######## hazard_ctrl ########
hazard_ctrl, signal wires on met3:
Scale: 8 px per um.
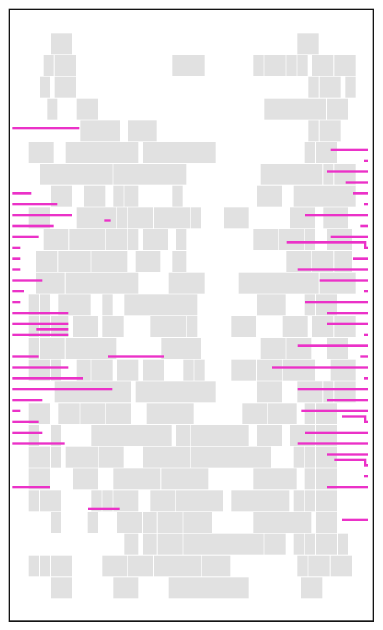

==> config.mk <==
export PLATFORM = sky130hd
export DESIGN_NAME = hazard_ctrl
export DESIGN_NICKNAME = d
export VERILOG_FILES = /design/src/rtl/hazard_ctrl.sv
export SDC_FILE = /design/constraint.sdc
export NUM_CORES = 1
export LEC_CHECK = 0
export CORE_ASPECT_RATIO = 1.75
export CORE_MARGIN = 2
export CORE_UTILIZATION = 40
export CTS_CLUSTER_DIAMETER = 60
export DETAILED_ROUTE_END_ITERATION = 8
export DONT_BUFFER_PORTS = 1
export GPL_ROUTABILITY_DRIVEN = 0
export GPL_TIMING_DRIVEN = 0
export HOLD_SLACK_MARGIN = 0.12
export PLACE_DENSITY_LB_ADDON = 0.25
export SYNTH_ARGS = -nofsm -noshare
export SYNTH_HDL_FRONTEND = slang
export SYNTH_SLANG_ARGS = --single-unit
==> constraint.sdc <==
create_clock -name clk -period 1.6 [get_ports clk]
set_input_delay 0.32 -clock clk [delete_from_list [all_inputs] [get_ports clk]]
set_output_delay 0.32 -clock clk [all_outputs]
set_load 0.005 [all_outputs]
==> src/rtl/hazard_ctrl.sv <==
// Hazard detection, forwarding select and stall watchdog for the 5-stage MIPS pipeline.
// Define HAZARD_PERF_CNT_EN to build the saturating stall/flush performance counters.
module hazard_ctrl #(
  parameter int MAX_STALL = 4,
  parameter int CNT_W     = 16
) (
  input  logic             clk,
  input  logic             rst,
  input  logic [4:0]       rsD,
  input  logic [4:0]       rtD,
  input  logic [4:0]       rsE,
  input  logic [4:0]       rtE,
  input  logic [4:0]       writeregE,
  input  logic [4:0]       writeregM,
  input  logic [4:0]       writeregW,
  input  logic             regwriE,
  input  logic             regwriM,
  input  logic             regwriW,
  input  logic             memtoregE,
  input  logic             memtoregM,
  input  logic             branchD,
  input  logic             pcsrcD,
  output logic             stallF,
  output logic             stallD,
  output logic             flushD,
  output logic             flushE,
  output logic             forwardAD,
  output logic             forwardBD,
  output logic [1:0]       forwardAE,
  output logic [1:0]       forwardBE,
  output logic             stall_err,
  output logic [CNT_W-1:0] stall_cnt,
  output logic [CNT_W-1:0] flush_cnt
);

  typedef enum logic [1:0] {
    RUN     = 2'd0,
    LDSTALL = 2'd1,
    BRSTALL = 2'd2
  } state_t;

  localparam int RUN_W = $clog2(MAX_STALL + 1);
  localparam logic [RUN_W-1:0] RUN_MAX  = RUN_W'(MAX_STALL);
  localparam logic [RUN_W-1:0] RUN_LAST = RUN_W'(MAX_STALL - 1);

  state_t           state_q, state_d;
  logic [RUN_W-1:0] run_q, run_d;
  logic             stall_err_q, stall_err_d;
  logic             lwstall, brstall, stall;

  // Register 0 is hard-wired to zero, so it never creates a dependency.
  function automatic logic hit(input logic [4:0] dst, input logic [4:0] src);
    return (dst != 5'd0) && (dst == src);
  endfunction

  function automatic logic [1:0] ex_sel(input logic [4:0] src, input logic rw_m,
                                        input logic [4:0] dst_m, input logic rw_w,
                                        input logic [4:0] dst_w);
    if (rw_m && hit(dst_m, src))
      return 2'b10;
    else if (rw_w && hit(dst_w, src))
      return 2'b01;
    return 2'b00;
  endfunction

  always_comb begin
    lwstall = memtoregE && (hit(writeregE, rsD) || hit(writeregE, rtD));
    brstall = branchD &&
              ((regwriE   && (hit(writeregE, rsD) || hit(writeregE, rtD))) ||
               (memtoregM && (hit(writeregM, rsD) || hit(writeregM, rtD))));
    stall   = lwstall || brstall;

    stallF    = 1'b0;
    stallD    = 1'b0;
    flushE    = 1'b1;
    flushD    = 1'b1;
    forwardAD = 1'b0;
    forwardBD = 1'b0;
    forwardAE = 2'b00;
    forwardBE = 2'b00;
    if (!rst) begin
      stallF    = stall;
      stallD    = stall;
      flushE    = stall;
      flushD    = pcsrcD && !stall;
      forwardAD = regwriM && hit(writeregM, rsD);
      forwardBD = regwriM && hit(writeregM, rtD);
      forwardAE = ex_sel(rsE, regwriM, writeregM, regwriW, writeregW);
      forwardBE = ex_sel(rtE, regwriM, writeregM, regwriW, writeregW);
    end
  end

  // A stall seen while in RUN opens a new episode, so the run length restarts at 1.
  always_comb begin
    state_d     = lwstall ? LDSTALL : (brstall ? BRSTALL : RUN);
    stall_err_d = stall_err_q || (stall && (run_q == RUN_LAST));
    run_d       = '0;
    if (stall) begin
      if (state_q == RUN)
        run_d = RUN_W'(1);
      else if (run_q == RUN_MAX)
        run_d = run_q;
      else
        run_d = run_q + RUN_W'(1);
    end
  end

  always_ff @(posedge clk or posedge rst) begin
    if (rst) begin
      state_q     <= RUN;
      run_q       <= '0;
      stall_err_q <= 1'b0;
    end else begin
      state_q     <= state_d;
      run_q       <= run_d;
      stall_err_q <= stall_err_d;
    end
  end

  assign stall_err = stall_err_q;

`ifdef HAZARD_PERF_CNT_EN
  logic [CNT_W-1:0] stall_cnt_q, stall_cnt_d;
  logic [CNT_W-1:0] flush_cnt_q, flush_cnt_d;

  always_comb begin
    stall_cnt_d = stall_cnt_q;
    flush_cnt_d = flush_cnt_q;
    if (stallD && (stall_cnt_q != '1))
      stall_cnt_d = stall_cnt_q + CNT_W'(1);
    if ((flushD || flushE) && (flush_cnt_q != '1))
      flush_cnt_d = flush_cnt_q + CNT_W'(1);
  end

  always_ff @(posedge clk or posedge rst) begin
    if (rst) begin
      stall_cnt_q <= '0;
      flush_cnt_q <= '0;
    end else begin
      stall_cnt_q <= stall_cnt_d;
      flush_cnt_q <= flush_cnt_d;
    end
  end

  assign stall_cnt = stall_cnt_q;
  assign flush_cnt = flush_cnt_q;
`else
  assign stall_cnt = '0;
  assign flush_cnt = '0;
`endif

endmodule

######## frame_streamer ########
===== config.mk =====
export PLATFORM = sky130hd
export DESIGN_NAME = frame_streamer
export DESIGN_NICKNAME = d
export VERILOG_FILES = /design/src/rtl/frame_stream_pkg.sv /design/src/rtl/pix_tag_fifo.sv /design/src/rtl/frame_streamer.sv
export SDC_FILE = /design/constraint.sdc
export NUM_CORES = 1
export LEC_CHECK = 0
export ABC_CLOCK_PERIOD_IN_PS = 7400
export CAP_MARGIN = 20
export CORE_ASPECT_RATIO = 1.4
export CORE_MARGIN = 10
export CORE_UTILIZATION = 50
export DETAILED_ROUTE_END_ITERATION = 10
export PLACE_DENSITY = 0.71
export RECOVER_POWER = 25
export SYNTH_ARGS = -nofsm -noshare
export SYNTH_HDL_FRONTEND = slang
export SYNTH_SLANG_ARGS = --single-unit

===== constraint.sdc =====
create_clock -name clk -period 7.4 [get_ports clk]
set_clock_uncertainty 0.2 [all_clocks]
set_input_delay 1.48 -clock clk [delete_from_list [all_inputs] [get_ports clk]]
set_output_delay 1.48 -clock clk [all_outputs]
set_load 0.01 [all_outputs]

===== src/rtl/frame_stream_pkg.sv =====
// Shared types for the frame streamer: FSM states, tagged pixel entry, row stride helper.
// Latency: n/a (types and pure functions only).
// Backpressure: n/a.
package frame_stream_pkg;

  localparam int PIX_W = 24;

  typedef enum logic [1:0] {
    IDLE,
    RUN,
    DRAIN,
    DONE
  } state_t;

  typedef struct packed {
    logic             vsync;
    logic             hsync;
    logic [PIX_W-1:0] pixel;
  } pix_entry_t;

  // BMP rows are 3 bytes per pixel, padded up to a 4-byte boundary.
  function automatic logic [31:0] stride_bytes(input logic [31:0] w);
    return ((w << 1) + w + 32'd3) & ~32'd3;
  endfunction

endpackage


===== src/rtl/pix_tag_fifo.sv =====
// Synchronous FIFO of tagged pixels with occupancy count and same-cycle push/pop.
// Latency: a push is visible at the head the cycle after it is written.
// Backpressure: push is dropped when full unless a pop frees a slot in the same cycle.
module pix_tag_fifo
  import frame_stream_pkg::*;
#(
  parameter int DEPTH = 4
) (
  input  logic                   clk,
  input  logic                   reset_n,
  input  logic                   push,
  input  pix_entry_t             push_dat,
  input  logic                   pop,
  output pix_entry_t             head_dat,
  output logic [$clog2(DEPTH):0] count,
  output logic                   empty
);

  localparam int AW = $clog2(DEPTH);
  localparam int CW = AW + 1;

  pix_entry_t     store [DEPTH];
  logic [AW-1:0]  wr_ptr;
  logic [AW-1:0]  rd_ptr;
  logic           do_push;
  logic           do_pop;

  assign empty    = (count == '0);
  assign do_pop   = pop && !empty;
  assign do_push  = push && ((count != CW'(DEPTH)) || do_pop);
  assign head_dat = store[rd_ptr];

  always_ff @(posedge clk) begin
    if (!reset_n) begin
      wr_ptr <= '0;
      rd_ptr <= '0;
      count  <= '0;
    end else begin
      if (do_push) wr_ptr <= wr_ptr + AW'(1);
      if (do_pop)  rd_ptr <= rd_ptr + AW'(1);
      case ({do_push, do_pop})
        2'b10:   count <= count + CW'(1);
        2'b01:   count <= count - CW'(1);
        default: count <= count;
      endcase
    end
  end

  always_ff @(posedge clk) begin
    if (do_push) store[wr_ptr] <= push_dat;
  end

endmodule


===== src/rtl/frame_streamer.sv =====
// Streams a BMP-layout 24-bit frame from byte-addressed memory as pixels with hsync/vsync tags.
// Latency: start -> mem_rd next cycle -> FIFO write one cycle later -> valid the cycle after.
// Backpressure: en low holds the head; reads stop once buffered plus in-flight pixels fill the FIFO.
module frame_streamer
  import frame_stream_pkg::*;
#(
  parameter int DIM_BITS   = 12,
  parameter int ADDR_BITS  = 22,
  parameter int FIFO_DEPTH = 4,
  parameter int PIXEL_SIZE = PIX_W
) (
  input  logic                  clk,
  input  logic                  reset_n,
  input  logic                  start,
  input  logic [DIM_BITS-1:0]   width,
  input  logic [DIM_BITS-1:0]   height,
  input  logic [ADDR_BITS-1:0]  base_addr,
  output logic                  mem_rd,
  output logic [ADDR_BITS-1:0]  mem_addr,
  input  logic [PIXEL_SIZE-1:0] mem_rdata,
  input  logic                  en,
  output logic                  valid,
  output logic [PIXEL_SIZE-1:0] data,
  output logic                  hsync,
  output logic                  vsync,
  output logic                  busy,
  output logic                  done
);

  localparam int CW = $clog2(FIFO_DEPTH) + 1;
  localparam int OW = CW + 1;

  state_t                state;
  logic [DIM_BITS-1:0]   width_q;
  logic [DIM_BITS-1:0]   height_q;
  logic [ADDR_BITS-1:0]  stride_q;
  logic [DIM_BITS-1:0]   col;
  logic [DIM_BITS-1:0]   row;
  logic [ADDR_BITS-1:0]  row_base;
  logic [ADDR_BITS-1:0]  pix_addr;

  // Tags ride with mem_rd, then with the returning read data.
  logic                  rd_hs;
  logic                  rd_vs;
  logic                  rd_vld_q;
  logic                  tag_hs_q;
  logic                  tag_vs_q;

  logic                  idle;
  logic                  zero_frame;
  logic                  issue;
  logic                  room;
  logic                  pop;
  logic                  fifo_empty;
  logic [CW-1:0]         fifo_count;
  logic [OW-1:0]         occupancy;
  logic                  fifo_drained;
  pix_entry_t            push_entry;
  pix_entry_t            head;

  logic [DIM_BITS-1:0]   cur_w;
  logic [DIM_BITS-1:0]   cur_h;
  logic [ADDR_BITS-1:0]  cur_stride;
  logic [DIM_BITS-1:0]   cur_col;
  logic [DIM_BITS-1:0]   cur_row;
  logic [ADDR_BITS-1:0]  cur_addr;
  logic [ADDR_BITS-1:0]  cur_row_base;
  logic [ADDR_BITS-1:0]  next_row_base;
  logic                  col_last;
  logic                  frame_last;
  logic [DIM_BITS-1:0]   nxt_col;
  logic [DIM_BITS-1:0]   nxt_row;
  logic [ADDR_BITS-1:0]  nxt_addr;
  logic [ADDR_BITS-1:0]  nxt_row_base;

  // The first pixel is issued straight out of IDLE, so the walk starts from the start-time inputs.
  assign idle         = (state == IDLE);
  assign cur_w        = idle ? width     : width_q;
  assign cur_h        = idle ? height    : height_q;
  assign cur_stride   = idle ? ADDR_BITS'(stride_bytes(32'(width))) : stride_q;
  assign cur_col      = idle ? '0        : col;
  assign cur_row      = idle ? '0        : row;
  assign cur_addr     = idle ? base_addr : pix_addr;
  assign cur_row_base = idle ? base_addr : row_base;

  assign col_last      = (cur_col == cur_w - DIM_BITS'(1));
  assign frame_last    = col_last && (cur_row == cur_h - DIM_BITS'(1));
  assign next_row_base = cur_row_base + cur_stride;

  always_comb begin
    nxt_col      = cur_col + DIM_BITS'(1);
    nxt_row      = cur_row;
    nxt_addr     = cur_addr + ADDR_BITS'(3);
    nxt_row_base = cur_row_base;
    if (col_last) begin
      nxt_col      = '0;
      nxt_row      = cur_row + DIM_BITS'(1);
      nxt_addr     = next_row_base;
      nxt_row_base = next_row_base;
    end
  end

  assign occupancy    = OW'(fifo_count) + OW'(mem_rd) + OW'(rd_vld_q);
  assign room         = (occupancy < OW'(FIFO_DEPTH));
  assign zero_frame   = idle && start && ((width == '0) || (height == '0));
  assign issue        = (idle && start && !zero_frame) || ((state == RUN) && room);
  assign pop          = valid && en;
  // Counts the final pop as already done so done lands the cycle after the last transfer.
  assign fifo_drained = fifo_empty || ((fifo_count == CW'(1)) && pop);

  always_ff @(posedge clk) begin
    if (!reset_n) begin
      state    <= IDLE;
      width_q  <= '0;
      height_q <= '0;
      stride_q <= '0;
      col      <= '0;
      row      <= '0;
      row_base <= '0;
      pix_addr <= '0;
      mem_rd   <= 1'b0;
      mem_addr <= '0;
      rd_hs    <= 1'b0;
      rd_vs    <= 1'b0;
      rd_vld_q <= 1'b0;
      tag_hs_q <= 1'b0;
      tag_vs_q <= 1'b0;
      busy     <= 1'b0;
      done     <= 1'b0;
    end else begin
      mem_rd   <= 1'b0;
      done     <= 1'b0;
      rd_vld_q <= mem_rd;
      tag_hs_q <= rd_hs;
      tag_vs_q <= rd_vs;

      case (state)
        IDLE: begin
          if (zero_frame) begin
            done <= 1'b1;
          end else if (start) begin
            width_q  <= width;
            height_q <= height;
            stride_q <= cur_stride;
            busy     <= 1'b1;
            state    <= frame_last ? DRAIN : RUN;
          end
        end
        RUN: begin
          if (room && frame_last) state <= DRAIN;
        end
        DRAIN: begin
          if (!mem_rd && !rd_vld_q && fifo_drained) begin
            state <= DONE;
            done  <= 1'b1;
            busy  <= 1'b0;
          end
        end
        default: state <= IDLE;
      endcase

      if (issue) begin
        mem_rd   <= 1'b1;
        mem_addr <= cur_addr;
        rd_hs    <= (cur_col == '0);
        rd_vs    <= (cur_col == '0) && (cur_row == '0);
        col      <= nxt_col;
        row      <= nxt_row;
        pix_addr <= nxt_addr;
        row_base <= nxt_row_base;
      end
    end
  end

  assign push_entry = '{vsync: tag_vs_q, hsync: tag_hs_q, pixel: mem_rdata};

  pix_tag_fifo #(
    .DEPTH (FIFO_DEPTH)
  ) u_fifo (
    .clk      (clk),
    .reset_n  (reset_n),
    .push     (rd_vld_q),
    .push_dat (push_entry),
    .pop      (pop),
    .head_dat (head),
    .count    (fifo_count),
    .empty    (fifo_empty)
  );

  assign valid = !fifo_empty;
  assign data  = valid ? head.pixel : '0;
  assign hsync = valid && head.hsync;
  assign vsync = valid && head.vsync;

endmodule

######## el2_ahb_master_arbiter ########
[config.mk]
export PLATFORM = sky130hd
export DESIGN_NAME = el2_ahb_master_arbiter
export DESIGN_NICKNAME = d
export VERILOG_FILES = /design/src/rtl/el2_ahb_master_arbiter.sv
export SDC_FILE = /design/constraint.sdc
export NUM_CORES = 1
export LEC_CHECK = 0
export ABC_AREA = 1
export CAP_MARGIN = 40
export CORE_AREA = 2 2 209 211
export DETAILED_ROUTE_END_ITERATION = 10
export DIE_AREA = 0 0 211 213
export HOLD_SLACK_MARGIN = 0.05
export PLACE_DENSITY = 0.38
export SYNTH_ARGS = -nofsm -noshare
export SYNTH_HDL_FRONTEND = slang
export SYNTH_SLANG_ARGS = --single-unit
[constraint.sdc]
create_clock -name HCLK -period 1.53 [get_ports HCLK]
set_input_delay 0.459 -clock HCLK [delete_from_list [all_inputs] [get_ports HCLK]]
set_output_delay 0.459 -clock HCLK [all_outputs]
set_load 0.02 [all_outputs]
[src/rtl/el2_ahb_master_arbiter.sv]
// Two-master to one-slave AHB-Lite arbiter and multiplexer for the EL2 core.
// M0 is the instruction-fetch port and M1 the LSU port. The core ignores
// HGRANT, so a master that does not own the bus is stalled through its HREADY.
// Optional build macro: EL2_ARB_ROUND_ROBIN_EN. It selects alternating
// priority and lets the owner yield after every accepted NONSEQ. Without it,
// M1 has fixed priority over M0.
module el2_ahb_master_arbiter #(
    parameter int AW          = 32,
    parameter int DW          = 64,
    parameter int PARK_MASTER = 0
) (
    input  logic          HCLK,
    input  logic          HRESETn,
    input  logic [AW-1:0] M0_HADDR,
    input  logic [1:0]    M0_HTRANS,
    input  logic [2:0]    M0_HSIZE,
    input  logic [2:0]    M0_HBURST,
    input  logic [3:0]    M0_HPROT,
    input  logic          M0_HWRITE,
    input  logic          M0_HMASTLOCK,
    input  logic [DW-1:0] M0_HWDATA,
    input  logic          M0_HBUSREQ,
    output logic          M0_HGRANT,
    output logic          M0_HREADY,
    output logic [DW-1:0] M0_HRDATA,
    input  logic [AW-1:0] M1_HADDR,
    input  logic [1:0]    M1_HTRANS,
    input  logic [2:0]    M1_HSIZE,
    input  logic [2:0]    M1_HBURST,
    input  logic [3:0]    M1_HPROT,
    input  logic          M1_HWRITE,
    input  logic          M1_HMASTLOCK,
    input  logic [DW-1:0] M1_HWDATA,
    input  logic          M1_HBUSREQ,
    output logic          M1_HGRANT,
    output logic          M1_HREADY,
    output logic [DW-1:0] M1_HRDATA,
    output logic [AW-1:0] S_HADDR,
    output logic [1:0]    S_HTRANS,
    output logic [2:0]    S_HSIZE,
    output logic [2:0]    S_HBURST,
    output logic [3:0]    S_HPROT,
    output logic          S_HWRITE,
    output logic          S_HMASTLOCK,
    output logic [DW-1:0] S_HWDATA,
    input  logic [DW-1:0] S_HRDATA,
    input  logic          S_HREADY
);

    typedef enum logic {
        MST_M0 = 1'b0,
        MST_M1 = 1'b1
    } master_e;

    localparam master_e PARK = (PARK_MASTER == 1) ? MST_M1 : MST_M0;

    master_e owner;      // address-phase owner
    master_e owner_nxt;
    master_e dp_owner;   // data-phase owner
    logic    dp_valid;   // a transfer is in its data phase
    logic    owner_idle; // owner presents IDLE/BUSY and holds no lock

`ifdef EL2_ARB_ROUND_ROBIN_EN
    localparam logic [1:0] HTRANS_NONSEQ = 2'b10;

    master_e last;       // master whose NONSEQ was accepted most recently
    logic    other_req;  // the non-owner is requesting
`endif

    // Address-phase mux: the slave sees the owner's control signals
    always_comb begin
        if (owner == MST_M1) begin
            S_HADDR     = M1_HADDR;
            S_HTRANS    = M1_HTRANS;
            S_HSIZE     = M1_HSIZE;
            S_HBURST    = M1_HBURST;
            S_HPROT     = M1_HPROT;
            S_HWRITE    = M1_HWRITE;
            S_HMASTLOCK = M1_HMASTLOCK;
        end else begin
            S_HADDR     = M0_HADDR;
            S_HTRANS    = M0_HTRANS;
            S_HSIZE     = M0_HSIZE;
            S_HBURST    = M0_HBURST;
            S_HPROT     = M0_HPROT;
            S_HWRITE    = M0_HWRITE;
            S_HMASTLOCK = M0_HMASTLOCK;
        end
    end

    // Write data follows the data-phase owner; read data goes to both masters
    assign S_HWDATA  = (dp_owner == MST_M1) ? M1_HWDATA : M0_HWDATA;
    assign M0_HRDATA = S_HRDATA;
    assign M1_HRDATA = S_HRDATA;

    assign M0_HGRANT = (owner == MST_M0);
    assign M1_HGRANT = (owner == MST_M1);

    // The grant may only move when the owner is between transfers and unlocked
    assign owner_idle = !S_HTRANS[1] && !S_HMASTLOCK;

`ifdef EL2_ARB_ROUND_ROBIN_EN
    assign other_req = (owner == MST_M0) ? M1_HBUSREQ : M0_HBUSREQ;
`endif

    // Next owner: winner among requesters at a switch point, else unchanged
    always_comb begin
        // NOTE: every signal assigned in always_comb gets a default first,
        // so no path can leave it unassigned and infer a latch.
        owner_nxt = owner;
        if (owner_idle) begin
`ifdef EL2_ARB_ROUND_ROBIN_EN
            if (M0_HBUSREQ && M1_HBUSREQ) begin
                owner_nxt = (last == MST_M0) ? MST_M1 : MST_M0;
            end else if (M1_HBUSREQ) begin
                owner_nxt = MST_M1;
            end else if (M0_HBUSREQ) begin
                owner_nxt = MST_M0;
            end
`else
            if (M1_HBUSREQ) begin
                owner_nxt = MST_M1;
            end else if (M0_HBUSREQ) begin
                owner_nxt = MST_M0;
            end
`endif
        end
`ifdef EL2_ARB_ROUND_ROBIN_EN
        else if ((S_HTRANS == HTRANS_NONSEQ) && !S_HMASTLOCK && other_req) begin
            // Yield right after the owner's NONSEQ is accepted
            owner_nxt = (owner == MST_M0) ? MST_M1 : MST_M0;
        end
`endif
    end

    // Per-master ready: owners see the slave, waiting requesters are stalled
    always_comb begin
        M0_HREADY = !M0_HBUSREQ;
        M1_HREADY = !M1_HBUSREQ;
        if ((owner == MST_M0) || (dp_valid && (dp_owner == MST_M0))) begin
            M0_HREADY = S_HREADY;
        end
        if ((owner == MST_M1) || (dp_valid && (dp_owner == MST_M1))) begin
            M1_HREADY = S_HREADY;
        end
    end

    // Arbitration state advances only when the slave completes a cycle
    always_ff @(posedge HCLK or negedge HRESETn) begin
        if (!HRESETn) begin
            owner    <= PARK;
            dp_owner <= PARK;
            dp_valid <= 1'b0;
        end else if (S_HREADY) begin
            // NOTE: sequential state uses non-blocking assignments so every
            // register samples the pre-edge values of its neighbours.
            owner    <= owner_nxt;
            dp_owner <= owner;
            dp_valid <= S_HTRANS[1];
        end
    end

`ifdef EL2_ARB_ROUND_ROBIN_EN
    // Remember who was served last to alternate on contention
    always_ff @(posedge HCLK or negedge HRESETn) begin
        if (!HRESETn) begin
            last <= PARK;
        end else if (S_HREADY && (S_HTRANS == HTRANS_NONSEQ)) begin
            last <= owner;
        end
    end
`endif

endmodule

frame_streamer, pin placement:
Scale: 1.5 px per um. Pins as bars across the die edge, other pins in grey.
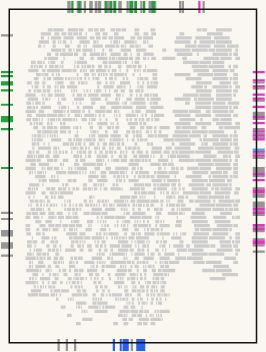
legend:
  cyan:
    port: `hsync`
    pins: 1
    direction: output
    edge: right
  green:
    port: `base_addr`
    pins: 22
    direction: input
    edge: 11 left, 11 top
  blue:
    port: `height`
    pins: 12
    direction: input
    edge: bottom
  magenta:
    port: `data`
    pins: 24
    direction: output
    edge: 23 right, 1 top
all pins by edge: 52 right, 37 top, 21 left, 16 bottom
width of the die: 163.8 um
Die Y: 221.3 um

==> out/qor.yml, frame_streamer <==
synth-edff-count: 104
crit_chain: "clkdlybuf4s50_1, inv_1, ha_1, ha_1, nand4_1, a21oi_1, nor2_1, o21ai_0, a21o_1, a21oi_1, xnor2_1, mux2_2, ha_1, a21o_1, a21o_1, a21o_1, nand2_1, nand2b_1, a21oi_1, o41ai_2, o31ai_1, mux2_2, nor3_1"
yosys-top-cells-area: "edfxtp_1 22%, dfxtp_1 21%, ha_1 5.9%, nand2_1 4.6%, a21oi_1 4.1%"
status: "finished clean"
cts_tree: "done"
htreeDepth: 1
logic_gates: 1118
drv_slew: 0
numCtsBuffers: 26
flops: 259
area_growth_pct: 16.82
drt-met1-wl_um: 14500
synthesis.area_sq_um: 14470
cts_buffer_depth: 3
clock_power_share: 0.206
comb_power_share: 0.491
finalWorstPathRequiredPeriod_ns: 6.232
met3_usage: 0.02508
ys_async_sr_fraction: 0
rows: 73
worstMarginPinSlew_ns: 1.073
initial_core_util: 0.5076
wl_met2_um: 19040
rr_startpoint: "state[1]$_SDFFE_PN0P_"
num-nonclk-buffers: 141
end_kind: "flip-flop"
top_usage_layer: "met2"
n_antenna_cell: 0
syn_area_per_cell_sq_um: 9.619
drt_iter0_markers: 642
synth_nets: 1647
clk_share: 0.05190
finalSetupViolations: 0
grt_pass1_wl_um: 58360
buf_share: 0.08188
frame_streamer: power by group through the flow:
stage          combinational [mW]  clock, mW  sequential [mW]
6_report                     3.20       1.35             1.97
5_1_grt                      3.52       1.43             2.01
4_1_cts                      3.22       1.37             1.98
3_5_place_dp                 3.20          0             2.00
3_3_place_gp                 3.17          0             1.99
2_1_floorplan                2.35          0             1.95
frame_streamer: worst register-to-register path, stage by stage, from the launching register on:
cell and delay, ns:
dfxtp_1 0.36, inv_1 0.14, ha_4 0.48, buf_12 0.53
mux2_2 0.51, ha_1 0.21, inv_1 0.07, fa_1 0.20
nor2b_1 0.08, o31a_1 0.30, o211ai_1 0.24, a211oi_1 0.10
mux2_2 0.28, a41oi_1 0.29, a21oi_1 0.16, a311oi_1 0.33
xor2_1 0.24, o32ai_1 0.12
frame_streamer: logic make-up (layout without fill, tap and decap cells):
| family | after synthesis | count (layout) | share of synthesized area |
|---|---|---|---|
| flops | 259 | 259 | 0.4304 |
| simple gates | 512 | 512 | 0.1748 |
| mux | 92 | 92 | 0.08857 |
| buf+inv | 127 | 233 | 0.03607 |
| xor+xnor | 100 | 100 | 0.06054 |
| compound gates | 345 | 345 | 0.1495 |
| fa+ha+maj | 69 | 69 | 0.06020 |
hazard_ctrl, pin placement:
Scale: 6 px per um. Pins as bars across the die edge, other pins in grey.
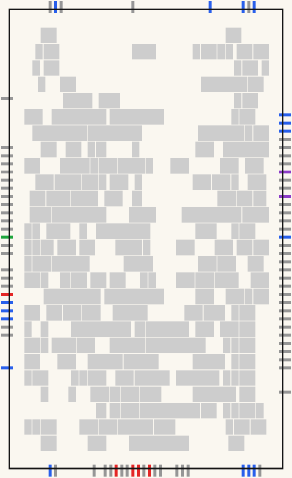
legend:
  purple:
    port: `forwardBE`
    pins: 2
    direction: output
    edge: right
  green:
    port: `stall_err`
    pins: 1
    direction: output
    edge: left
  blue:
    port: `stall_cnt`
    pins: 16
    direction: output
    edge: 4 top, 4 right, 4 left, 4 bottom
  red:
    port: `rtD`
    pins: 5
    direction: input
    edge: 4 bottom, 1 left
all pins by edge: 33 right, 25 left, 21 bottom, 8 top
Die Y: 76.30 um
width of the die: 45.32 um
I/O Buffers: 0

## Picture notes: 'signal wires on met3' of hazard_ctrl
main direction: horizontal
wire length on this layer: 274 um
share of all routed wire: 8.9%
nets with wire on the layer: 61
Vias: 1066
drt total wl: 3062 um

==> out/qor.yml, hazard_ctrl <==
status: "finished with violations"
violations: "negative setup slack"
hold_class: "primary input to flip-flop"
yosys-top-cells-area: "buf_4 21%, xnor2_1 15%, xor2_1 15%, dfrtp_1 13%, nand3_1 3.4%"
synth-adder-area-share: 0.03141
grt_pass1_wl_um: 4712
coreArea_sq_um: 2895
most-common-layout-cells: "43 x buf_4, 32 x conb_1, 18 x xor2_1"
reg2reg_to: "run_q[2]$_DFFE_PP0P_"
seq_share: 0.08374
setup_ws_ns: -0.1087
hold_end: "state_q[0]$_DFF_PP0_"
postLayoutCellArea_sq_um: 1793
mostFrequentLayoutCell: "buf_4"
cts_resized: 24
finalSetupViolations: 5
[hazard_ctrl: power by group]
part           internal, mW  switching, mW
combinational         0.201          0.155
sequential            0.156        0.00185
clock                 0.162         0.0674
total                 0.519          0.224
[hazard_ctrl: stage by stage]
stage               worst slack (ns)  power, mW
floorplan                   -0.07713     0.3909
global route                 -0.1842     0.7912
detailed placement           -0.2943     0.4154
finish                       -0.1087     0.7434
global placement             -0.2677     0.4106
CTS                          -0.1349     0.7160
[hazard_ctrl: worst max-delay path, cell delays in order]
cell and delay (ns):
buf_12 0.12, xnor2_4 0.13, nand3_2 0.11, nor3_4 0.18
o2111ai_4 0.19, a21oi_2 0.21, buf_4 0.13
[hazard_ctrl: flip-flops by register name, indices dropped and copies added (netlist names)]
signal / cells
run_q: 3
state_q: 2
stall_err: 1
[hazard_ctrl: per-layer routing]
| metal | vias up | GRT usage | wire length, um |
|---|---|---|---|
| met5 | - | 0 | 0 |
| met4 | 0 | 0.04412 | 17 |
| met3 | 2 | 0.02607 | 273 |
| met2 | 68 | 0.3657 | 1822 |
| met1 | 479 | 0.1730 | 949 |
| li1 | 517 | - | - |
el2_ahb_master_arbiter, signal wires on met3:
Scale: 2 px per um.
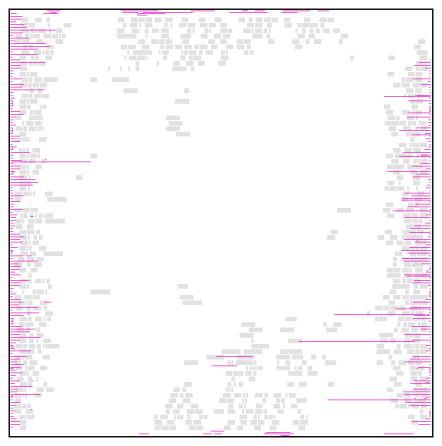
share of all routed wire: 10%
wire length on this layer: 1890 um
met3 Track Usage GR: 0.02089
Vias: 4073
drt total wl: 18460 um

==> out/qor.yml, el2_ahb_master_arbiter <==
cpMostUsedCell: "buf_12"
warning_count: 29
synth-adder-area-share: 0
violations: "negative setup slack"
internal_power_mw: 6.719
initial_core_util: 0.06084
drc_errors: 0
simple_gate_area_frac: 0.5024
syn_area_per_cell_sq_um: 5.024
grt_pass1_wl_um: 22900
cts_tree: "done"
cp_slowest_stage_delay_ns: 0.40
status: "finished with violations"
rsz0062_at_grt: "yes"
period_used_share: 1.237
clock_power_share: 0.032
crit_type: "flip-flop to primary output"
top_usage_layer: "met2"
coreArea_sq_um: 42700
postSynthSeqShare: 0.02890
mostFrequentLayoutCell: "clkdlybuf4s50_1"
wl_met3_um: 1890
rr_startpoint: "M1_HGRANT$_DFFE_PN0P_"
drtAntennaViolNets: 0
yosys_warnings: 0
gp_congestion: 0.7392
boundaryPins: 531
power.total_mw: 12.71
switching_power_mw: 5.994
setup_ws_ns: -0.3629
cp-start-kind: "flip-flop"
cts_hold_buf: 0
postCtsSetupRepairBufs: 26
finalSetupViolations: 114
## el2_ahb_master_arbiter: registers in the layout, summed over array words and instances, names as in the netlist
register	count
M1_HGRANT	1
dp_owner	1
dp_valid	1
## el2_ahb_master_arbiter: per-stage QoR
stage / cell area, sq um / TNS [ns] / worst slack (ns) / instances / utilization
floorplan: 2780 / -0.03535 / -0.003928 / 517 / -
global placement: 5978 / -67.15 / -0.7335 / 1274 / 0.1400
detailed placement: 5978 / -66.76 / -0.7146 / 1274 / 0.1400
CTS: 6924 / -34.02 / -0.4157 / 1314 / 0.1622
global route: 8130 / -34.47 / -0.4234 / 1328 / 0.1904
finish: 8133 / -29.53 / -0.3629 / 1329 / 0.1905
## el2_ahb_master_arbiter: cell usage after synthesis (all sizes together)
cell,number,area share
nand2,342,0.49
buf,152,0.44
inv,8,0.013
o21ai,6,0.013
dfrtp,3,0.029
nor2,3,0.0043
nand3,2,0.0039
clkbuf,1,0.0014
## el2_ahb_master_arbiter: layout make-up
cell class	count	share of cell area
inverters	8	0.006615
repair buffers	414	0.5909
well taps	546	0.08400
clock buffers	4	0.009692
diodes	1	0.0003077
flip-flops and latches	3	0.009538
multi-input cells	353	0.2989

## Gallery

The clock network.
Plate I
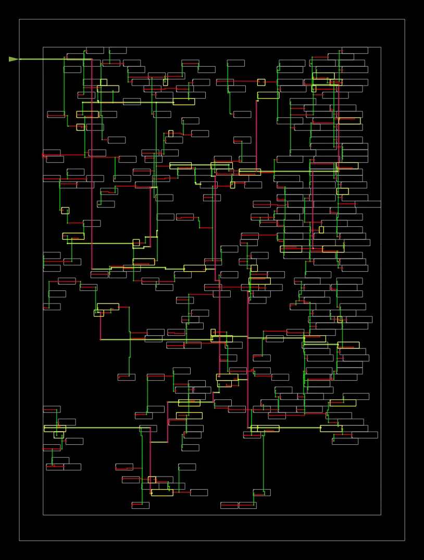
Plate II
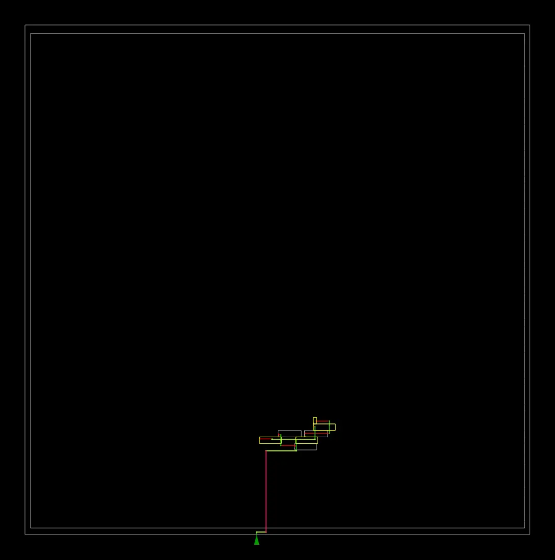
Plate III
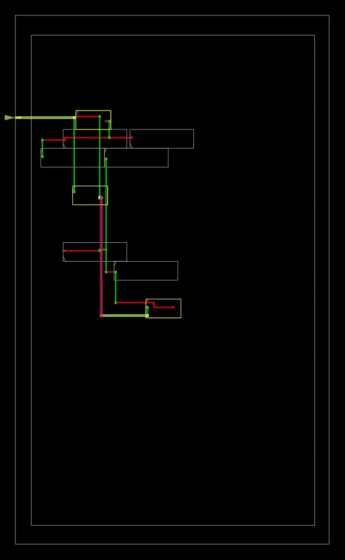
| picture | from |
|---|---|
| Plate III | hazard_ctrl |
| Plate I | frame_streamer |
| Plate II | el2_ahb_master_arbiter |
Of these, fewest sequential cells: Plate II
Of these, most clock buffers: Plate I


######## udp_rx_parser ########
udp_rx_parser, close-up of the layout:
Window x 86 to 136, y 86 to 136 um. Cells in grey, sequential cells in the stronger grey; small squares are vias.
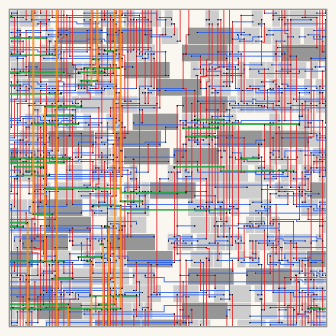

===== src/rtl/udp_rx_pkg.sv =====
// udp_rx_pkg: shared tags, header offsets and helpers
// for the UDP receive parser.
package udp_rx_pkg;

  localparam logic [1:0] TAG_DATA     = 2'b00;
  localparam logic [1:0] TAG_HDR      = 2'b01;
  localparam logic [1:0] TAG_TRL      = 2'b10;
  localparam logic [1:0] TAG_LAST_ODD = 2'b11;

  localparam logic [5:0] OFF_MAC_END  = 6'h05;
  localparam logic [5:0] OFF_ETYPE_HI = 6'h0c;
  localparam logic [5:0] OFF_ETYPE_LO = 6'h0d;
  localparam logic [5:0] OFF_VIHL     = 6'h0e;
  localparam logic [5:0] OFF_TOS      = 6'h0f;
  localparam logic [5:0] OFF_ID_LO    = 6'h13;
  localparam logic [5:0] OFF_PROTO    = 6'h17;
  localparam logic [5:0] OFF_DIP_HI   = 6'h1e;
  localparam logic [5:0] OFF_DIP_LO   = 6'h21;
  localparam logic [5:0] OFF_PORT_HI  = 6'h24;
  localparam logic [5:0] OFF_PORT_LO  = 6'h25;
  localparam logic [5:0] OFF_ULEN_LO  = 6'h27;
  localparam logic [5:0] OFF_MAGIC_HI = 6'h2a;
  localparam logic [5:0] OFF_MAGIC_LO = 6'h2d;

  // UDP header (8) plus magic (4) precede the forwarded payload
  localparam logic [15:0] UDP_OVERHEAD = 16'd12;
  localparam logic [31:0] CRC_RESIDUE  = 32'hc704dd7b;

  typedef enum logic [2:0] {
    S_IDLE,
    S_HDR,
    S_PAYLOAD,
    S_TAIL,
    S_TRAILER,
    S_DROP
  } state_t;

  function automatic logic [7:0] byte_of(
    input logic [31:0] w,
    input logic [1:0]  i
  );
    unique case (i)
      2'd0:    return w[31:24];
      2'd1:    return w[23:16];
      2'd2:    return w[15:8];
      default: return w[7:0];
    endcase
  endfunction

  // active-high segments, gfedcba
  function automatic logic [6:0] hex7seg(input logic [3:0] v);
    unique case (v)
      4'h0: return 7'h3f;
      4'h1: return 7'h06;
      4'h2: return 7'h5b;
      4'h3: return 7'h4f;
      4'h4: return 7'h66;
      4'h5: return 7'h6d;
      4'h6: return 7'h7d;
      4'h7: return 7'h07;
      4'h8: return 7'h7f;
      4'h9: return 7'h6f;
      4'ha: return 7'h77;
      4'hb: return 7'h7c;
      4'hc: return 7'h39;
      4'hd: return 7'h5e;
      4'he: return 7'h79;
      default: return 7'h71;
    endcase
  endfunction

endpackage


===== src/rtl/udp_rx_parser_crc32_chk.sv =====
// crc32_chk: reflected Ethernet CRC-32 over the frame,
// flags the good-FCS residue.
module crc32_chk
  import udp_rx_pkg::*;
(
  input  logic       pcie_clk,
  input  logic       sys_rst,
  input  logic       init,
  input  logic       en,
  input  logic [7:0] data,
  output logic       residue_ok
);

  logic [31:0] crc;
  logic [31:0] crc_nx;
  logic [31:0] rev;

  always_comb begin
    crc_nx = init ? 32'hffff_ffff : crc;
    for (int i = 0; i < 8; i++) begin
      if (crc_nx[0] ^ data[i])
        crc_nx = (crc_nx >> 1) ^ 32'hedb8_8320;
      else
        crc_nx = crc_nx >> 1;
    end
  end

  always_ff @(posedge pcie_clk) begin
    if (sys_rst)
      crc <= 32'hffff_ffff;
    else if (init || en)
      crc <= crc_nx;
  end

  // residue constant is quoted in MSB-first order
  always_comb begin
    rev = '0;
    for (int i = 0; i < 32; i++)
      rev[i] = crc[31-i];
  end

  assign residue_ok = (rev == CRC_RESIDUE);

endmodule


===== src/rtl/udp_rx_parser.sv =====
// udp_rx_parser: Ethernet/IPv4/UDP receive parser that
// forwards tagged payload words to the slave FIFO.
module udp_rx_parser
  import udp_rx_pkg::*;
#(
  parameter logic [47:0] OWN_MAC      = 48'h003776_000002,
  parameter bit          ACCEPT_BCAST = 1'b1,
  parameter logic [31:0] OWN_IP       = {8'd10, 8'd0, 8'd21, 8'd254},
  parameter logic [15:0] UDP_PORT     = 16'h0d5e,
  parameter logic [31:0] MAGIC        = 32'ha1110000
) (
  input  logic        pcie_clk,
  input  logic        sys_rst,
  input  logic [8:0]  phy_dout,
  input  logic        phy_empty,
  output logic        phy_rd_en,
  output logic [17:0] slv_din,
  input  logic        slv_full,
  output logic        slv_wr_en,
  input  logic [7:0]  dipsw,
  input  logic        btn,
  output logic [7:0]  led,
  output logic [13:0] segled
);

  state_t      state, state_nx;
  logic        rd_q, skid_vld, pend;
  logic        phase, trunc, own_q, bc_q;
  logic [8:0]  skid, cur;
  logic [17:0] word, ld_word;
  logic [5:0]  off, oc;
  logic [1:0]  qi;
  logic [7:0]  hold, b, mac_b, port_b;
  logic [15:0] id, ulen, csum, cnt;
  logic [15:0] good, drop, shown;
  logic [16:0] sum17;
  logic [15:0] csum_add, csum_nx;
  logic        have, stall, go, dv, hdr;
  logic        own_m, bc_m, bad, ld;
  logic        good_inc, drop_inc, crc_ok;
  logic        unused_bits;

  assign cur   = skid_vld ? skid : phy_dout;
  assign have  = skid_vld || rd_q;
  assign dv    = cur[8];
  assign b     = cur[7:0];
  assign stall = have &&
                 ((pend && slv_full) ||
                  state == S_TRAILER);
  assign go    = have && !stall;
  assign hdr   = (state == S_IDLE) ||
                 (state == S_HDR);
  assign oc    = (state == S_IDLE) ? '0 : off;
  assign qi    = oc[1:0] - 2'd2;

  assign phy_rd_en = !sys_rst && !phy_empty &&
                     !skid_vld &&
                     !(pend && slv_full) &&
                     state != S_TRAILER;
  assign slv_wr_en = !sys_rst && pend && !slv_full;
  assign slv_din   = word;

  always_comb begin
    unique case (oc[2:0])
      3'd0:    mac_b = OWN_MAC[47:40];
      3'd1:    mac_b = OWN_MAC[39:32];
      3'd2:    mac_b = OWN_MAC[31:24];
      3'd3:    mac_b = OWN_MAC[23:16];
      3'd4:    mac_b = OWN_MAC[15:8];
      default: mac_b = OWN_MAC[7:0];
    endcase
  end

  assign port_b = oc[0] ? UDP_PORT[7:0]
                        : UDP_PORT[15:8];
  assign own_m  = (oc == '0 || own_q) &&
                  b == mac_b;
  assign bc_m   = ACCEPT_BCAST &&
                  (oc == '0 || bc_q) &&
                  b == 8'hff;

  // running one's-complement sum, folded each halfword
  assign sum17    = {1'b0, csum} + {1'b0, hold, b};
  assign csum_add = sum17[15:0] + {15'b0, sum17[16]};
  assign csum_nx  = (oc[0] && oc >= OFF_TOS &&
                     oc <= OFF_DIP_LO)
                    ? csum_add : csum;

  always_comb begin
    bad = 1'b0;
    unique case (1'b1)
      oc <= OFF_MAC_END:
        bad = !(own_m || bc_m);
      oc == OFF_ETYPE_HI: bad = b != 8'h08;
      oc == OFF_ETYPE_LO: bad = b != 8'h00;
      oc == OFF_VIHL:     bad = b != 8'h45;
      oc == OFF_TOS:      bad = b != 8'h00;
      oc == OFF_PROTO:    bad = b != 8'h11;
      oc >= OFF_DIP_HI && oc <= OFF_DIP_LO:
        bad = b != byte_of(OWN_IP, qi) ||
              (oc == OFF_DIP_LO &&
               csum_nx != 16'hffff);
      oc == OFF_PORT_HI || oc == OFF_PORT_LO:
        bad = b != port_b;
      oc >= OFF_MAGIC_HI:
        bad = b != byte_of(MAGIC, qi);
      default: bad = 1'b0;
    endcase
  end

  always_comb begin
    state_nx = state;
    ld       = 1'b0;
    ld_word  = '0;
    good_inc = 1'b0;
    drop_inc = 1'b0;
    unique case (state)
      S_IDLE:
        if (go && dv)
          state_nx = bad ? S_DROP : S_HDR;
      S_HDR:
        if (go) begin
          if (!dv) begin
            state_nx = S_IDLE;
            drop_inc = 1'b1;
          end else if (bad) begin
            state_nx = S_DROP;
          end else if (oc == OFF_MAGIC_LO) begin
            ld       = 1'b1;
            ld_word  = {TAG_HDR, id};
            state_nx = (ulen <= UDP_OVERHEAD)
                       ? S_TAIL : S_PAYLOAD;
          end
        end
      S_PAYLOAD:
        if (go) begin
          if (!dv) begin
            ld       = phase;
            ld_word  = {TAG_LAST_ODD, hold, 8'h00};
            state_nx = S_TRAILER;
          end else if (!phase) begin
            if (cnt == 16'd1) begin
              ld       = 1'b1;
              ld_word  = {TAG_LAST_ODD, b, 8'h00};
              state_nx = S_TAIL;
            end
          end else begin
            ld      = 1'b1;
            ld_word = {TAG_DATA, hold, b};
            if (cnt == 16'd1)
              state_nx = S_TAIL;
          end
        end
      S_TAIL:
        if (go && !dv)
          state_nx = S_TRAILER;
      S_TRAILER:
        if (!(pend && slv_full)) begin
          ld       = 1'b1;
          ld_word  = {TAG_TRL, 14'b0, trunc, crc_ok};
          good_inc = crc_ok && !trunc;
          state_nx = S_IDLE;
        end
      S_DROP:
        if (go && !dv) begin
          state_nx = S_IDLE;
          drop_inc = 1'b1;
        end
      default: state_nx = S_IDLE;
    endcase
  end

  always_ff @(posedge pcie_clk) begin
    if (sys_rst)
      state <= S_IDLE;
    else
      state <= state_nx;
  end

  always_ff @(posedge pcie_clk) begin
    if (sys_rst) begin
      rd_q     <= 1'b0;
      skid_vld <= 1'b0;
      skid     <= '0;
      pend     <= 1'b0;
      word     <= '0;
      off      <= '0;
      hold     <= '0;
      id       <= '0;
      ulen     <= '0;
      csum     <= '0;
      cnt      <= '0;
      phase    <= 1'b0;
      trunc    <= 1'b0;
      own_q    <= 1'b0;
      bc_q     <= 1'b0;
    end else begin
      rd_q     <= phy_rd_en;
      skid_vld <= stall;
      if (stall)
        skid <= cur;
      if (ld) begin
        pend <= 1'b1;
        word <= ld_word;
      end else if (slv_wr_en) begin
        pend <= 1'b0;
      end
      if (go && dv)
        hold <= b;
      if (go && dv && hdr) begin
        off  <= oc + 6'd1;
        csum <= (oc == '0) ? '0 : csum_nx;
        if (oc <= OFF_MAC_END) begin
          own_q <= own_m;
          bc_q  <= bc_m;
        end
        if (oc == '0)
          trunc <= 1'b0;
        if (oc == OFF_ID_LO)
          id <= {hold, b};
        if (oc == OFF_ULEN_LO)
          ulen <= {hold, b};
        if (oc == OFF_MAGIC_LO) begin
          cnt   <= ulen - UDP_OVERHEAD;
          phase <= 1'b0;
        end
      end
      if (go && state == S_PAYLOAD) begin
        if (dv) begin
          cnt   <= cnt - 16'd1;
          phase <= ~phase;
        end else begin
          trunc <= 1'b1;
        end
      end
    end
  end

  always_ff @(posedge pcie_clk) begin
    if (sys_rst || btn) begin
      good <= '0;
      drop <= '0;
    end else begin
      if (good_inc)
        good <= good + 16'd1;
      if (drop_inc)
        drop <= drop + 16'd1;
    end
  end

  crc32_chk u_crc (
    .pcie_clk   (pcie_clk),
    .sys_rst    (sys_rst),
    .init       (go && dv && state == S_IDLE),
    .en         (go && dv && state != S_IDLE),
    .data       (b),
    .residue_ok (crc_ok)
  );

  assign shown  = dipsw[0] ? drop : good;
  assign led    = ~good[7:0];
  assign segled = {~hex7seg(shown[7:4]),
                   ~hex7seg(shown[3:0])};

  assign unused_bits = ^{dipsw[7:1], shown[15:8]};

endmodule

===== config.mk =====
export PLATFORM = sky130hd
export DESIGN_NAME = udp_rx_parser
export DESIGN_NICKNAME = d
export VERILOG_FILES = /design/src/rtl/udp_rx_pkg.sv /design/src/rtl/udp_rx_parser_crc32_chk.sv /design/src/rtl/udp_rx_parser.sv
export SDC_FILE = /design/constraint.sdc
export NUM_CORES = 1
export LEC_CHECK = 0
export ABC_AREA = 1
export CAP_MARGIN = 40
export CORE_MARGIN = 2
export CORE_UTILIZATION = 55
export CTS_CLUSTER_SIZE = 20
export DETAILED_ROUTE_END_ITERATION = 6
export PLACE_DENSITY = 0.77
export SLEW_MARGIN = 25
export SYNTH_ARGS = -nofsm -noshare
export SYNTH_HDL_FRONTEND = slang
export SYNTH_SLANG_ARGS = --single-unit
export TNS_END_PERCENT = 100

===== constraint.sdc =====
create_clock -name pcie_clk -period 4.7 [get_ports pcie_clk]
set_input_delay 0.94 -clock pcie_clk [delete_from_list [all_inputs] [get_ports pcie_clk]]
set_output_delay 0.94 -clock pcie_clk [all_outputs]
set_load 0.005 [all_outputs]

######## mc_seq_ctrl_flat ########
===== config.mk =====
export PLATFORM = sky130hd
export DESIGN_NAME = mc_seq_ctrl_flat
export DESIGN_NICKNAME = d
export VERILOG_FILES = /design/src/rtl/mc_seq_ctrl_if.sv /design/src/rtl/mc_seq_ctrl.sv /design/src/flat_wrapper.sv
export SDC_FILE = /design/constraint.sdc
export NUM_CORES = 1
export LEC_CHECK = 0
export CAP_MARGIN = 20
export CORE_AREA = 2 2 90 92
export CTS_CLUSTER_DIAMETER = 120
export DETAILED_ROUTE_END_ITERATION = 16
export DIE_AREA = 0 0 92 94
export HOLD_SLACK_MARGIN = 0.02
export PLACE_DENSITY = 0.84
export SYNTH_ARGS = -nofsm -noshare
export SYNTH_HDL_FRONTEND = slang
export SYNTH_SLANG_ARGS = --single-unit

===== constraint.sdc =====
create_clock -name clk -period 2.98 [get_ports clk]
set_clock_uncertainty 0.2 [all_clocks]
set_input_delay 0.894 -clock clk [delete_from_list [all_inputs] [get_ports clk]]
set_output_delay 0.894 -clock clk [all_outputs]
set_load 0.03 [all_outputs]

===== src/rtl/mc_seq_ctrl_if.sv =====
// Handshake bundle between the multi-cycle sequencer and the RV32I datapath/memory ports.
// The sequencer takes the master side; the datapath/memories take the slave side.
interface mc_seq_ctrl_if;
    logic [6:0] opcode;
    logic       branch_taken;
    logic       imem_ack;
    logic       dmem_ack;
    logic       imem_req;
    logic       ir_we;
    logic       dmem_req;
    logic       dmem_we;
    logic       reg_write;
    logic [1:0] wb_sel;
    logic       pc_we;
    logic [1:0] pc_sel;

    modport master (
        input  opcode, branch_taken, imem_ack, dmem_ack,
        output imem_req, ir_we, dmem_req, dmem_we, reg_write, wb_sel, pc_we, pc_sel
    );
    modport slave (
        output opcode, branch_taken, imem_ack, dmem_ack,
        input  imem_req, ir_we, dmem_req, dmem_we, reg_write, wb_sel, pc_we, pc_sel
    );
endinterface


===== src/rtl/mc_seq_ctrl.sv =====
// Multi-cycle RV32I sequencer: FETCH/DECODE/EXEC/MEM/WB with memory wait timeout,
// ECALL/EBREAK halt and cycle/retired-instruction counters.
module mc_seq_ctrl #(
    parameter int TIMEOUT = 255,
    parameter int CNT_W   = 32
) (
    input  logic             clk,
    input  logic             rst,
    mc_seq_ctrl_if.master    bus,
    output logic             o_halted,
    output logic             o_bus_err,
    output logic             o_illegal,
    output logic [2:0]       o_state,
    output logic [CNT_W-1:0] o_cycle_cnt,
    output logic [CNT_W-1:0] o_instret_cnt
);
    typedef enum logic [2:0] {
        IDLE = 3'd0, FETCH = 3'd1, DECODE = 3'd2, EXEC = 3'd3,
        MEM  = 3'd4, WB    = 3'd5, HALT   = 3'd6, ERR  = 3'd7
    } state_t;

    localparam logic [6:0] OP_R   = 7'b0110011, OP_I   = 7'b0010011, OP_L   = 7'b0000011,
                           OP_S   = 7'b0100011, OP_B   = 7'b1100011, OP_J   = 7'b1101111,
                           OP_JR  = 7'b1100111, OP_LUI = 7'b0110111, OP_AUI = 7'b0010111,
                           OP_SYS = 7'b1110011;
    localparam int WW = (TIMEOUT > 1) ? $clog2(TIMEOUT) : 1;

    state_t           r_state;
    logic             r_nop;
    logic [WW-1:0]    r_wait;
    logic [CNT_W-1:0] r_cyc;
    logic [CNT_W-1:0] r_ret;

    logic w_known, w_wait_st, w_ack, w_tmo, w_pc_we;

    assign w_known   = bus.opcode inside {OP_R, OP_I, OP_L, OP_S, OP_B, OP_J, OP_JR,
                                          OP_LUI, OP_AUI, OP_SYS};
    assign w_wait_st = (r_state == FETCH) || (r_state == MEM);
    assign w_ack     = ((r_state == FETCH) && bus.imem_ack) || ((r_state == MEM) && bus.dmem_ack);
    // An ack arriving in the same cycle the count hits the limit takes priority.
    assign w_tmo     = (TIMEOUT != 0) && w_wait_st && !w_ack && (r_wait == WW'(TIMEOUT - 1));
    assign w_pc_we   = ((r_state == EXEC) && (bus.opcode == OP_B)) ||
                       ((r_state == MEM) && bus.dmem_ack && (bus.opcode == OP_S)) ||
                       (r_state == WB);

    always_comb begin
        bus.imem_req  = (r_state == FETCH);
        bus.ir_we     = (r_state == FETCH) && bus.imem_ack;
        bus.dmem_req  = (r_state == MEM);
        bus.dmem_we   = (r_state == MEM) && (bus.opcode == OP_S);
        bus.reg_write = (r_state == WB) && !r_nop;
        bus.pc_we     = w_pc_we;
        bus.wb_sel    = 2'b00;
        bus.pc_sel    = 2'b00;
        if (r_state == EXEC && bus.opcode == OP_B)
            bus.pc_sel = {1'b0, bus.branch_taken};
        if (r_state == WB && !r_nop) begin
            if (bus.opcode == OP_L)                          bus.wb_sel = 2'b01;
            else if (bus.opcode == OP_J || bus.opcode == OP_JR) bus.wb_sel = 2'b10;
            if (bus.opcode == OP_J)                          bus.pc_sel = 2'b01;
            else if (bus.opcode == OP_JR)                    bus.pc_sel = 2'b10;
        end
    end

    assign o_halted      = (r_state == HALT);
    assign o_bus_err     = (r_state == ERR);
    assign o_illegal     = (r_state == DECODE) && !w_known;
    assign o_state       = r_state;
    assign o_cycle_cnt   = r_cyc;
    assign o_instret_cnt = r_ret;

    always_ff @(posedge clk or negedge rst) begin
        if (!rst) begin
            r_state <= IDLE;
            r_nop   <= 1'b0;
            r_wait  <= '0;
            r_cyc   <= '0;
            r_ret   <= '0;
        end else begin
            if (r_state inside {FETCH, DECODE, EXEC, MEM, WB})
                r_cyc <= r_cyc + CNT_W'(1);
            if (w_pc_we)
                r_ret <= r_ret + CNT_W'(1);
            // Wait count runs only while stalled on a request; any other cycle clears it.
            r_wait <= (w_wait_st && !w_ack) ? r_wait + WW'(1) : '0;
            case (r_state)
                IDLE:   r_state <= FETCH;
                FETCH:  if (w_ack) r_state <= DECODE;
                        else if (w_tmo) r_state <= ERR;
                DECODE: begin
                    r_nop   <= !w_known;
                    r_state <= w_known ? EXEC : WB;
                end
                EXEC: begin
                    if (bus.opcode == OP_B)                           r_state <= FETCH;
                    else if (bus.opcode == OP_L || bus.opcode == OP_S) r_state <= MEM;
                    else if (bus.opcode == OP_SYS)                    r_state <= HALT;
                    else                                              r_state <= WB;
                end
                MEM:    if (w_ack) r_state <= (bus.opcode == OP_L) ? WB : FETCH;
                        else if (w_tmo) r_state <= ERR;
                WB:     r_state <= FETCH;
                HALT:   r_state <= HALT;
                ERR:    r_state <= ERR;
                default: r_state <= IDLE;
            endcase
        end
    end
endmodule


===== src/flat_wrapper.sv =====
// flat-port wrapper written by rule: the top's interface ports become plain ports
module mc_seq_ctrl_flat 
#(
    parameter int TIMEOUT = 255,
    parameter int CNT_W   = 32
)
  (clk, rst, o_halted, o_bus_err, o_illegal, o_state, o_cycle_cnt, o_instret_cnt, bus_opcode, bus_branch_taken, bus_imem_ack, bus_dmem_ack, bus_imem_req, bus_ir_we, bus_dmem_req, bus_dmem_we, bus_reg_write, bus_wb_sel, bus_pc_we, bus_pc_sel);
  mc_seq_ctrl_if bus_i ();
  input  logic clk;
  input  logic rst;
  output logic o_halted;
  output logic o_bus_err;
  output logic o_illegal;
  output logic [2:0] o_state;
  output logic [CNT_W-1:0] o_cycle_cnt;
  output logic [CNT_W-1:0] o_instret_cnt;
  input wire logic [$bits(bus_i.opcode)-1:0] bus_opcode;
  input wire logic [$bits(bus_i.branch_taken)-1:0] bus_branch_taken;
  input wire logic [$bits(bus_i.imem_ack)-1:0] bus_imem_ack;
  input wire logic [$bits(bus_i.dmem_ack)-1:0] bus_dmem_ack;
  output wire logic [$bits(bus_i.imem_req)-1:0] bus_imem_req;
  output wire logic [$bits(bus_i.ir_we)-1:0] bus_ir_we;
  output wire logic [$bits(bus_i.dmem_req)-1:0] bus_dmem_req;
  output wire logic [$bits(bus_i.dmem_we)-1:0] bus_dmem_we;
  output wire logic [$bits(bus_i.reg_write)-1:0] bus_reg_write;
  output wire logic [$bits(bus_i.wb_sel)-1:0] bus_wb_sel;
  output wire logic [$bits(bus_i.pc_we)-1:0] bus_pc_we;
  output wire logic [$bits(bus_i.pc_sel)-1:0] bus_pc_sel;
  assign bus_i.opcode = bus_opcode;
  assign bus_i.branch_taken = bus_branch_taken;
  assign bus_i.imem_ack = bus_imem_ack;
  assign bus_i.dmem_ack = bus_dmem_ack;
  assign bus_imem_req = bus_i.imem_req;
  assign bus_ir_we = bus_i.ir_we;
  assign bus_dmem_req = bus_i.dmem_req;
  assign bus_dmem_we = bus_i.dmem_we;
  assign bus_reg_write = bus_i.reg_write;
  assign bus_wb_sel = bus_i.wb_sel;
  assign bus_pc_we = bus_i.pc_we;
  assign bus_pc_sel = bus_i.pc_sel;
  mc_seq_ctrl #(.TIMEOUT(TIMEOUT), .CNT_W(CNT_W)) u_core (.clk(clk), .rst(rst), .bus(bus_i), .o_halted(o_halted), .o_bus_err(o_bus_err), .o_illegal(o_illegal), .o_state(o_state), .o_cycle_cnt(o_cycle_cnt), .o_instret_cnt(o_instret_cnt));
endmodule

######## spi_master_seq ########
===== config.mk =====
export PLATFORM = sky130hd
export DESIGN_NAME = spi_master_seq
export DESIGN_NICKNAME = d
export VERILOG_FILES = /design/src/rtl/spi_master_seq.sv
export SDC_FILE = /design/constraint.sdc
export NUM_CORES = 1
export LEC_CHECK = 0
export ABC_AREA = 1
export CAP_MARGIN = 25
export CORE_AREA = 8 8 101 103
export DETAILED_ROUTE_END_ITERATION = 12
export DIE_AREA = 0 0 109 111
export GPL_TIMING_DRIVEN = 1
export MAX_ROUTING_LAYER = met4
export PLACE_DENSITY_LB_ADDON = 0.15
export RECOVER_POWER = 100
export SLEW_MARGIN = 40
export SYNTH_ARGS = -nofsm -noshare
export SYNTH_HDL_FRONTEND = slang
export SYNTH_SLANG_ARGS = --single-unit

===== constraint.sdc =====
create_clock -name clk -period 2.18 [get_ports clk]
set_input_delay 0.545 -clock clk [delete_from_list [all_inputs] [get_ports clk]]
set_output_delay 0.545 -clock clk [all_outputs]
set_load 0.02 [all_outputs]

===== src/rtl/spi_master_seq.sv =====
// SPI master transfer sequencer: baud toggle, SS_n framing, bit shifting and capture.
// Everything runs on clk; the baud divider produces edge strobes instead of a derived clock.
module spi_master_seq #(
    parameter int DATA_W = 8,
    parameter int DIV_W  = 8
) (
    input  logic              clk,
    input  logic              rst,
    input  logic              start,
    input  logic [DATA_W-1:0] tx_data,
    input  logic [DIV_W-1:0]  BaudDiv,
    input  logic              CPOL,
    input  logic              CPHA,
    input  logic              MISO,
    output logic              M_BaudRate,
    output logic              idle,
    output logic              SCK,
    output logic              MOSI,
    output logic              SS_n,
    output logic              busy,
    output logic              done,
    output logic [DATA_W-1:0] rx_data
);

    localparam logic [1:0] S_IDLE  = 2'd0;
    localparam logic [1:0] S_SETUP = 2'd1;
    localparam logic [1:0] S_XFER  = 2'd2;
    localparam logic [1:0] S_HOLD  = 2'd3;

    localparam int EW = $clog2(2 * DATA_W);
    localparam logic [EW-1:0] EDGE_LAST = EW'(2 * DATA_W - 1);

    logic [1:0]        state_q, state_d;
    logic [DIV_W-1:0]  div_cnt_q, div_cnt_d;
    logic [DIV_W-1:0]  baud_div_q, baud_div_d;
    logic              cpol_q, cpol_d;
    logic              cpha_q, cpha_d;
    logic [EW-1:0]     edge_cnt_q, edge_cnt_d;
    logic              mbr_q, mbr_d;
    logic [DATA_W-1:0] tx_sreg_q, tx_sreg_d;
    logic [DATA_W-1:0] rx_sreg_q, rx_sreg_d;
    logic [DATA_W-1:0] rx_data_q, rx_data_d;
    logic              done_q, done_d;
    logic              ss_n_q, ss_n_d;
    logic              idle_q, idle_d;
    logic              busy_q, busy_d;
    logic              sck_q, sck_d;
    logic              mosi_q, mosi_d;
    logic              tick_s;

    // Next-state logic: FSM, baud divider, edge actions and next values of the output flops.
    always_comb begin
        state_d    = state_q;
        baud_div_d = baud_div_q;
        cpol_d     = cpol_q;
        cpha_d     = cpha_q;
        edge_cnt_d = edge_cnt_q;
        mbr_d      = mbr_q;
        tx_sreg_d  = tx_sreg_q;
        rx_sreg_d  = rx_sreg_q;
        rx_data_d  = rx_data_q;
        done_d     = 1'b0;
        tick_s     = (div_cnt_q == baud_div_q);
        div_cnt_d  = tick_s ? {DIV_W{1'b0}} : div_cnt_q + DIV_W'(1);

        case (state_q)
            S_IDLE: begin
                div_cnt_d = {DIV_W{1'b0}};
                if (start) begin
                    state_d    = S_SETUP;
                    tx_sreg_d  = tx_data;
                    baud_div_d = BaudDiv;
                    cpol_d     = CPOL;
                    cpha_d     = CPHA;
                    edge_cnt_d = {EW{1'b0}};
                    mbr_d      = 1'b0;
                end else begin
                    state_d = S_IDLE;
                end
            end
            S_SETUP: begin
                if (tick_s) begin
                    state_d = S_XFER;
                end else begin
                    state_d = S_SETUP;
                end
            end
            S_XFER: begin
                if (tick_s) begin
                    mbr_d      = ~mbr_q;
                    edge_cnt_d = edge_cnt_q + EW'(1);
                    // mbr_q low means this tick is a leading edge
                    if (!mbr_q) begin
                        if (!cpha_q) begin
                            rx_sreg_d = {rx_sreg_q[DATA_W-2:0], MISO};
                        end else if (edge_cnt_q != {EW{1'b0}}) begin
                            tx_sreg_d = {tx_sreg_q[DATA_W-2:0], 1'b0};
                        end else begin
                            tx_sreg_d = tx_sreg_q;
                        end
                    end else begin
                        if (cpha_q) begin
                            rx_sreg_d = {rx_sreg_q[DATA_W-2:0], MISO};
                        end else if (edge_cnt_q != EDGE_LAST) begin
                            tx_sreg_d = {tx_sreg_q[DATA_W-2:0], 1'b0};
                        end else begin
                            tx_sreg_d = tx_sreg_q;
                        end
                    end
                    if (edge_cnt_q == EDGE_LAST) begin
                        state_d    = S_HOLD;
                        edge_cnt_d = {EW{1'b0}};
                    end else begin
                        state_d = S_XFER;
                    end
                end else begin
                    state_d = S_XFER;
                end
            end
            S_HOLD: begin
                if (tick_s) begin
                    state_d   = S_IDLE;
                    done_d    = 1'b1;
                    rx_data_d = rx_sreg_q;
                    tx_sreg_d = {DATA_W{1'b0}};
                end else begin
                    state_d = S_HOLD;
                end
            end
            default: begin
                state_d   = S_IDLE;
                div_cnt_d = {DIV_W{1'b0}};
                mbr_d     = 1'b0;
            end
        endcase

        ss_n_d = (state_d == S_IDLE);
        idle_d = (state_d != S_XFER);
        busy_d = (state_d != S_IDLE);
        sck_d  = cpol_d ^ mbr_d;
        mosi_d = (state_d == S_IDLE) ? 1'b0 : tx_sreg_d[DATA_W-1];
    end

    // State and output registers with synchronous reset.
    always_ff @(posedge clk) begin
        if (rst) begin
            state_q    <= S_IDLE;
            div_cnt_q  <= {DIV_W{1'b0}};
            baud_div_q <= {DIV_W{1'b0}};
            cpol_q     <= 1'b0;
            cpha_q     <= 1'b0;
            edge_cnt_q <= {EW{1'b0}};
            mbr_q      <= 1'b0;
            tx_sreg_q  <= {DATA_W{1'b0}};
            rx_sreg_q  <= {DATA_W{1'b0}};
            rx_data_q  <= {DATA_W{1'b0}};
            done_q     <= 1'b0;
            ss_n_q     <= 1'b1;
            idle_q     <= 1'b1;
            busy_q     <= 1'b0;
            sck_q      <= 1'b0;
            mosi_q     <= 1'b0;
        end else begin
            state_q    <= state_d;
            div_cnt_q  <= div_cnt_d;
            baud_div_q <= baud_div_d;
            cpol_q     <= cpol_d;
            cpha_q     <= cpha_d;
            edge_cnt_q <= edge_cnt_d;
            mbr_q      <= mbr_d;
            tx_sreg_q  <= tx_sreg_d;
            rx_sreg_q  <= rx_sreg_d;
            rx_data_q  <= rx_data_d;
            done_q     <= done_d;
            ss_n_q     <= ss_n_d;
            idle_q     <= idle_d;
            busy_q     <= busy_d;
            sck_q      <= sck_d;
            mosi_q     <= mosi_d;
        end
    end

    assign M_BaudRate = mbr_q;
    assign idle       = idle_q;
    assign SCK        = sck_q;
    assign MOSI       = mosi_q;
    assign SS_n       = ss_n_q;
    assign busy       = busy_q;
    assign done       = done_q;
    assign rx_data    = rx_data_q;

endmodule


udp_rx_parser, the clock network:
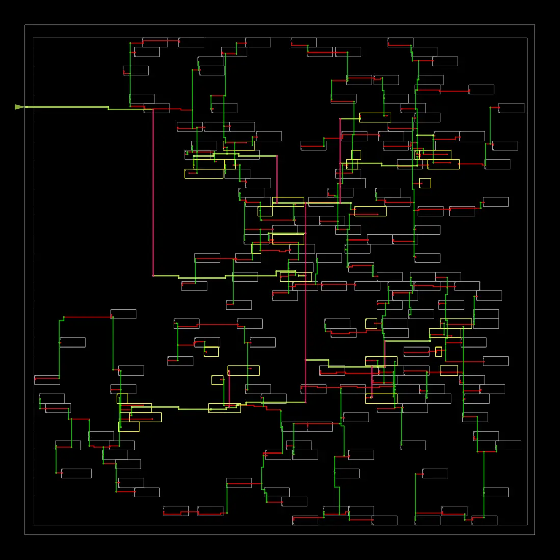
Clock Skew: 0.01261 ns
Clock Sinks: 163

udp_rx_parser, M4 wires:
Scale: 2 px per um. Supply wires on this layer in grey.
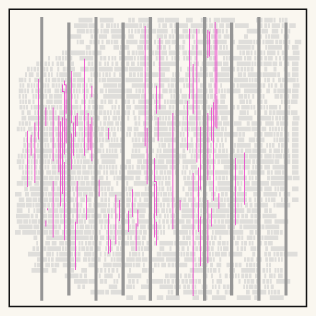
share of all routed wire: 4.4%
longest straight run: 66.6 um
wire length on this layer: 1650 um
Vias: 12809
drt total wl: 37300 um

## Picture notes: 'close-up of the layout' of udp_rx_parser
legend:
  orange:
    layer: M4
  blue:
    layer: M1
  green:
    layer: M3
  red:
    layer: M2
most frequent: inv_1 (35), nand2_1 (34)
cells with their middle in the window: 244
sequential cells in the window: 28
netlist names of flops here include: `u_crc.crc` (10), `drop` (7), `good` (4)

==> out/qor.yml, udp_rx_parser <==
reg2reg_depth: 39
met3_usage: 0.05525
crit_required_ns: 4.98
gp_congestion: 0.9643
maxPowerGroup: "combinational logic"
nWellTaps: 270
place_ws_ns: -1.065
initial_core_util: 0.5610
clk_share: 0.04026
end_kind: "flip-flop"
relSlewSlack: 0.4309
flops: 163
power.total_mw: 5.056
hp-start: "id[7]$_SDFFE_PP0P_"
root_buffer: "clkbuf_16"
seq_area_sq_um: 3267
cts_resized: 67
status: "finished with violations"
synthesis.area_sq_um: 11390
area_growth_pct: 27.46
violations: "negative setup slack"
setup_ws_ns: -0.1853
rr_startpoint: "skid_vld$_SDFF_PP0_"
ys_area_sq_um: 11390
clkbuf_count: 19
warning_count: 52
wl_met2_um: 17130
worstMarginPinSlew_ns: 0.8537
finalSetupViolations: 23
cp_slowest_stage_delay_ns: 0.30
wl_met3_um: 3066
==> udp_rx_parser: cell families (layout without fill, tap and decap cells) <==
family / count (synthesis) / after routing / share of synthesized area
xor+xnor: 72 / 72 / 0.06164
flops: 163 / 163 / 0.2865
buf+inv: 302 / 516 / 0.1042
simple gates: 768 / 769 / 0.3010
fa+ha+maj: 42 / 42 / 0.04680
compound gates: 405 / 405 / 0.1998
==> udp_rx_parser: flip-flops by register name (all words and copies together), names as in the netlist, 3 cells and up <==
name	flops
slv_din	18
hold	8
state	3
ulen	16
csum	16
drop	8
skid	9
off	6
cnt	16
good	8
id	16
u_crc.crc	32
==> udp_rx_parser: through the flow <==
step / setup TNS [ns] / instances / hold WS [ns]
after floorplan: -0.002403 / 1752 / 0.4292
after detailed placement: -22.20 / 2126 / 0.4460
after global placement: -19.17 / 2126 / 0.4400
after global routing: -8.060 / 2237 / 0.4783
final: -3.084 / 2237 / 0.4530
after CTS: -0.2677 / 2230 / 0.4567
==> udp_rx_parser: worst max-delay path: cells and delay by family <==
family	cells	cell delay, ns
AOI/OAI and AO/OA	5	0.66
adders and majority gates	2	0.56
buffers and inverters	4	0.56
and+or+nand+nor	24	2.42
spi_master_seq, the clock network:
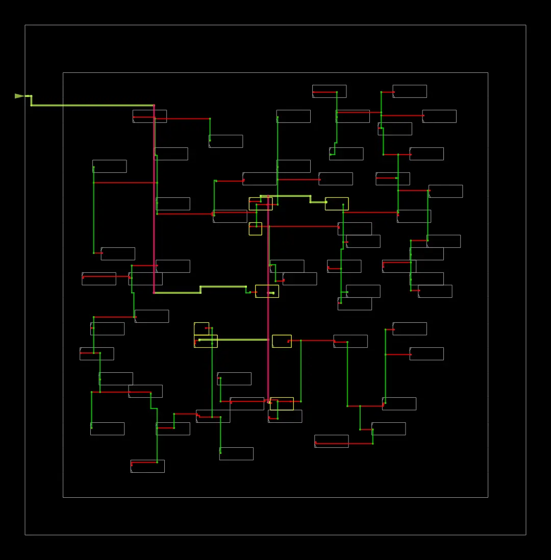
clk_buf instances: 5
Clock Skew: 0.01119 ns
Flops: 55

spi_master_seq, cell classes on the final placement:
Scale: 4 px per um.
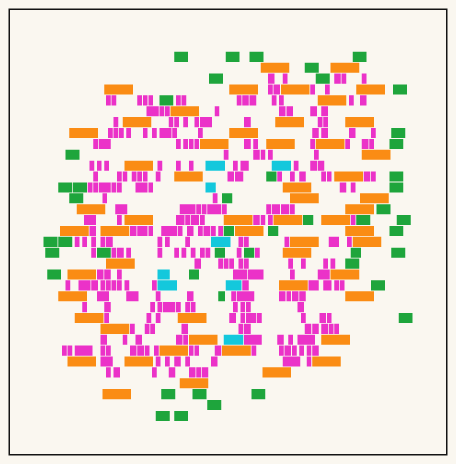
legend:
  magenta:
    class: remaining logic cells
    cells: 281
  green:
    class: remaining buffers and delay cells
    cells: 46
  cyan:
    class: clock drivers and dummy loads
    cells: 8
  orange:
    class: sequential cells
    cells: 55
Util after Layout: 0.3603
core area: 8551 sq um
num rows: 34

==> out/qor.yml, spi_master_seq <==
synth_nets: 372
met3_usage: 0.02267
hold_end: "rx_data[5]$_SDFFE_PP0P_"
tns_ns: 0
powerSeq_mw: 1.12
area_growth_pct: 21.82
comb_power_share: 0.192
max_cap_viol_count: 0
fp.dieH_um: 111
switching_power_uw: 673.2
yosys_warnings: 0
grt_pass1_wl_um: 9584
hp-start: "rx_data[5]$_SDFFE_PP0P_"
status: "finished clean"
fill_cells: 913
finalSetupViolations: 0
clk_share: 0.03128
port_buffers: 36
syn_area_per_cell_sq_um: 7.329
drt-met1-wl_um: 2934
ys_ff: 55
setup_ws_ns: 0.1157
most-common-layout-cells: "89 x nand2_1, 55 x dfxtp_1, 50 x nor2_1"
maxPowerGroup: "registers"
comb-power_uw: 412
crit_end: "M_BaudRate"
cp_top_family: "buffers and inverters"
grt_pass1_vias: 2066
crit_required_ns: 1.63
crit_chain: "clkdlybuf4s50_1"
crit_buf_inv: 1
dp_hpwl_um: 4343
syn_inst: 345
n_antenna_cell: 0
fp.dieW_um: 109
cp_num_cells: 1
-- spi_master_seq: cell usage after synthesis, types with 2 or more instances --
library cell	instances	area share
buf_6	2	0.0089
nand3_2	2	0.0079
xor2_1	2	0.0069
nand2_1	84	0.12
ha_1	5	0.025
o211ai_1	2	0.0059
nor3_1	5	0.0099
nor2_4	5	0.022
xnor2_1	5	0.017
nor2_2	4	0.0099
nand3_1	11	0.022
inv_2	3	0.0045
o21ai_0	20	0.040
inv_1	41	0.061
nand2_2	6	0.015
clkbuf_1	2	0.0030
o21ai_2	7	0.024
a21oi_1	26	0.051
nor2_1	46	0.068
buf_2	3	0.0059
dfxtp_1	55	0.44
-- spi_master_seq: stage by stage --
step                instances  hold slack (ns)  total power [mW]  instance area, sq um
global route              498           0.4914             2.291                  3080
CTS                       498           0.4721             2.219                  3139
detailed placement        490           0.4526             1.593                  3043
finish                    498           0.4633             2.149                  3080
global placement          490           0.4495             1.592                  3043
floorplan                 345           0.4337             1.455                  2529
-- spi_master_seq: cells by family after synthesis --
family,Yosys count,synth area share
xor+xnor,7,0.02425
mux,1,0.003959
buf+inv,53,0.08758
flops,55,0.4354
fa+ha+maj,5,0.02474
simple gates,168,0.2999
compound gates,56,0.1242
mc_seq_ctrl_flat, M4 wires:
Scale: 4 px per um. Supply wires on this layer in grey.
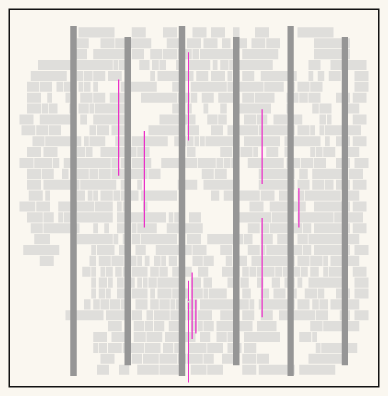
main direction: vertical
longest straight run: 24.5 um
Vias: 3160
drt total wl: 9012 um

mc_seq_ctrl_flat, the clock network:
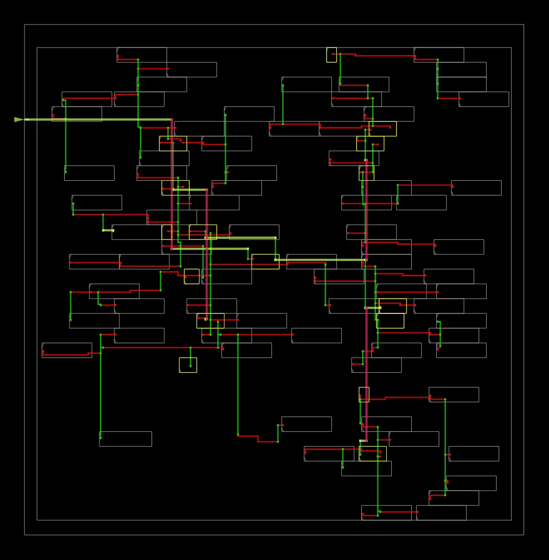
total CTS buffers: 9
Flops: 76
clk_buf instances: 10
clock latency (worst-skew pair): 0.34 ns

==> out/qor.yml, mc_seq_ctrl_flat <==
cts_sinks: 76
worstMarginPinSlew_ns: 1.030
ys_ff: 76
critPathSlowestCell: "and4bb_2"
violations: "negative setup slack"
cts_buffer_depth: 2
cp-startpoint: "bus_opcode[2]"
yosys_warnings: 0
tns_ns: -0.3854
dr.pass1.iters: 4
hp-start: "u_core.o_cycle_cnt[31]$_DFFE_PN0P_"
gp_congestion: 0.8903
cp.arrival_ns: 1.99
setup_ws_ns: -0.09908
antenna_found_initial: 0
met2_usage: 0.3529
finalSetupViolations: 6
hold_class: "flip-flop to flip-flop"
comb_power_share: 0.373
p_seq_frac: 0.405
n_antenna_cell: 0
clk_share: 0.03381
yosys-top-cells-area: "dfrtp_1 50%, xor2_1 10%, xnor2_1 5.8%, nand2_1 3.9%, nand3_1 3.7%"
logic_family: "simple AND/OR/NAND/NOR gates"
grt_pass1_wl_um: 14550
crit_end: "bus_dmem_we"
status: "finished with violations"
==> mc_seq_ctrl_flat: cells by family (layout without fill, tap and decap cells) <==
family / count (synthesis) / after routing
and+or+nand+nor: 182 / 182
DFF: 76 / 76
xor gates and xnor gates: 68 / 68
buffers and inverters: 16 / 139
AOI/OAI and AO/OA: 13 / 13
adders and majority gates: 4 / 4
muxes: 2 / 2
==> mc_seq_ctrl_flat: repair_timing <==
action | 4_1_cts | 5_1_grt
gates cloned | 0 | 0
resized | 50 | 14
pin swaps | 9 | 9
buffers inserted | 2 | 4
endpoints found under the setup margin | 10 | 7
==> mc_seq_ctrl_flat: per-stage QoR <==
stage                     total power, mW  hold WS, ns  worst slack, ns
final                               3.239       0.2730         -0.09908
after global routing                3.419       0.2902          -0.1417
after CTS                           3.237       0.2768          -0.1021
after detailed placement            2.513       0.2660          -0.4982
after global placement              2.481       0.2612          -0.4761
after floorplan                     2.047       0.2615          -0.1808
==> mc_seq_ctrl_flat: critical path: cells and delay by family <==
family	cells	cell delay, ns
buf+inv	3	0.35
simple gates	3	0.73

==> layout pictures side by side <==
Pin placement.
image #1
Scale: 4 px per um. Pins as bars across the die edge, other pins in grey.
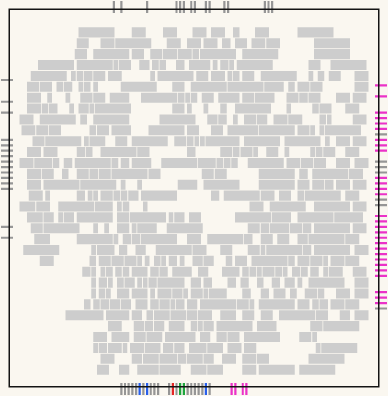
image #2
Scale: 3 px per um. Pins as bars across the die edge, other pins in grey.
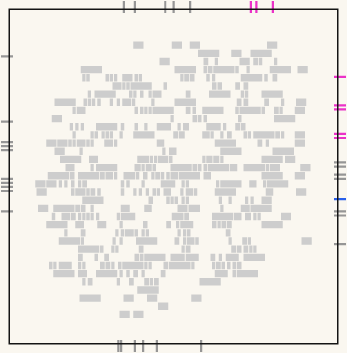
image #3
Scale: 2 px per um. Pins as bars across the die edge, other pins in grey.
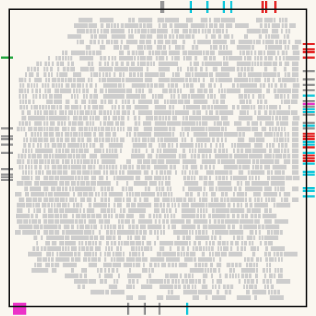
Image #3 comes from udp_rx_parser.
Image #2 comes from spi_master_seq.
Image #1 comes from mc_seq_ctrl_flat.


######## instr_fetch_unit ########
<file path="config.mk">
export PLATFORM = sky130hd
export DESIGN_NAME = instr_fetch_unit
export DESIGN_NICKNAME = d
export VERILOG_FILES = /design/src/rtl/instr_fetch_unit_pkg.sv /design/src/rtl/instr_fetch_unit_pc_next_mux.sv /design/src/rtl/instr_fetch_unit.sv
export SDC_FILE = /design/constraint.sdc
export NUM_CORES = 1
export LEC_CHECK = 0
export ABC_AREA = 1
export ABC_CLOCK_PERIOD_IN_PS = 1900
export CELL_PAD_IN_SITES_DETAIL_PLACEMENT = 1
export CELL_PAD_IN_SITES_GLOBAL_PLACEMENT = 2
export CORE_MARGIN = 4
export CORE_UTILIZATION = 22
export DETAILED_ROUTE_END_ITERATION = 12
export PLACE_DENSITY = 0.76
export SETUP_SLACK_MARGIN = 0.02
export SLEW_MARGIN = 10
export SYNTH_ARGS = -nofsm -noshare
export SYNTH_HDL_FRONTEND = slang
export SYNTH_SLANG_ARGS = --single-unit
</file>
<file path="constraint.sdc">
create_clock -name clk -period 1.9 [get_ports clk]
set_clock_uncertainty 0.1 [all_clocks]
set_input_delay 0.38 -clock clk [delete_from_list [all_inputs] [get_ports clk]]
set_output_delay 0.38 -clock clk [all_outputs]
set_load 0.02 [all_outputs]
</file>
<file path="src/rtl/instr_fetch_unit_pkg.sv">
// ============================================================================
// instr_fetch_unit_pkg : shared encodings, state type and default addresses
// Rev 1.0
// ============================================================================
`default_nettype none

package instr_fetch_unit_pkg;

  localparam logic [1:0] PCSRC_SEQ = 2'd0;
  localparam logic [1:0] PCSRC_BR  = 2'd1;
  localparam logic [1:0] PCSRC_J   = 2'd2;
  localparam logic [1:0] PCSRC_JR  = 2'd3;

  localparam logic [31:0] DEFAULT_RESET_PC   = 32'h0000_0000;
  localparam logic [31:0] DEFAULT_EXC_VECTOR = 32'h8000_0180;

  typedef enum logic [1:0] {
    ST_IDLE = 2'd0,
    ST_REQ  = 2'd1,
    ST_WAIT = 2'd2,
    ST_DONE = 2'd3
  } fetch_state_e;

endpackage

`default_nettype wire

</file>
<file path="src/rtl/instr_fetch_unit_pc_next_mux.sv">
// ============================================================================
// pc_next_mux : selects the PC update target from pc_src
// Rev 1.0
// ============================================================================
`default_nettype none

module pc_next_mux
  import instr_fetch_unit_pkg::*;
(
  input  logic [1:0]  pc_src_i,
  input  logic [31:0] pc_i,
  input  logic [25:0] jidx_i,
  input  logic [31:0] branch_target_i,
  input  logic [31:0] jr_target_i,
  output logic [31:0] target_o
);

  always_comb begin
    target_o = pc_i;
    unique case (pc_src_i)
      PCSRC_SEQ: target_o = pc_i;
      PCSRC_BR:  target_o = branch_target_i;
      PCSRC_J:   target_o = {pc_i[31:28], jidx_i, 2'b00};
      PCSRC_JR:  target_o = jr_target_i;
      default:   target_o = pc_i;
    endcase
  end

endmodule

`default_nettype wire

</file>
<file path="src/rtl/instr_fetch_unit.sv">
// ============================================================================
// instr_fetch_unit : fetch FSM, PC/IR registers and field decode
// Optional macro FETCH_EXC_VECTOR_EN enables exception vectoring and epc.
// Rev 1.0
// ============================================================================
`default_nettype none

module instr_fetch_unit
  import instr_fetch_unit_pkg::*;
#(
  parameter logic [31:0] RESET_PC   = DEFAULT_RESET_PC,
  parameter logic [31:0] EXC_VECTOR = DEFAULT_EXC_VECTOR
) (
  input  logic        clk,
  input  logic        reset,
  input  logic        ir_write,
  input  logic        pc_write,
  input  logic [1:0]  pc_src,
  input  logic [31:0] branch_target,
  input  logic [31:0] jr_target,
  input  logic        exc_req,
  output logic        mem_req,
  output logic [31:0] mem_addr,
  input  logic        mem_ack,
  input  logic [31:0] mem_rdata,
  output logic [5:0]  opcode,
  output logic [5:0]  funct,
  output logic [4:0]  rs,
  output logic [4:0]  rt,
  output logic [4:0]  rd,
  output logic [15:0] imm,
  output logic [31:0] pc,
  output logic [31:0] epc,
  output logic        fetch_done,
  output logic        busy
);

  fetch_state_e state_q, state_d;
  logic [31:0]  pc_q, pc_d;
  logic [31:0]  ir_q, ir_d;
  logic         pend_q, pend_d;
  logic [31:0]  pend_pc_q, pend_pc_d;
  logic [31:0]  target;

  pc_next_mux u_pc_next_mux (
    .pc_src_i        (pc_src),
    .pc_i            (pc_q),
    .jidx_i          (ir_q[25:0]),
    .branch_target_i (branch_target),
    .jr_target_i     (jr_target),
    .target_o        (target)
  );

`ifdef FETCH_EXC_VECTOR_EN
  logic [31:0] epc_q, epc_d;
  logic        abort_q, abort_d;
`endif

  always_comb begin
    state_d   = state_q;
    pc_d      = pc_q;
    ir_d      = ir_q;
    pend_d    = pend_q;
    pend_pc_d = pend_pc_q;
`ifdef FETCH_EXC_VECTOR_EN
    epc_d     = epc_q;
    abort_d   = abort_q;
`endif
    unique case (state_q)
      ST_IDLE: begin
        if (pc_write) pc_d = target;
        if (ir_write) state_d = ST_REQ;
`ifdef FETCH_EXC_VECTOR_EN
        if (exc_req) begin
          epc_d   = pc_q - 32'd4;
          pc_d    = EXC_VECTOR;
          pend_d  = 1'b0;
          state_d = ST_IDLE;
        end
`endif
      end
      ST_REQ: begin
        if (pc_write) begin
          pend_d    = 1'b1;
          pend_pc_d = target;
        end
        state_d = ST_WAIT;
`ifdef FETCH_EXC_VECTOR_EN
        if (exc_req) abort_d = 1'b1;
`endif
      end
      ST_WAIT: begin
        if (pc_write) begin
          pend_d    = 1'b1;
          pend_pc_d = target;
        end
        if (mem_ack) begin
          ir_d    = mem_rdata;
          pc_d    = pc_q + 32'd4;
          state_d = ST_DONE;
        end
`ifdef FETCH_EXC_VECTOR_EN
        if (exc_req) abort_d = 1'b1;
        // An aborted fetch still waits for the bus ack, then discards the word.
        if (mem_ack && (abort_q || exc_req)) begin
          ir_d    = ir_q;
          epc_d   = pc_q - 32'd4;
          pc_d    = EXC_VECTOR;
          pend_d  = 1'b0;
          abort_d = 1'b0;
          state_d = ST_IDLE;
        end
`endif
      end
      ST_DONE: begin
        if (pc_write)    pc_d = target;
        else if (pend_q) pc_d = pend_pc_q;
        pend_d  = 1'b0;
        state_d = ST_IDLE;
      end
      default: state_d = ST_IDLE;
    endcase
  end

  always_ff @(posedge clk) begin
    if (reset) begin
      state_q   <= ST_IDLE;
      pc_q      <= RESET_PC;
      ir_q      <= 32'h0;
      pend_q    <= 1'b0;
      pend_pc_q <= 32'h0;
    end else begin
      state_q   <= state_d;
      pc_q      <= pc_d;
      ir_q      <= ir_d;
      pend_q    <= pend_d;
      pend_pc_q <= pend_pc_d;
    end
  end

`ifdef FETCH_EXC_VECTOR_EN
  always_ff @(posedge clk) begin
    if (reset) begin
      epc_q   <= 32'h0;
      abort_q <= 1'b0;
    end else begin
      epc_q   <= epc_d;
      abort_q <= abort_d;
    end
  end
  assign epc = epc_q;
`else
  // epc is constant zero; the masking just keeps the unused inputs referenced.
  assign epc = EXC_VECTOR & {32{exc_req}} & 32'h0;
`endif

  assign mem_req    = (state_q == ST_REQ) || (state_q == ST_WAIT);
  assign mem_addr   = pc_q;
  assign busy       = (state_q != ST_IDLE);
  assign fetch_done = (state_q == ST_DONE);
  assign pc         = pc_q;

  assign opcode = ir_q[31:26];
  assign rs     = ir_q[25:21];
  assign rt     = ir_q[20:16];
  assign rd     = ir_q[15:11];
  assign imm    = ir_q[15:0];
  assign funct  = ir_q[5:0];

endmodule

`default_nettype wire

</file>
######## widrow_update_engine ########
<file path="config.mk">
export PLATFORM = sky130hd
export DESIGN_NAME = widrow_update_engine
export DESIGN_NICKNAME = d
export VERILOG_FILES = /design/src/rtl/widrow_pkg.sv /design/src/rtl/widrow_sat_add.sv /design/src/rtl/widrow_update_engine.sv
export SDC_FILE = /design/constraint.sdc
export NUM_CORES = 1
export LEC_CHECK = 0
export CORE_UTILIZATION = 48
export CTS_CLUSTER_DIAMETER = 120
export DETAILED_ROUTE_END_ITERATION = 6
export GPL_TIMING_DRIVEN = 0
export PLACE_DENSITY = 0.76
export SETUP_SLACK_MARGIN = 0.15
export SYNTH_ARGS = -nofsm -noshare
export SYNTH_HDL_FRONTEND = slang
export SYNTH_SLANG_ARGS = --single-unit
export TNS_END_PERCENT = 1
</file>
<file path="constraint.sdc">
create_clock -name clk -period 3.64 [get_ports clk]
set_clock_uncertainty 0.1 [all_clocks]
set_input_delay 0.546 -clock clk [delete_from_list [all_inputs] [get_ports clk]]
set_output_delay 0.546 -clock clk [all_outputs]
set_load 0.005 [all_outputs]
</file>
<file path="src/rtl/widrow_pkg.sv">
// Shared types and helpers for the Widrow-Hoff weight-update engine.
package widrow_pkg;

  typedef enum logic [2:0] {
    IDLE  = 3'd0,
    SHIFT = 3'd1,
    ERR   = 3'd2,
    UPD   = 3'd3,
    DONE  = 3'd4
  } state_t;

  // sel encodings: alpha = 2^-sel
  localparam logic [1:0] ALPHA_1 = 2'd0;
  localparam logic [1:0] ALPHA_2 = 2'd1;
  localparam logic [1:0] ALPHA_4 = 2'd2;
  localparam logic [1:0] ALPHA_8 = 2'd3;

  // Largest value representable in a ww-bit two's complement word
  function automatic longint sat_hi(input int unsigned ww);
    return (longint'(1) <<< (ww - 1)) - longint'(1);
  endfunction

  // Smallest value representable in a ww-bit two's complement word
  function automatic longint sat_lo(input int unsigned ww);
    return -(longint'(1) <<< (ww - 1));
  endfunction

endpackage

</file>
<file path="src/rtl/widrow_sat_add.sv">
// Signed saturating adder, clamps to the W-bit two's complement range.
module widrow_sat_add
  import widrow_pkg::*;
#(
  parameter int unsigned W = 8
) (
  input  logic signed [W-1:0] a,
  input  logic signed [W-1:0] b,
  output logic signed [W-1:0] sum_c
);

  localparam logic signed [W-1:0] MAXV = W'(sat_hi(W));
  localparam logic signed [W-1:0] MINV = W'(sat_lo(W));

  logic [W:0] raw;

  // One extra bit exposes overflow as disagreement of the top two bits
  always_comb begin
    raw = {a[W-1], a} + {b[W-1], b};
    if (raw[W] != raw[W-1]) begin
      sum_c = raw[W] ? MINV : MAXV;
    end else begin
      sum_c = raw[W-1:0];
    end
  end

endmodule

</file>
<file path="src/rtl/widrow_update_engine.sv">
// Widrow-Hoff weight update: deserialise y, form scaled error, update weights.
module widrow_update_engine
  import widrow_pkg::*;
#(
  parameter int unsigned N_IN = 4,
  parameter int unsigned Y_W  = 4,
  parameter int unsigned W_W  = 8
) (
  input  logic                      clk,
  input  logic                      rst,
  input  logic                      start,
  input  logic                      clr,
  input  logic                      y,
  input  logic [Y_W-1:0]            d,
  input  logic [N_IN-1:0]           pixel,
  input  logic [1:0]                sel,
  output logic                      busy,
  output logic                      done,
  output logic                      dw_valid,
  output logic [$clog2(N_IN)-1:0]   dw_idx,
  output logic signed [W_W-1:0]     dw,
  output logic [N_IN*W_W-1:0]       w
);

  localparam int unsigned IDX_W = $clog2(N_IN);
  localparam int unsigned E_W   = Y_W + 2;
  localparam int unsigned CNT_W = $clog2(Y_W);

  state_t                state;
  logic [Y_W-1:0]        d_r;
  logic [Y_W-1:0]        y_sr;
  logic [N_IN-1:0]       pixel_r;
  logic [1:0]            sel_r;
  logic [CNT_W-1:0]      cnt;
  logic signed [W_W-1:0] w_r [N_IN];

  logic signed [E_W-1:0] diff_c;
  logic signed [E_W-1:0] e_c;
  logic signed [E_W-1:0] m_c;
  logic signed [W_W-1:0] m_ext_c;
  logic signed [W_W-1:0] sum_c;

  // Scaled error; d_r, y_sr and sel_r stay frozen from ERR through UPD
  always_comb begin
    diff_c  = E_W'(d_r) - E_W'(y_sr);
    e_c     = diff_c <<< 1;
    m_c     = e_c >>> sel_r;
    m_ext_c = W_W'(m_c);
  end

  // Single adder shared by all channels, addressed by the current dw_idx
  widrow_sat_add #(.W(W_W)) u_sat_add (
    .a     (w_r[dw_idx]),
    .b     (dw),
    .sum_c (sum_c)
  );

  // Control FSM, y shift register, registered update stream and weight file
  always_ff @(posedge clk or negedge rst) begin
    if (!rst) begin
      state    <= IDLE;
      d_r      <= '0;
      y_sr     <= '0;
      pixel_r  <= '0;
      sel_r    <= '0;
      cnt      <= '0;
      busy     <= 1'b0;
      done     <= 1'b0;
      dw_valid <= 1'b0;
      dw_idx   <= '0;
      dw       <= '0;
      for (int i = 0; i < N_IN; i++) w_r[i] <= '0;
    end else begin
      done <= 1'b0;
      unique case (state)
        IDLE: begin
          if (clr) begin
            for (int i = 0; i < N_IN; i++) w_r[i] <= '0;
          end else if (start) begin
            d_r     <= d;
            pixel_r <= pixel;
            sel_r   <= sel;
            y_sr    <= '0;
            cnt     <= '0;
            busy    <= 1'b1;
            state   <= SHIFT;
          end
        end
        SHIFT: begin
          y_sr <= {y_sr[Y_W-2:0], y};
          cnt  <= cnt + CNT_W'(1);
          if (cnt == CNT_W'(Y_W - 1)) state <= ERR;
        end
        ERR: begin
          // Present channel 0's delta so it is visible during its UPD cycle
          dw_valid <= 1'b1;
          dw_idx   <= '0;
          dw       <= pixel_r[0] ? m_ext_c : '0;
          state    <= UPD;
        end
        UPD: begin
          w_r[dw_idx] <= sum_c;
          if (dw_idx == IDX_W'(N_IN - 1)) begin
            dw_valid <= 1'b0;
            dw_idx   <= '0;
            dw       <= '0;
            busy     <= 1'b0;
            done     <= 1'b1;
            state    <= DONE;
          end else begin
            dw_idx <= dw_idx + IDX_W'(1);
            dw     <= pixel_r[dw_idx + IDX_W'(1)] ? m_ext_c : '0;
          end
        end
        DONE: begin
          state <= IDLE;
        end
        default: begin
          state <= IDLE;
        end
      endcase
    end
  end

  // Flatten the weight file, channel 0 in the LSBs
  for (genvar g = 0; g < N_IN; g++) begin : g_wout
    assign w[g*W_W +: W_W] = w_r[g];
  end

endmodule
</file>
######## branch_predictor ########
<file path="config.mk">
export PLATFORM = sky130hd
export DESIGN_NAME = branch_predictor
export DESIGN_NICKNAME = d
export VERILOG_FILES = /design/src/rtl/branch_predictor.sv
export SDC_FILE = /design/constraint.sdc
export NUM_CORES = 2
export LEC_CHECK = 0
export CORE_MARGIN = 2
export CORE_UTILIZATION = 50
export DETAILED_ROUTE_END_ITERATION = 16
export PLACE_DENSITY = 0.75
export SETUP_SLACK_MARGIN = 0.02
export SYNTH_ARGS = -nofsm -noshare
export SYNTH_HDL_FRONTEND = slang
export SYNTH_SLANG_ARGS = --single-unit
</file>
<file path="constraint.sdc">
create_clock -name clk -period 7.29 [get_ports clk]
set_clock_uncertainty 0.15 [all_clocks]
set_input_delay 1.458 -clock clk [delete_from_list [all_inputs] [get_ports clk]]
set_output_delay 1.458 -clock clk [all_outputs]
set_load 0.005 [all_outputs]
</file>
<file path="src/rtl/branch_predictor.sv">
// ---------------------------------------------------------------------------
// branch_predictor
//
// Dynamic branch predictor for the five-stage core. It combines a
// direct-mapped branch target buffer (BTB) with a 2-bit saturating counter
// per entry.
//
// At fetch, the current PC is looked up combinationally from registered
// state. The lookup produces a taken/not-taken decision and a target address.
// At execute, the resolved outcome of each branch trains the BTB entry
// selected by that branch's PC. The same update also drives a registered
// mispredict pulse and two wrapping statistics counters.
//
// Parameters:
//   ENTRIES          number of BTB entries (power of two, 4..64)
//
// Ports:
//   clk              system clock, all state changes on the rising edge
//   rst              synchronous active-high reset, wins over any update
//   fetch_pc         PC being fetched (lookup address)
//   pred_taken       predicted taken for fetch_pc
//   pred_target      predicted target, zero when pred_taken is low
//   upd_valid        execute stage resolved a branch/jump this cycle
//   upd_pc           PC of the resolved instruction
//   upd_taken        actual outcome
//   upd_target       actual target (meaningful when upd_taken is high)
//   upd_pred_taken   prediction that travelled down with the instruction
//   upd_pred_target  predicted target that travelled down with it
//   mispredict       one-cycle pulse the cycle after a wrong prediction
//   stat_updates     wrapping count of accepted updates
//   stat_mispred     wrapping count of mispredictions
// ---------------------------------------------------------------------------
module branch_predictor #(
  parameter int ENTRIES = 16
) (
  input  logic        clk,
  input  logic        rst,
  input  logic [31:0] fetch_pc,
  output logic        pred_taken,
  output logic [31:0] pred_target,
  input  logic        upd_valid,
  input  logic [31:0] upd_pc,
  input  logic        upd_taken,
  input  logic [31:0] upd_target,
  input  logic        upd_pred_taken,
  input  logic [31:0] upd_pred_target,
  output logic        mispredict,
  output logic [15:0] stat_updates,
  output logic [15:0] stat_mispred
);

  localparam int IDX  = $clog2(ENTRIES);
  localparam int TAGW = 32 - IDX - 2;

  localparam logic [1:0] CTR_STRONG_NT = 2'b00;
  localparam logic [1:0] CTR_WEAK_NT   = 2'b01;
  localparam logic [1:0] CTR_WEAK_T    = 2'b10;
  localparam logic [1:0] CTR_STRONG_T  = 2'b11;

  // BTB storage
  logic            valid_q  [ENTRIES];
  logic [TAGW-1:0] tag_q    [ENTRIES];
  logic [31:0]     target_q [ENTRIES];
  logic [1:0]      ctr_q    [ENTRIES];

  // Status registers
  logic        mispredict_q;
  logic        mispredict_d;
  logic [15:0] stat_updates_q;
  logic [15:0] stat_mispred_q;

  // Address decomposition
  logic [IDX-1:0]  f_idx_s;
  logic [TAGW-1:0] f_tag_s;
  logic [IDX-1:0]  u_idx_s;
  logic [TAGW-1:0] u_tag_s;

  // Lookup results
  logic f_hit_s;
  logic u_hit_s;

  // Next value of the entry addressed by upd_pc
  logic            entry_we_s;
  logic [TAGW-1:0] entry_tag_d;
  logic [31:0]     entry_target_d;
  logic [1:0]      entry_ctr_d;

  // Word-alignment bits of both PCs play no part in the lookup or the update.
  logic unused_pc_bits_s;
  assign unused_pc_bits_s = ^{fetch_pc[1:0], upd_pc[1:0]};

  assign f_idx_s = fetch_pc[IDX+1:2];
  assign f_tag_s = fetch_pc[31:IDX+2];
  assign u_idx_s = upd_pc[IDX+1:2];
  assign u_tag_s = upd_pc[31:IDX+2];

  // Fetch-side lookup. It reads only registered BTB state, so a same-cycle
  // update to the same index is not visible here (read-before-write).
  always_comb begin
    f_hit_s     = valid_q[f_idx_s] && (tag_q[f_idx_s] == f_tag_s);
    pred_taken  = f_hit_s && ctr_q[f_idx_s][1];
    if (pred_taken) begin
      pred_target = target_q[f_idx_s];
    end else begin
      pred_target = 32'h0000_0000;
    end
  end

  // Execute-side training. Compute the next contents of the addressed entry.
  always_comb begin
    u_hit_s        = valid_q[u_idx_s] && (tag_q[u_idx_s] == u_tag_s);
    entry_we_s     = 1'b0;
    entry_tag_d    = tag_q[u_idx_s];
    entry_target_d = target_q[u_idx_s];
    entry_ctr_d    = ctr_q[u_idx_s];
    if (upd_valid) begin
      if (u_hit_s) begin
        entry_we_s = 1'b1;
        if (upd_taken) begin
          entry_target_d = upd_target;
          if (ctr_q[u_idx_s] == CTR_STRONG_T) begin
            entry_ctr_d = CTR_STRONG_T;
          end else begin
            entry_ctr_d = ctr_q[u_idx_s] + 2'd1;
          end
        end else begin
          if (ctr_q[u_idx_s] == CTR_STRONG_NT) begin
            entry_ctr_d = CTR_STRONG_NT;
          end else begin
            entry_ctr_d = ctr_q[u_idx_s] - 2'd1;
          end
        end
      end else if (upd_taken) begin
        // A taken miss evicts whatever occupied the slot. It starts weakly
        // taken, so the next fetch of this PC predicts taken.
        entry_we_s     = 1'b1;
        entry_tag_d    = u_tag_s;
        entry_target_d = upd_target;
        entry_ctr_d    = CTR_WEAK_T;
      end else begin
        // A not-taken miss is not worth a BTB slot.
        entry_we_s = 1'b0;
      end
    end else begin
      entry_we_s = 1'b0;
    end
  end

  // Mispredict detection. A target mismatch only matters when both the
  // prediction and the outcome were taken.
  always_comb begin
    if (upd_valid) begin
      mispredict_d = (upd_taken != upd_pred_taken) ||
                     (upd_taken && upd_pred_taken &&
                      (upd_target != upd_pred_target));
    end else begin
      mispredict_d = 1'b0;
    end
  end

  // State update for the BTB, the mispredict pulse and the statistics.
  // Reset has priority and also drops any update presented in that cycle.
  always_ff @(posedge clk) begin
    if (rst) begin
      for (int i = 0; i < ENTRIES; i++) begin
        valid_q[i]  <= 1'b0;
        tag_q[i]    <= '0;
        target_q[i] <= 32'h0000_0000;
        ctr_q[i]    <= CTR_WEAK_NT;
      end
      mispredict_q   <= 1'b0;
      stat_updates_q <= 16'h0000;
      stat_mispred_q <= 16'h0000;
    end else begin
      if (entry_we_s) begin
        valid_q[u_idx_s]  <= 1'b1;
        tag_q[u_idx_s]    <= entry_tag_d;
        target_q[u_idx_s] <= entry_target_d;
        ctr_q[u_idx_s]    <= entry_ctr_d;
      end
      mispredict_q <= mispredict_d;
      if (upd_valid) begin
        stat_updates_q <= stat_updates_q + 16'd1;
      end
      if (mispredict_d) begin
        stat_mispred_q <= stat_mispred_q + 16'd1;
      end
    end
  end

  assign mispredict   = mispredict_q;
  assign stat_updates = stat_updates_q;
  assign stat_mispred = stat_mispred_q;

endmodule

</file>
######## sa_row_feeder ########
--- src/rtl/sa_row_feeder.sv ---
// Systolic-array row feeder: accepts column-vector beats, skews lane i by
// i+1 cycles onto the PE left inputs, then flushes the array before
// signalling job completion.
module sa_row_feeder #(
  parameter int BIT_WIDTH = 8,
  parameter int N         = 4,
  parameter int CNT_WIDTH = 16
) (
  input  logic                   clk,
  input  logic                   resetn,
  input  logic                   i_s_valid,
  output logic                   o_s_ready,
  input  logic [N*BIT_WIDTH-1:0] i_s_data,
  input  logic                   i_s_last,
  output logic [N*BIT_WIDTH-1:0] o_left_out,
  output logic                   o_en,
  output logic                   o_busy,
  output logic                   o_done,
  output logic [CNT_WIDTH-1:0]   o_beat_cnt
);

  typedef enum logic [1:0] {
    ST_IDLE  = 2'd0,
    ST_FEED  = 2'd1,
    ST_FLUSH = 2'd2,
    ST_DONE  = 2'd3
  } state_t;

  // Flush runs 2N-1 cycles: the counter is loaded with 2N-2 and DONE is
  // entered from the cycle where it reads zero.
  localparam int FLUSH_W = $clog2(2 * N);
  localparam logic [FLUSH_W-1:0] FLUSH_LOAD = FLUSH_W'(2 * N - 2);

  state_t                   r_state;
  logic [FLUSH_W-1:0]       r_flush_cnt;
  logic [CNT_WIDTH-1:0]     r_beat_cnt;
  logic                     w_accept;
  logic [N*BIT_WIDTH-1:0]   w_chain_in;

  assign o_s_ready  = (r_state == ST_IDLE) || (r_state == ST_FEED);
  assign o_en       = (r_state == ST_FEED) || (r_state == ST_FLUSH);
  assign o_busy     = (r_state != ST_IDLE);
  assign o_done     = (r_state == ST_DONE);
  assign o_beat_cnt = r_beat_cnt;

  assign w_accept   = i_s_valid && o_s_ready;
  // Cycles without an accepted beat inject zero bubbles instead of stalling.
  assign w_chain_in = w_accept ? i_s_data : '0;

  // Job sequencing, flush timing and saturating beat count.
  always_ff @(posedge clk) begin
    if (!resetn) begin
      r_state     <= ST_IDLE;
      r_flush_cnt <= '0;
      r_beat_cnt  <= '0;
    end else begin
      case (r_state)
        ST_IDLE: begin
          if (w_accept) begin
            r_beat_cnt <= CNT_WIDTH'(1);
            if (i_s_last) begin
              r_state     <= ST_FLUSH;
              r_flush_cnt <= FLUSH_LOAD;
            end else begin
              r_state <= ST_FEED;
            end
          end
        end
        ST_FEED: begin
          if (w_accept) begin
            if (r_beat_cnt != '1) begin
              r_beat_cnt <= r_beat_cnt + CNT_WIDTH'(1);
            end
            if (i_s_last) begin
              r_state     <= ST_FLUSH;
              r_flush_cnt <= FLUSH_LOAD;
            end
          end
        end
        ST_FLUSH: begin
          if (r_flush_cnt == '0) begin
            r_state <= ST_DONE;
          end else begin
            r_flush_cnt <= r_flush_cnt - FLUSH_W'(1);
          end
        end
        ST_DONE: begin
          r_state <= ST_IDLE;
        end
        default: begin
          r_state <= ST_IDLE;
        end
      endcase
    end
  end

  // One shift chain per lane, depth gi+1, shifting every cycle.
  generate
    for (genvar gi = 0; gi < N; gi++) begin : g_lane
      logic [BIT_WIDTH-1:0] r_stage [0:gi];

      // Advance the lane's skew pipeline; reset discards in-flight data.
      always_ff @(posedge clk) begin
        if (!resetn) begin
          for (int k = 0; k <= gi; k++) begin
            r_stage[k] <= '0;
          end
        end else begin
          r_stage[0] <= w_chain_in[gi*BIT_WIDTH +: BIT_WIDTH];
          for (int k = 1; k <= gi; k++) begin
            r_stage[k] <= r_stage[k-1];
          end
        end
      end

      assign o_left_out[gi*BIT_WIDTH +: BIT_WIDTH] = r_stage[gi];
    end
  endgenerate

endmodule

--- config.mk ---
export PLATFORM = sky130hd
export DESIGN_NAME = sa_row_feeder
export DESIGN_NICKNAME = d
export VERILOG_FILES = /design/src/rtl/sa_row_feeder.sv
export SDC_FILE = /design/constraint.sdc
export NUM_CORES = 1
export LEC_CHECK = 0
export CORE_MARGIN = 8
export CORE_UTILIZATION = 49
export DETAILED_ROUTE_END_ITERATION = 12
export HOLD_SLACK_MARGIN = 0.02
export PLACE_DENSITY_LB_ADDON = 0.05
export RECOVER_POWER = 50
export SETUP_SLACK_MARGIN = 0.15
export SLEW_MARGIN = 20
export SYNTH_ARGS = -nofsm -noshare
export SYNTH_HDL_FRONTEND = slang
export SYNTH_SLANG_ARGS = --single-unit
--- constraint.sdc ---
create_clock -name clk -period 2.5 [get_ports clk]
set_input_delay 0.25 -clock clk [delete_from_list [all_inputs] [get_ports clk]]
set_output_delay 0.25 -clock clk [all_outputs]
set_load 0.005 [all_outputs]

==> screenshots <==
Close-up of the layout.
picture 1
Window x 112 to 162, y 112 to 162 um. Cells in grey, sequential cells in the stronger grey; small squares are vias.
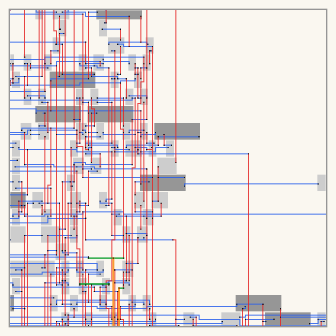
picture 2
Window x 52 to 102, y 52 to 102 um. Cells in grey, sequential cells in the stronger grey; small squares are vias.
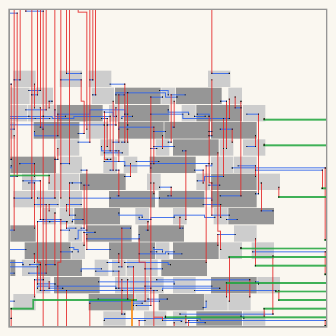
picture 3
Window x 218 to 268, y 218 to 268 um. Cells in grey, sequential cells in the stronger grey; small squares are vias.
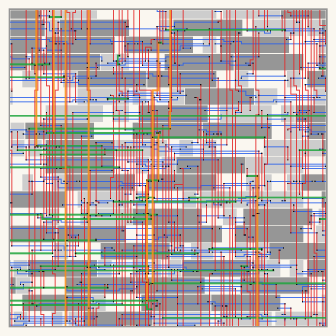
picture 4
Window x 38 to 88, y 38 to 88 um. Cells in grey, sequential cells in the stronger grey; small squares are vias.
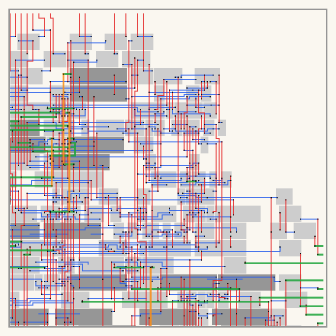
instr_fetch_unit -> picture 1
branch_predictor -> picture 3
sa_row_feeder -> picture 2
widrow_update_engine -> picture 4

Key to picture 4:
legend:
  green:
    layer: M3
  orange:
    layer: M4
  blue:
    layer: M1
  red:
    layer: M2
most frequent: clkdlybuf4s50_1 (18), nand2_1 (16), dfrtp_1 (15)
sequential cells in the window: 15
cells with their middle in the window: 121
netlist names of flops here include: `w` (11), `dw` (4)

branch_predictor, the clock network:
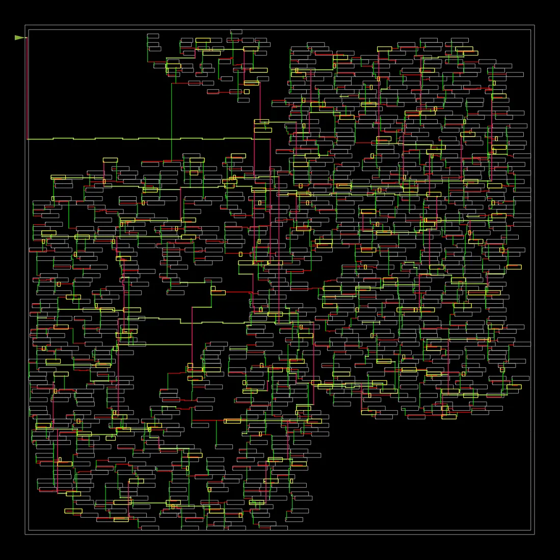
total CTS buffers: 107
Clock Sinks: 1009

branch_predictor, M4 wires:
Scale: 1 px per um. Supply wires on this layer in grey.
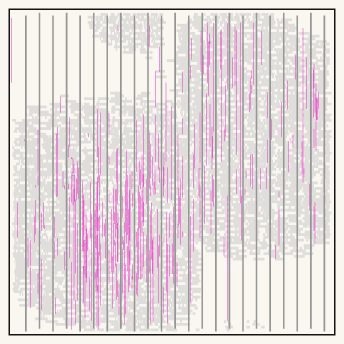
nets with wire on the layer: 148
main direction: vertical
drt total wl: 161600 um
Vias: 34249

==> out/qor.yml, branch_predictor <==
num-nets-final: 3849
routedWlPerCell_um: 31.21
crit_type: "primary input to primary output"
final_cells: 5176
seq_share: 0.5081
synth-edff-count: 960
clk_share: 0.06076
path_max_fanout: 43
n_antenna_cell: 6
fp.dieW_um: 323.9
place_ws_ns: 0.1604
finalWorstPathRequiredPeriod_ns: 7.017
dp_cells: 4972
whs_ns: 0.3404
powerSeq_mw: 6.69
largest_cell_class: "registers"
hp-start: "valid_q[1]$_DFF_P_"
fill_cells: 7823
root_buffer: "clkbuf_16"
yosys_warnings: 0
drc_errors: 0
syn_area_per_cell_sq_um: 14.37
cp_top_family: "buffers and inverters"
comb-power_mw: 1.53
postSynthSeqShare: 0.5825
cp-startpoint: "fetch_pc[2]"
yosys-top-cells-area: "edfxtp_1 56%, mux4_2 16%, and2_1 6.4%, nor2_1 2.4%, mux2i_1 2.0%"
top_usage_layer: "met2"
logic_gates: 2196
status: "finished clean"
hold_depth: 2
==> branch_predictor: layout by cell type, fill, tap and decap left out, types with 20 or more instances in the layout <==
master	netlist	routed
edfxtp_1	960	960
and2_1	524	524
mux4_2	371	371
nor2_1	327	312
a21oi_1	185	185
clkdlybuf4s50_1	0	185
buf_4	23	154
clkbuf_16	0	108
mux2i_1	101	101
xnor2_1	79	79
nand2_1	71	71
nor3_1	54	53
dfxtp_1	49	49
nor2b_1	48	48
o21ai_0	41	41
xor2_1	35	35
inv_1	33	33
o211ai_1	28	28
mux2_2	28	28
nand2b_1	43	27
clkinv_1	1	27
a211oi_1	23	23
nand3_1	22	22
a22oi_1	21	21
nand4_1	20	20
==> branch_predictor: worst max path at each step <==
stage	slack, ns	cells past startpoint	endpoint
6_report	0.27	12	pred_target[28]
5_1_grt	0.10	12	pred_target[29]
3_5_place_dp	0.16	12	pred_target[29]
2_1_floorplan	1.08	9	pred_target[11]
4_1_cts	0.16	12	pred_target[28]
3_3_place_gp	0.18	12	pred_target[27]
==> branch_predictor: timing repair <==
item,CTS,global route
gates resized,0,1
setup endpoints to repair,0,33
setup buffers,0,0
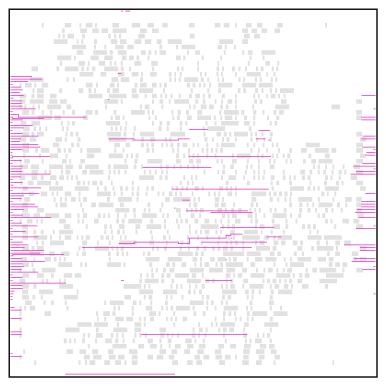
instr_fetch_unit: signal wires on met3
Scale: 2 px per um.
longest straight run: 84.6 um
nets with wire on the layer: 136
wire length on this layer: 1450 um
share of all routed wire: 5.0%
main direction: horizontal
Vias: 7788
drt total wl: 28930 um
met3 Track Usage GR: 0.02777

==> out/qor.yml, instr_fetch_unit <==
synthesis.area_sq_um: 6744
htreeDepth: 3
rr_startpoint: "state_q[0]$_SDFFE_PP0P_"
final_cells: 1739
status: "finished clean"
whs_ns: 0.3564
ys_async_sr_fraction: 0
crit_end: "funct[0]"
crit_buf_inv: 1
rows: 63
maxPowerGroup: "combinational logic"
ys_area_sq_um: 6744
hold_class: "flip-flop to flip-flop"
end_kind: "primary output"
comb-power_mw: 8.51
comb_power_share: 0.595
ys_ff: 99
cts_buffer_depth: 2
cellPowerDensity_nw_per_um2: 1448
ff_type: "dfxtp_1"
antenna_found_initial: 0
max_cap_viol_count: 0
hold_end: "pend_pc_q[0]$_SDFFE_PP0P_"
crit_required_ns: 1.42
drive_above_1_share: 0.1179
max_freq_mhz: 543.9
internal_power_mw: 7.409
dp_cells: 1720
period_used_share: 0.9677
warning_count: 33
mostFrequentLayoutCell: "nand2_1"
yosysTopAreaCell: "dfxtp_1"
==> instr_fetch_unit: layout make-up <==
| class | count | area (sq um) |
|---|---|---|
| repair buffers | 300 | 2928 |
| flip-flops and latches | 99 | 2007 |
| clock inverters | 7 | 81.33 |
| well taps | 390 | 488.0 |
| clock buffers | 9 | 225.2 |
| fillers | 3832 | 20070 |
| inverters | 112 | 425.4 |
| multi-input cells | 822 | 3726 |
==> instr_fetch_unit: layer usage <==
layer	share of wire	track usage	wire length, um	vias up
met5	0	0	0	-
met4	0.011	0.03099	318	0
met3	0.050	0.02777	1454	21
met2	0.47	0.2890	13720	161
met1	0.46	0.2229	13440	3711
li1	-	-	-	3895
==> instr_fetch_unit: kinds of logic after synthesis <==
family	after synthesis	synth area share
compound gates	176	0.1427
fa+ha+maj	6	0.01113
buf+inv	236	0.1813
flops	99	0.2939
other cells	1	0.0005561
simple gates	608	0.3705
==> instr_fetch_unit: stage by stage <==
stage	setup TNS, ns	instance area, sq um
after floorplan	0	6860
after global placement	-7.892	9477
after detailed placement	-10.10	9477
after CTS	0	9719
after global routing	0	9881
final	0	9881
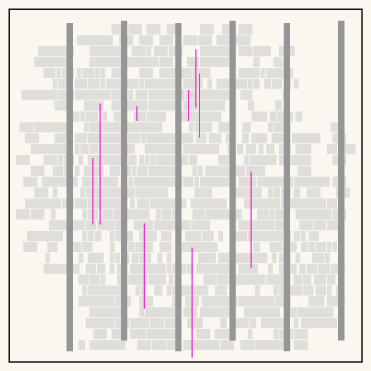
widrow_update_engine: M4 wires
Scale: 4 px per um. Supply wires on this layer in grey.
share of all routed wire: 1.8%
nets with wire on the layer: 5
longest straight run: 29.9 um
wire length on this layer: 159 um
drt total wl: 8990 um
Vias: 3070

==> out/qor.yml, widrow_update_engine <==
postCtsSetupRepairBufs: 0
syn_area_per_cell_sq_um: 10.55
fp.dieW_um: 87.81
initial_core_util: 0.5090
switching_power_mw: 1.852
comb-power_mw: 2.53
p_seq_frac: 0.280
swShare: 0.4150
clk_pin_slew_ns: 0.07
drive_above_1_share: 0.1241
finalSetupViolations: 0
crit_buf_inv: 1
maxPowerGroup: "combinational logic"
drv_slew: 0
comb_power_share: 0.566
rows: 30
cp-startpoint: "dw_idx[0]$_DFFE_PN0N_"
gp_congestion: 0.8870
end_kind: "flip-flop"
hold_class: "primary input to asynchronous set/reset pin"
status: "finished clean"
finalWorstPathRequiredPeriod_ns: 3.340
synth-adder-area-share: 0.07150
yosys_warnings: 0
area_growth_pct: 27.47
max_cap_viol_count: 0
relSlewSlack: 0.5492
grt_pass1_wl_um: 14980
powerSeq_mw: 1.25
yosys_cells: 335
ys_types: 57
cts_resized: 1
postSynthSeqShare: 0.4389
widrow_update_engine: state kept, by name (all words and copies together) (netlist names):
| register | count |
|---|---|
| sel_r | 2 |
| cnt | 2 |
| d_r | 4 |
| state | 3 |
| pixel_r | 4 |
| dw_valid | 1 |
| busy | 1 |
| done | 1 |
| dw_idx | 2 |
| dw | 6 |
| y_sr | 4 |
| w | 32 |
widrow_update_engine: per-layer routing:
metal  share of wire  track usage
met4           0.018      0.08346
met2            0.47       0.4003
met1            0.44       0.3685
met3           0.069      0.04995
met5               0            0
widrow_update_engine: cell type report:
cell class | count | area (sq um)
sequential | 62 | 1551
inverter | 16 | 60.06
multi-input combinational | 242 | 1839
fill | 536 | 2439
clock inverter | 3 | 67.56
tap | 96 | 120.1
timing repair buffer | 61 | 625.6
buffer | 15 | 86.33
clock buffer | 12 | 155.1
widrow_update_engine: through the flow:
step	hold slack, ns	power, mW	instances	area (sq um)	util
finish	0.1074	4.463	507	4506	0.6488
global placement	0.3683	3.646	490	4245	0.6114
floorplan	0.1504	2.833	335	3535	-
global route	0.1495	4.793	507	4506	0.6488
detailed placement	0.3650	3.722	491	4260	0.6135
CTS	0.1132	4.439	506	4486	0.6459
sa_row_feeder, flops by top-level scope:
Scale: 3 px per um. Other sequential cells in the stronger grey, the rest of the logic in the fainter grey.
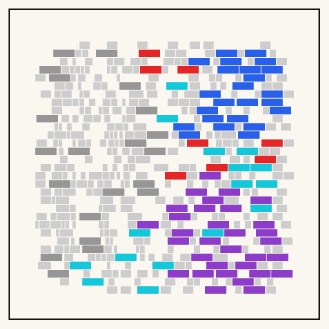
legend:
  cyan:
    scope: `g_lane[1]`
    placed_flops: 16
  purple:
    scope: `g_lane[3]`
    placed_flops: 32
  blue:
    scope: `g_lane[2]`
    placed_flops: 24
  red:
    scope: `g_lane[0]`
    placed_flops: 8
non-filler cells, final: 533
die area: 10580 sq um
Util after Layout: 0.6426

==> out/qor.yml, sa_row_feeder <==
ys_async_sr_fraction: 0
end_kind: "primary output"
status: "finished clean"
internal_power_mw: 2.528
synth-adder-area-share: 0.02707
cpMostUsedCell: "inv_1"
postSynthSeqShare: 0.5469
drive_above_1_share: 0.08986
root_buffer: "clkbuf_8"
cp_slowest_stage_delay_ns: 0.45
clk_pin_slew_ns: 0.10
hold_class: "primary input to flip-flop"
simple_gate_area_frac: 0.2305
compound_area_frac: 0.09712
period_used_share: 0.8878
cellPowerDensity_nw_per_um2: 765.2
drt_iter0_markers: 119
critPathSlowestCell: "dfxtp_1"
dp_hpwl_um: 5471
finalHoldViolations: 0
worst_skew_pair.late_latency_ns: 0.35
## sa_row_feeder: layer usage
metal	vias up	wire [um]	track usage
li1	1366	-	-
met1	1232	3479	0.1762
met2	96	3662	0.2507
met3	9	530	0.03781
met4	0	110	0.06563
met5	-	0	0
## sa_row_feeder: final cells by class
type / count / area (sq um)
clock inverters: 6 / 57.56
well taps: 99 / 123.9
flip-flops and latches: 101 / 2022
fillers: 631 / 2606
multi-input cells: 210 / 1383
repair buffers: 96 / 930.9
clock buffers: 9 / 123.9
inverters: 12 / 45.04
## sa_row_feeder: metrics by stage
step           hold slack (ns)  instances
2_1_floorplan           0.4025        367
4_1_cts                 0.3740        533
5_1_grt                 0.4117        533
3_5_place_dp            0.4169        518
3_3_place_gp            0.4133        518
6_report                0.3897        533
## sa_row_feeder: power groups by stage
stage,clock network (mW),registers [mW],logic [mW]
floorplan,0,1.83,0.494
global placement,0,1.83,0.822
detailed placement,0,1.84,0.838
CTS,0.973,1.80,0.845
global route,1.03,1.82,0.927
finish,0.943,1.80,0.842
## sa_row_feeder: what timing repair did
item	in CTS	in global routing
endpoints found under the hold margin	0	0
endpoints found under the setup margin	0	2
hold buffers	0	0
buffers inserted	0	0
resized	0	2

######## neopixel_pixel_buffer ########
## src/rtl/neopixel_pixel_buffer.sv

```systemverilog
// neopixel_pixel_buffer
//
// Frame buffer and pixel streamer that feeds the NeoPixel bit serializer. The host writes
// 24-bit pixel words into a small RAM. On START the block streams them in address order,
// starting at index 0. Each word is scaled per byte lane by a brightness factor, which is
// latched when the frame starts. Words are handed over on a valid/ready handshake, and the
// last pixel is flagged so the serializer can enter its latch period.
//
// Ports:
//   CLK_10MHZ    in   sole clock, rising edge
//   RESET        in   asynchronous active-high reset (aborts a frame in progress)
//   WR_EN        in   pixel RAM write strobe, honoured in every state
//   WR_ADDR      in   pixel index to write; indices >= PIXELS are dropped
//   WR_DATA      in   pixel word in serializer wire format
//   BRIGHTNESS   in   global scale factor, latched at frame start
//   START        in   frame request, only looked at while idle
//   PIXEL_READY  in   serializer accepts the presented pixel
//   PIXEL_VALID  out  PIXEL_DATA holds a pixel
//   PIXEL_DATA   out  scaled pixel word
//   PIXEL_LAST   out  presented pixel is index PIXELS-1 (qualified by PIXEL_VALID)
//   BUSY         out  frame in progress
//   FRAME_DONE   out  one-cycle pulse after the last handshake

module neopixel_pixel_buffer #(
    parameter int unsigned PIXELS     = 2,
    parameter int unsigned ADDR_WIDTH = 8
) (
    input  logic                  CLK_10MHZ,
    input  logic                  RESET,
    input  logic                  WR_EN,
    input  logic [ADDR_WIDTH-1:0] WR_ADDR,
    input  logic [23:0]           WR_DATA,
    input  logic [7:0]            BRIGHTNESS,
    input  logic                  START,
    input  logic                  PIXEL_READY,
    output logic                  PIXEL_VALID,
    output logic [23:0]           PIXEL_DATA,
    output logic                  PIXEL_LAST,
    output logic                  BUSY,
    output logic                  FRAME_DONE
);

    // RAM index width; the RAM holds exactly PIXELS words.
    localparam int unsigned IdxW = (PIXELS > 1) ? $clog2(PIXELS) : 1;
    // One extra bit so PIXELS == 2**ADDR_WIDTH still compares correctly.
    localparam logic [ADDR_WIDTH:0]   NumPixels = (ADDR_WIDTH + 1)'(PIXELS);
    localparam logic [ADDR_WIDTH-1:0] LastIdx   = ADDR_WIDTH'(PIXELS - 1);

    typedef enum logic [1:0] {
        StIdle,
        StFetch,
        StLoad,
        StPresent
    } state_e;

    state_e                  state_q, state_d;
    logic [ADDR_WIDTH-1:0]   rd_idx_q, rd_idx_d;
    logic [7:0]              bright_q, bright_d;
    logic                    valid_q, valid_d;
    logic [23:0]             data_q, data_d;
    logic                    last_q, last_d;
    logic                    done_q, done_d;
    logic [23:0]             ram_q;
    logic                    rd_en;
    logic                    wr_ok;
    logic                    handshake;

    logic [23:0] mem [PIXELS];

    // Per-lane (c * (b + 1)) >> 8: b = 255 is an exact pass-through, b = 0 gives zero.
    function automatic logic [23:0] scale(input logic [23:0] px, input logic [7:0] b);
        logic [15:0] factor;
        logic [15:0] prod;
        logic [23:0] res;
        factor = 16'(b) + 16'd1;
        res    = '0;
        for (int l = 0; l < 3; l++) begin
            prod            = 16'(px[8*l +: 8]) * factor;
            res[8*l +: 8]   = prod[15:8];
        end
        return res;
    endfunction

    assign wr_ok     = WR_EN && ({1'b0, WR_ADDR} < NumPixels);
    assign handshake = valid_q && PIXEL_READY;

    // Pixel RAM: not reset. The non-blocking read and write on the same edge give
    // read-before-write when both hit the same address.
    always_ff @(posedge CLK_10MHZ) begin
        if (wr_ok) begin
            mem[WR_ADDR[IdxW-1:0]] <= WR_DATA;
        end
        if (rd_en) begin
            ram_q <= mem[rd_idx_q[IdxW-1:0]];
        end
    end

    // State register
    always_ff @(posedge CLK_10MHZ or posedge RESET) begin
        if (RESET) begin
            state_q <= StIdle;
        end else begin
            state_q <= state_d;
        end
    end

    // Next-state logic
    always_comb begin
        state_d = state_q;
        unique case (state_q)
            StIdle:    if (START) state_d = StFetch;
            StFetch:   state_d = StLoad;
            StLoad:    state_d = StPresent;
            StPresent: if (handshake) state_d = last_q ? StIdle : StFetch;
            default:   state_d = StIdle;
        endcase
    end

    // Output and datapath next values
    always_comb begin
        rd_idx_d = rd_idx_q;
        bright_d = bright_q;
        valid_d  = valid_q;
        data_d   = data_q;
        last_d   = last_q;
        done_d   = 1'b0;
        rd_en    = 1'b0;
        unique case (state_q)
            StIdle: begin
                if (START) begin
                    bright_d = BRIGHTNESS;
                    rd_idx_d = '0;
                end
            end
            StFetch: begin
                rd_en = 1'b1;
            end
            StLoad: begin
                data_d  = scale(ram_q, bright_q);
                valid_d = 1'b1;
                last_d  = (rd_idx_q == LastIdx);
            end
            StPresent: begin
                if (handshake) begin
                    valid_d = 1'b0;
                    last_d  = 1'b0;
                    if (last_q) begin
                        done_d = 1'b1;
                    end else begin
                        rd_idx_d = rd_idx_q + 1'b1;
                    end
                end
            end
            default: ;
        endcase
    end

    always_ff @(posedge CLK_10MHZ or posedge RESET) begin
        if (RESET) begin
            rd_idx_q <= '0;
            bright_q <= '0;
            valid_q  <= 1'b0;
            data_q   <= '0;
            last_q   <= 1'b0;
            done_q   <= 1'b0;
        end else begin
            rd_idx_q <= rd_idx_d;
            bright_q <= bright_d;
            valid_q  <= valid_d;
            data_q   <= data_d;
            last_q   <= last_d;
            done_q   <= done_d;
        end
    end

    assign PIXEL_VALID = valid_q;
    assign PIXEL_DATA  = data_q;
    assign PIXEL_LAST  = last_q;
    assign FRAME_DONE  = done_q;
    assign BUSY        = (state_q != StIdle);

endmodule

```

## config.mk

```make
export PLATFORM = sky130hd
export DESIGN_NAME = neopixel_pixel_buffer
export DESIGN_NICKNAME = d
export VERILOG_FILES = /design/src/rtl/neopixel_pixel_buffer.sv
export SDC_FILE = /design/constraint.sdc
export NUM_CORES = 1
export LEC_CHECK = 0
export CORE_MARGIN = 4
export CORE_UTILIZATION = 40
export CTS_CLUSTER_SIZE = 10
export DETAILED_ROUTE_END_ITERATION = 12
export GPL_ROUTABILITY_DRIVEN = 0
export PLACE_DENSITY = 0.7
export SYNTH_ARGS = -nofsm -noshare
export SYNTH_HDL_FRONTEND = slang
export SYNTH_SLANG_ARGS = --single-unit
```

## constraint.sdc

```tcl
create_clock -name CLK_10MHZ -period 5.3 [get_ports CLK_10MHZ]
set_input_delay 1.06 -clock CLK_10MHZ [delete_from_list [all_inputs] [get_ports CLK_10MHZ]]
set_output_delay 1.06 -clock CLK_10MHZ [all_outputs]
set_load 0.02 [all_outputs]
```

######## pipeline_decode_stage_flat ########
===== src/rtl/pipeline_decode_stage_if.sv =====
// Handshake and decoded-payload bundle for pipeline_decode_stage.
// The slave modport is the decode stage; the master modport is whoever feeds and drains it.
interface pipeline_decode_stage_if #(
  parameter int DATA_W = 16,
  parameter int PC_W   = 8,
  parameter int RA_W   = 3
);
  logic              in_valid;
  logic              in_ready;
  logic [15:0]       ir_in;
  logic [PC_W-1:0]   pc_in;
  logic              flush;
  logic              resume;
  logic              out_valid;
  logic              out_ready;
  logic              halted;
  logic [2:0]        opcode;
  logic [PC_W-1:0]   pc;
  logic              asel;
  logic              bsel;
  logic              loads;
  logic [1:0]        aluop;
  logic [1:0]        shift;
  logic              write;
  logic [RA_W-1:0]   writenum;
  logic [RA_W-1:0]   num_rm;
  logic [RA_W-1:0]   num_rn;
  logic [RA_W-1:0]   num_rd;
  logic [2:0]        used_rmrnrd;
  logic [5:0]        inst_type;
  logic [DATA_W-1:0] sximm;
  logic              illegal;

  modport slave (
    input  in_valid, ir_in, pc_in, flush, resume, out_ready,
    output in_ready, out_valid, halted, opcode, pc, asel, bsel, loads, aluop, shift,
           write, writenum, num_rm, num_rn, num_rd, used_rmrnrd, inst_type, sximm, illegal
  );

  modport master (
    output in_valid, ir_in, pc_in, flush, resume, out_ready,
    input  in_ready, out_valid, halted, opcode, pc, asel, bsel, loads, aluop, shift,
           write, writenum, num_rm, num_rn, num_rd, used_rmrnrd, inst_type, sximm, illegal
  );
endinterface


===== src/rtl/pipeline_decode_stage.sv =====
// Decode stage: decodes the IR at acceptance and queues the decoded payload in a
// 2-entry in-order buffer; a pushed HALT stops intake until resume.
module pipeline_decode_stage #(
  parameter int DATA_W = 16,
  parameter int PC_W   = 8,
  parameter int RA_W   = 3
) (
  input  logic                   clk,
  input  logic                   rst_n,
  pipeline_decode_stage_if.slave bus
);

  typedef enum logic {RUN = 1'b0, HALTED = 1'b1} state_t;

  typedef struct packed {
    logic [2:0]        opcode;
    logic [PC_W-1:0]   pc;
    logic              asel;
    logic              bsel;
    logic              loads;
    logic [1:0]        aluop;
    logic [1:0]        shift;
    logic              write;
    logic [RA_W-1:0]   writenum;
    logic [RA_W-1:0]   num_rm;
    logic [RA_W-1:0]   num_rn;
    logic [RA_W-1:0]   num_rd;
    logic [2:0]        used_rmrnrd;
    logic [5:0]        inst_type;
    logic [DATA_W-1:0] sximm;
    logic              illegal;
  } entry_t;

  function automatic entry_t decode(input logic [15:0] ir, input logic [PC_W-1:0] pc_v);
    entry_t            e;
    logic signed [7:0] imm8;
    logic signed [4:0] imm5;
    e        = '0;
    imm8     = ir[7:0];
    imm5     = ir[4:0];
    e.opcode = ir[15:13];
    e.pc     = pc_v;
    e.num_rd = RA_W'(ir[7:5]);
    case (ir[15:13])
      3'b110: begin
        case (ir[12:11])
          2'b10: begin
            e.asel        = 1'b1;
            e.bsel        = 1'b1;
            e.write       = 1'b1;
            e.writenum    = RA_W'(ir[10:8]);
            e.sximm       = DATA_W'(imm8);
          end
          2'b00: begin
            e.bsel        = 1'b1;
            e.write       = 1'b1;
            e.writenum    = RA_W'(ir[7:5]);
            e.shift       = ir[4:3];
            e.num_rm      = RA_W'(ir[2:0]);
            e.used_rmrnrd = 3'b100;
          end
          default: e.illegal = 1'b1;
        endcase
      end
      3'b101: begin
        e.aluop  = ir[12:11];
        e.shift  = ir[4:3];
        e.num_rm = RA_W'(ir[2:0]);
        case (ir[12:11])
          2'b01: begin
            e.num_rn      = RA_W'(ir[10:8]);
            e.loads       = 1'b1;
            e.used_rmrnrd = 3'b110;
          end
          2'b11: begin
            e.writenum    = RA_W'(ir[7:5]);
            e.write       = 1'b1;
            e.used_rmrnrd = 3'b100;
          end
          default: begin
            e.num_rn      = RA_W'(ir[10:8]);
            e.writenum    = RA_W'(ir[7:5]);
            e.write       = 1'b1;
            e.used_rmrnrd = 3'b110;
          end
        endcase
      end
      3'b100: begin
        e.bsel         = 1'b1;
        e.num_rm       = RA_W'(ir[10:8]);
        e.sximm        = DATA_W'(imm5);
        e.used_rmrnrd  = 3'b101;
        e.inst_type[1] = 1'b1;
      end
      3'b011: begin
        e.bsel         = 1'b1;
        e.write        = 1'b1;
        e.num_rm       = RA_W'(ir[10:8]);
        e.writenum     = RA_W'(ir[7:5]);
        e.sximm        = DATA_W'(imm5);
        e.used_rmrnrd  = 3'b100;
        e.inst_type[0] = 1'b1;
      end
      3'b111:          e.inst_type[2] = 1'b1;
      3'b001, 3'b010:  e.illegal      = 1'b1;
      default: ;
    endcase
    return e;
  endfunction

  state_t     state_q, state_d;
  logic [1:0] count_q, count_d;
  entry_t     slot_q [2];
  entry_t     slot_d [2];
  entry_t     in_entry;
  entry_t     head;
  logic       in_ready_w;
  logic       out_valid_w;
  logic       push;
  logic       pop;
  logic       push_pos;

  assign in_ready_w  = (state_q == RUN) && (count_q < 2'd2);
  assign out_valid_w = (count_q != 2'd0);
  assign push        = bus.in_valid && in_ready_w && !bus.flush;
  assign pop         = out_valid_w && bus.out_ready && !bus.flush;
  assign in_entry    = decode(bus.ir_in, bus.pc_in);

  always_comb begin
    count_d  = count_q;
    state_d  = state_q;
    slot_d   = slot_q;
    push_pos = count_q[0] & ~pop;
    if (bus.flush) count_d = 2'd0;
    else           count_d = count_q + {1'b0, push} - {1'b0, pop};
    if (pop)  slot_d[0] = slot_q[1];
    if (push) slot_d[push_pos] = in_entry;
    case (state_q)
      RUN:     if (push && in_entry.inst_type[2]) state_d = HALTED;
      HALTED:  if (bus.resume) state_d = RUN;
      default: state_d = RUN;
    endcase
  end

  // Stage p0 -> buffer: control is reset, stored payload is not (masked by count).
  always_ff @(posedge clk) begin
    if (!rst_n) begin
      count_q <= 2'd0;
      state_q <= RUN;
    end else begin
      count_q <= count_d;
      state_q <= state_d;
    end
  end

  always_ff @(posedge clk) begin
    slot_q <= slot_d;
  end

  assign head            = out_valid_w ? slot_q[0] : '0;
  assign bus.in_ready    = in_ready_w;
  assign bus.out_valid   = out_valid_w;
  assign bus.halted      = (state_q == HALTED);
  assign bus.opcode      = head.opcode;
  assign bus.pc          = head.pc;
  assign bus.asel        = head.asel;
  assign bus.bsel        = head.bsel;
  assign bus.loads       = head.loads;
  assign bus.aluop       = head.aluop;
  assign bus.shift       = head.shift;
  assign bus.write       = head.write;
  assign bus.writenum    = head.writenum;
  assign bus.num_rm      = head.num_rm;
  assign bus.num_rn      = head.num_rn;
  assign bus.num_rd      = head.num_rd;
  assign bus.used_rmrnrd = head.used_rmrnrd;
  assign bus.inst_type   = head.inst_type;
  assign bus.sximm       = head.sximm;
  assign bus.illegal     = head.illegal;

endmodule


===== src/flat_wrapper.sv =====
// flat-port wrapper written by rule: the top's interface ports become plain ports
module pipeline_decode_stage_flat 
#(
  parameter int DATA_W = 16,
  parameter int PC_W   = 8,
  parameter int RA_W   = 3
)
  (clk, rst_n, bus_in_valid, bus_ir_in, bus_pc_in, bus_flush, bus_resume, bus_out_ready, bus_in_ready, bus_out_valid, bus_halted, bus_opcode, bus_pc, bus_asel, bus_bsel, bus_loads, bus_aluop, bus_shift, bus_write, bus_writenum, bus_num_rm, bus_num_rn, bus_num_rd, bus_used_rmrnrd, bus_inst_type, bus_sximm, bus_illegal);
  pipeline_decode_stage_if #(.DATA_W(DATA_W), .PC_W(PC_W), .RA_W(RA_W)) bus_i ();
  input  logic clk;
  input  logic rst_n;
  input wire logic [$bits(bus_i.in_valid)-1:0] bus_in_valid;
  input wire logic [$bits(bus_i.ir_in)-1:0] bus_ir_in;
  input wire logic [$bits(bus_i.pc_in)-1:0] bus_pc_in;
  input wire logic [$bits(bus_i.flush)-1:0] bus_flush;
  input wire logic [$bits(bus_i.resume)-1:0] bus_resume;
  input wire logic [$bits(bus_i.out_ready)-1:0] bus_out_ready;
  output wire logic [$bits(bus_i.in_ready)-1:0] bus_in_ready;
  output wire logic [$bits(bus_i.out_valid)-1:0] bus_out_valid;
  output wire logic [$bits(bus_i.halted)-1:0] bus_halted;
  output wire logic [$bits(bus_i.opcode)-1:0] bus_opcode;
  output wire logic [$bits(bus_i.pc)-1:0] bus_pc;
  output wire logic [$bits(bus_i.asel)-1:0] bus_asel;
  output wire logic [$bits(bus_i.bsel)-1:0] bus_bsel;
  output wire logic [$bits(bus_i.loads)-1:0] bus_loads;
  output wire logic [$bits(bus_i.aluop)-1:0] bus_aluop;
  output wire logic [$bits(bus_i.shift)-1:0] bus_shift;
  output wire logic [$bits(bus_i.write)-1:0] bus_write;
  output wire logic [$bits(bus_i.writenum)-1:0] bus_writenum;
  output wire logic [$bits(bus_i.num_rm)-1:0] bus_num_rm;
  output wire logic [$bits(bus_i.num_rn)-1:0] bus_num_rn;
  output wire logic [$bits(bus_i.num_rd)-1:0] bus_num_rd;
  output wire logic [$bits(bus_i.used_rmrnrd)-1:0] bus_used_rmrnrd;
  output wire logic [$bits(bus_i.inst_type)-1:0] bus_inst_type;
  output wire logic [$bits(bus_i.sximm)-1:0] bus_sximm;
  output wire logic [$bits(bus_i.illegal)-1:0] bus_illegal;
  assign bus_i.in_valid = bus_in_valid;
  assign bus_i.ir_in = bus_ir_in;
  assign bus_i.pc_in = bus_pc_in;
  assign bus_i.flush = bus_flush;
  assign bus_i.resume = bus_resume;
  assign bus_i.out_ready = bus_out_ready;
  assign bus_in_ready = bus_i.in_ready;
  assign bus_out_valid = bus_i.out_valid;
  assign bus_halted = bus_i.halted;
  assign bus_opcode = bus_i.opcode;
  assign bus_pc = bus_i.pc;
  assign bus_asel = bus_i.asel;
  assign bus_bsel = bus_i.bsel;
  assign bus_loads = bus_i.loads;
  assign bus_aluop = bus_i.aluop;
  assign bus_shift = bus_i.shift;
  assign bus_write = bus_i.write;
  assign bus_writenum = bus_i.writenum;
  assign bus_num_rm = bus_i.num_rm;
  assign bus_num_rn = bus_i.num_rn;
  assign bus_num_rd = bus_i.num_rd;
  assign bus_used_rmrnrd = bus_i.used_rmrnrd;
  assign bus_inst_type = bus_i.inst_type;
  assign bus_sximm = bus_i.sximm;
  assign bus_illegal = bus_i.illegal;
  pipeline_decode_stage #(.DATA_W(DATA_W), .PC_W(PC_W), .RA_W(RA_W)) u_core (.clk(clk), .rst_n(rst_n), .bus(bus_i));
endmodule

===== config.mk =====
export PLATFORM = sky130hd
export DESIGN_NAME = pipeline_decode_stage_flat
export DESIGN_NICKNAME = d
export VERILOG_FILES = /design/src/rtl/pipeline_decode_stage_if.sv /design/src/rtl/pipeline_decode_stage.sv /design/src/flat_wrapper.sv
export SDC_FILE = /design/constraint.sdc
export NUM_CORES = 1
export LEC_CHECK = 0
export CAP_MARGIN = 25
export CORE_UTILIZATION = 52
export CTS_CLUSTER_DIAMETER = 80
export DETAILED_ROUTE_END_ITERATION = 7
export PLACE_DENSITY = 0.8
export SLEW_MARGIN = 20
export SYNTH_ARGS = -nofsm -noshare
export SYNTH_HDL_FRONTEND = slang
export SYNTH_SLANG_ARGS = --single-unit

===== constraint.sdc =====
create_clock -name clk -period 3.7 [get_ports clk]
set_input_delay 0.74 -clock clk [delete_from_list [all_inputs] [get_ports clk]]
set_output_delay 0.74 -clock clk [all_outputs]
set_load 0.03 [all_outputs]


==> layout pictures side by side <==
Close-up of the layout.
(a)
Window x 105 to 155, y 105 to 155 um. Cells in grey, sequential cells in the stronger grey; small squares are vias.
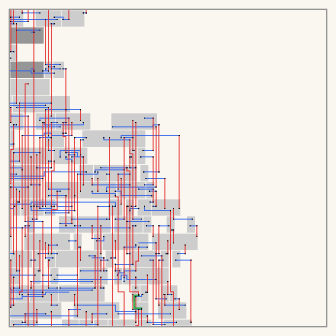
(b)
Window x 48 to 98, y 48 to 98 um. Cells in grey, sequential cells in the stronger grey; small squares are vias.
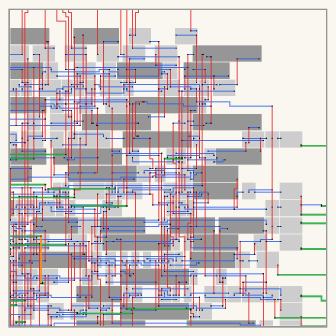
| from | picture |
|---|---|
| pipeline_decode_stage_flat | (b) |
| neopixel_pixel_buffer | (a) |

Key to (a):
legend:
  red:
    layer: M2
  green:
    layer: M3
  blue:
    layer: M1
netlist names of flops here include: `PIXEL_DATA` (1), `bright_q` (1)
sequential cells in the window: 2
most frequent: inv_1 (22), fa_1 (10), ha_1 (8)
cells with their middle in the window: 72

pipeline_decode_stage_flat, the clock network:
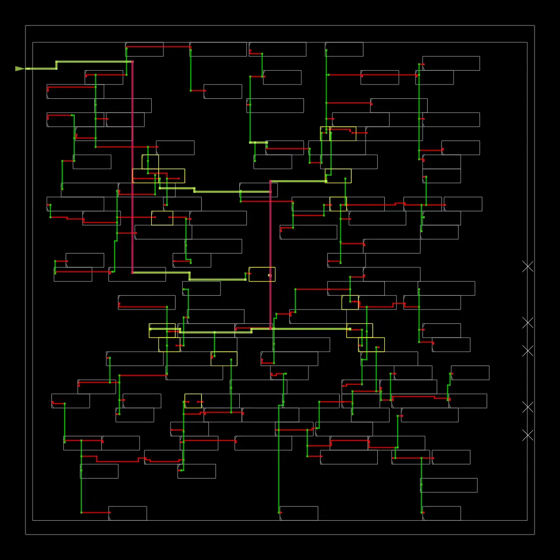
Clock Sinks: 109
clk_buf instances: 9
clock latency (worst-skew pair): 0.37 ns
Clock Skew: 0.01533 ns

==> out/qor.yml, pipeline_decode_stage_flat <==
largest_cell_class: "registers"
crit_chain: "nor2_2, inv_2, and2_1, clkdlybuf4s50_1"
fill_cells: 692
clk_share: 0.03122
fp.dieW_um: 98.46
ys_types: 51
rrSetupSlack_ns: 0.72
drc_errors: 5
seq_share: 0.4475
vias_per_cell: 5.438
dp_hpwl_um: 7133
gp_congestion: 0.7936
root_buffer: "clkbuf_8"
period_used_share: 0.8559
buf_share: 0.1651
flops: 109
yosys-top-cells-area: "edfxtp_1 30%, dfxtp_1 25%, and2_1 8.1%, nand2_1 6.2%, a31oi_1 3.5%"
synth-edff-count: 49
path_max_fanout: 60
cp_slowest_stage_delay_ns: 0.68
clk_pin_slew_ns: 0.10
violations: "design-rule violations"
postLayoutCoreUtil: 0.6749
status: "finished with violations"
die-area_sq_um: 9694
ys_ff: 109
finalSetupViolations: 0
htreeDepth: 3
area_growth_pct: 23.43
coreArea_sq_um: 8848
logic_family: "simple AND/OR/NAND/NOR gates"
setup_ws_ns: 0.5331
crit_required_ns: 2.96
postCtsSetupRepairBufs: 0
crit_end: "bus_sximm[3]"
place_ws_ns: 0.3605
port_buffers: 89
==> pipeline_decode_stage_flat: layer usage <==
layer  up-vias  share of wire  GRT usage
met5         -              0          0
met4         0         0.0088    0.05741
met3        10          0.048    0.03972
met2       118           0.48     0.3716
met1      1713           0.46     0.3036
li1       1808              -          -
==> pipeline_decode_stage_flat: kinds of logic (layout without fill, tap and decap cells) <==
logic type,Yosys count,count (layout)
simple gates,213,213
flops,109,109
compound gates,89,89
buf+inv,42,125
mux,20,20
xor+xnor,4,4
fa+ha+maj,3,3
==> pipeline_decode_stage_flat: stage by stage <==
| stage | area [sq um] |
|---|---|
| CTS | 5972 |
| floorplan | 4838 |
| detailed placement | 5786 |
| global placement | 5786 |
| finish | 5972 |
| global route | 5972 |
neopixel_pixel_buffer, pin placement:
Scale: 2 px per um. Pins as bars across the die edge, other pins in grey.
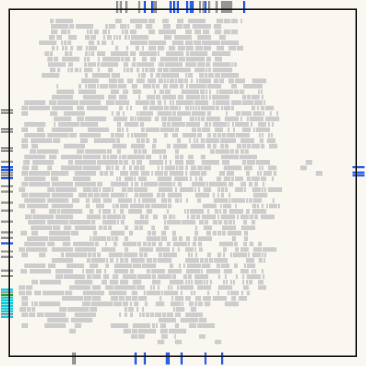
legend:
  green:
    port: `WR_EN`
    pins: 1
    direction: input
    edge: left
  cyan:
    port: `WR_ADDR`
    pins: 8
    direction: input
    edge: left
  blue:
    port: `PIXEL_DATA`
    pins: 24
    direction: output
    edge: 10 top, 7 bottom, 4 left, 3 right
all pins by edge: 35 left, 26 top, 9 bottom, 3 right
I/O Buffers: 72
Die Y: 172.8 um
width of the die: 172.8 um

neopixel_pixel_buffer, signal wires on met3:
Scale: 3 px per um.
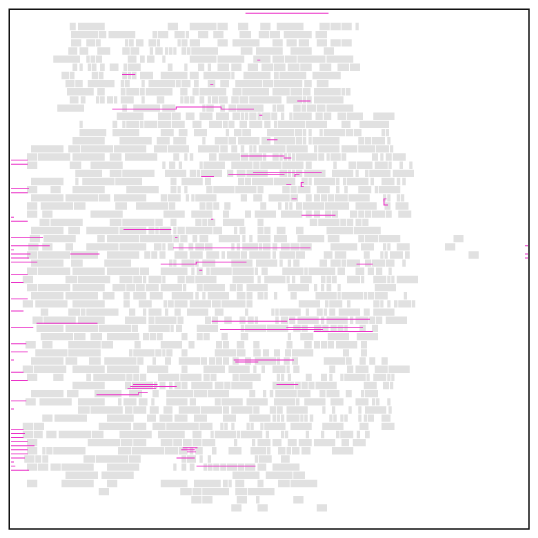
wire length on this layer: 722 um
nets with wire on the layer: 70
main direction: horizontal
longest straight run: 45.5 um
Vias: 7275
met3 Track Usage GR: 0.02645
drt total wl: 22010 um

==> out/qor.yml, neopixel_pixel_buffer <==
cp-start-kind: "flip-flop"
worst_skew_pair.late_latency_ns: 0.42
compound_area_frac: 0.05611
die-area_sq_um: 29850
finalSetupViolations: 0
seq_area_sq_um: 3293
vias_per_cell: 4.990
yosys.area.top_type_share: 0.2212
rrSetupSlack_ns: 0.12
synth_nets: 1273
cp.arrival_ns: 5.48
buf_share: 0.08134
boundaryPins: 73
worstMarginPinSlew_ns: 1.197
yosys_warnings: 0
crit_type: "flip-flop to flip-flop"
final_cells: 1458
num-nonclk-inverters: 168
antenna_found_initial: 0
logic_gates: 691
largest_reg_flops: 48
place_area_sq_um: 12140
relSlewSlack: 0.2012
finalHoldViolations: 0
cts_resized: 2
grt_pass1_vias: 7665
postSynthSeqShare: 0.3028
grt_max_degree: 46
status: "finished clean"
cpMostUsedCell: "fa_1"
neopixel_pixel_buffer: logic make-up (layout without fill, tap and decap cells):
group | after synthesis | after routing
DFF | 117 | 117
buffers and inverters | 196 | 309
adders and majority gates | 224 | 224
muxes | 47 | 47
AOI/OAI and AO/OA | 85 | 85
xor gates and xnor gates | 32 | 32
and+or+nand+nor | 303 | 303
neopixel_pixel_buffer: Yosys cell counts (4+ instances only):
| cell type | instances |
|---|---|
| o21ai_0 | 13 |
| edfxtp_1 | 72 |
| inv_1 | 168 |
| a21oi_1 | 15 |
| xor2_1 | 9 |
| clkbuf_1 | 28 |
| nor3_1 | 13 |
| xnor2_1 | 23 |
| mux2_2 | 45 |
| nand2_1 | 52 |
| o21bai_1 | 4 |
| nor2b_1 | 59 |
| nor2_1 | 15 |
| a22o_1 | 9 |
| fa_1 | 120 |
| ha_1 | 104 |
| a31oi_1 | 4 |
| a21o_1 | 9 |
| nand2b_1 | 13 |
| o21a_1 | 6 |
| and2_1 | 113 |
| nand3_1 | 15 |
| dfrtp_1 | 45 |

######## u110_pci_monitor_flat ########
File: config.mk
export PLATFORM = sky130hd
export DESIGN_NAME = u110_pci_monitor_flat
export DESIGN_NICKNAME = d
export VERILOG_FILES = /design/src/rtl/u110_pci_monitor_if.sv /design/src/rtl/u110_pci_monitor.sv /design/src/flat_wrapper.sv
export SDC_FILE = /design/constraint.sdc
export NUM_CORES = 1
export LEC_CHECK = 0
export ABC_AREA = 1
export CAP_MARGIN = 20
export CORE_MARGIN = 2
export CORE_UTILIZATION = 52
export CTS_CLUSTER_SIZE = 20
export DETAILED_ROUTE_END_ITERATION = 12
export PLACE_DENSITY_LB_ADDON = 0.05
export RECOVER_POWER = 25
export SYNTH_ARGS = -nofsm -noshare
export SYNTH_HDL_FRONTEND = slang
export SYNTH_SLANG_ARGS = --single-unit
File: constraint.sdc
create_clock -name CLK40 -period 2.2 [get_ports CLK40]
set_clock_uncertainty 0.15 [all_clocks]
set_input_delay 0.66 -clock CLK40 [delete_from_list [all_inputs] [get_ports CLK40]]
set_output_delay 0.66 -clock CLK40 [all_outputs]
set_load 0.01 [all_outputs]
File: src/rtl/u110_pci_monitor_if.sv
// 68040-side PCI cycle tracking signals: the master drives the bus/target inputs,
// the monitor (slave) returns the termination pulses, busy state and sticky flags.
interface u110_pci_monitor_if;
    logic       TSn;
    logic       PCI_CYCLEn;
    logic [1:0] SIZ;
    logic       DEVSELn;
    logic       TRDYn;
    logic       STOPn;
    logic       FLAG_CLR;
    logic       PCI_TACK;
    logic       PCI_TEA;
    logic       BUSY;
    logic       MABORT;
    logic       TABORT;

    modport master (
        output TSn, PCI_CYCLEn, SIZ, DEVSELn, TRDYn, STOPn, FLAG_CLR,
        input  PCI_TACK, PCI_TEA, BUSY, MABORT, TABORT
    );

    modport slave (
        input  TSn, PCI_CYCLEn, SIZ, DEVSELn, TRDYn, STOPn, FLAG_CLR,
        output PCI_TACK, PCI_TEA, BUSY, MABORT, TABORT
    );
endinterface

File: src/rtl/u110_pci_monitor.sv
// Tracks one 68040 cycle into PCI space and generates TACK/TEA terminations.
// Pulses are registered: a target response sampled at edge N is reported from edge N to N+1.
module u110_pci_monitor #(
    parameter int DEVSEL_TO = 6,
    parameter int TRDY_TO   = 16
) (
    input  logic                  CLK40,
    input  logic                  RESET,
    u110_pci_monitor_if.slave     bus
);

    typedef enum logic [1:0] {IDLE, WAIT_DEV, DATA, DONE} state_t;

    localparam logic [4:0] DEV_LIM  = 5'(DEVSEL_TO - 1);
    localparam logic [4:0] TRDY_LIM = 5'(TRDY_TO - 1);

    state_t     state_q, state_d;
    logic [4:0] cnt_q, cnt_d;
    logic [2:0] beats_q, beats_d;
    logic       disc_q, disc_d;
    logic       tack_q, tack_d;
    logic       tea_q, tea_d;
    logic       mabort_q, mabort_d;
    logic       tabort_q, tabort_d;
    logic       set_mabort, set_tabort;
    logic [4:0] cnt_inc;

    assign cnt_inc = (cnt_q == 5'h1f) ? cnt_q : cnt_q + 5'd1;

    always_comb begin
        state_d    = state_q;
        cnt_d      = cnt_q;
        beats_d    = beats_q;
        disc_d     = 1'b0;
        tack_d     = 1'b0;
        tea_d      = 1'b0;
        set_mabort = 1'b0;
        set_tabort = 1'b0;

        case (state_q)
            IDLE: begin
                if (!bus.TSn && !bus.PCI_CYCLEn) begin
                    state_d = WAIT_DEV;
                    cnt_d   = 5'd0;
                    beats_d = (bus.SIZ == 2'b11) ? 3'd4 : 3'd1;
                end
            end
            WAIT_DEV: begin
                if (!bus.DEVSELn) begin
                    state_d = DATA;
                    cnt_d   = 5'd0;
                end else if (cnt_q >= DEV_LIM) begin
                    tea_d      = 1'b1;
                    set_mabort = 1'b1;
                    state_d    = DONE;
                end else begin
                    cnt_d = cnt_inc;
                end
            end
            DATA: begin
                // A disconnect-with-data spends one extra clock here to emit its TEA.
                if (disc_q) begin
                    tea_d   = 1'b1;
                    state_d = DONE;
                end else if (!bus.TRDYn) begin
                    tack_d  = 1'b1;
                    cnt_d   = 5'd0;
                    beats_d = (beats_q == 3'd0) ? 3'd0 : beats_q - 3'd1;
                    if (beats_q <= 3'd1) begin
                        state_d = DONE;
                    end else if (!bus.STOPn) begin
                        disc_d = 1'b1;
                    end
                end else if (!bus.STOPn) begin
                    tea_d      = 1'b1;
                    set_tabort = bus.DEVSELn;
                    state_d    = DONE;
                end else if (cnt_q >= TRDY_LIM) begin
                    tea_d      = 1'b1;
                    set_tabort = 1'b1;
                    state_d    = DONE;
                end else begin
                    cnt_d = cnt_inc;
                end
            end
            DONE: begin
                state_d = IDLE;
            end
            default: begin
                state_d = IDLE;
            end
        endcase

        mabort_d = set_mabort ? 1'b1 : (bus.FLAG_CLR ? 1'b0 : mabort_q);
        tabort_d = set_tabort ? 1'b1 : (bus.FLAG_CLR ? 1'b0 : tabort_q);
    end

    always_ff @(posedge CLK40) begin
        if (RESET) begin
            state_q  <= IDLE;
            cnt_q    <= 5'd0;
            beats_q  <= 3'd0;
            disc_q   <= 1'b0;
            tack_q   <= 1'b0;
            tea_q    <= 1'b0;
            mabort_q <= 1'b0;
            tabort_q <= 1'b0;
        end else begin
            state_q  <= state_d;
            cnt_q    <= cnt_d;
            beats_q  <= beats_d;
            disc_q   <= disc_d;
            tack_q   <= tack_d;
            tea_q    <= tea_d;
            mabort_q <= mabort_d;
            tabort_q <= tabort_d;
        end
    end

    assign bus.PCI_TACK = tack_q;
    assign bus.PCI_TEA  = tea_q;
    assign bus.BUSY     = (state_q == WAIT_DEV) || (state_q == DATA);
    assign bus.MABORT   = mabort_q;
    assign bus.TABORT   = tabort_q;

endmodule

File: src/flat_wrapper.sv
// flat-port wrapper written by rule: the top's interface ports become plain ports
module u110_pci_monitor_flat 
#(
    parameter int DEVSEL_TO = 6,
    parameter int TRDY_TO   = 16
)
  (CLK40, RESET, bus_TSn, bus_PCI_CYCLEn, bus_SIZ, bus_DEVSELn, bus_TRDYn, bus_STOPn, bus_FLAG_CLR, bus_PCI_TACK, bus_PCI_TEA, bus_BUSY, bus_MABORT, bus_TABORT);
  u110_pci_monitor_if bus_i ();
  input  logic CLK40;
  input  logic RESET;
  input wire logic [$bits(bus_i.TSn)-1:0] bus_TSn;
  input wire logic [$bits(bus_i.PCI_CYCLEn)-1:0] bus_PCI_CYCLEn;
  input wire logic [$bits(bus_i.SIZ)-1:0] bus_SIZ;
  input wire logic [$bits(bus_i.DEVSELn)-1:0] bus_DEVSELn;
  input wire logic [$bits(bus_i.TRDYn)-1:0] bus_TRDYn;
  input wire logic [$bits(bus_i.STOPn)-1:0] bus_STOPn;
  input wire logic [$bits(bus_i.FLAG_CLR)-1:0] bus_FLAG_CLR;
  output wire logic [$bits(bus_i.PCI_TACK)-1:0] bus_PCI_TACK;
  output wire logic [$bits(bus_i.PCI_TEA)-1:0] bus_PCI_TEA;
  output wire logic [$bits(bus_i.BUSY)-1:0] bus_BUSY;
  output wire logic [$bits(bus_i.MABORT)-1:0] bus_MABORT;
  output wire logic [$bits(bus_i.TABORT)-1:0] bus_TABORT;
  assign bus_i.TSn = bus_TSn;
  assign bus_i.PCI_CYCLEn = bus_PCI_CYCLEn;
  assign bus_i.SIZ = bus_SIZ;
  assign bus_i.DEVSELn = bus_DEVSELn;
  assign bus_i.TRDYn = bus_TRDYn;
  assign bus_i.STOPn = bus_STOPn;
  assign bus_i.FLAG_CLR = bus_FLAG_CLR;
  assign bus_PCI_TACK = bus_i.PCI_TACK;
  assign bus_PCI_TEA = bus_i.PCI_TEA;
  assign bus_BUSY = bus_i.BUSY;
  assign bus_MABORT = bus_i.MABORT;
  assign bus_TABORT = bus_i.TABORT;
  u110_pci_monitor #(.DEVSEL_TO(DEVSEL_TO), .TRDY_TO(TRDY_TO)) u_core (.CLK40(CLK40), .RESET(RESET), .bus(bus_i));
endmodule
######## butterfly_pipe_flat ########
File: src/rtl/fft_pkg.sv
// fft_pkg: shared types and helpers for the streaming FFT/IFFT engine.
// Build option: define BFLY_SAT_EN to make sat_trunc clamp out-of-range
// results; otherwise results wrap to their low bits.
package fft_pkg;

  localparam int DW_DEF = 13;
  localparam int WW_DEF = 13;

  // One complex sample at the default data width.
  typedef struct packed {
    logic signed [DW_DEF-1:0] re;
    logic signed [DW_DEF-1:0] im;
  } cplx_t;

  // Range-checks r against a signed dw-bit range and reports ovf.
  // With BFLY_SAT_EN the returned value is clamped to the range; without it
  // r is returned unchanged and the caller keeps its low dw bits (wrap).
  function automatic logic signed [31:0] sat_trunc(
    input  logic signed [31:0] r,
    input  int                 dw,
    output logic               ovf
  );
    logic signed [31:0] lo;
    logic signed [31:0] hi;
    lo  = -(32'sd1 <<< (dw - 1));
    hi  = (32'sd1 <<< (dw - 1)) - 32'sd1;
    ovf = (r < lo) || (r > hi);
`ifdef BFLY_SAT_EN
    if (r > hi) begin
      return hi;
    end else if (r < lo) begin
      return lo;
    end else begin
      return r;
    end
`else
    return r;
`endif
  endfunction

endpackage

File: src/rtl/butterfly_pipe_if.sv
// butterfly_pipe_if: input/output valid-ready streams of the butterfly core.
// slave = the butterfly, master = the producer/consumer driving it.
interface butterfly_pipe_if
  import fft_pkg::*;
#(
  parameter int DW = DW_DEF,
  parameter int WW = WW_DEF
) ();

  logic                 in_valid;
  logic                 in_ready;
  logic                 scale;
  logic                 inv;
  logic signed [WW-1:0] w_re;
  logic signed [WW-1:0] w_im;
  logic signed [DW-1:0] x1_re;
  logic signed [DW-1:0] x1_im;
  logic signed [DW-1:0] x2_re;
  logic signed [DW-1:0] x2_im;

  logic                 out_valid;
  logic                 out_ready;
  logic signed [DW-1:0] y1_re;
  logic signed [DW-1:0] y1_im;
  logic signed [DW-1:0] y2_re;
  logic signed [DW-1:0] y2_im;
  logic                 ovf;

  modport slave (
    input  in_valid, scale, inv, w_re, w_im, x1_re, x1_im, x2_re, x2_im,
    input  out_ready,
    output in_ready, out_valid, y1_re, y1_im, y2_re, y2_im, ovf
  );

  modport master (
    output in_valid, scale, inv, w_re, w_im, x1_re, x1_im, x2_re, x2_im,
    output out_ready,
    input  in_ready, out_valid, y1_re, y1_im, y2_re, y2_im, ovf
  );

endinterface

File: src/rtl/cmult.sv
// cmult: first two butterfly stages. S1 captures the sample and the
// (optionally conjugated) twiddle, S2 forms the four partial products of
// w*x2 and rescales them by 2^-(WW-1). x1 and the scale flag ride along.
module cmult
  import fft_pkg::*;
#(
  parameter int DW = DW_DEF,
  parameter int WW = WW_DEF
) (
  input  logic                 clk,
  input  logic                 rst,
  input  logic                 ce,
  input  logic                 in_valid,
  input  logic                 scale,
  input  logic                 inv,
  input  logic signed [WW-1:0] w_re,
  input  logic signed [WW-1:0] w_im,
  input  logic signed [DW-1:0] x1_re,
  input  logic signed [DW-1:0] x1_im,
  input  logic signed [DW-1:0] x2_re,
  input  logic signed [DW-1:0] x2_im,
  output logic                 valid_s2,
  output logic                 scale_s2,
  output logic signed [DW-1:0] x1_re_s2,
  output logic signed [DW-1:0] x1_im_s2,
  output logic signed [DW+1:0] a,
  output logic signed [DW+1:0] b,
  output logic signed [DW+1:0] c,
  output logic signed [DW+1:0] d
);

  // Full product width, and width kept after the 2^-(WW-1) rescale.
  localparam int PW = DW + WW + 1;
  localparam int RW = DW + 2;

  // One extra bit so that negating -2^(WW-1) does not wrap.
  logic signed [WW:0] w_im_ext;
  logic signed [WW:0] w_im_eff;

  assign w_im_ext = {w_im[WW-1], w_im};
  assign w_im_eff = inv ? -w_im_ext : w_im_ext;

  logic                 s1_valid_reg;
  logic                 s1_scale_reg;
  logic signed [WW:0]   s1_w_re_reg;
  logic signed [WW:0]   s1_w_im_reg;
  logic signed [DW-1:0] s1_x1_re_reg;
  logic signed [DW-1:0] s1_x1_im_reg;
  logic signed [DW-1:0] s1_x2_re_reg;
  logic signed [DW-1:0] s1_x2_im_reg;

  // S1: capture the sample and the effective twiddle.
  always_ff @(posedge clk) begin
    if (rst) begin
      s1_valid_reg <= 1'b0;
      s1_scale_reg <= 1'b0;
      s1_w_re_reg  <= '0;
      s1_w_im_reg  <= '0;
      s1_x1_re_reg <= '0;
      s1_x1_im_reg <= '0;
      s1_x2_re_reg <= '0;
      s1_x2_im_reg <= '0;
    end else if (ce) begin
      s1_valid_reg <= in_valid;
      s1_scale_reg <= scale;
      s1_w_re_reg  <= {w_re[WW-1], w_re};
      s1_w_im_reg  <= w_im_eff;
      s1_x1_re_reg <= x1_re;
      s1_x1_im_reg <= x1_im;
      s1_x2_re_reg <= x2_re;
      s1_x2_im_reg <= x2_im;
    end
  end

  // Operand pairing: a = wr*xr, b = wi*xi, c = wr*xi, d = wi*xr.
  logic signed [WW:0]   mul_w [4];
  logic signed [DW-1:0] mul_x [4];
  logic signed [RW-1:0] prod_next [4];
  logic signed [RW-1:0] prod_reg [4];

  assign mul_w[0] = s1_w_re_reg;
  assign mul_x[0] = s1_x2_re_reg;
  assign mul_w[1] = s1_w_im_reg;
  assign mul_x[1] = s1_x2_im_reg;
  assign mul_w[2] = s1_w_re_reg;
  assign mul_x[2] = s1_x2_im_reg;
  assign mul_w[3] = s1_w_im_reg;
  assign mul_x[3] = s1_x2_re_reg;

  // Arithmetic shift floors toward -inf; the result always fits DW+1 bits.
  genvar gi;
  generate
    for (gi = 0; gi < 4; gi++) begin : g_mul
      assign prod_next[gi] = RW'((PW'(mul_w[gi]) * PW'(mul_x[gi])) >>> (WW - 1));
    end
  endgenerate

  logic                 s2_valid_reg;
  logic                 s2_scale_reg;
  logic signed [DW-1:0] s2_x1_re_reg;
  logic signed [DW-1:0] s2_x1_im_reg;

  // S2: register the rescaled products and the pass-through fields.
  always_ff @(posedge clk) begin
    if (rst) begin
      s2_valid_reg <= 1'b0;
      s2_scale_reg <= 1'b0;
      s2_x1_re_reg <= '0;
      s2_x1_im_reg <= '0;
      for (int i = 0; i < 4; i++) begin
        prod_reg[i] <= '0;
      end
    end else if (ce) begin
      s2_valid_reg <= s1_valid_reg;
      s2_scale_reg <= s1_scale_reg;
      s2_x1_re_reg <= s1_x1_re_reg;
      s2_x1_im_reg <= s1_x1_im_reg;
      for (int i = 0; i < 4; i++) begin
        prod_reg[i] <= prod_next[i];
      end
    end
  end

  assign valid_s2 = s2_valid_reg;
  assign scale_s2 = s2_scale_reg;
  assign x1_re_s2 = s2_x1_re_reg;
  assign x1_im_s2 = s2_x1_im_reg;
  assign a        = prod_reg[0];
  assign b        = prod_reg[1];
  assign c        = prod_reg[2];
  assign d        = prod_reg[3];

endmodule

File: src/rtl/butterfly_pipe.sv
// butterfly_pipe: 3-stage radix-2 DIT butterfly y1 = x1 + w*x2,
// y2 = x1 - w*x2 with optional /2 scaling, conj(w) for IFFT and ovf flag.
// Build option: BFLY_SAT_EN clamps out-of-range outputs, otherwise they wrap.
// One global advance enable stalls the whole pipe under backpressure.
module butterfly_pipe
  import fft_pkg::*;
#(
  parameter int DW = DW_DEF,
  parameter int WW = WW_DEF
) (
  input logic             clk,
  input logic             rst,
  butterfly_pipe_if.slave bus
);

  localparam int RW = DW + 2;

  logic out_valid_reg;
  logic ce;

  assign ce           = ~out_valid_reg | bus.out_ready;
  assign bus.in_ready = ce;

  logic                 valid_s2;
  logic                 scale_s2;
  logic signed [DW-1:0] x1_re_s2;
  logic signed [DW-1:0] x1_im_s2;
  logic signed [RW-1:0] a;
  logic signed [RW-1:0] b;
  logic signed [RW-1:0] c;
  logic signed [RW-1:0] d;

  cmult #(
    .DW(DW),
    .WW(WW)
  ) u_cmult (
    .clk      (clk),
    .rst      (rst),
    .ce       (ce),
    .in_valid (bus.in_valid),
    .scale    (bus.scale),
    .inv      (bus.inv),
    .w_re     (bus.w_re),
    .w_im     (bus.w_im),
    .x1_re    (bus.x1_re),
    .x1_im    (bus.x1_im),
    .x2_re    (bus.x2_re),
    .x2_im    (bus.x2_im),
    .valid_s2 (valid_s2),
    .scale_s2 (scale_s2),
    .x1_re_s2 (x1_re_s2),
    .x1_im_s2 (x1_im_s2),
    .a        (a),
    .b        (b),
    .c        (c),
    .d        (d)
  );

  // S3 arithmetic in DW+2 bits: wide enough for x1 +/- w*x2 at full scale.
  logic signed [RW-1:0] x1e_re;
  logic signed [RW-1:0] x1e_im;
  logic signed [RW-1:0] p_re;
  logic signed [RW-1:0] p_im;
  logic signed [RW-1:0] s [4];
  logic signed [RW-1:0] r [4];

  assign x1e_re = RW'(x1_re_s2);
  assign x1e_im = RW'(x1_im_s2);
  assign p_re   = a - b;
  assign p_im   = c + d;

  // Output order: y1_re, y1_im, y2_re, y2_im.
  assign s[0] = x1e_re + p_re;
  assign s[1] = x1e_im + p_im;
  assign s[2] = x1e_re - p_re;
  assign s[3] = x1e_im - p_im;

  // Scaling rounds half up: add one LSB, then floor-divide by two.
  genvar gi;
  generate
    for (gi = 0; gi < 4; gi++) begin : g_scale
      assign r[gi] = scale_s2 ? ((s[gi] + RW'(1)) >>> 1) : s[gi];
    end
  endgenerate

  logic signed [DW-1:0] y_next [4];
  logic signed [DW-1:0] y_reg [4];
  logic                 ovf_next;
  logic                 ovf_one;
  logic                 ovf_reg;

  // Range check each result, clamp or wrap, and merge the overflow flags.
  always_comb begin
    ovf_next = 1'b0;
    ovf_one  = 1'b0;
    for (int i = 0; i < 4; i++) begin
      y_next[i] = DW'(sat_trunc(32'(r[i]), DW, ovf_one));
      ovf_next  = ovf_next | ovf_one;
    end
  end

  // S3 register: outputs, ovf and out_valid.
  always_ff @(posedge clk) begin
    if (rst) begin
      out_valid_reg <= 1'b0;
      ovf_reg       <= 1'b0;
      for (int i = 0; i < 4; i++) begin
        y_reg[i] <= '0;
      end
    end else if (ce) begin
      out_valid_reg <= valid_s2;
      ovf_reg       <= ovf_next;
      for (int i = 0; i < 4; i++) begin
        y_reg[i] <= y_next[i];
      end
    end
  end

  assign bus.out_valid = out_valid_reg;
  assign bus.ovf       = ovf_reg;
  assign bus.y1_re     = y_reg[0];
  assign bus.y1_im     = y_reg[1];
  assign bus.y2_re     = y_reg[2];
  assign bus.y2_im     = y_reg[3];

endmodule

File: src/flat_wrapper.sv
// flat-port wrapper written by rule: the top's interface ports become plain ports
module butterfly_pipe_flat import fft_pkg::*;
#(
  parameter int DW = DW_DEF,
  parameter int WW = WW_DEF
)
  (clk, rst, bus_in_valid, bus_scale, bus_inv, bus_w_re, bus_w_im, bus_x1_re, bus_x1_im, bus_x2_re, bus_x2_im, bus_out_ready, bus_in_ready, bus_out_valid, bus_y1_re, bus_y1_im, bus_y2_re, bus_y2_im, bus_ovf);
  butterfly_pipe_if #(.DW(DW), .WW(WW)) bus_i ();
  input logic clk;
  input logic rst;
  input wire logic [$bits(bus_i.in_valid)-1:0] bus_in_valid;
  input wire logic [$bits(bus_i.scale)-1:0] bus_scale;
  input wire logic [$bits(bus_i.inv)-1:0] bus_inv;
  input wire logic [$bits(bus_i.w_re)-1:0] bus_w_re;
  input wire logic [$bits(bus_i.w_im)-1:0] bus_w_im;
  input wire logic [$bits(bus_i.x1_re)-1:0] bus_x1_re;
  input wire logic [$bits(bus_i.x1_im)-1:0] bus_x1_im;
  input wire logic [$bits(bus_i.x2_re)-1:0] bus_x2_re;
  input wire logic [$bits(bus_i.x2_im)-1:0] bus_x2_im;
  input wire logic [$bits(bus_i.out_ready)-1:0] bus_out_ready;
  output wire logic [$bits(bus_i.in_ready)-1:0] bus_in_ready;
  output wire logic [$bits(bus_i.out_valid)-1:0] bus_out_valid;
  output wire logic [$bits(bus_i.y1_re)-1:0] bus_y1_re;
  output wire logic [$bits(bus_i.y1_im)-1:0] bus_y1_im;
  output wire logic [$bits(bus_i.y2_re)-1:0] bus_y2_re;
  output wire logic [$bits(bus_i.y2_im)-1:0] bus_y2_im;
  output wire logic [$bits(bus_i.ovf)-1:0] bus_ovf;
  assign bus_i.in_valid = bus_in_valid;
  assign bus_i.scale = bus_scale;
  assign bus_i.inv = bus_inv;
  assign bus_i.w_re = bus_w_re;
  assign bus_i.w_im = bus_w_im;
  assign bus_i.x1_re = bus_x1_re;
  assign bus_i.x1_im = bus_x1_im;
  assign bus_i.x2_re = bus_x2_re;
  assign bus_i.x2_im = bus_x2_im;
  assign bus_i.out_ready = bus_out_ready;
  assign bus_in_ready = bus_i.in_ready;
  assign bus_out_valid = bus_i.out_valid;
  assign bus_y1_re = bus_i.y1_re;
  assign bus_y1_im = bus_i.y1_im;
  assign bus_y2_re = bus_i.y2_re;
  assign bus_y2_im = bus_i.y2_im;
  assign bus_ovf = bus_i.ovf;
  butterfly_pipe #(.DW(DW), .WW(WW)) u_core (.clk(clk), .rst(rst), .bus(bus_i));
endmodule
File: config.mk
export PLATFORM = sky130hd
export DESIGN_NAME = butterfly_pipe_flat
export DESIGN_NICKNAME = d
export VERILOG_FILES = /design/src/rtl/fft_pkg.sv /design/src/rtl/butterfly_pipe_if.sv /design/src/rtl/cmult.sv /design/src/rtl/butterfly_pipe.sv /design/src/flat_wrapper.sv
export SDC_FILE = /design/constraint.sdc
export NUM_CORES = 2
export LEC_CHECK = 0
export CORE_UTILIZATION = 60
export CTS_CLUSTER_SIZE = 12
export DETAILED_ROUTE_END_ITERATION = 16
export PLACE_DENSITY = 0.89
export SYNTH_ARGS = -nofsm -noshare
export SYNTH_HDL_FRONTEND = slang
export SYNTH_SLANG_ARGS = --single-unit
File: constraint.sdc
create_clock -name clk -period 11.2 [get_ports clk]
set_clock_uncertainty 0.1 [all_clocks]
set_input_delay 1.12 -clock clk [delete_from_list [all_inputs] [get_ports clk]]
set_output_delay 1.12 -clock clk [all_outputs]
set_load 0.005 [all_outputs]
######## serial_add_seq ########
==> config.mk <==
export PLATFORM = sky130hd
export DESIGN_NAME = serial_add_seq
export DESIGN_NICKNAME = d
export VERILOG_FILES = /design/src/rtl/serial_add_seq.sv
export SDC_FILE = /design/constraint.sdc
export NUM_CORES = 1
export LEC_CHECK = 0
export CORE_UTILIZATION = 52
export DETAILED_ROUTE_END_ITERATION = 8
export MAX_ROUTING_LAYER = met4
export PLACE_DENSITY = 0.82
export RECOVER_POWER = 100
export SLEW_MARGIN = 20
export SYNTH_ARGS = -nofsm -noshare
export SYNTH_HDL_FRONTEND = slang
export SYNTH_SLANG_ARGS = --single-unit
==> constraint.sdc <==
create_clock -name clk -period 3.5 [get_ports clk]
set_input_delay 0.35 -clock clk [delete_from_list [all_inputs] [get_ports clk]]
set_output_delay 0.35 -clock clk [all_outputs]
set_load 0.03 [all_outputs]
==> src/rtl/serial_add_seq.sv <==
// Sequencer wrapped around a bit-serial JK-carry adder. It loads two N-bit
// operands on start, shifts for N cycles, then holds the sum and carry-out.
module serial_add_seq #(
  parameter int N = 8
) (
  input  logic         clk,
  input  logic         clr_n,
  input  logic         start,
  input  logic         abort,
  input  logic [N-1:0] a_in,
  input  logic [N-1:0] b_in,
  output logic         busy,
  output logic         sft_en,
  output logic         done,
  output logic [N-1:0] sum,
  output logic         cout
);

  localparam int CW = (N > 1) ? $clog2(N) : 1;
  localparam logic [CW-1:0] LAST_CNT = CW'(N - 1);

  typedef enum logic [1:0] {
    IDLE  = 2'd0,
    SHIFT = 2'd1,
    DONE  = 2'd2
  } state_t;

  state_t         state;
  state_t         state_nxt;
  logic [N-1:0]   ra;
  logic [N-1:0]   rb;
  logic           carry;
  logic [CW-1:0]  cnt;

  logic           x;
  logic           y;
  logic           s;
  logic           carry_nxt;
  logic           last;
  logic           shift_go;

  // JK flip-flop update; J=K=1 cannot arise from J=x&y, K=~(x|y).
  function automatic logic jk_next(input logic q, input logic j, input logic k);
    return j | (q & ~k);
  endfunction

  function automatic logic sum_bit(input logic a, input logic b, input logic c);
    return a ^ b ^ c;
  endfunction

  assign x         = ra[0];
  assign y         = rb[0];
  assign s         = sum_bit(x, y, carry);
  assign carry_nxt = jk_next(carry, x & y, ~(x | y));
  assign last      = (cnt == LAST_CNT);
  assign shift_go  = (state == SHIFT) && !abort;

  always_ff @(posedge clk) begin
    if (!clr_n) begin
      state <= IDLE;
    end else begin
      state <= state_nxt;
    end
  end

  always_comb begin
    state_nxt = state;
    case (state)
      IDLE:    if (start) state_nxt = SHIFT;
      SHIFT: begin
        if (abort)     state_nxt = IDLE;
        else if (last) state_nxt = DONE;
      end
      DONE:    state_nxt = IDLE;
      default: state_nxt = IDLE;
    endcase
  end

  always_comb begin
    busy   = (state != IDLE);
    sft_en = (state == SHIFT);
    done   = (state == DONE);
  end

  // Operand/sum shift registers; the sum overwrites A as it shifts in from the top.
  always_ff @(posedge clk) begin
    if (!clr_n) begin
      ra    <= '0;
      rb    <= '0;
      carry <= 1'b0;
      cnt   <= '0;
      sum   <= '0;
      cout  <= 1'b0;
    end else if (state == IDLE && start) begin
      ra    <= a_in;
      rb    <= b_in;
      carry <= 1'b0;
      cnt   <= '0;
    end else if (shift_go) begin
      ra    <= {s, ra[N-1:1]};
      rb    <= {1'b0, rb[N-1:1]};
      carry <= carry_nxt;
      if (last) begin
        sum  <= {s, ra[N-1:1]};
        cout <= carry_nxt;
      end else begin
        cnt  <= cnt + 1'b1;
      end
    end
  end

endmodule

######## run_length_logger ########
<file path="src/rtl/run_length_logger.sv">
// Run-length logger: measures every run of detector activity, queues each
// run length in a small show-ahead FIFO and keeps run/drop statistics.
//
// state | meaning
// IDLE  | no run in progress, waiting for det_in
// RUN   | run in progress, len_cnt counting input bits
// PUSH  | run ended last edge; commit len_cnt this cycle
module run_length_logger #(
  parameter int LEN_W = 8,
  parameter int DEPTH = 4,
  parameter int CNT_W = 16
) (
  input  logic             clk,
  input  logic             rst,
  input  logic             det_in,
  input  logic             clr,
  output logic             out_valid,
  input  logic             out_ready,
  output logic [LEN_W-1:0] out_len,
  output logic [CNT_W-1:0] run_count,
  output logic             drop_flag,
  output logic             busy
);

  localparam int AW = $clog2(DEPTH);
  localparam int PW = AW + 1;
  localparam logic [LEN_W-1:0] LEN_MAX   = '1;
  localparam logic [LEN_W-1:0] LEN_START = LEN_W'(3);
  localparam logic [CNT_W-1:0] CNT_MAX   = '1;

  typedef enum logic [1:0] {
    IDLE = 2'd0,
    RUN  = 2'd1,
    PUSH = 2'd2
  } state_t;

  state_t           state, state_nxt;
  logic [LEN_W-1:0] len_cnt, len_nxt;

  logic [PW-1:0]    wr_ptr, rd_ptr;
  logic [LEN_W-1:0] mem [DEPTH];
  logic             empty, full, push_req, pop, wr_en;

  // FSM state and run-length register
  always_ff @(posedge clk or negedge rst) begin
    if (!rst) begin
      state   <= IDLE;
      len_cnt <= '0;
    end else begin
      state   <= state_nxt;
      len_cnt <= len_nxt;
    end
  end

  // Next-state and length update; det_in is first seen on the 3rd one of a run
  always_comb begin
    state_nxt = state;
    len_nxt   = len_cnt;
    case (state)
      IDLE: begin
        if (det_in) begin
          state_nxt = RUN;
          len_nxt   = LEN_START;
        end
      end
      RUN: begin
        if (det_in) begin
          if (len_cnt != LEN_MAX) len_nxt = len_cnt + LEN_W'(1);
        end else begin
          state_nxt = PUSH;
        end
      end
      PUSH: begin
        if (det_in) begin
          state_nxt = RUN;
          len_nxt   = LEN_START;
        end else begin
          state_nxt = IDLE;
        end
      end
      default: begin
        state_nxt = IDLE;
        len_nxt   = '0;
      end
    endcase
  end

  // FIFO status and handshake; a full FIFO still accepts a push if the head
  // leaves in the same cycle (the freed slot is the one being written)
  always_comb begin
    empty     = (wr_ptr == rd_ptr);
    full      = (wr_ptr[AW] != rd_ptr[AW]) && (wr_ptr[AW-1:0] == rd_ptr[AW-1:0]);
    out_valid = !empty;
    push_req  = (state == PUSH);
    pop       = out_valid && out_ready;
    wr_en     = push_req && (!full || pop);
    out_len   = out_valid ? mem[rd_ptr[AW-1:0]] : '0;
    busy      = (state != IDLE);
  end

  // FIFO pointers; clr flushes and wins over push/pop
  always_ff @(posedge clk or negedge rst) begin
    if (!rst) begin
      wr_ptr <= '0;
      rd_ptr <= '0;
    end else if (clr) begin
      wr_ptr <= '0;
      rd_ptr <= '0;
    end else begin
      if (wr_en) wr_ptr <= wr_ptr + PW'(1);
      if (pop)   rd_ptr <= rd_ptr + PW'(1);
    end
  end

  // FIFO storage; contents are qualified by the pointers so need no reset
  always_ff @(posedge clk) begin
    if (!clr && wr_en) mem[wr_ptr[AW-1:0]] <= len_cnt;
  end

  // Run statistics: every completed run counts, even when its record is dropped
  always_ff @(posedge clk or negedge rst) begin
    if (!rst) begin
      run_count <= '0;
      drop_flag <= 1'b0;
    end else if (clr) begin
      run_count <= '0;
      drop_flag <= 1'b0;
    end else if (push_req) begin
      if (run_count != CNT_MAX) run_count <= run_count + CNT_W'(1);
      if (full && !pop) drop_flag <= 1'b1;
    end
  end

endmodule
</file>
<file path="config.mk">
export PLATFORM = sky130hd
export DESIGN_NAME = run_length_logger
export DESIGN_NICKNAME = d
export VERILOG_FILES = /design/src/rtl/run_length_logger.sv
export SDC_FILE = /design/constraint.sdc
export NUM_CORES = 1
export LEC_CHECK = 0
export CAP_MARGIN = 15
export CORE_UTILIZATION = 56
export DETAILED_ROUTE_END_ITERATION = 16
export GPL_ROUTABILITY_DRIVEN = 0
export PLACE_DENSITY_LB_ADDON = 0.25
export SETUP_SLACK_MARGIN = 0.2
export SKIP_LAST_GASP = 1
export SLEW_MARGIN = 5
export SYNTH_ARGS = -nofsm -noshare
export SYNTH_HDL_FRONTEND = slang
export SYNTH_SLANG_ARGS = --single-unit
</file>
<file path="constraint.sdc">
create_clock -name clk -period 2.3 [get_ports clk]
set_input_delay 0.46 -clock clk [delete_from_list [all_inputs] [get_ports clk]]
set_output_delay 0.46 -clock clk [all_outputs]
set_load 0.1 [all_outputs]
</file>
u110_pci_monitor_flat, pin placement:
Scale: 8 px per um. Pins as bars across the die edge, other pins in grey.
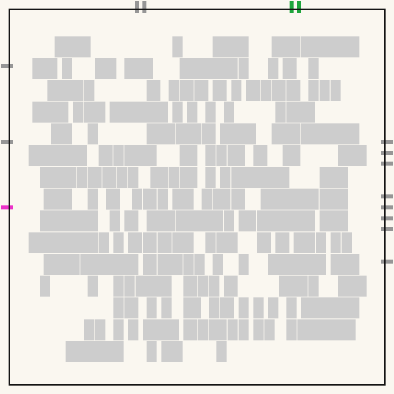
legend:
  magenta:
    port: `bus_DEVSELn`
    pins: 1
    direction: input
    edge: left
  green:
    port: `bus_SIZ`
    pins: 2
    direction: input
    edge: top
all pins by edge: 8 right, 4 top, 3 left
I/O Buffers: 14
width of the die: 46.77 um

u110_pci_monitor_flat, signal wires on met3:
Scale: 10 px per um.
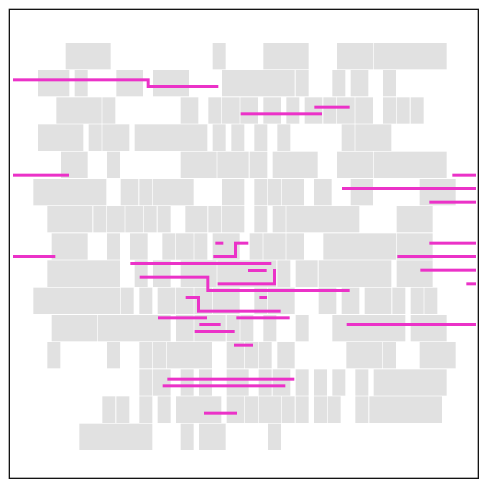
nets with wire on the layer: 24
main direction: horizontal
wire length on this layer: 195 um
share of all routed wire: 9.5%
longest straight run: 14.0 um
met3 Track Usage GR: 0.05385
Vias: 950

==> out/qor.yml, u110_pci_monitor_flat <==
status: "finished clean"
initial_core_util: 0.5507
boundaryPins: 15
place_area_sq_um: 1141
compound_area_frac: 0.1316
final_cells: 184
period_used_share: 0.9653
tns_ns: 0
crit_chain: "inv_1, ha_1, dlygate4sd2_1"
end_kind: "primary output"
reg.largest.list: "u_core.cnt_q x5, u_core.beats_q x3, u_core.state_q x2"
top_usage_layer: "met2"
ys_sh_mux: 0
max_freq_mhz: 470.9
synth-edff-count: 0
grt_util_all_layers: 0.2205
num-nonclk-inverters: 21
rsz0062_at_grt: "no"
crit_buf_inv: 2
clk_share: 0.02256
drtAntennaViolNets: 0
cp_num_cells: 3
yosysTopAreaCell: "dfxtp_1"
hold_class: "flip-flop to flip-flop"
yosys_cells: 139
drt_wl_total_um: 2050
hold_depth: 2
yosys_warnings: 0
yosys.area_share.xor_xnor: 0.009211
cts_buffer_depth: 2
worst_skew_pair.late_latency_ns: 0.29
wl_met3_um: 194
place_ws_ns: 0.01752
cts_resized: 2
cp-start-kind: "flip-flop"
ys_types: 25
n_antenna_cell: 0
internal_power_uw: 674.8
clk_pin_slew_ns: 0.09
wl_met2_um: 899
u110_pci_monitor_flat: power groups by stage:
stage,clock network (mW),logic (mW),registers (mW)
after CTS,0.169,0.640,0.413
after global routing,0.181,0.742,0.430
after global placement,0,0.629,0.415
final,0.164,0.636,0.416
after floorplan,0,0.469,0.408
after detailed placement,0,0.644,0.419
u110_pci_monitor_flat: cell usage in the layout (no fill, tap or decap):
cell,netlist,final
nand2_1,36,36
ha_1,9,9
dlygate4sd2_1,0,1
clkbuf_1,1,1
nor2_1,13,13
clkdlybuf4s50_1,0,11
buf_4,0,3
xor2_1,1,1
o211ai_1,1,1
o21ai_1,1,1
dfxtp_1,15,14
nand3_1,9,9
nand4_1,2,2
nor4_1,1,1
nand3_2,1,1
a21oi_4,1,1
o2111ai_1,1,1
clkbuf_4,0,3
nand3b_1,1,1
a21boi_2,1,1
a21oi_1,8,8
a31oi_1,1,1
nor3_1,3,4
o21ai_0,6,6
inv_1,20,21
dfxtp_4,0,1
nor2_2,2,2
dlygate4sd3_1,0,2
nand2_2,3,3
butterfly_pipe_flat, close-up of the layout:
Window x 168 to 218, y 168 to 218 um. Cells in grey, sequential cells in the stronger grey; small squares are vias.
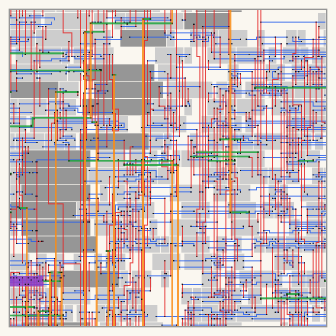
legend:
  green:
    layer: M3
  orange:
    layer: M4
  red:
    layer: M2
  purple:
    layer: M5
  blue:
    layer: M1
sequential cells in the window: 14
netlist names of flops here include: `u_core.u_cmult.prod_reg` (12)
most frequent: ha_1 (37), inv_1 (28), nor2_1 (22)
cells with their middle in the window: 222

==> out/qor.yml, butterfly_pipe_flat <==
internal_power_mw: 4.405
hold_class: "flip-flop to flip-flop"
cts_sinks: 221
hold_depth: 2
ys_area_sq_um: 38930
power.leakage_nw: 19.17
period_used_share: 0.6725
cellPowerDensity_nw_per_um2: 214.0
hold_end: "u_core.u_cmult.s1_x1_im_reg[8]$_SDFFE_PP0P_"
warning_count: 65
syn_inst: 4362
cts_resized: 0
met2_usage: 0.4983
crit_end: "u_core.u_cmult.prod_reg[3][14]$_SDFFCE_PN0P_"
cts_buffer_depth: 3
fp.dieH_um: 256.7
drt_wl_total_um: 99030
postSynthSeqShare: 0.1419
yosys-top-cells-area: "fa_1 35%, ha_1 11%, edfxtp_1 8.5%, inv_1 7.2%, nand2_1 6.6%"
status: "finished clean"
logic_family: "adder cells"
boundaryPins: 139
synth-edff-count: 110
ys_async_sr_fraction: 0
cp_slowest_stage_delay_ns: 1.03
## butterfly_pipe_flat: worst register-to-register path, delay by kind of cell, from the launching register on
family                   cells  cell delay [ns]
adder cells (fa/ha/maj)      7             3.10
AND-OR/OR-AND               10             2.47
flip-flops                   1             1.03
AND/OR/NAND/NOR              2             0.39
buffers and inverters        3             0.14
## butterfly_pipe_flat: through the flow
step	cell area, sq um	power [mW]	instances	hold slack [ns]	setup slack, ns
global placement	40930	7.606	5189	0.3390	4.140
global route	41860	9.757	5238	0.3691	3.327
finish	41860	8.959	5238	0.3485	3.668
detailed placement	40930	7.864	5189	0.3432	3.829
CTS	41860	8.855	5238	0.3513	3.812
floorplan	38930	6.213	4362	0.3321	4.560
## butterfly_pipe_flat: kinds of logic after synthesis
group,after synthesis
simple gates,1448
fa+ha+maj,1024
buf+inv,972
compound gates,527
flops,221
xor+xnor,164
mux,6
## butterfly_pipe_flat: layout make-up
cell class	instances	area [sq um]
clock buffers	38	810.8
clock inverters	11	117.6
fillers	4781	22370
inverters	752	2828
multi-input cells	3169	29720
flip-flops and latches	221	5527
well taps	855	1070
repair buffers	192	1784
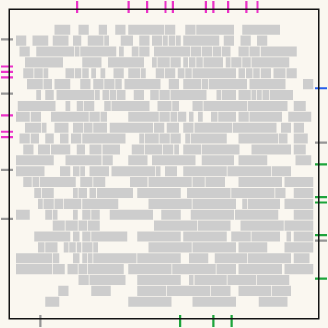
Run_length_logger: pin placement
Scale: 4 px per um. Pins as bars across the die edge, other pins in grey.
legend:
  green:
    port: `out_len`
    pins: 8
    direction: output
    edge: 5 right, 3 bottom
  blue:
    port: `drop_flag`
    pins: 1
    direction: output
    edge: right
  magenta:
    port: `run_count`
    pins: 16
    direction: output
    edge: 10 top, 6 left
all pins by edge: 10 left, 10 top, 8 right, 4 bottom
width of the die: 77.02 um
Die Y: 77.02 um

==> out/qor.yml, run_length_logger <==
status: "finished clean"
rows: 26
worstMarginPinSlew_ns: 0.5945
cp-start-kind: "flip-flop"
boundaryPins: 32
rsz0062_at_grt: "yes"
final_cells: 379
largest_cell_class: "registers"
p_seq_frac: 0.420
num-nets-final: 316
ys_sh_mux: 0.08813
drtAntennaViolNets: 0
ys_async_sr_fraction: 0.5077
internal_power_mw: 2.223
fill_cells: 316
comb_power_share: 0.205
cp.arrival_ns: 1.75
crit_required_ns: 1.84
buf_share: 0.1355
ys_types: 46
grt_max_degree: 34
period_used_share: 0.9594
crit_buf_inv: 2
reg2reg_depth: 7
yosys_warnings: 0
postSynthSeqShare: 0.5669
end_kind: "primary output"
initial_core_util: 0.5981
ff_type: "dfrtp_1"
dr.pass1.iters: 4
n_antenna_cell: 0
root_buffer: "clkbuf_8"
postCtsSetupRepairBufs: 4
most-common-layout-cells: "34 x buf_4, 32 x edfxtp_1, 20 x dfrtp_1"
drc_errors: 0
-- run_length_logger: flip-flops by register name (all words and copies together) (netlist names) --
| register | cells |
|---|---|
| rd_ptr | 3 |
| wr_ptr | 3 |
| state | 2 |
| drop_flag | 1 |
| len_cnt | 8 |
| run_count | 16 |
| mem | 32 |
-- run_length_logger: routing by layer --
layer,global-route usage,part of all wire
met5,0,0
met1,0.3431,0.45
met4,0.1283,0.0091
met2,0.3911,0.49
met3,0.04167,0.053
-- run_length_logger: synthesized netlist by cell type (3+ instances only) --
cell      number  area (sq um)
clkbuf_1       5         18.77
nor2_1        17         63.81
nand4_1        6         37.54
a221oi_1       3         26.28
buf_2          4         20.02
or4_1          7         52.55
a31oi_1        5         31.28
and4_1         3         26.28
nand2b_1       4         25.02
nor2b_1       14         87.58
xor2_1         6         52.55
mux4_2         8         180.2
mux2i_1        3         30.03
a21oi_1       17         85.08
mux2_2         6         67.56
and2_1         3         18.77
nand2_1        9         33.78
edfxtp_1      32         960.9
inv_1         10         37.54
ha_1           7         87.58
o21ai_0        8         40.04
nor3_1         6         30.03
dfrtp_1       33         825.8
a211oi_1       3         22.52
o31ai_1        7         52.55
serial_add_seq, pin placement:
Scale: 6 px per um. Pins as bars across the die edge, other pins in grey.
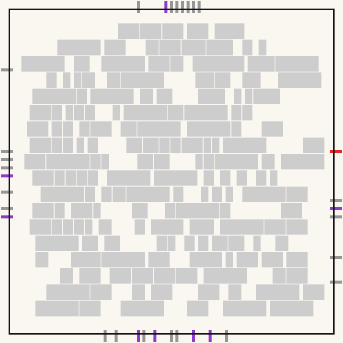
legend:
  purple:
    port: `a_in`
    pins: 8
    direction: input
    edge: 4 bottom, 2 left, 1 top, 1 right
  red:
    port: `cout`
    pins: 1
    direction: output
    edge: right
all pins by edge: 10 bottom, 8 top, 8 left, 6 right
I/O Buffers: 31
Die Y: 53.84 um
width of the die: 53.84 um

serial_add_seq, the clock network:
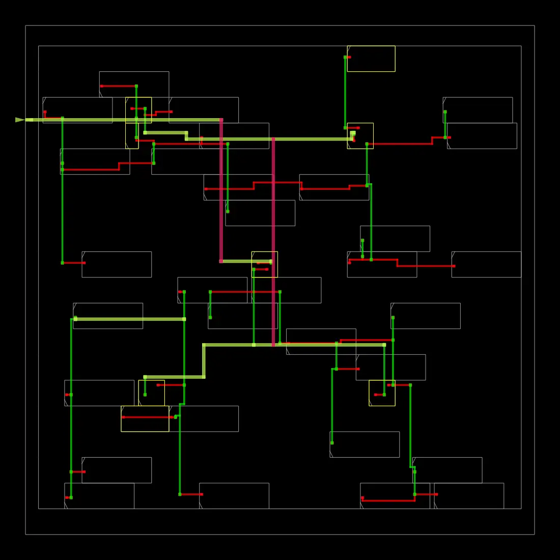
Clock Skew: 0.004351 ns
total CTS buffers: 5
clock latency (worst-skew pair): 0.33 ns
Flops: 31

==> out/qor.yml, serial_add_seq <==
status: "finished with violations"
violations: "max-capacitance violations, max-slew violations"
crit_chain: "dlygate4sd3_1, nor3b_1, a22oi_1, a21boi_0"
max_freq_mhz: 410.9
area_growth_pct: 22.56
switching_power_uw: 174.9
crit_required_ns: 3.76
gp_congestion: 0.8005
yosysMostFrequentCell: "dfxtp_1"
drv_slew: 18
postCtsSetupRepairBufs: 0
antenna_found_initial: 0
n_antenna_cell: 0
drtAntennaViolNets: 0
max_cap_viol_count: 1
==> serial_add_seq: routing by layer <==
layer,vias to the layer above,share of wire,track usage
li1,569,-,-
met1,499,0.42,0.2348
met2,27,0.51,0.3765
met3,6,0.057,0.09605
met4,0,0.018,0.09211
met5,-,0,-
==> serial_add_seq: path summary, 6_finish.rpt <==
kind	end	from
worst max-delay path	rb[0]$_SDFFE_PN0P_	start
worst min-delay path	rb[3]$_SDFFE_PN0P_	rb[3]$_SDFFE_PN0P_
worst max register to register	rb[0]$_SDFFE_PN0P_	state[1]$_SDFFE_PN0P_
worst min register to register	rb[3]$_SDFFE_PN0P_	rb[3]$_SDFFE_PN0P_
==> serial_add_seq: kinds of logic after synthesis <==
logic type      after synthesis  share of synthesized area
flops                        31                     0.4440
simple gates                 50                     0.2157
buf+inv                      11                    0.06176
compound gates               41                     0.1826
mux                           8                    0.05730
fa+ha+maj                     3                    0.03223
xor+xnor                      1                   0.006268
==> serial_add_seq: state kept, by name (all words and copies together) (netlist names) <==
register  cells
state         2
ra            8
sum           8
cnt           3
carry         1
rb            8
cout          1

==> notes/layouts.md <==
Pictures saved along the way, in no particular order.

Cell classes on the final placement.
shot_01.png
Scale: 12 px per um.
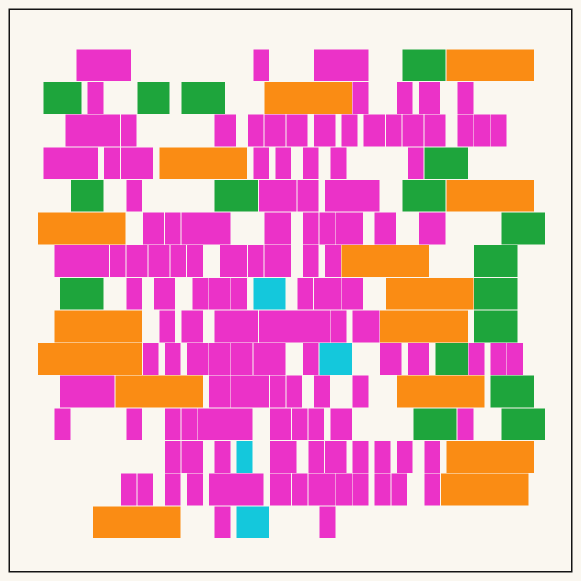
shot_02.png
Scale: 8 px per um.
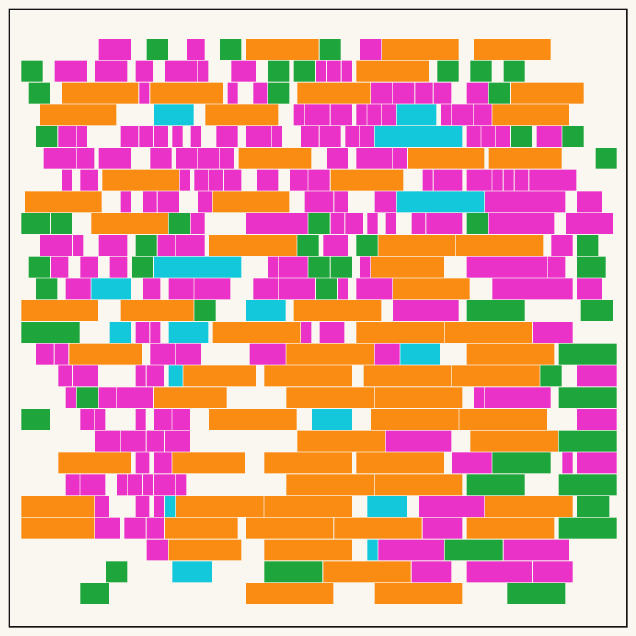
shot_03.png
Scale: 12 px per um.
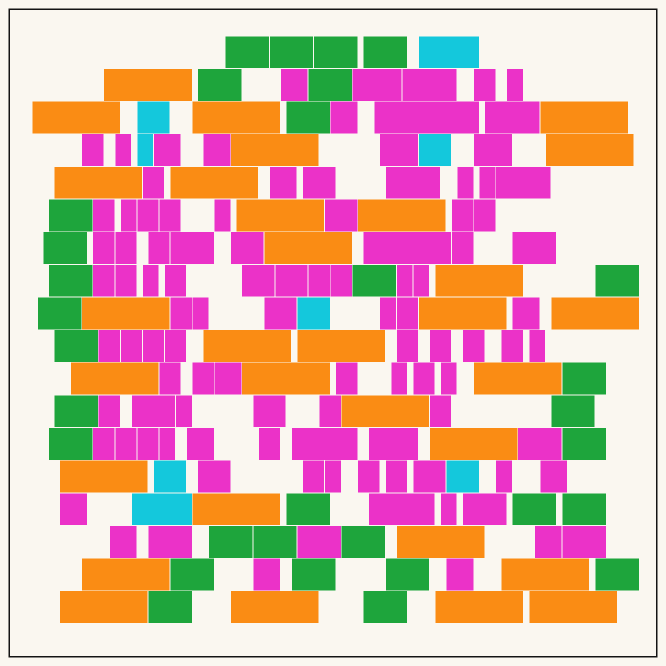
shot_01.png is u110_pci_monitor_flat.
shot_02.png is run_length_logger.
shot_03.png is serial_add_seq.
- most cells: shot_02.png

Key to shot_01.png:
legend:
  cyan:
    class: clock drivers and dummy loads
    cells: 4
  orange:
    class: sequential cells
    cells: 15
  green:
    class: remaining buffers and delay cells
    cells: 17
  magenta:
    class: remaining logic cells
    cells: 123



==> notes/layouts.md <==
Pictures saved along the way, in no particular order.

Cell classes on the final placement.
panel A
Scale: 3 px per um.
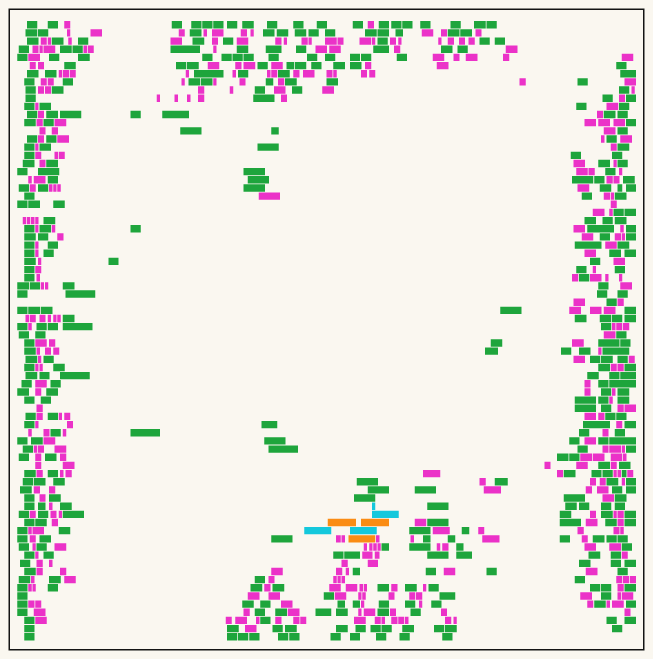
panel B
Scale: 6 px per um.
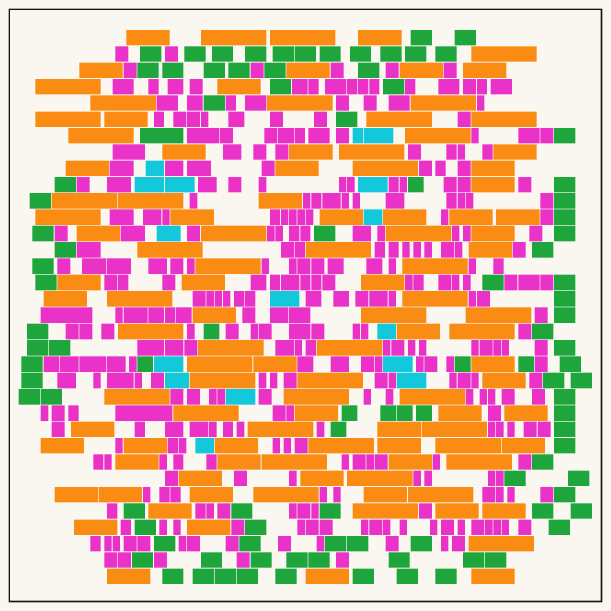
panel C
Scale: 10 px per um.
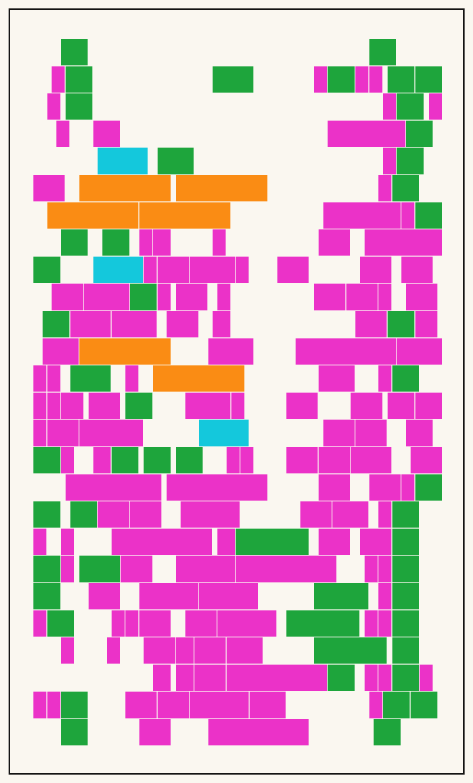
panel D
Scale: 3 px per um.
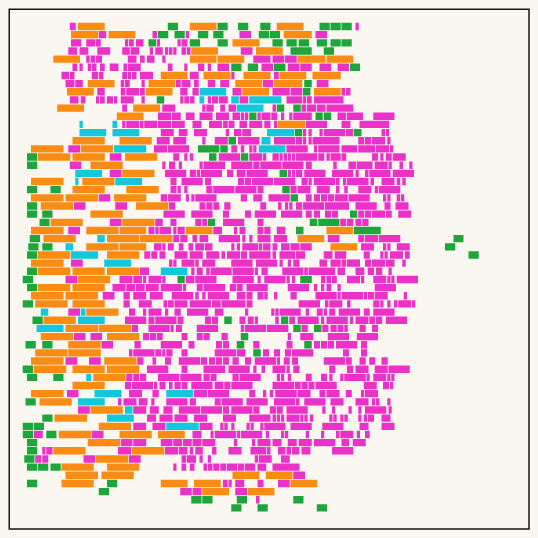
el2_ahb_master_arbiter: panel A
neopixel_pixel_buffer: panel D
hazard_ctrl: panel C
pipeline_decode_stage_flat: panel B
- largest die: panel A
- fewest cells: panel C

Key to panel B:
legend:
  green:
    class: remaining buffers and delay cells
    cells: 100
  orange:
    class: sequential cells
    cells: 109
  cyan:
    class: clock drivers and dummy loads
    cells: 16
  magenta:
    class: remaining logic cells
    cells: 338


==> screenshots <==
The clock network.
image #1
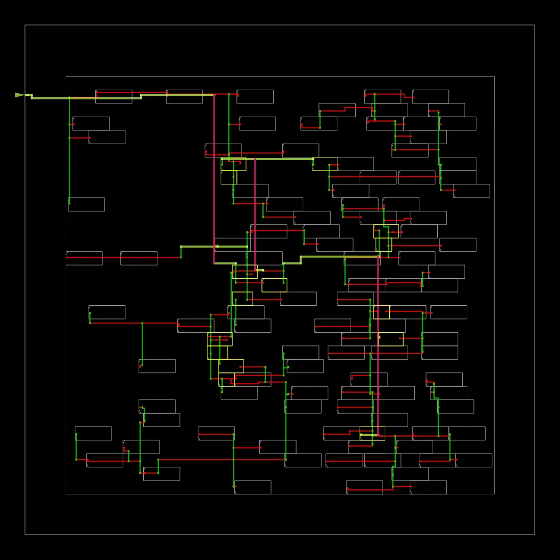
image #2
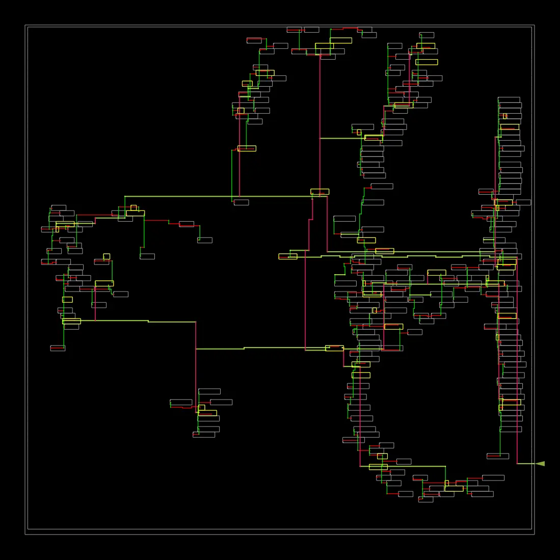
image #3
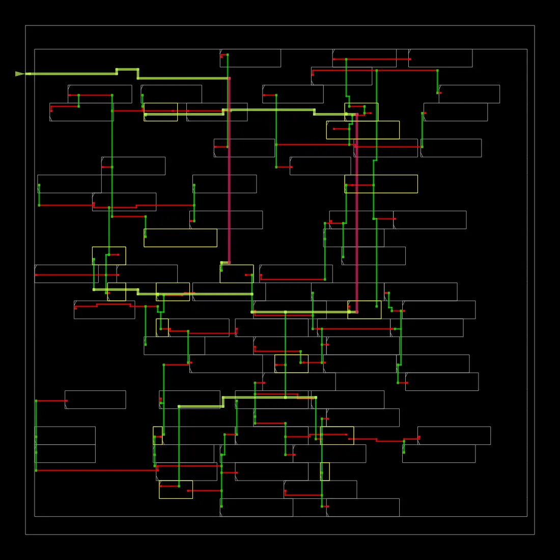
image #4
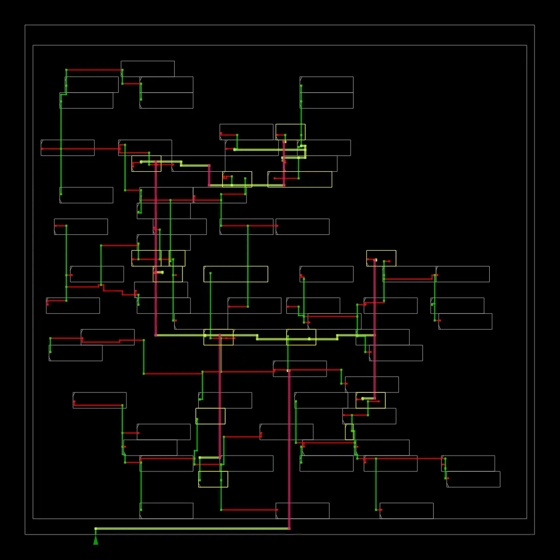
image #5
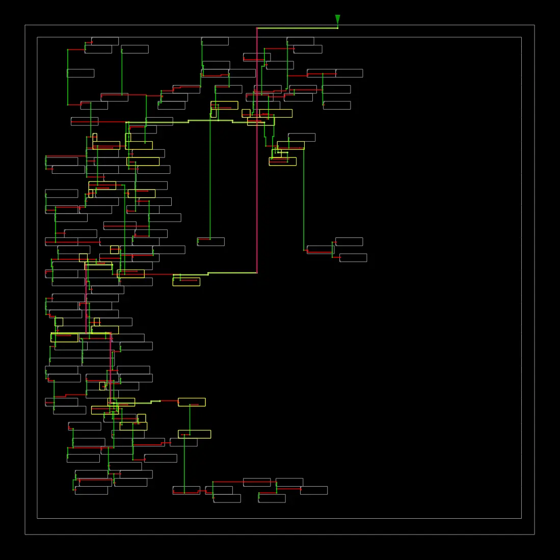
image #6
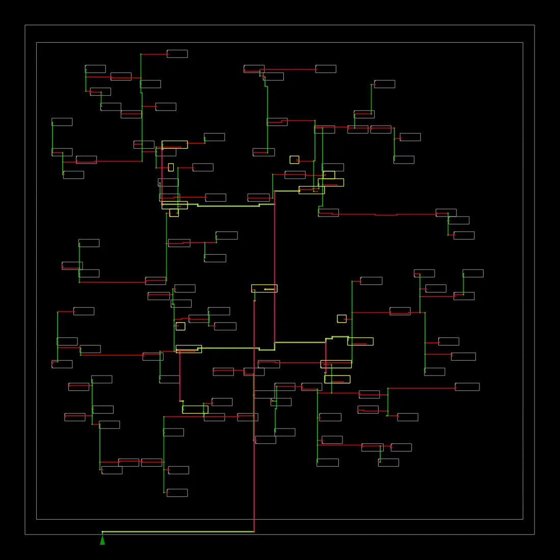
Of these, most clock buffers: image #2
Of these, most sequential cells: image #2
butterfly_pipe_flat -> image #2
neopixel_pixel_buffer -> image #5
run_length_logger -> image #3
widrow_update_engine -> image #4
sa_row_feeder -> image #1
instr_fetch_unit -> image #6

Power is estimated from default activity; no workload was simulated.
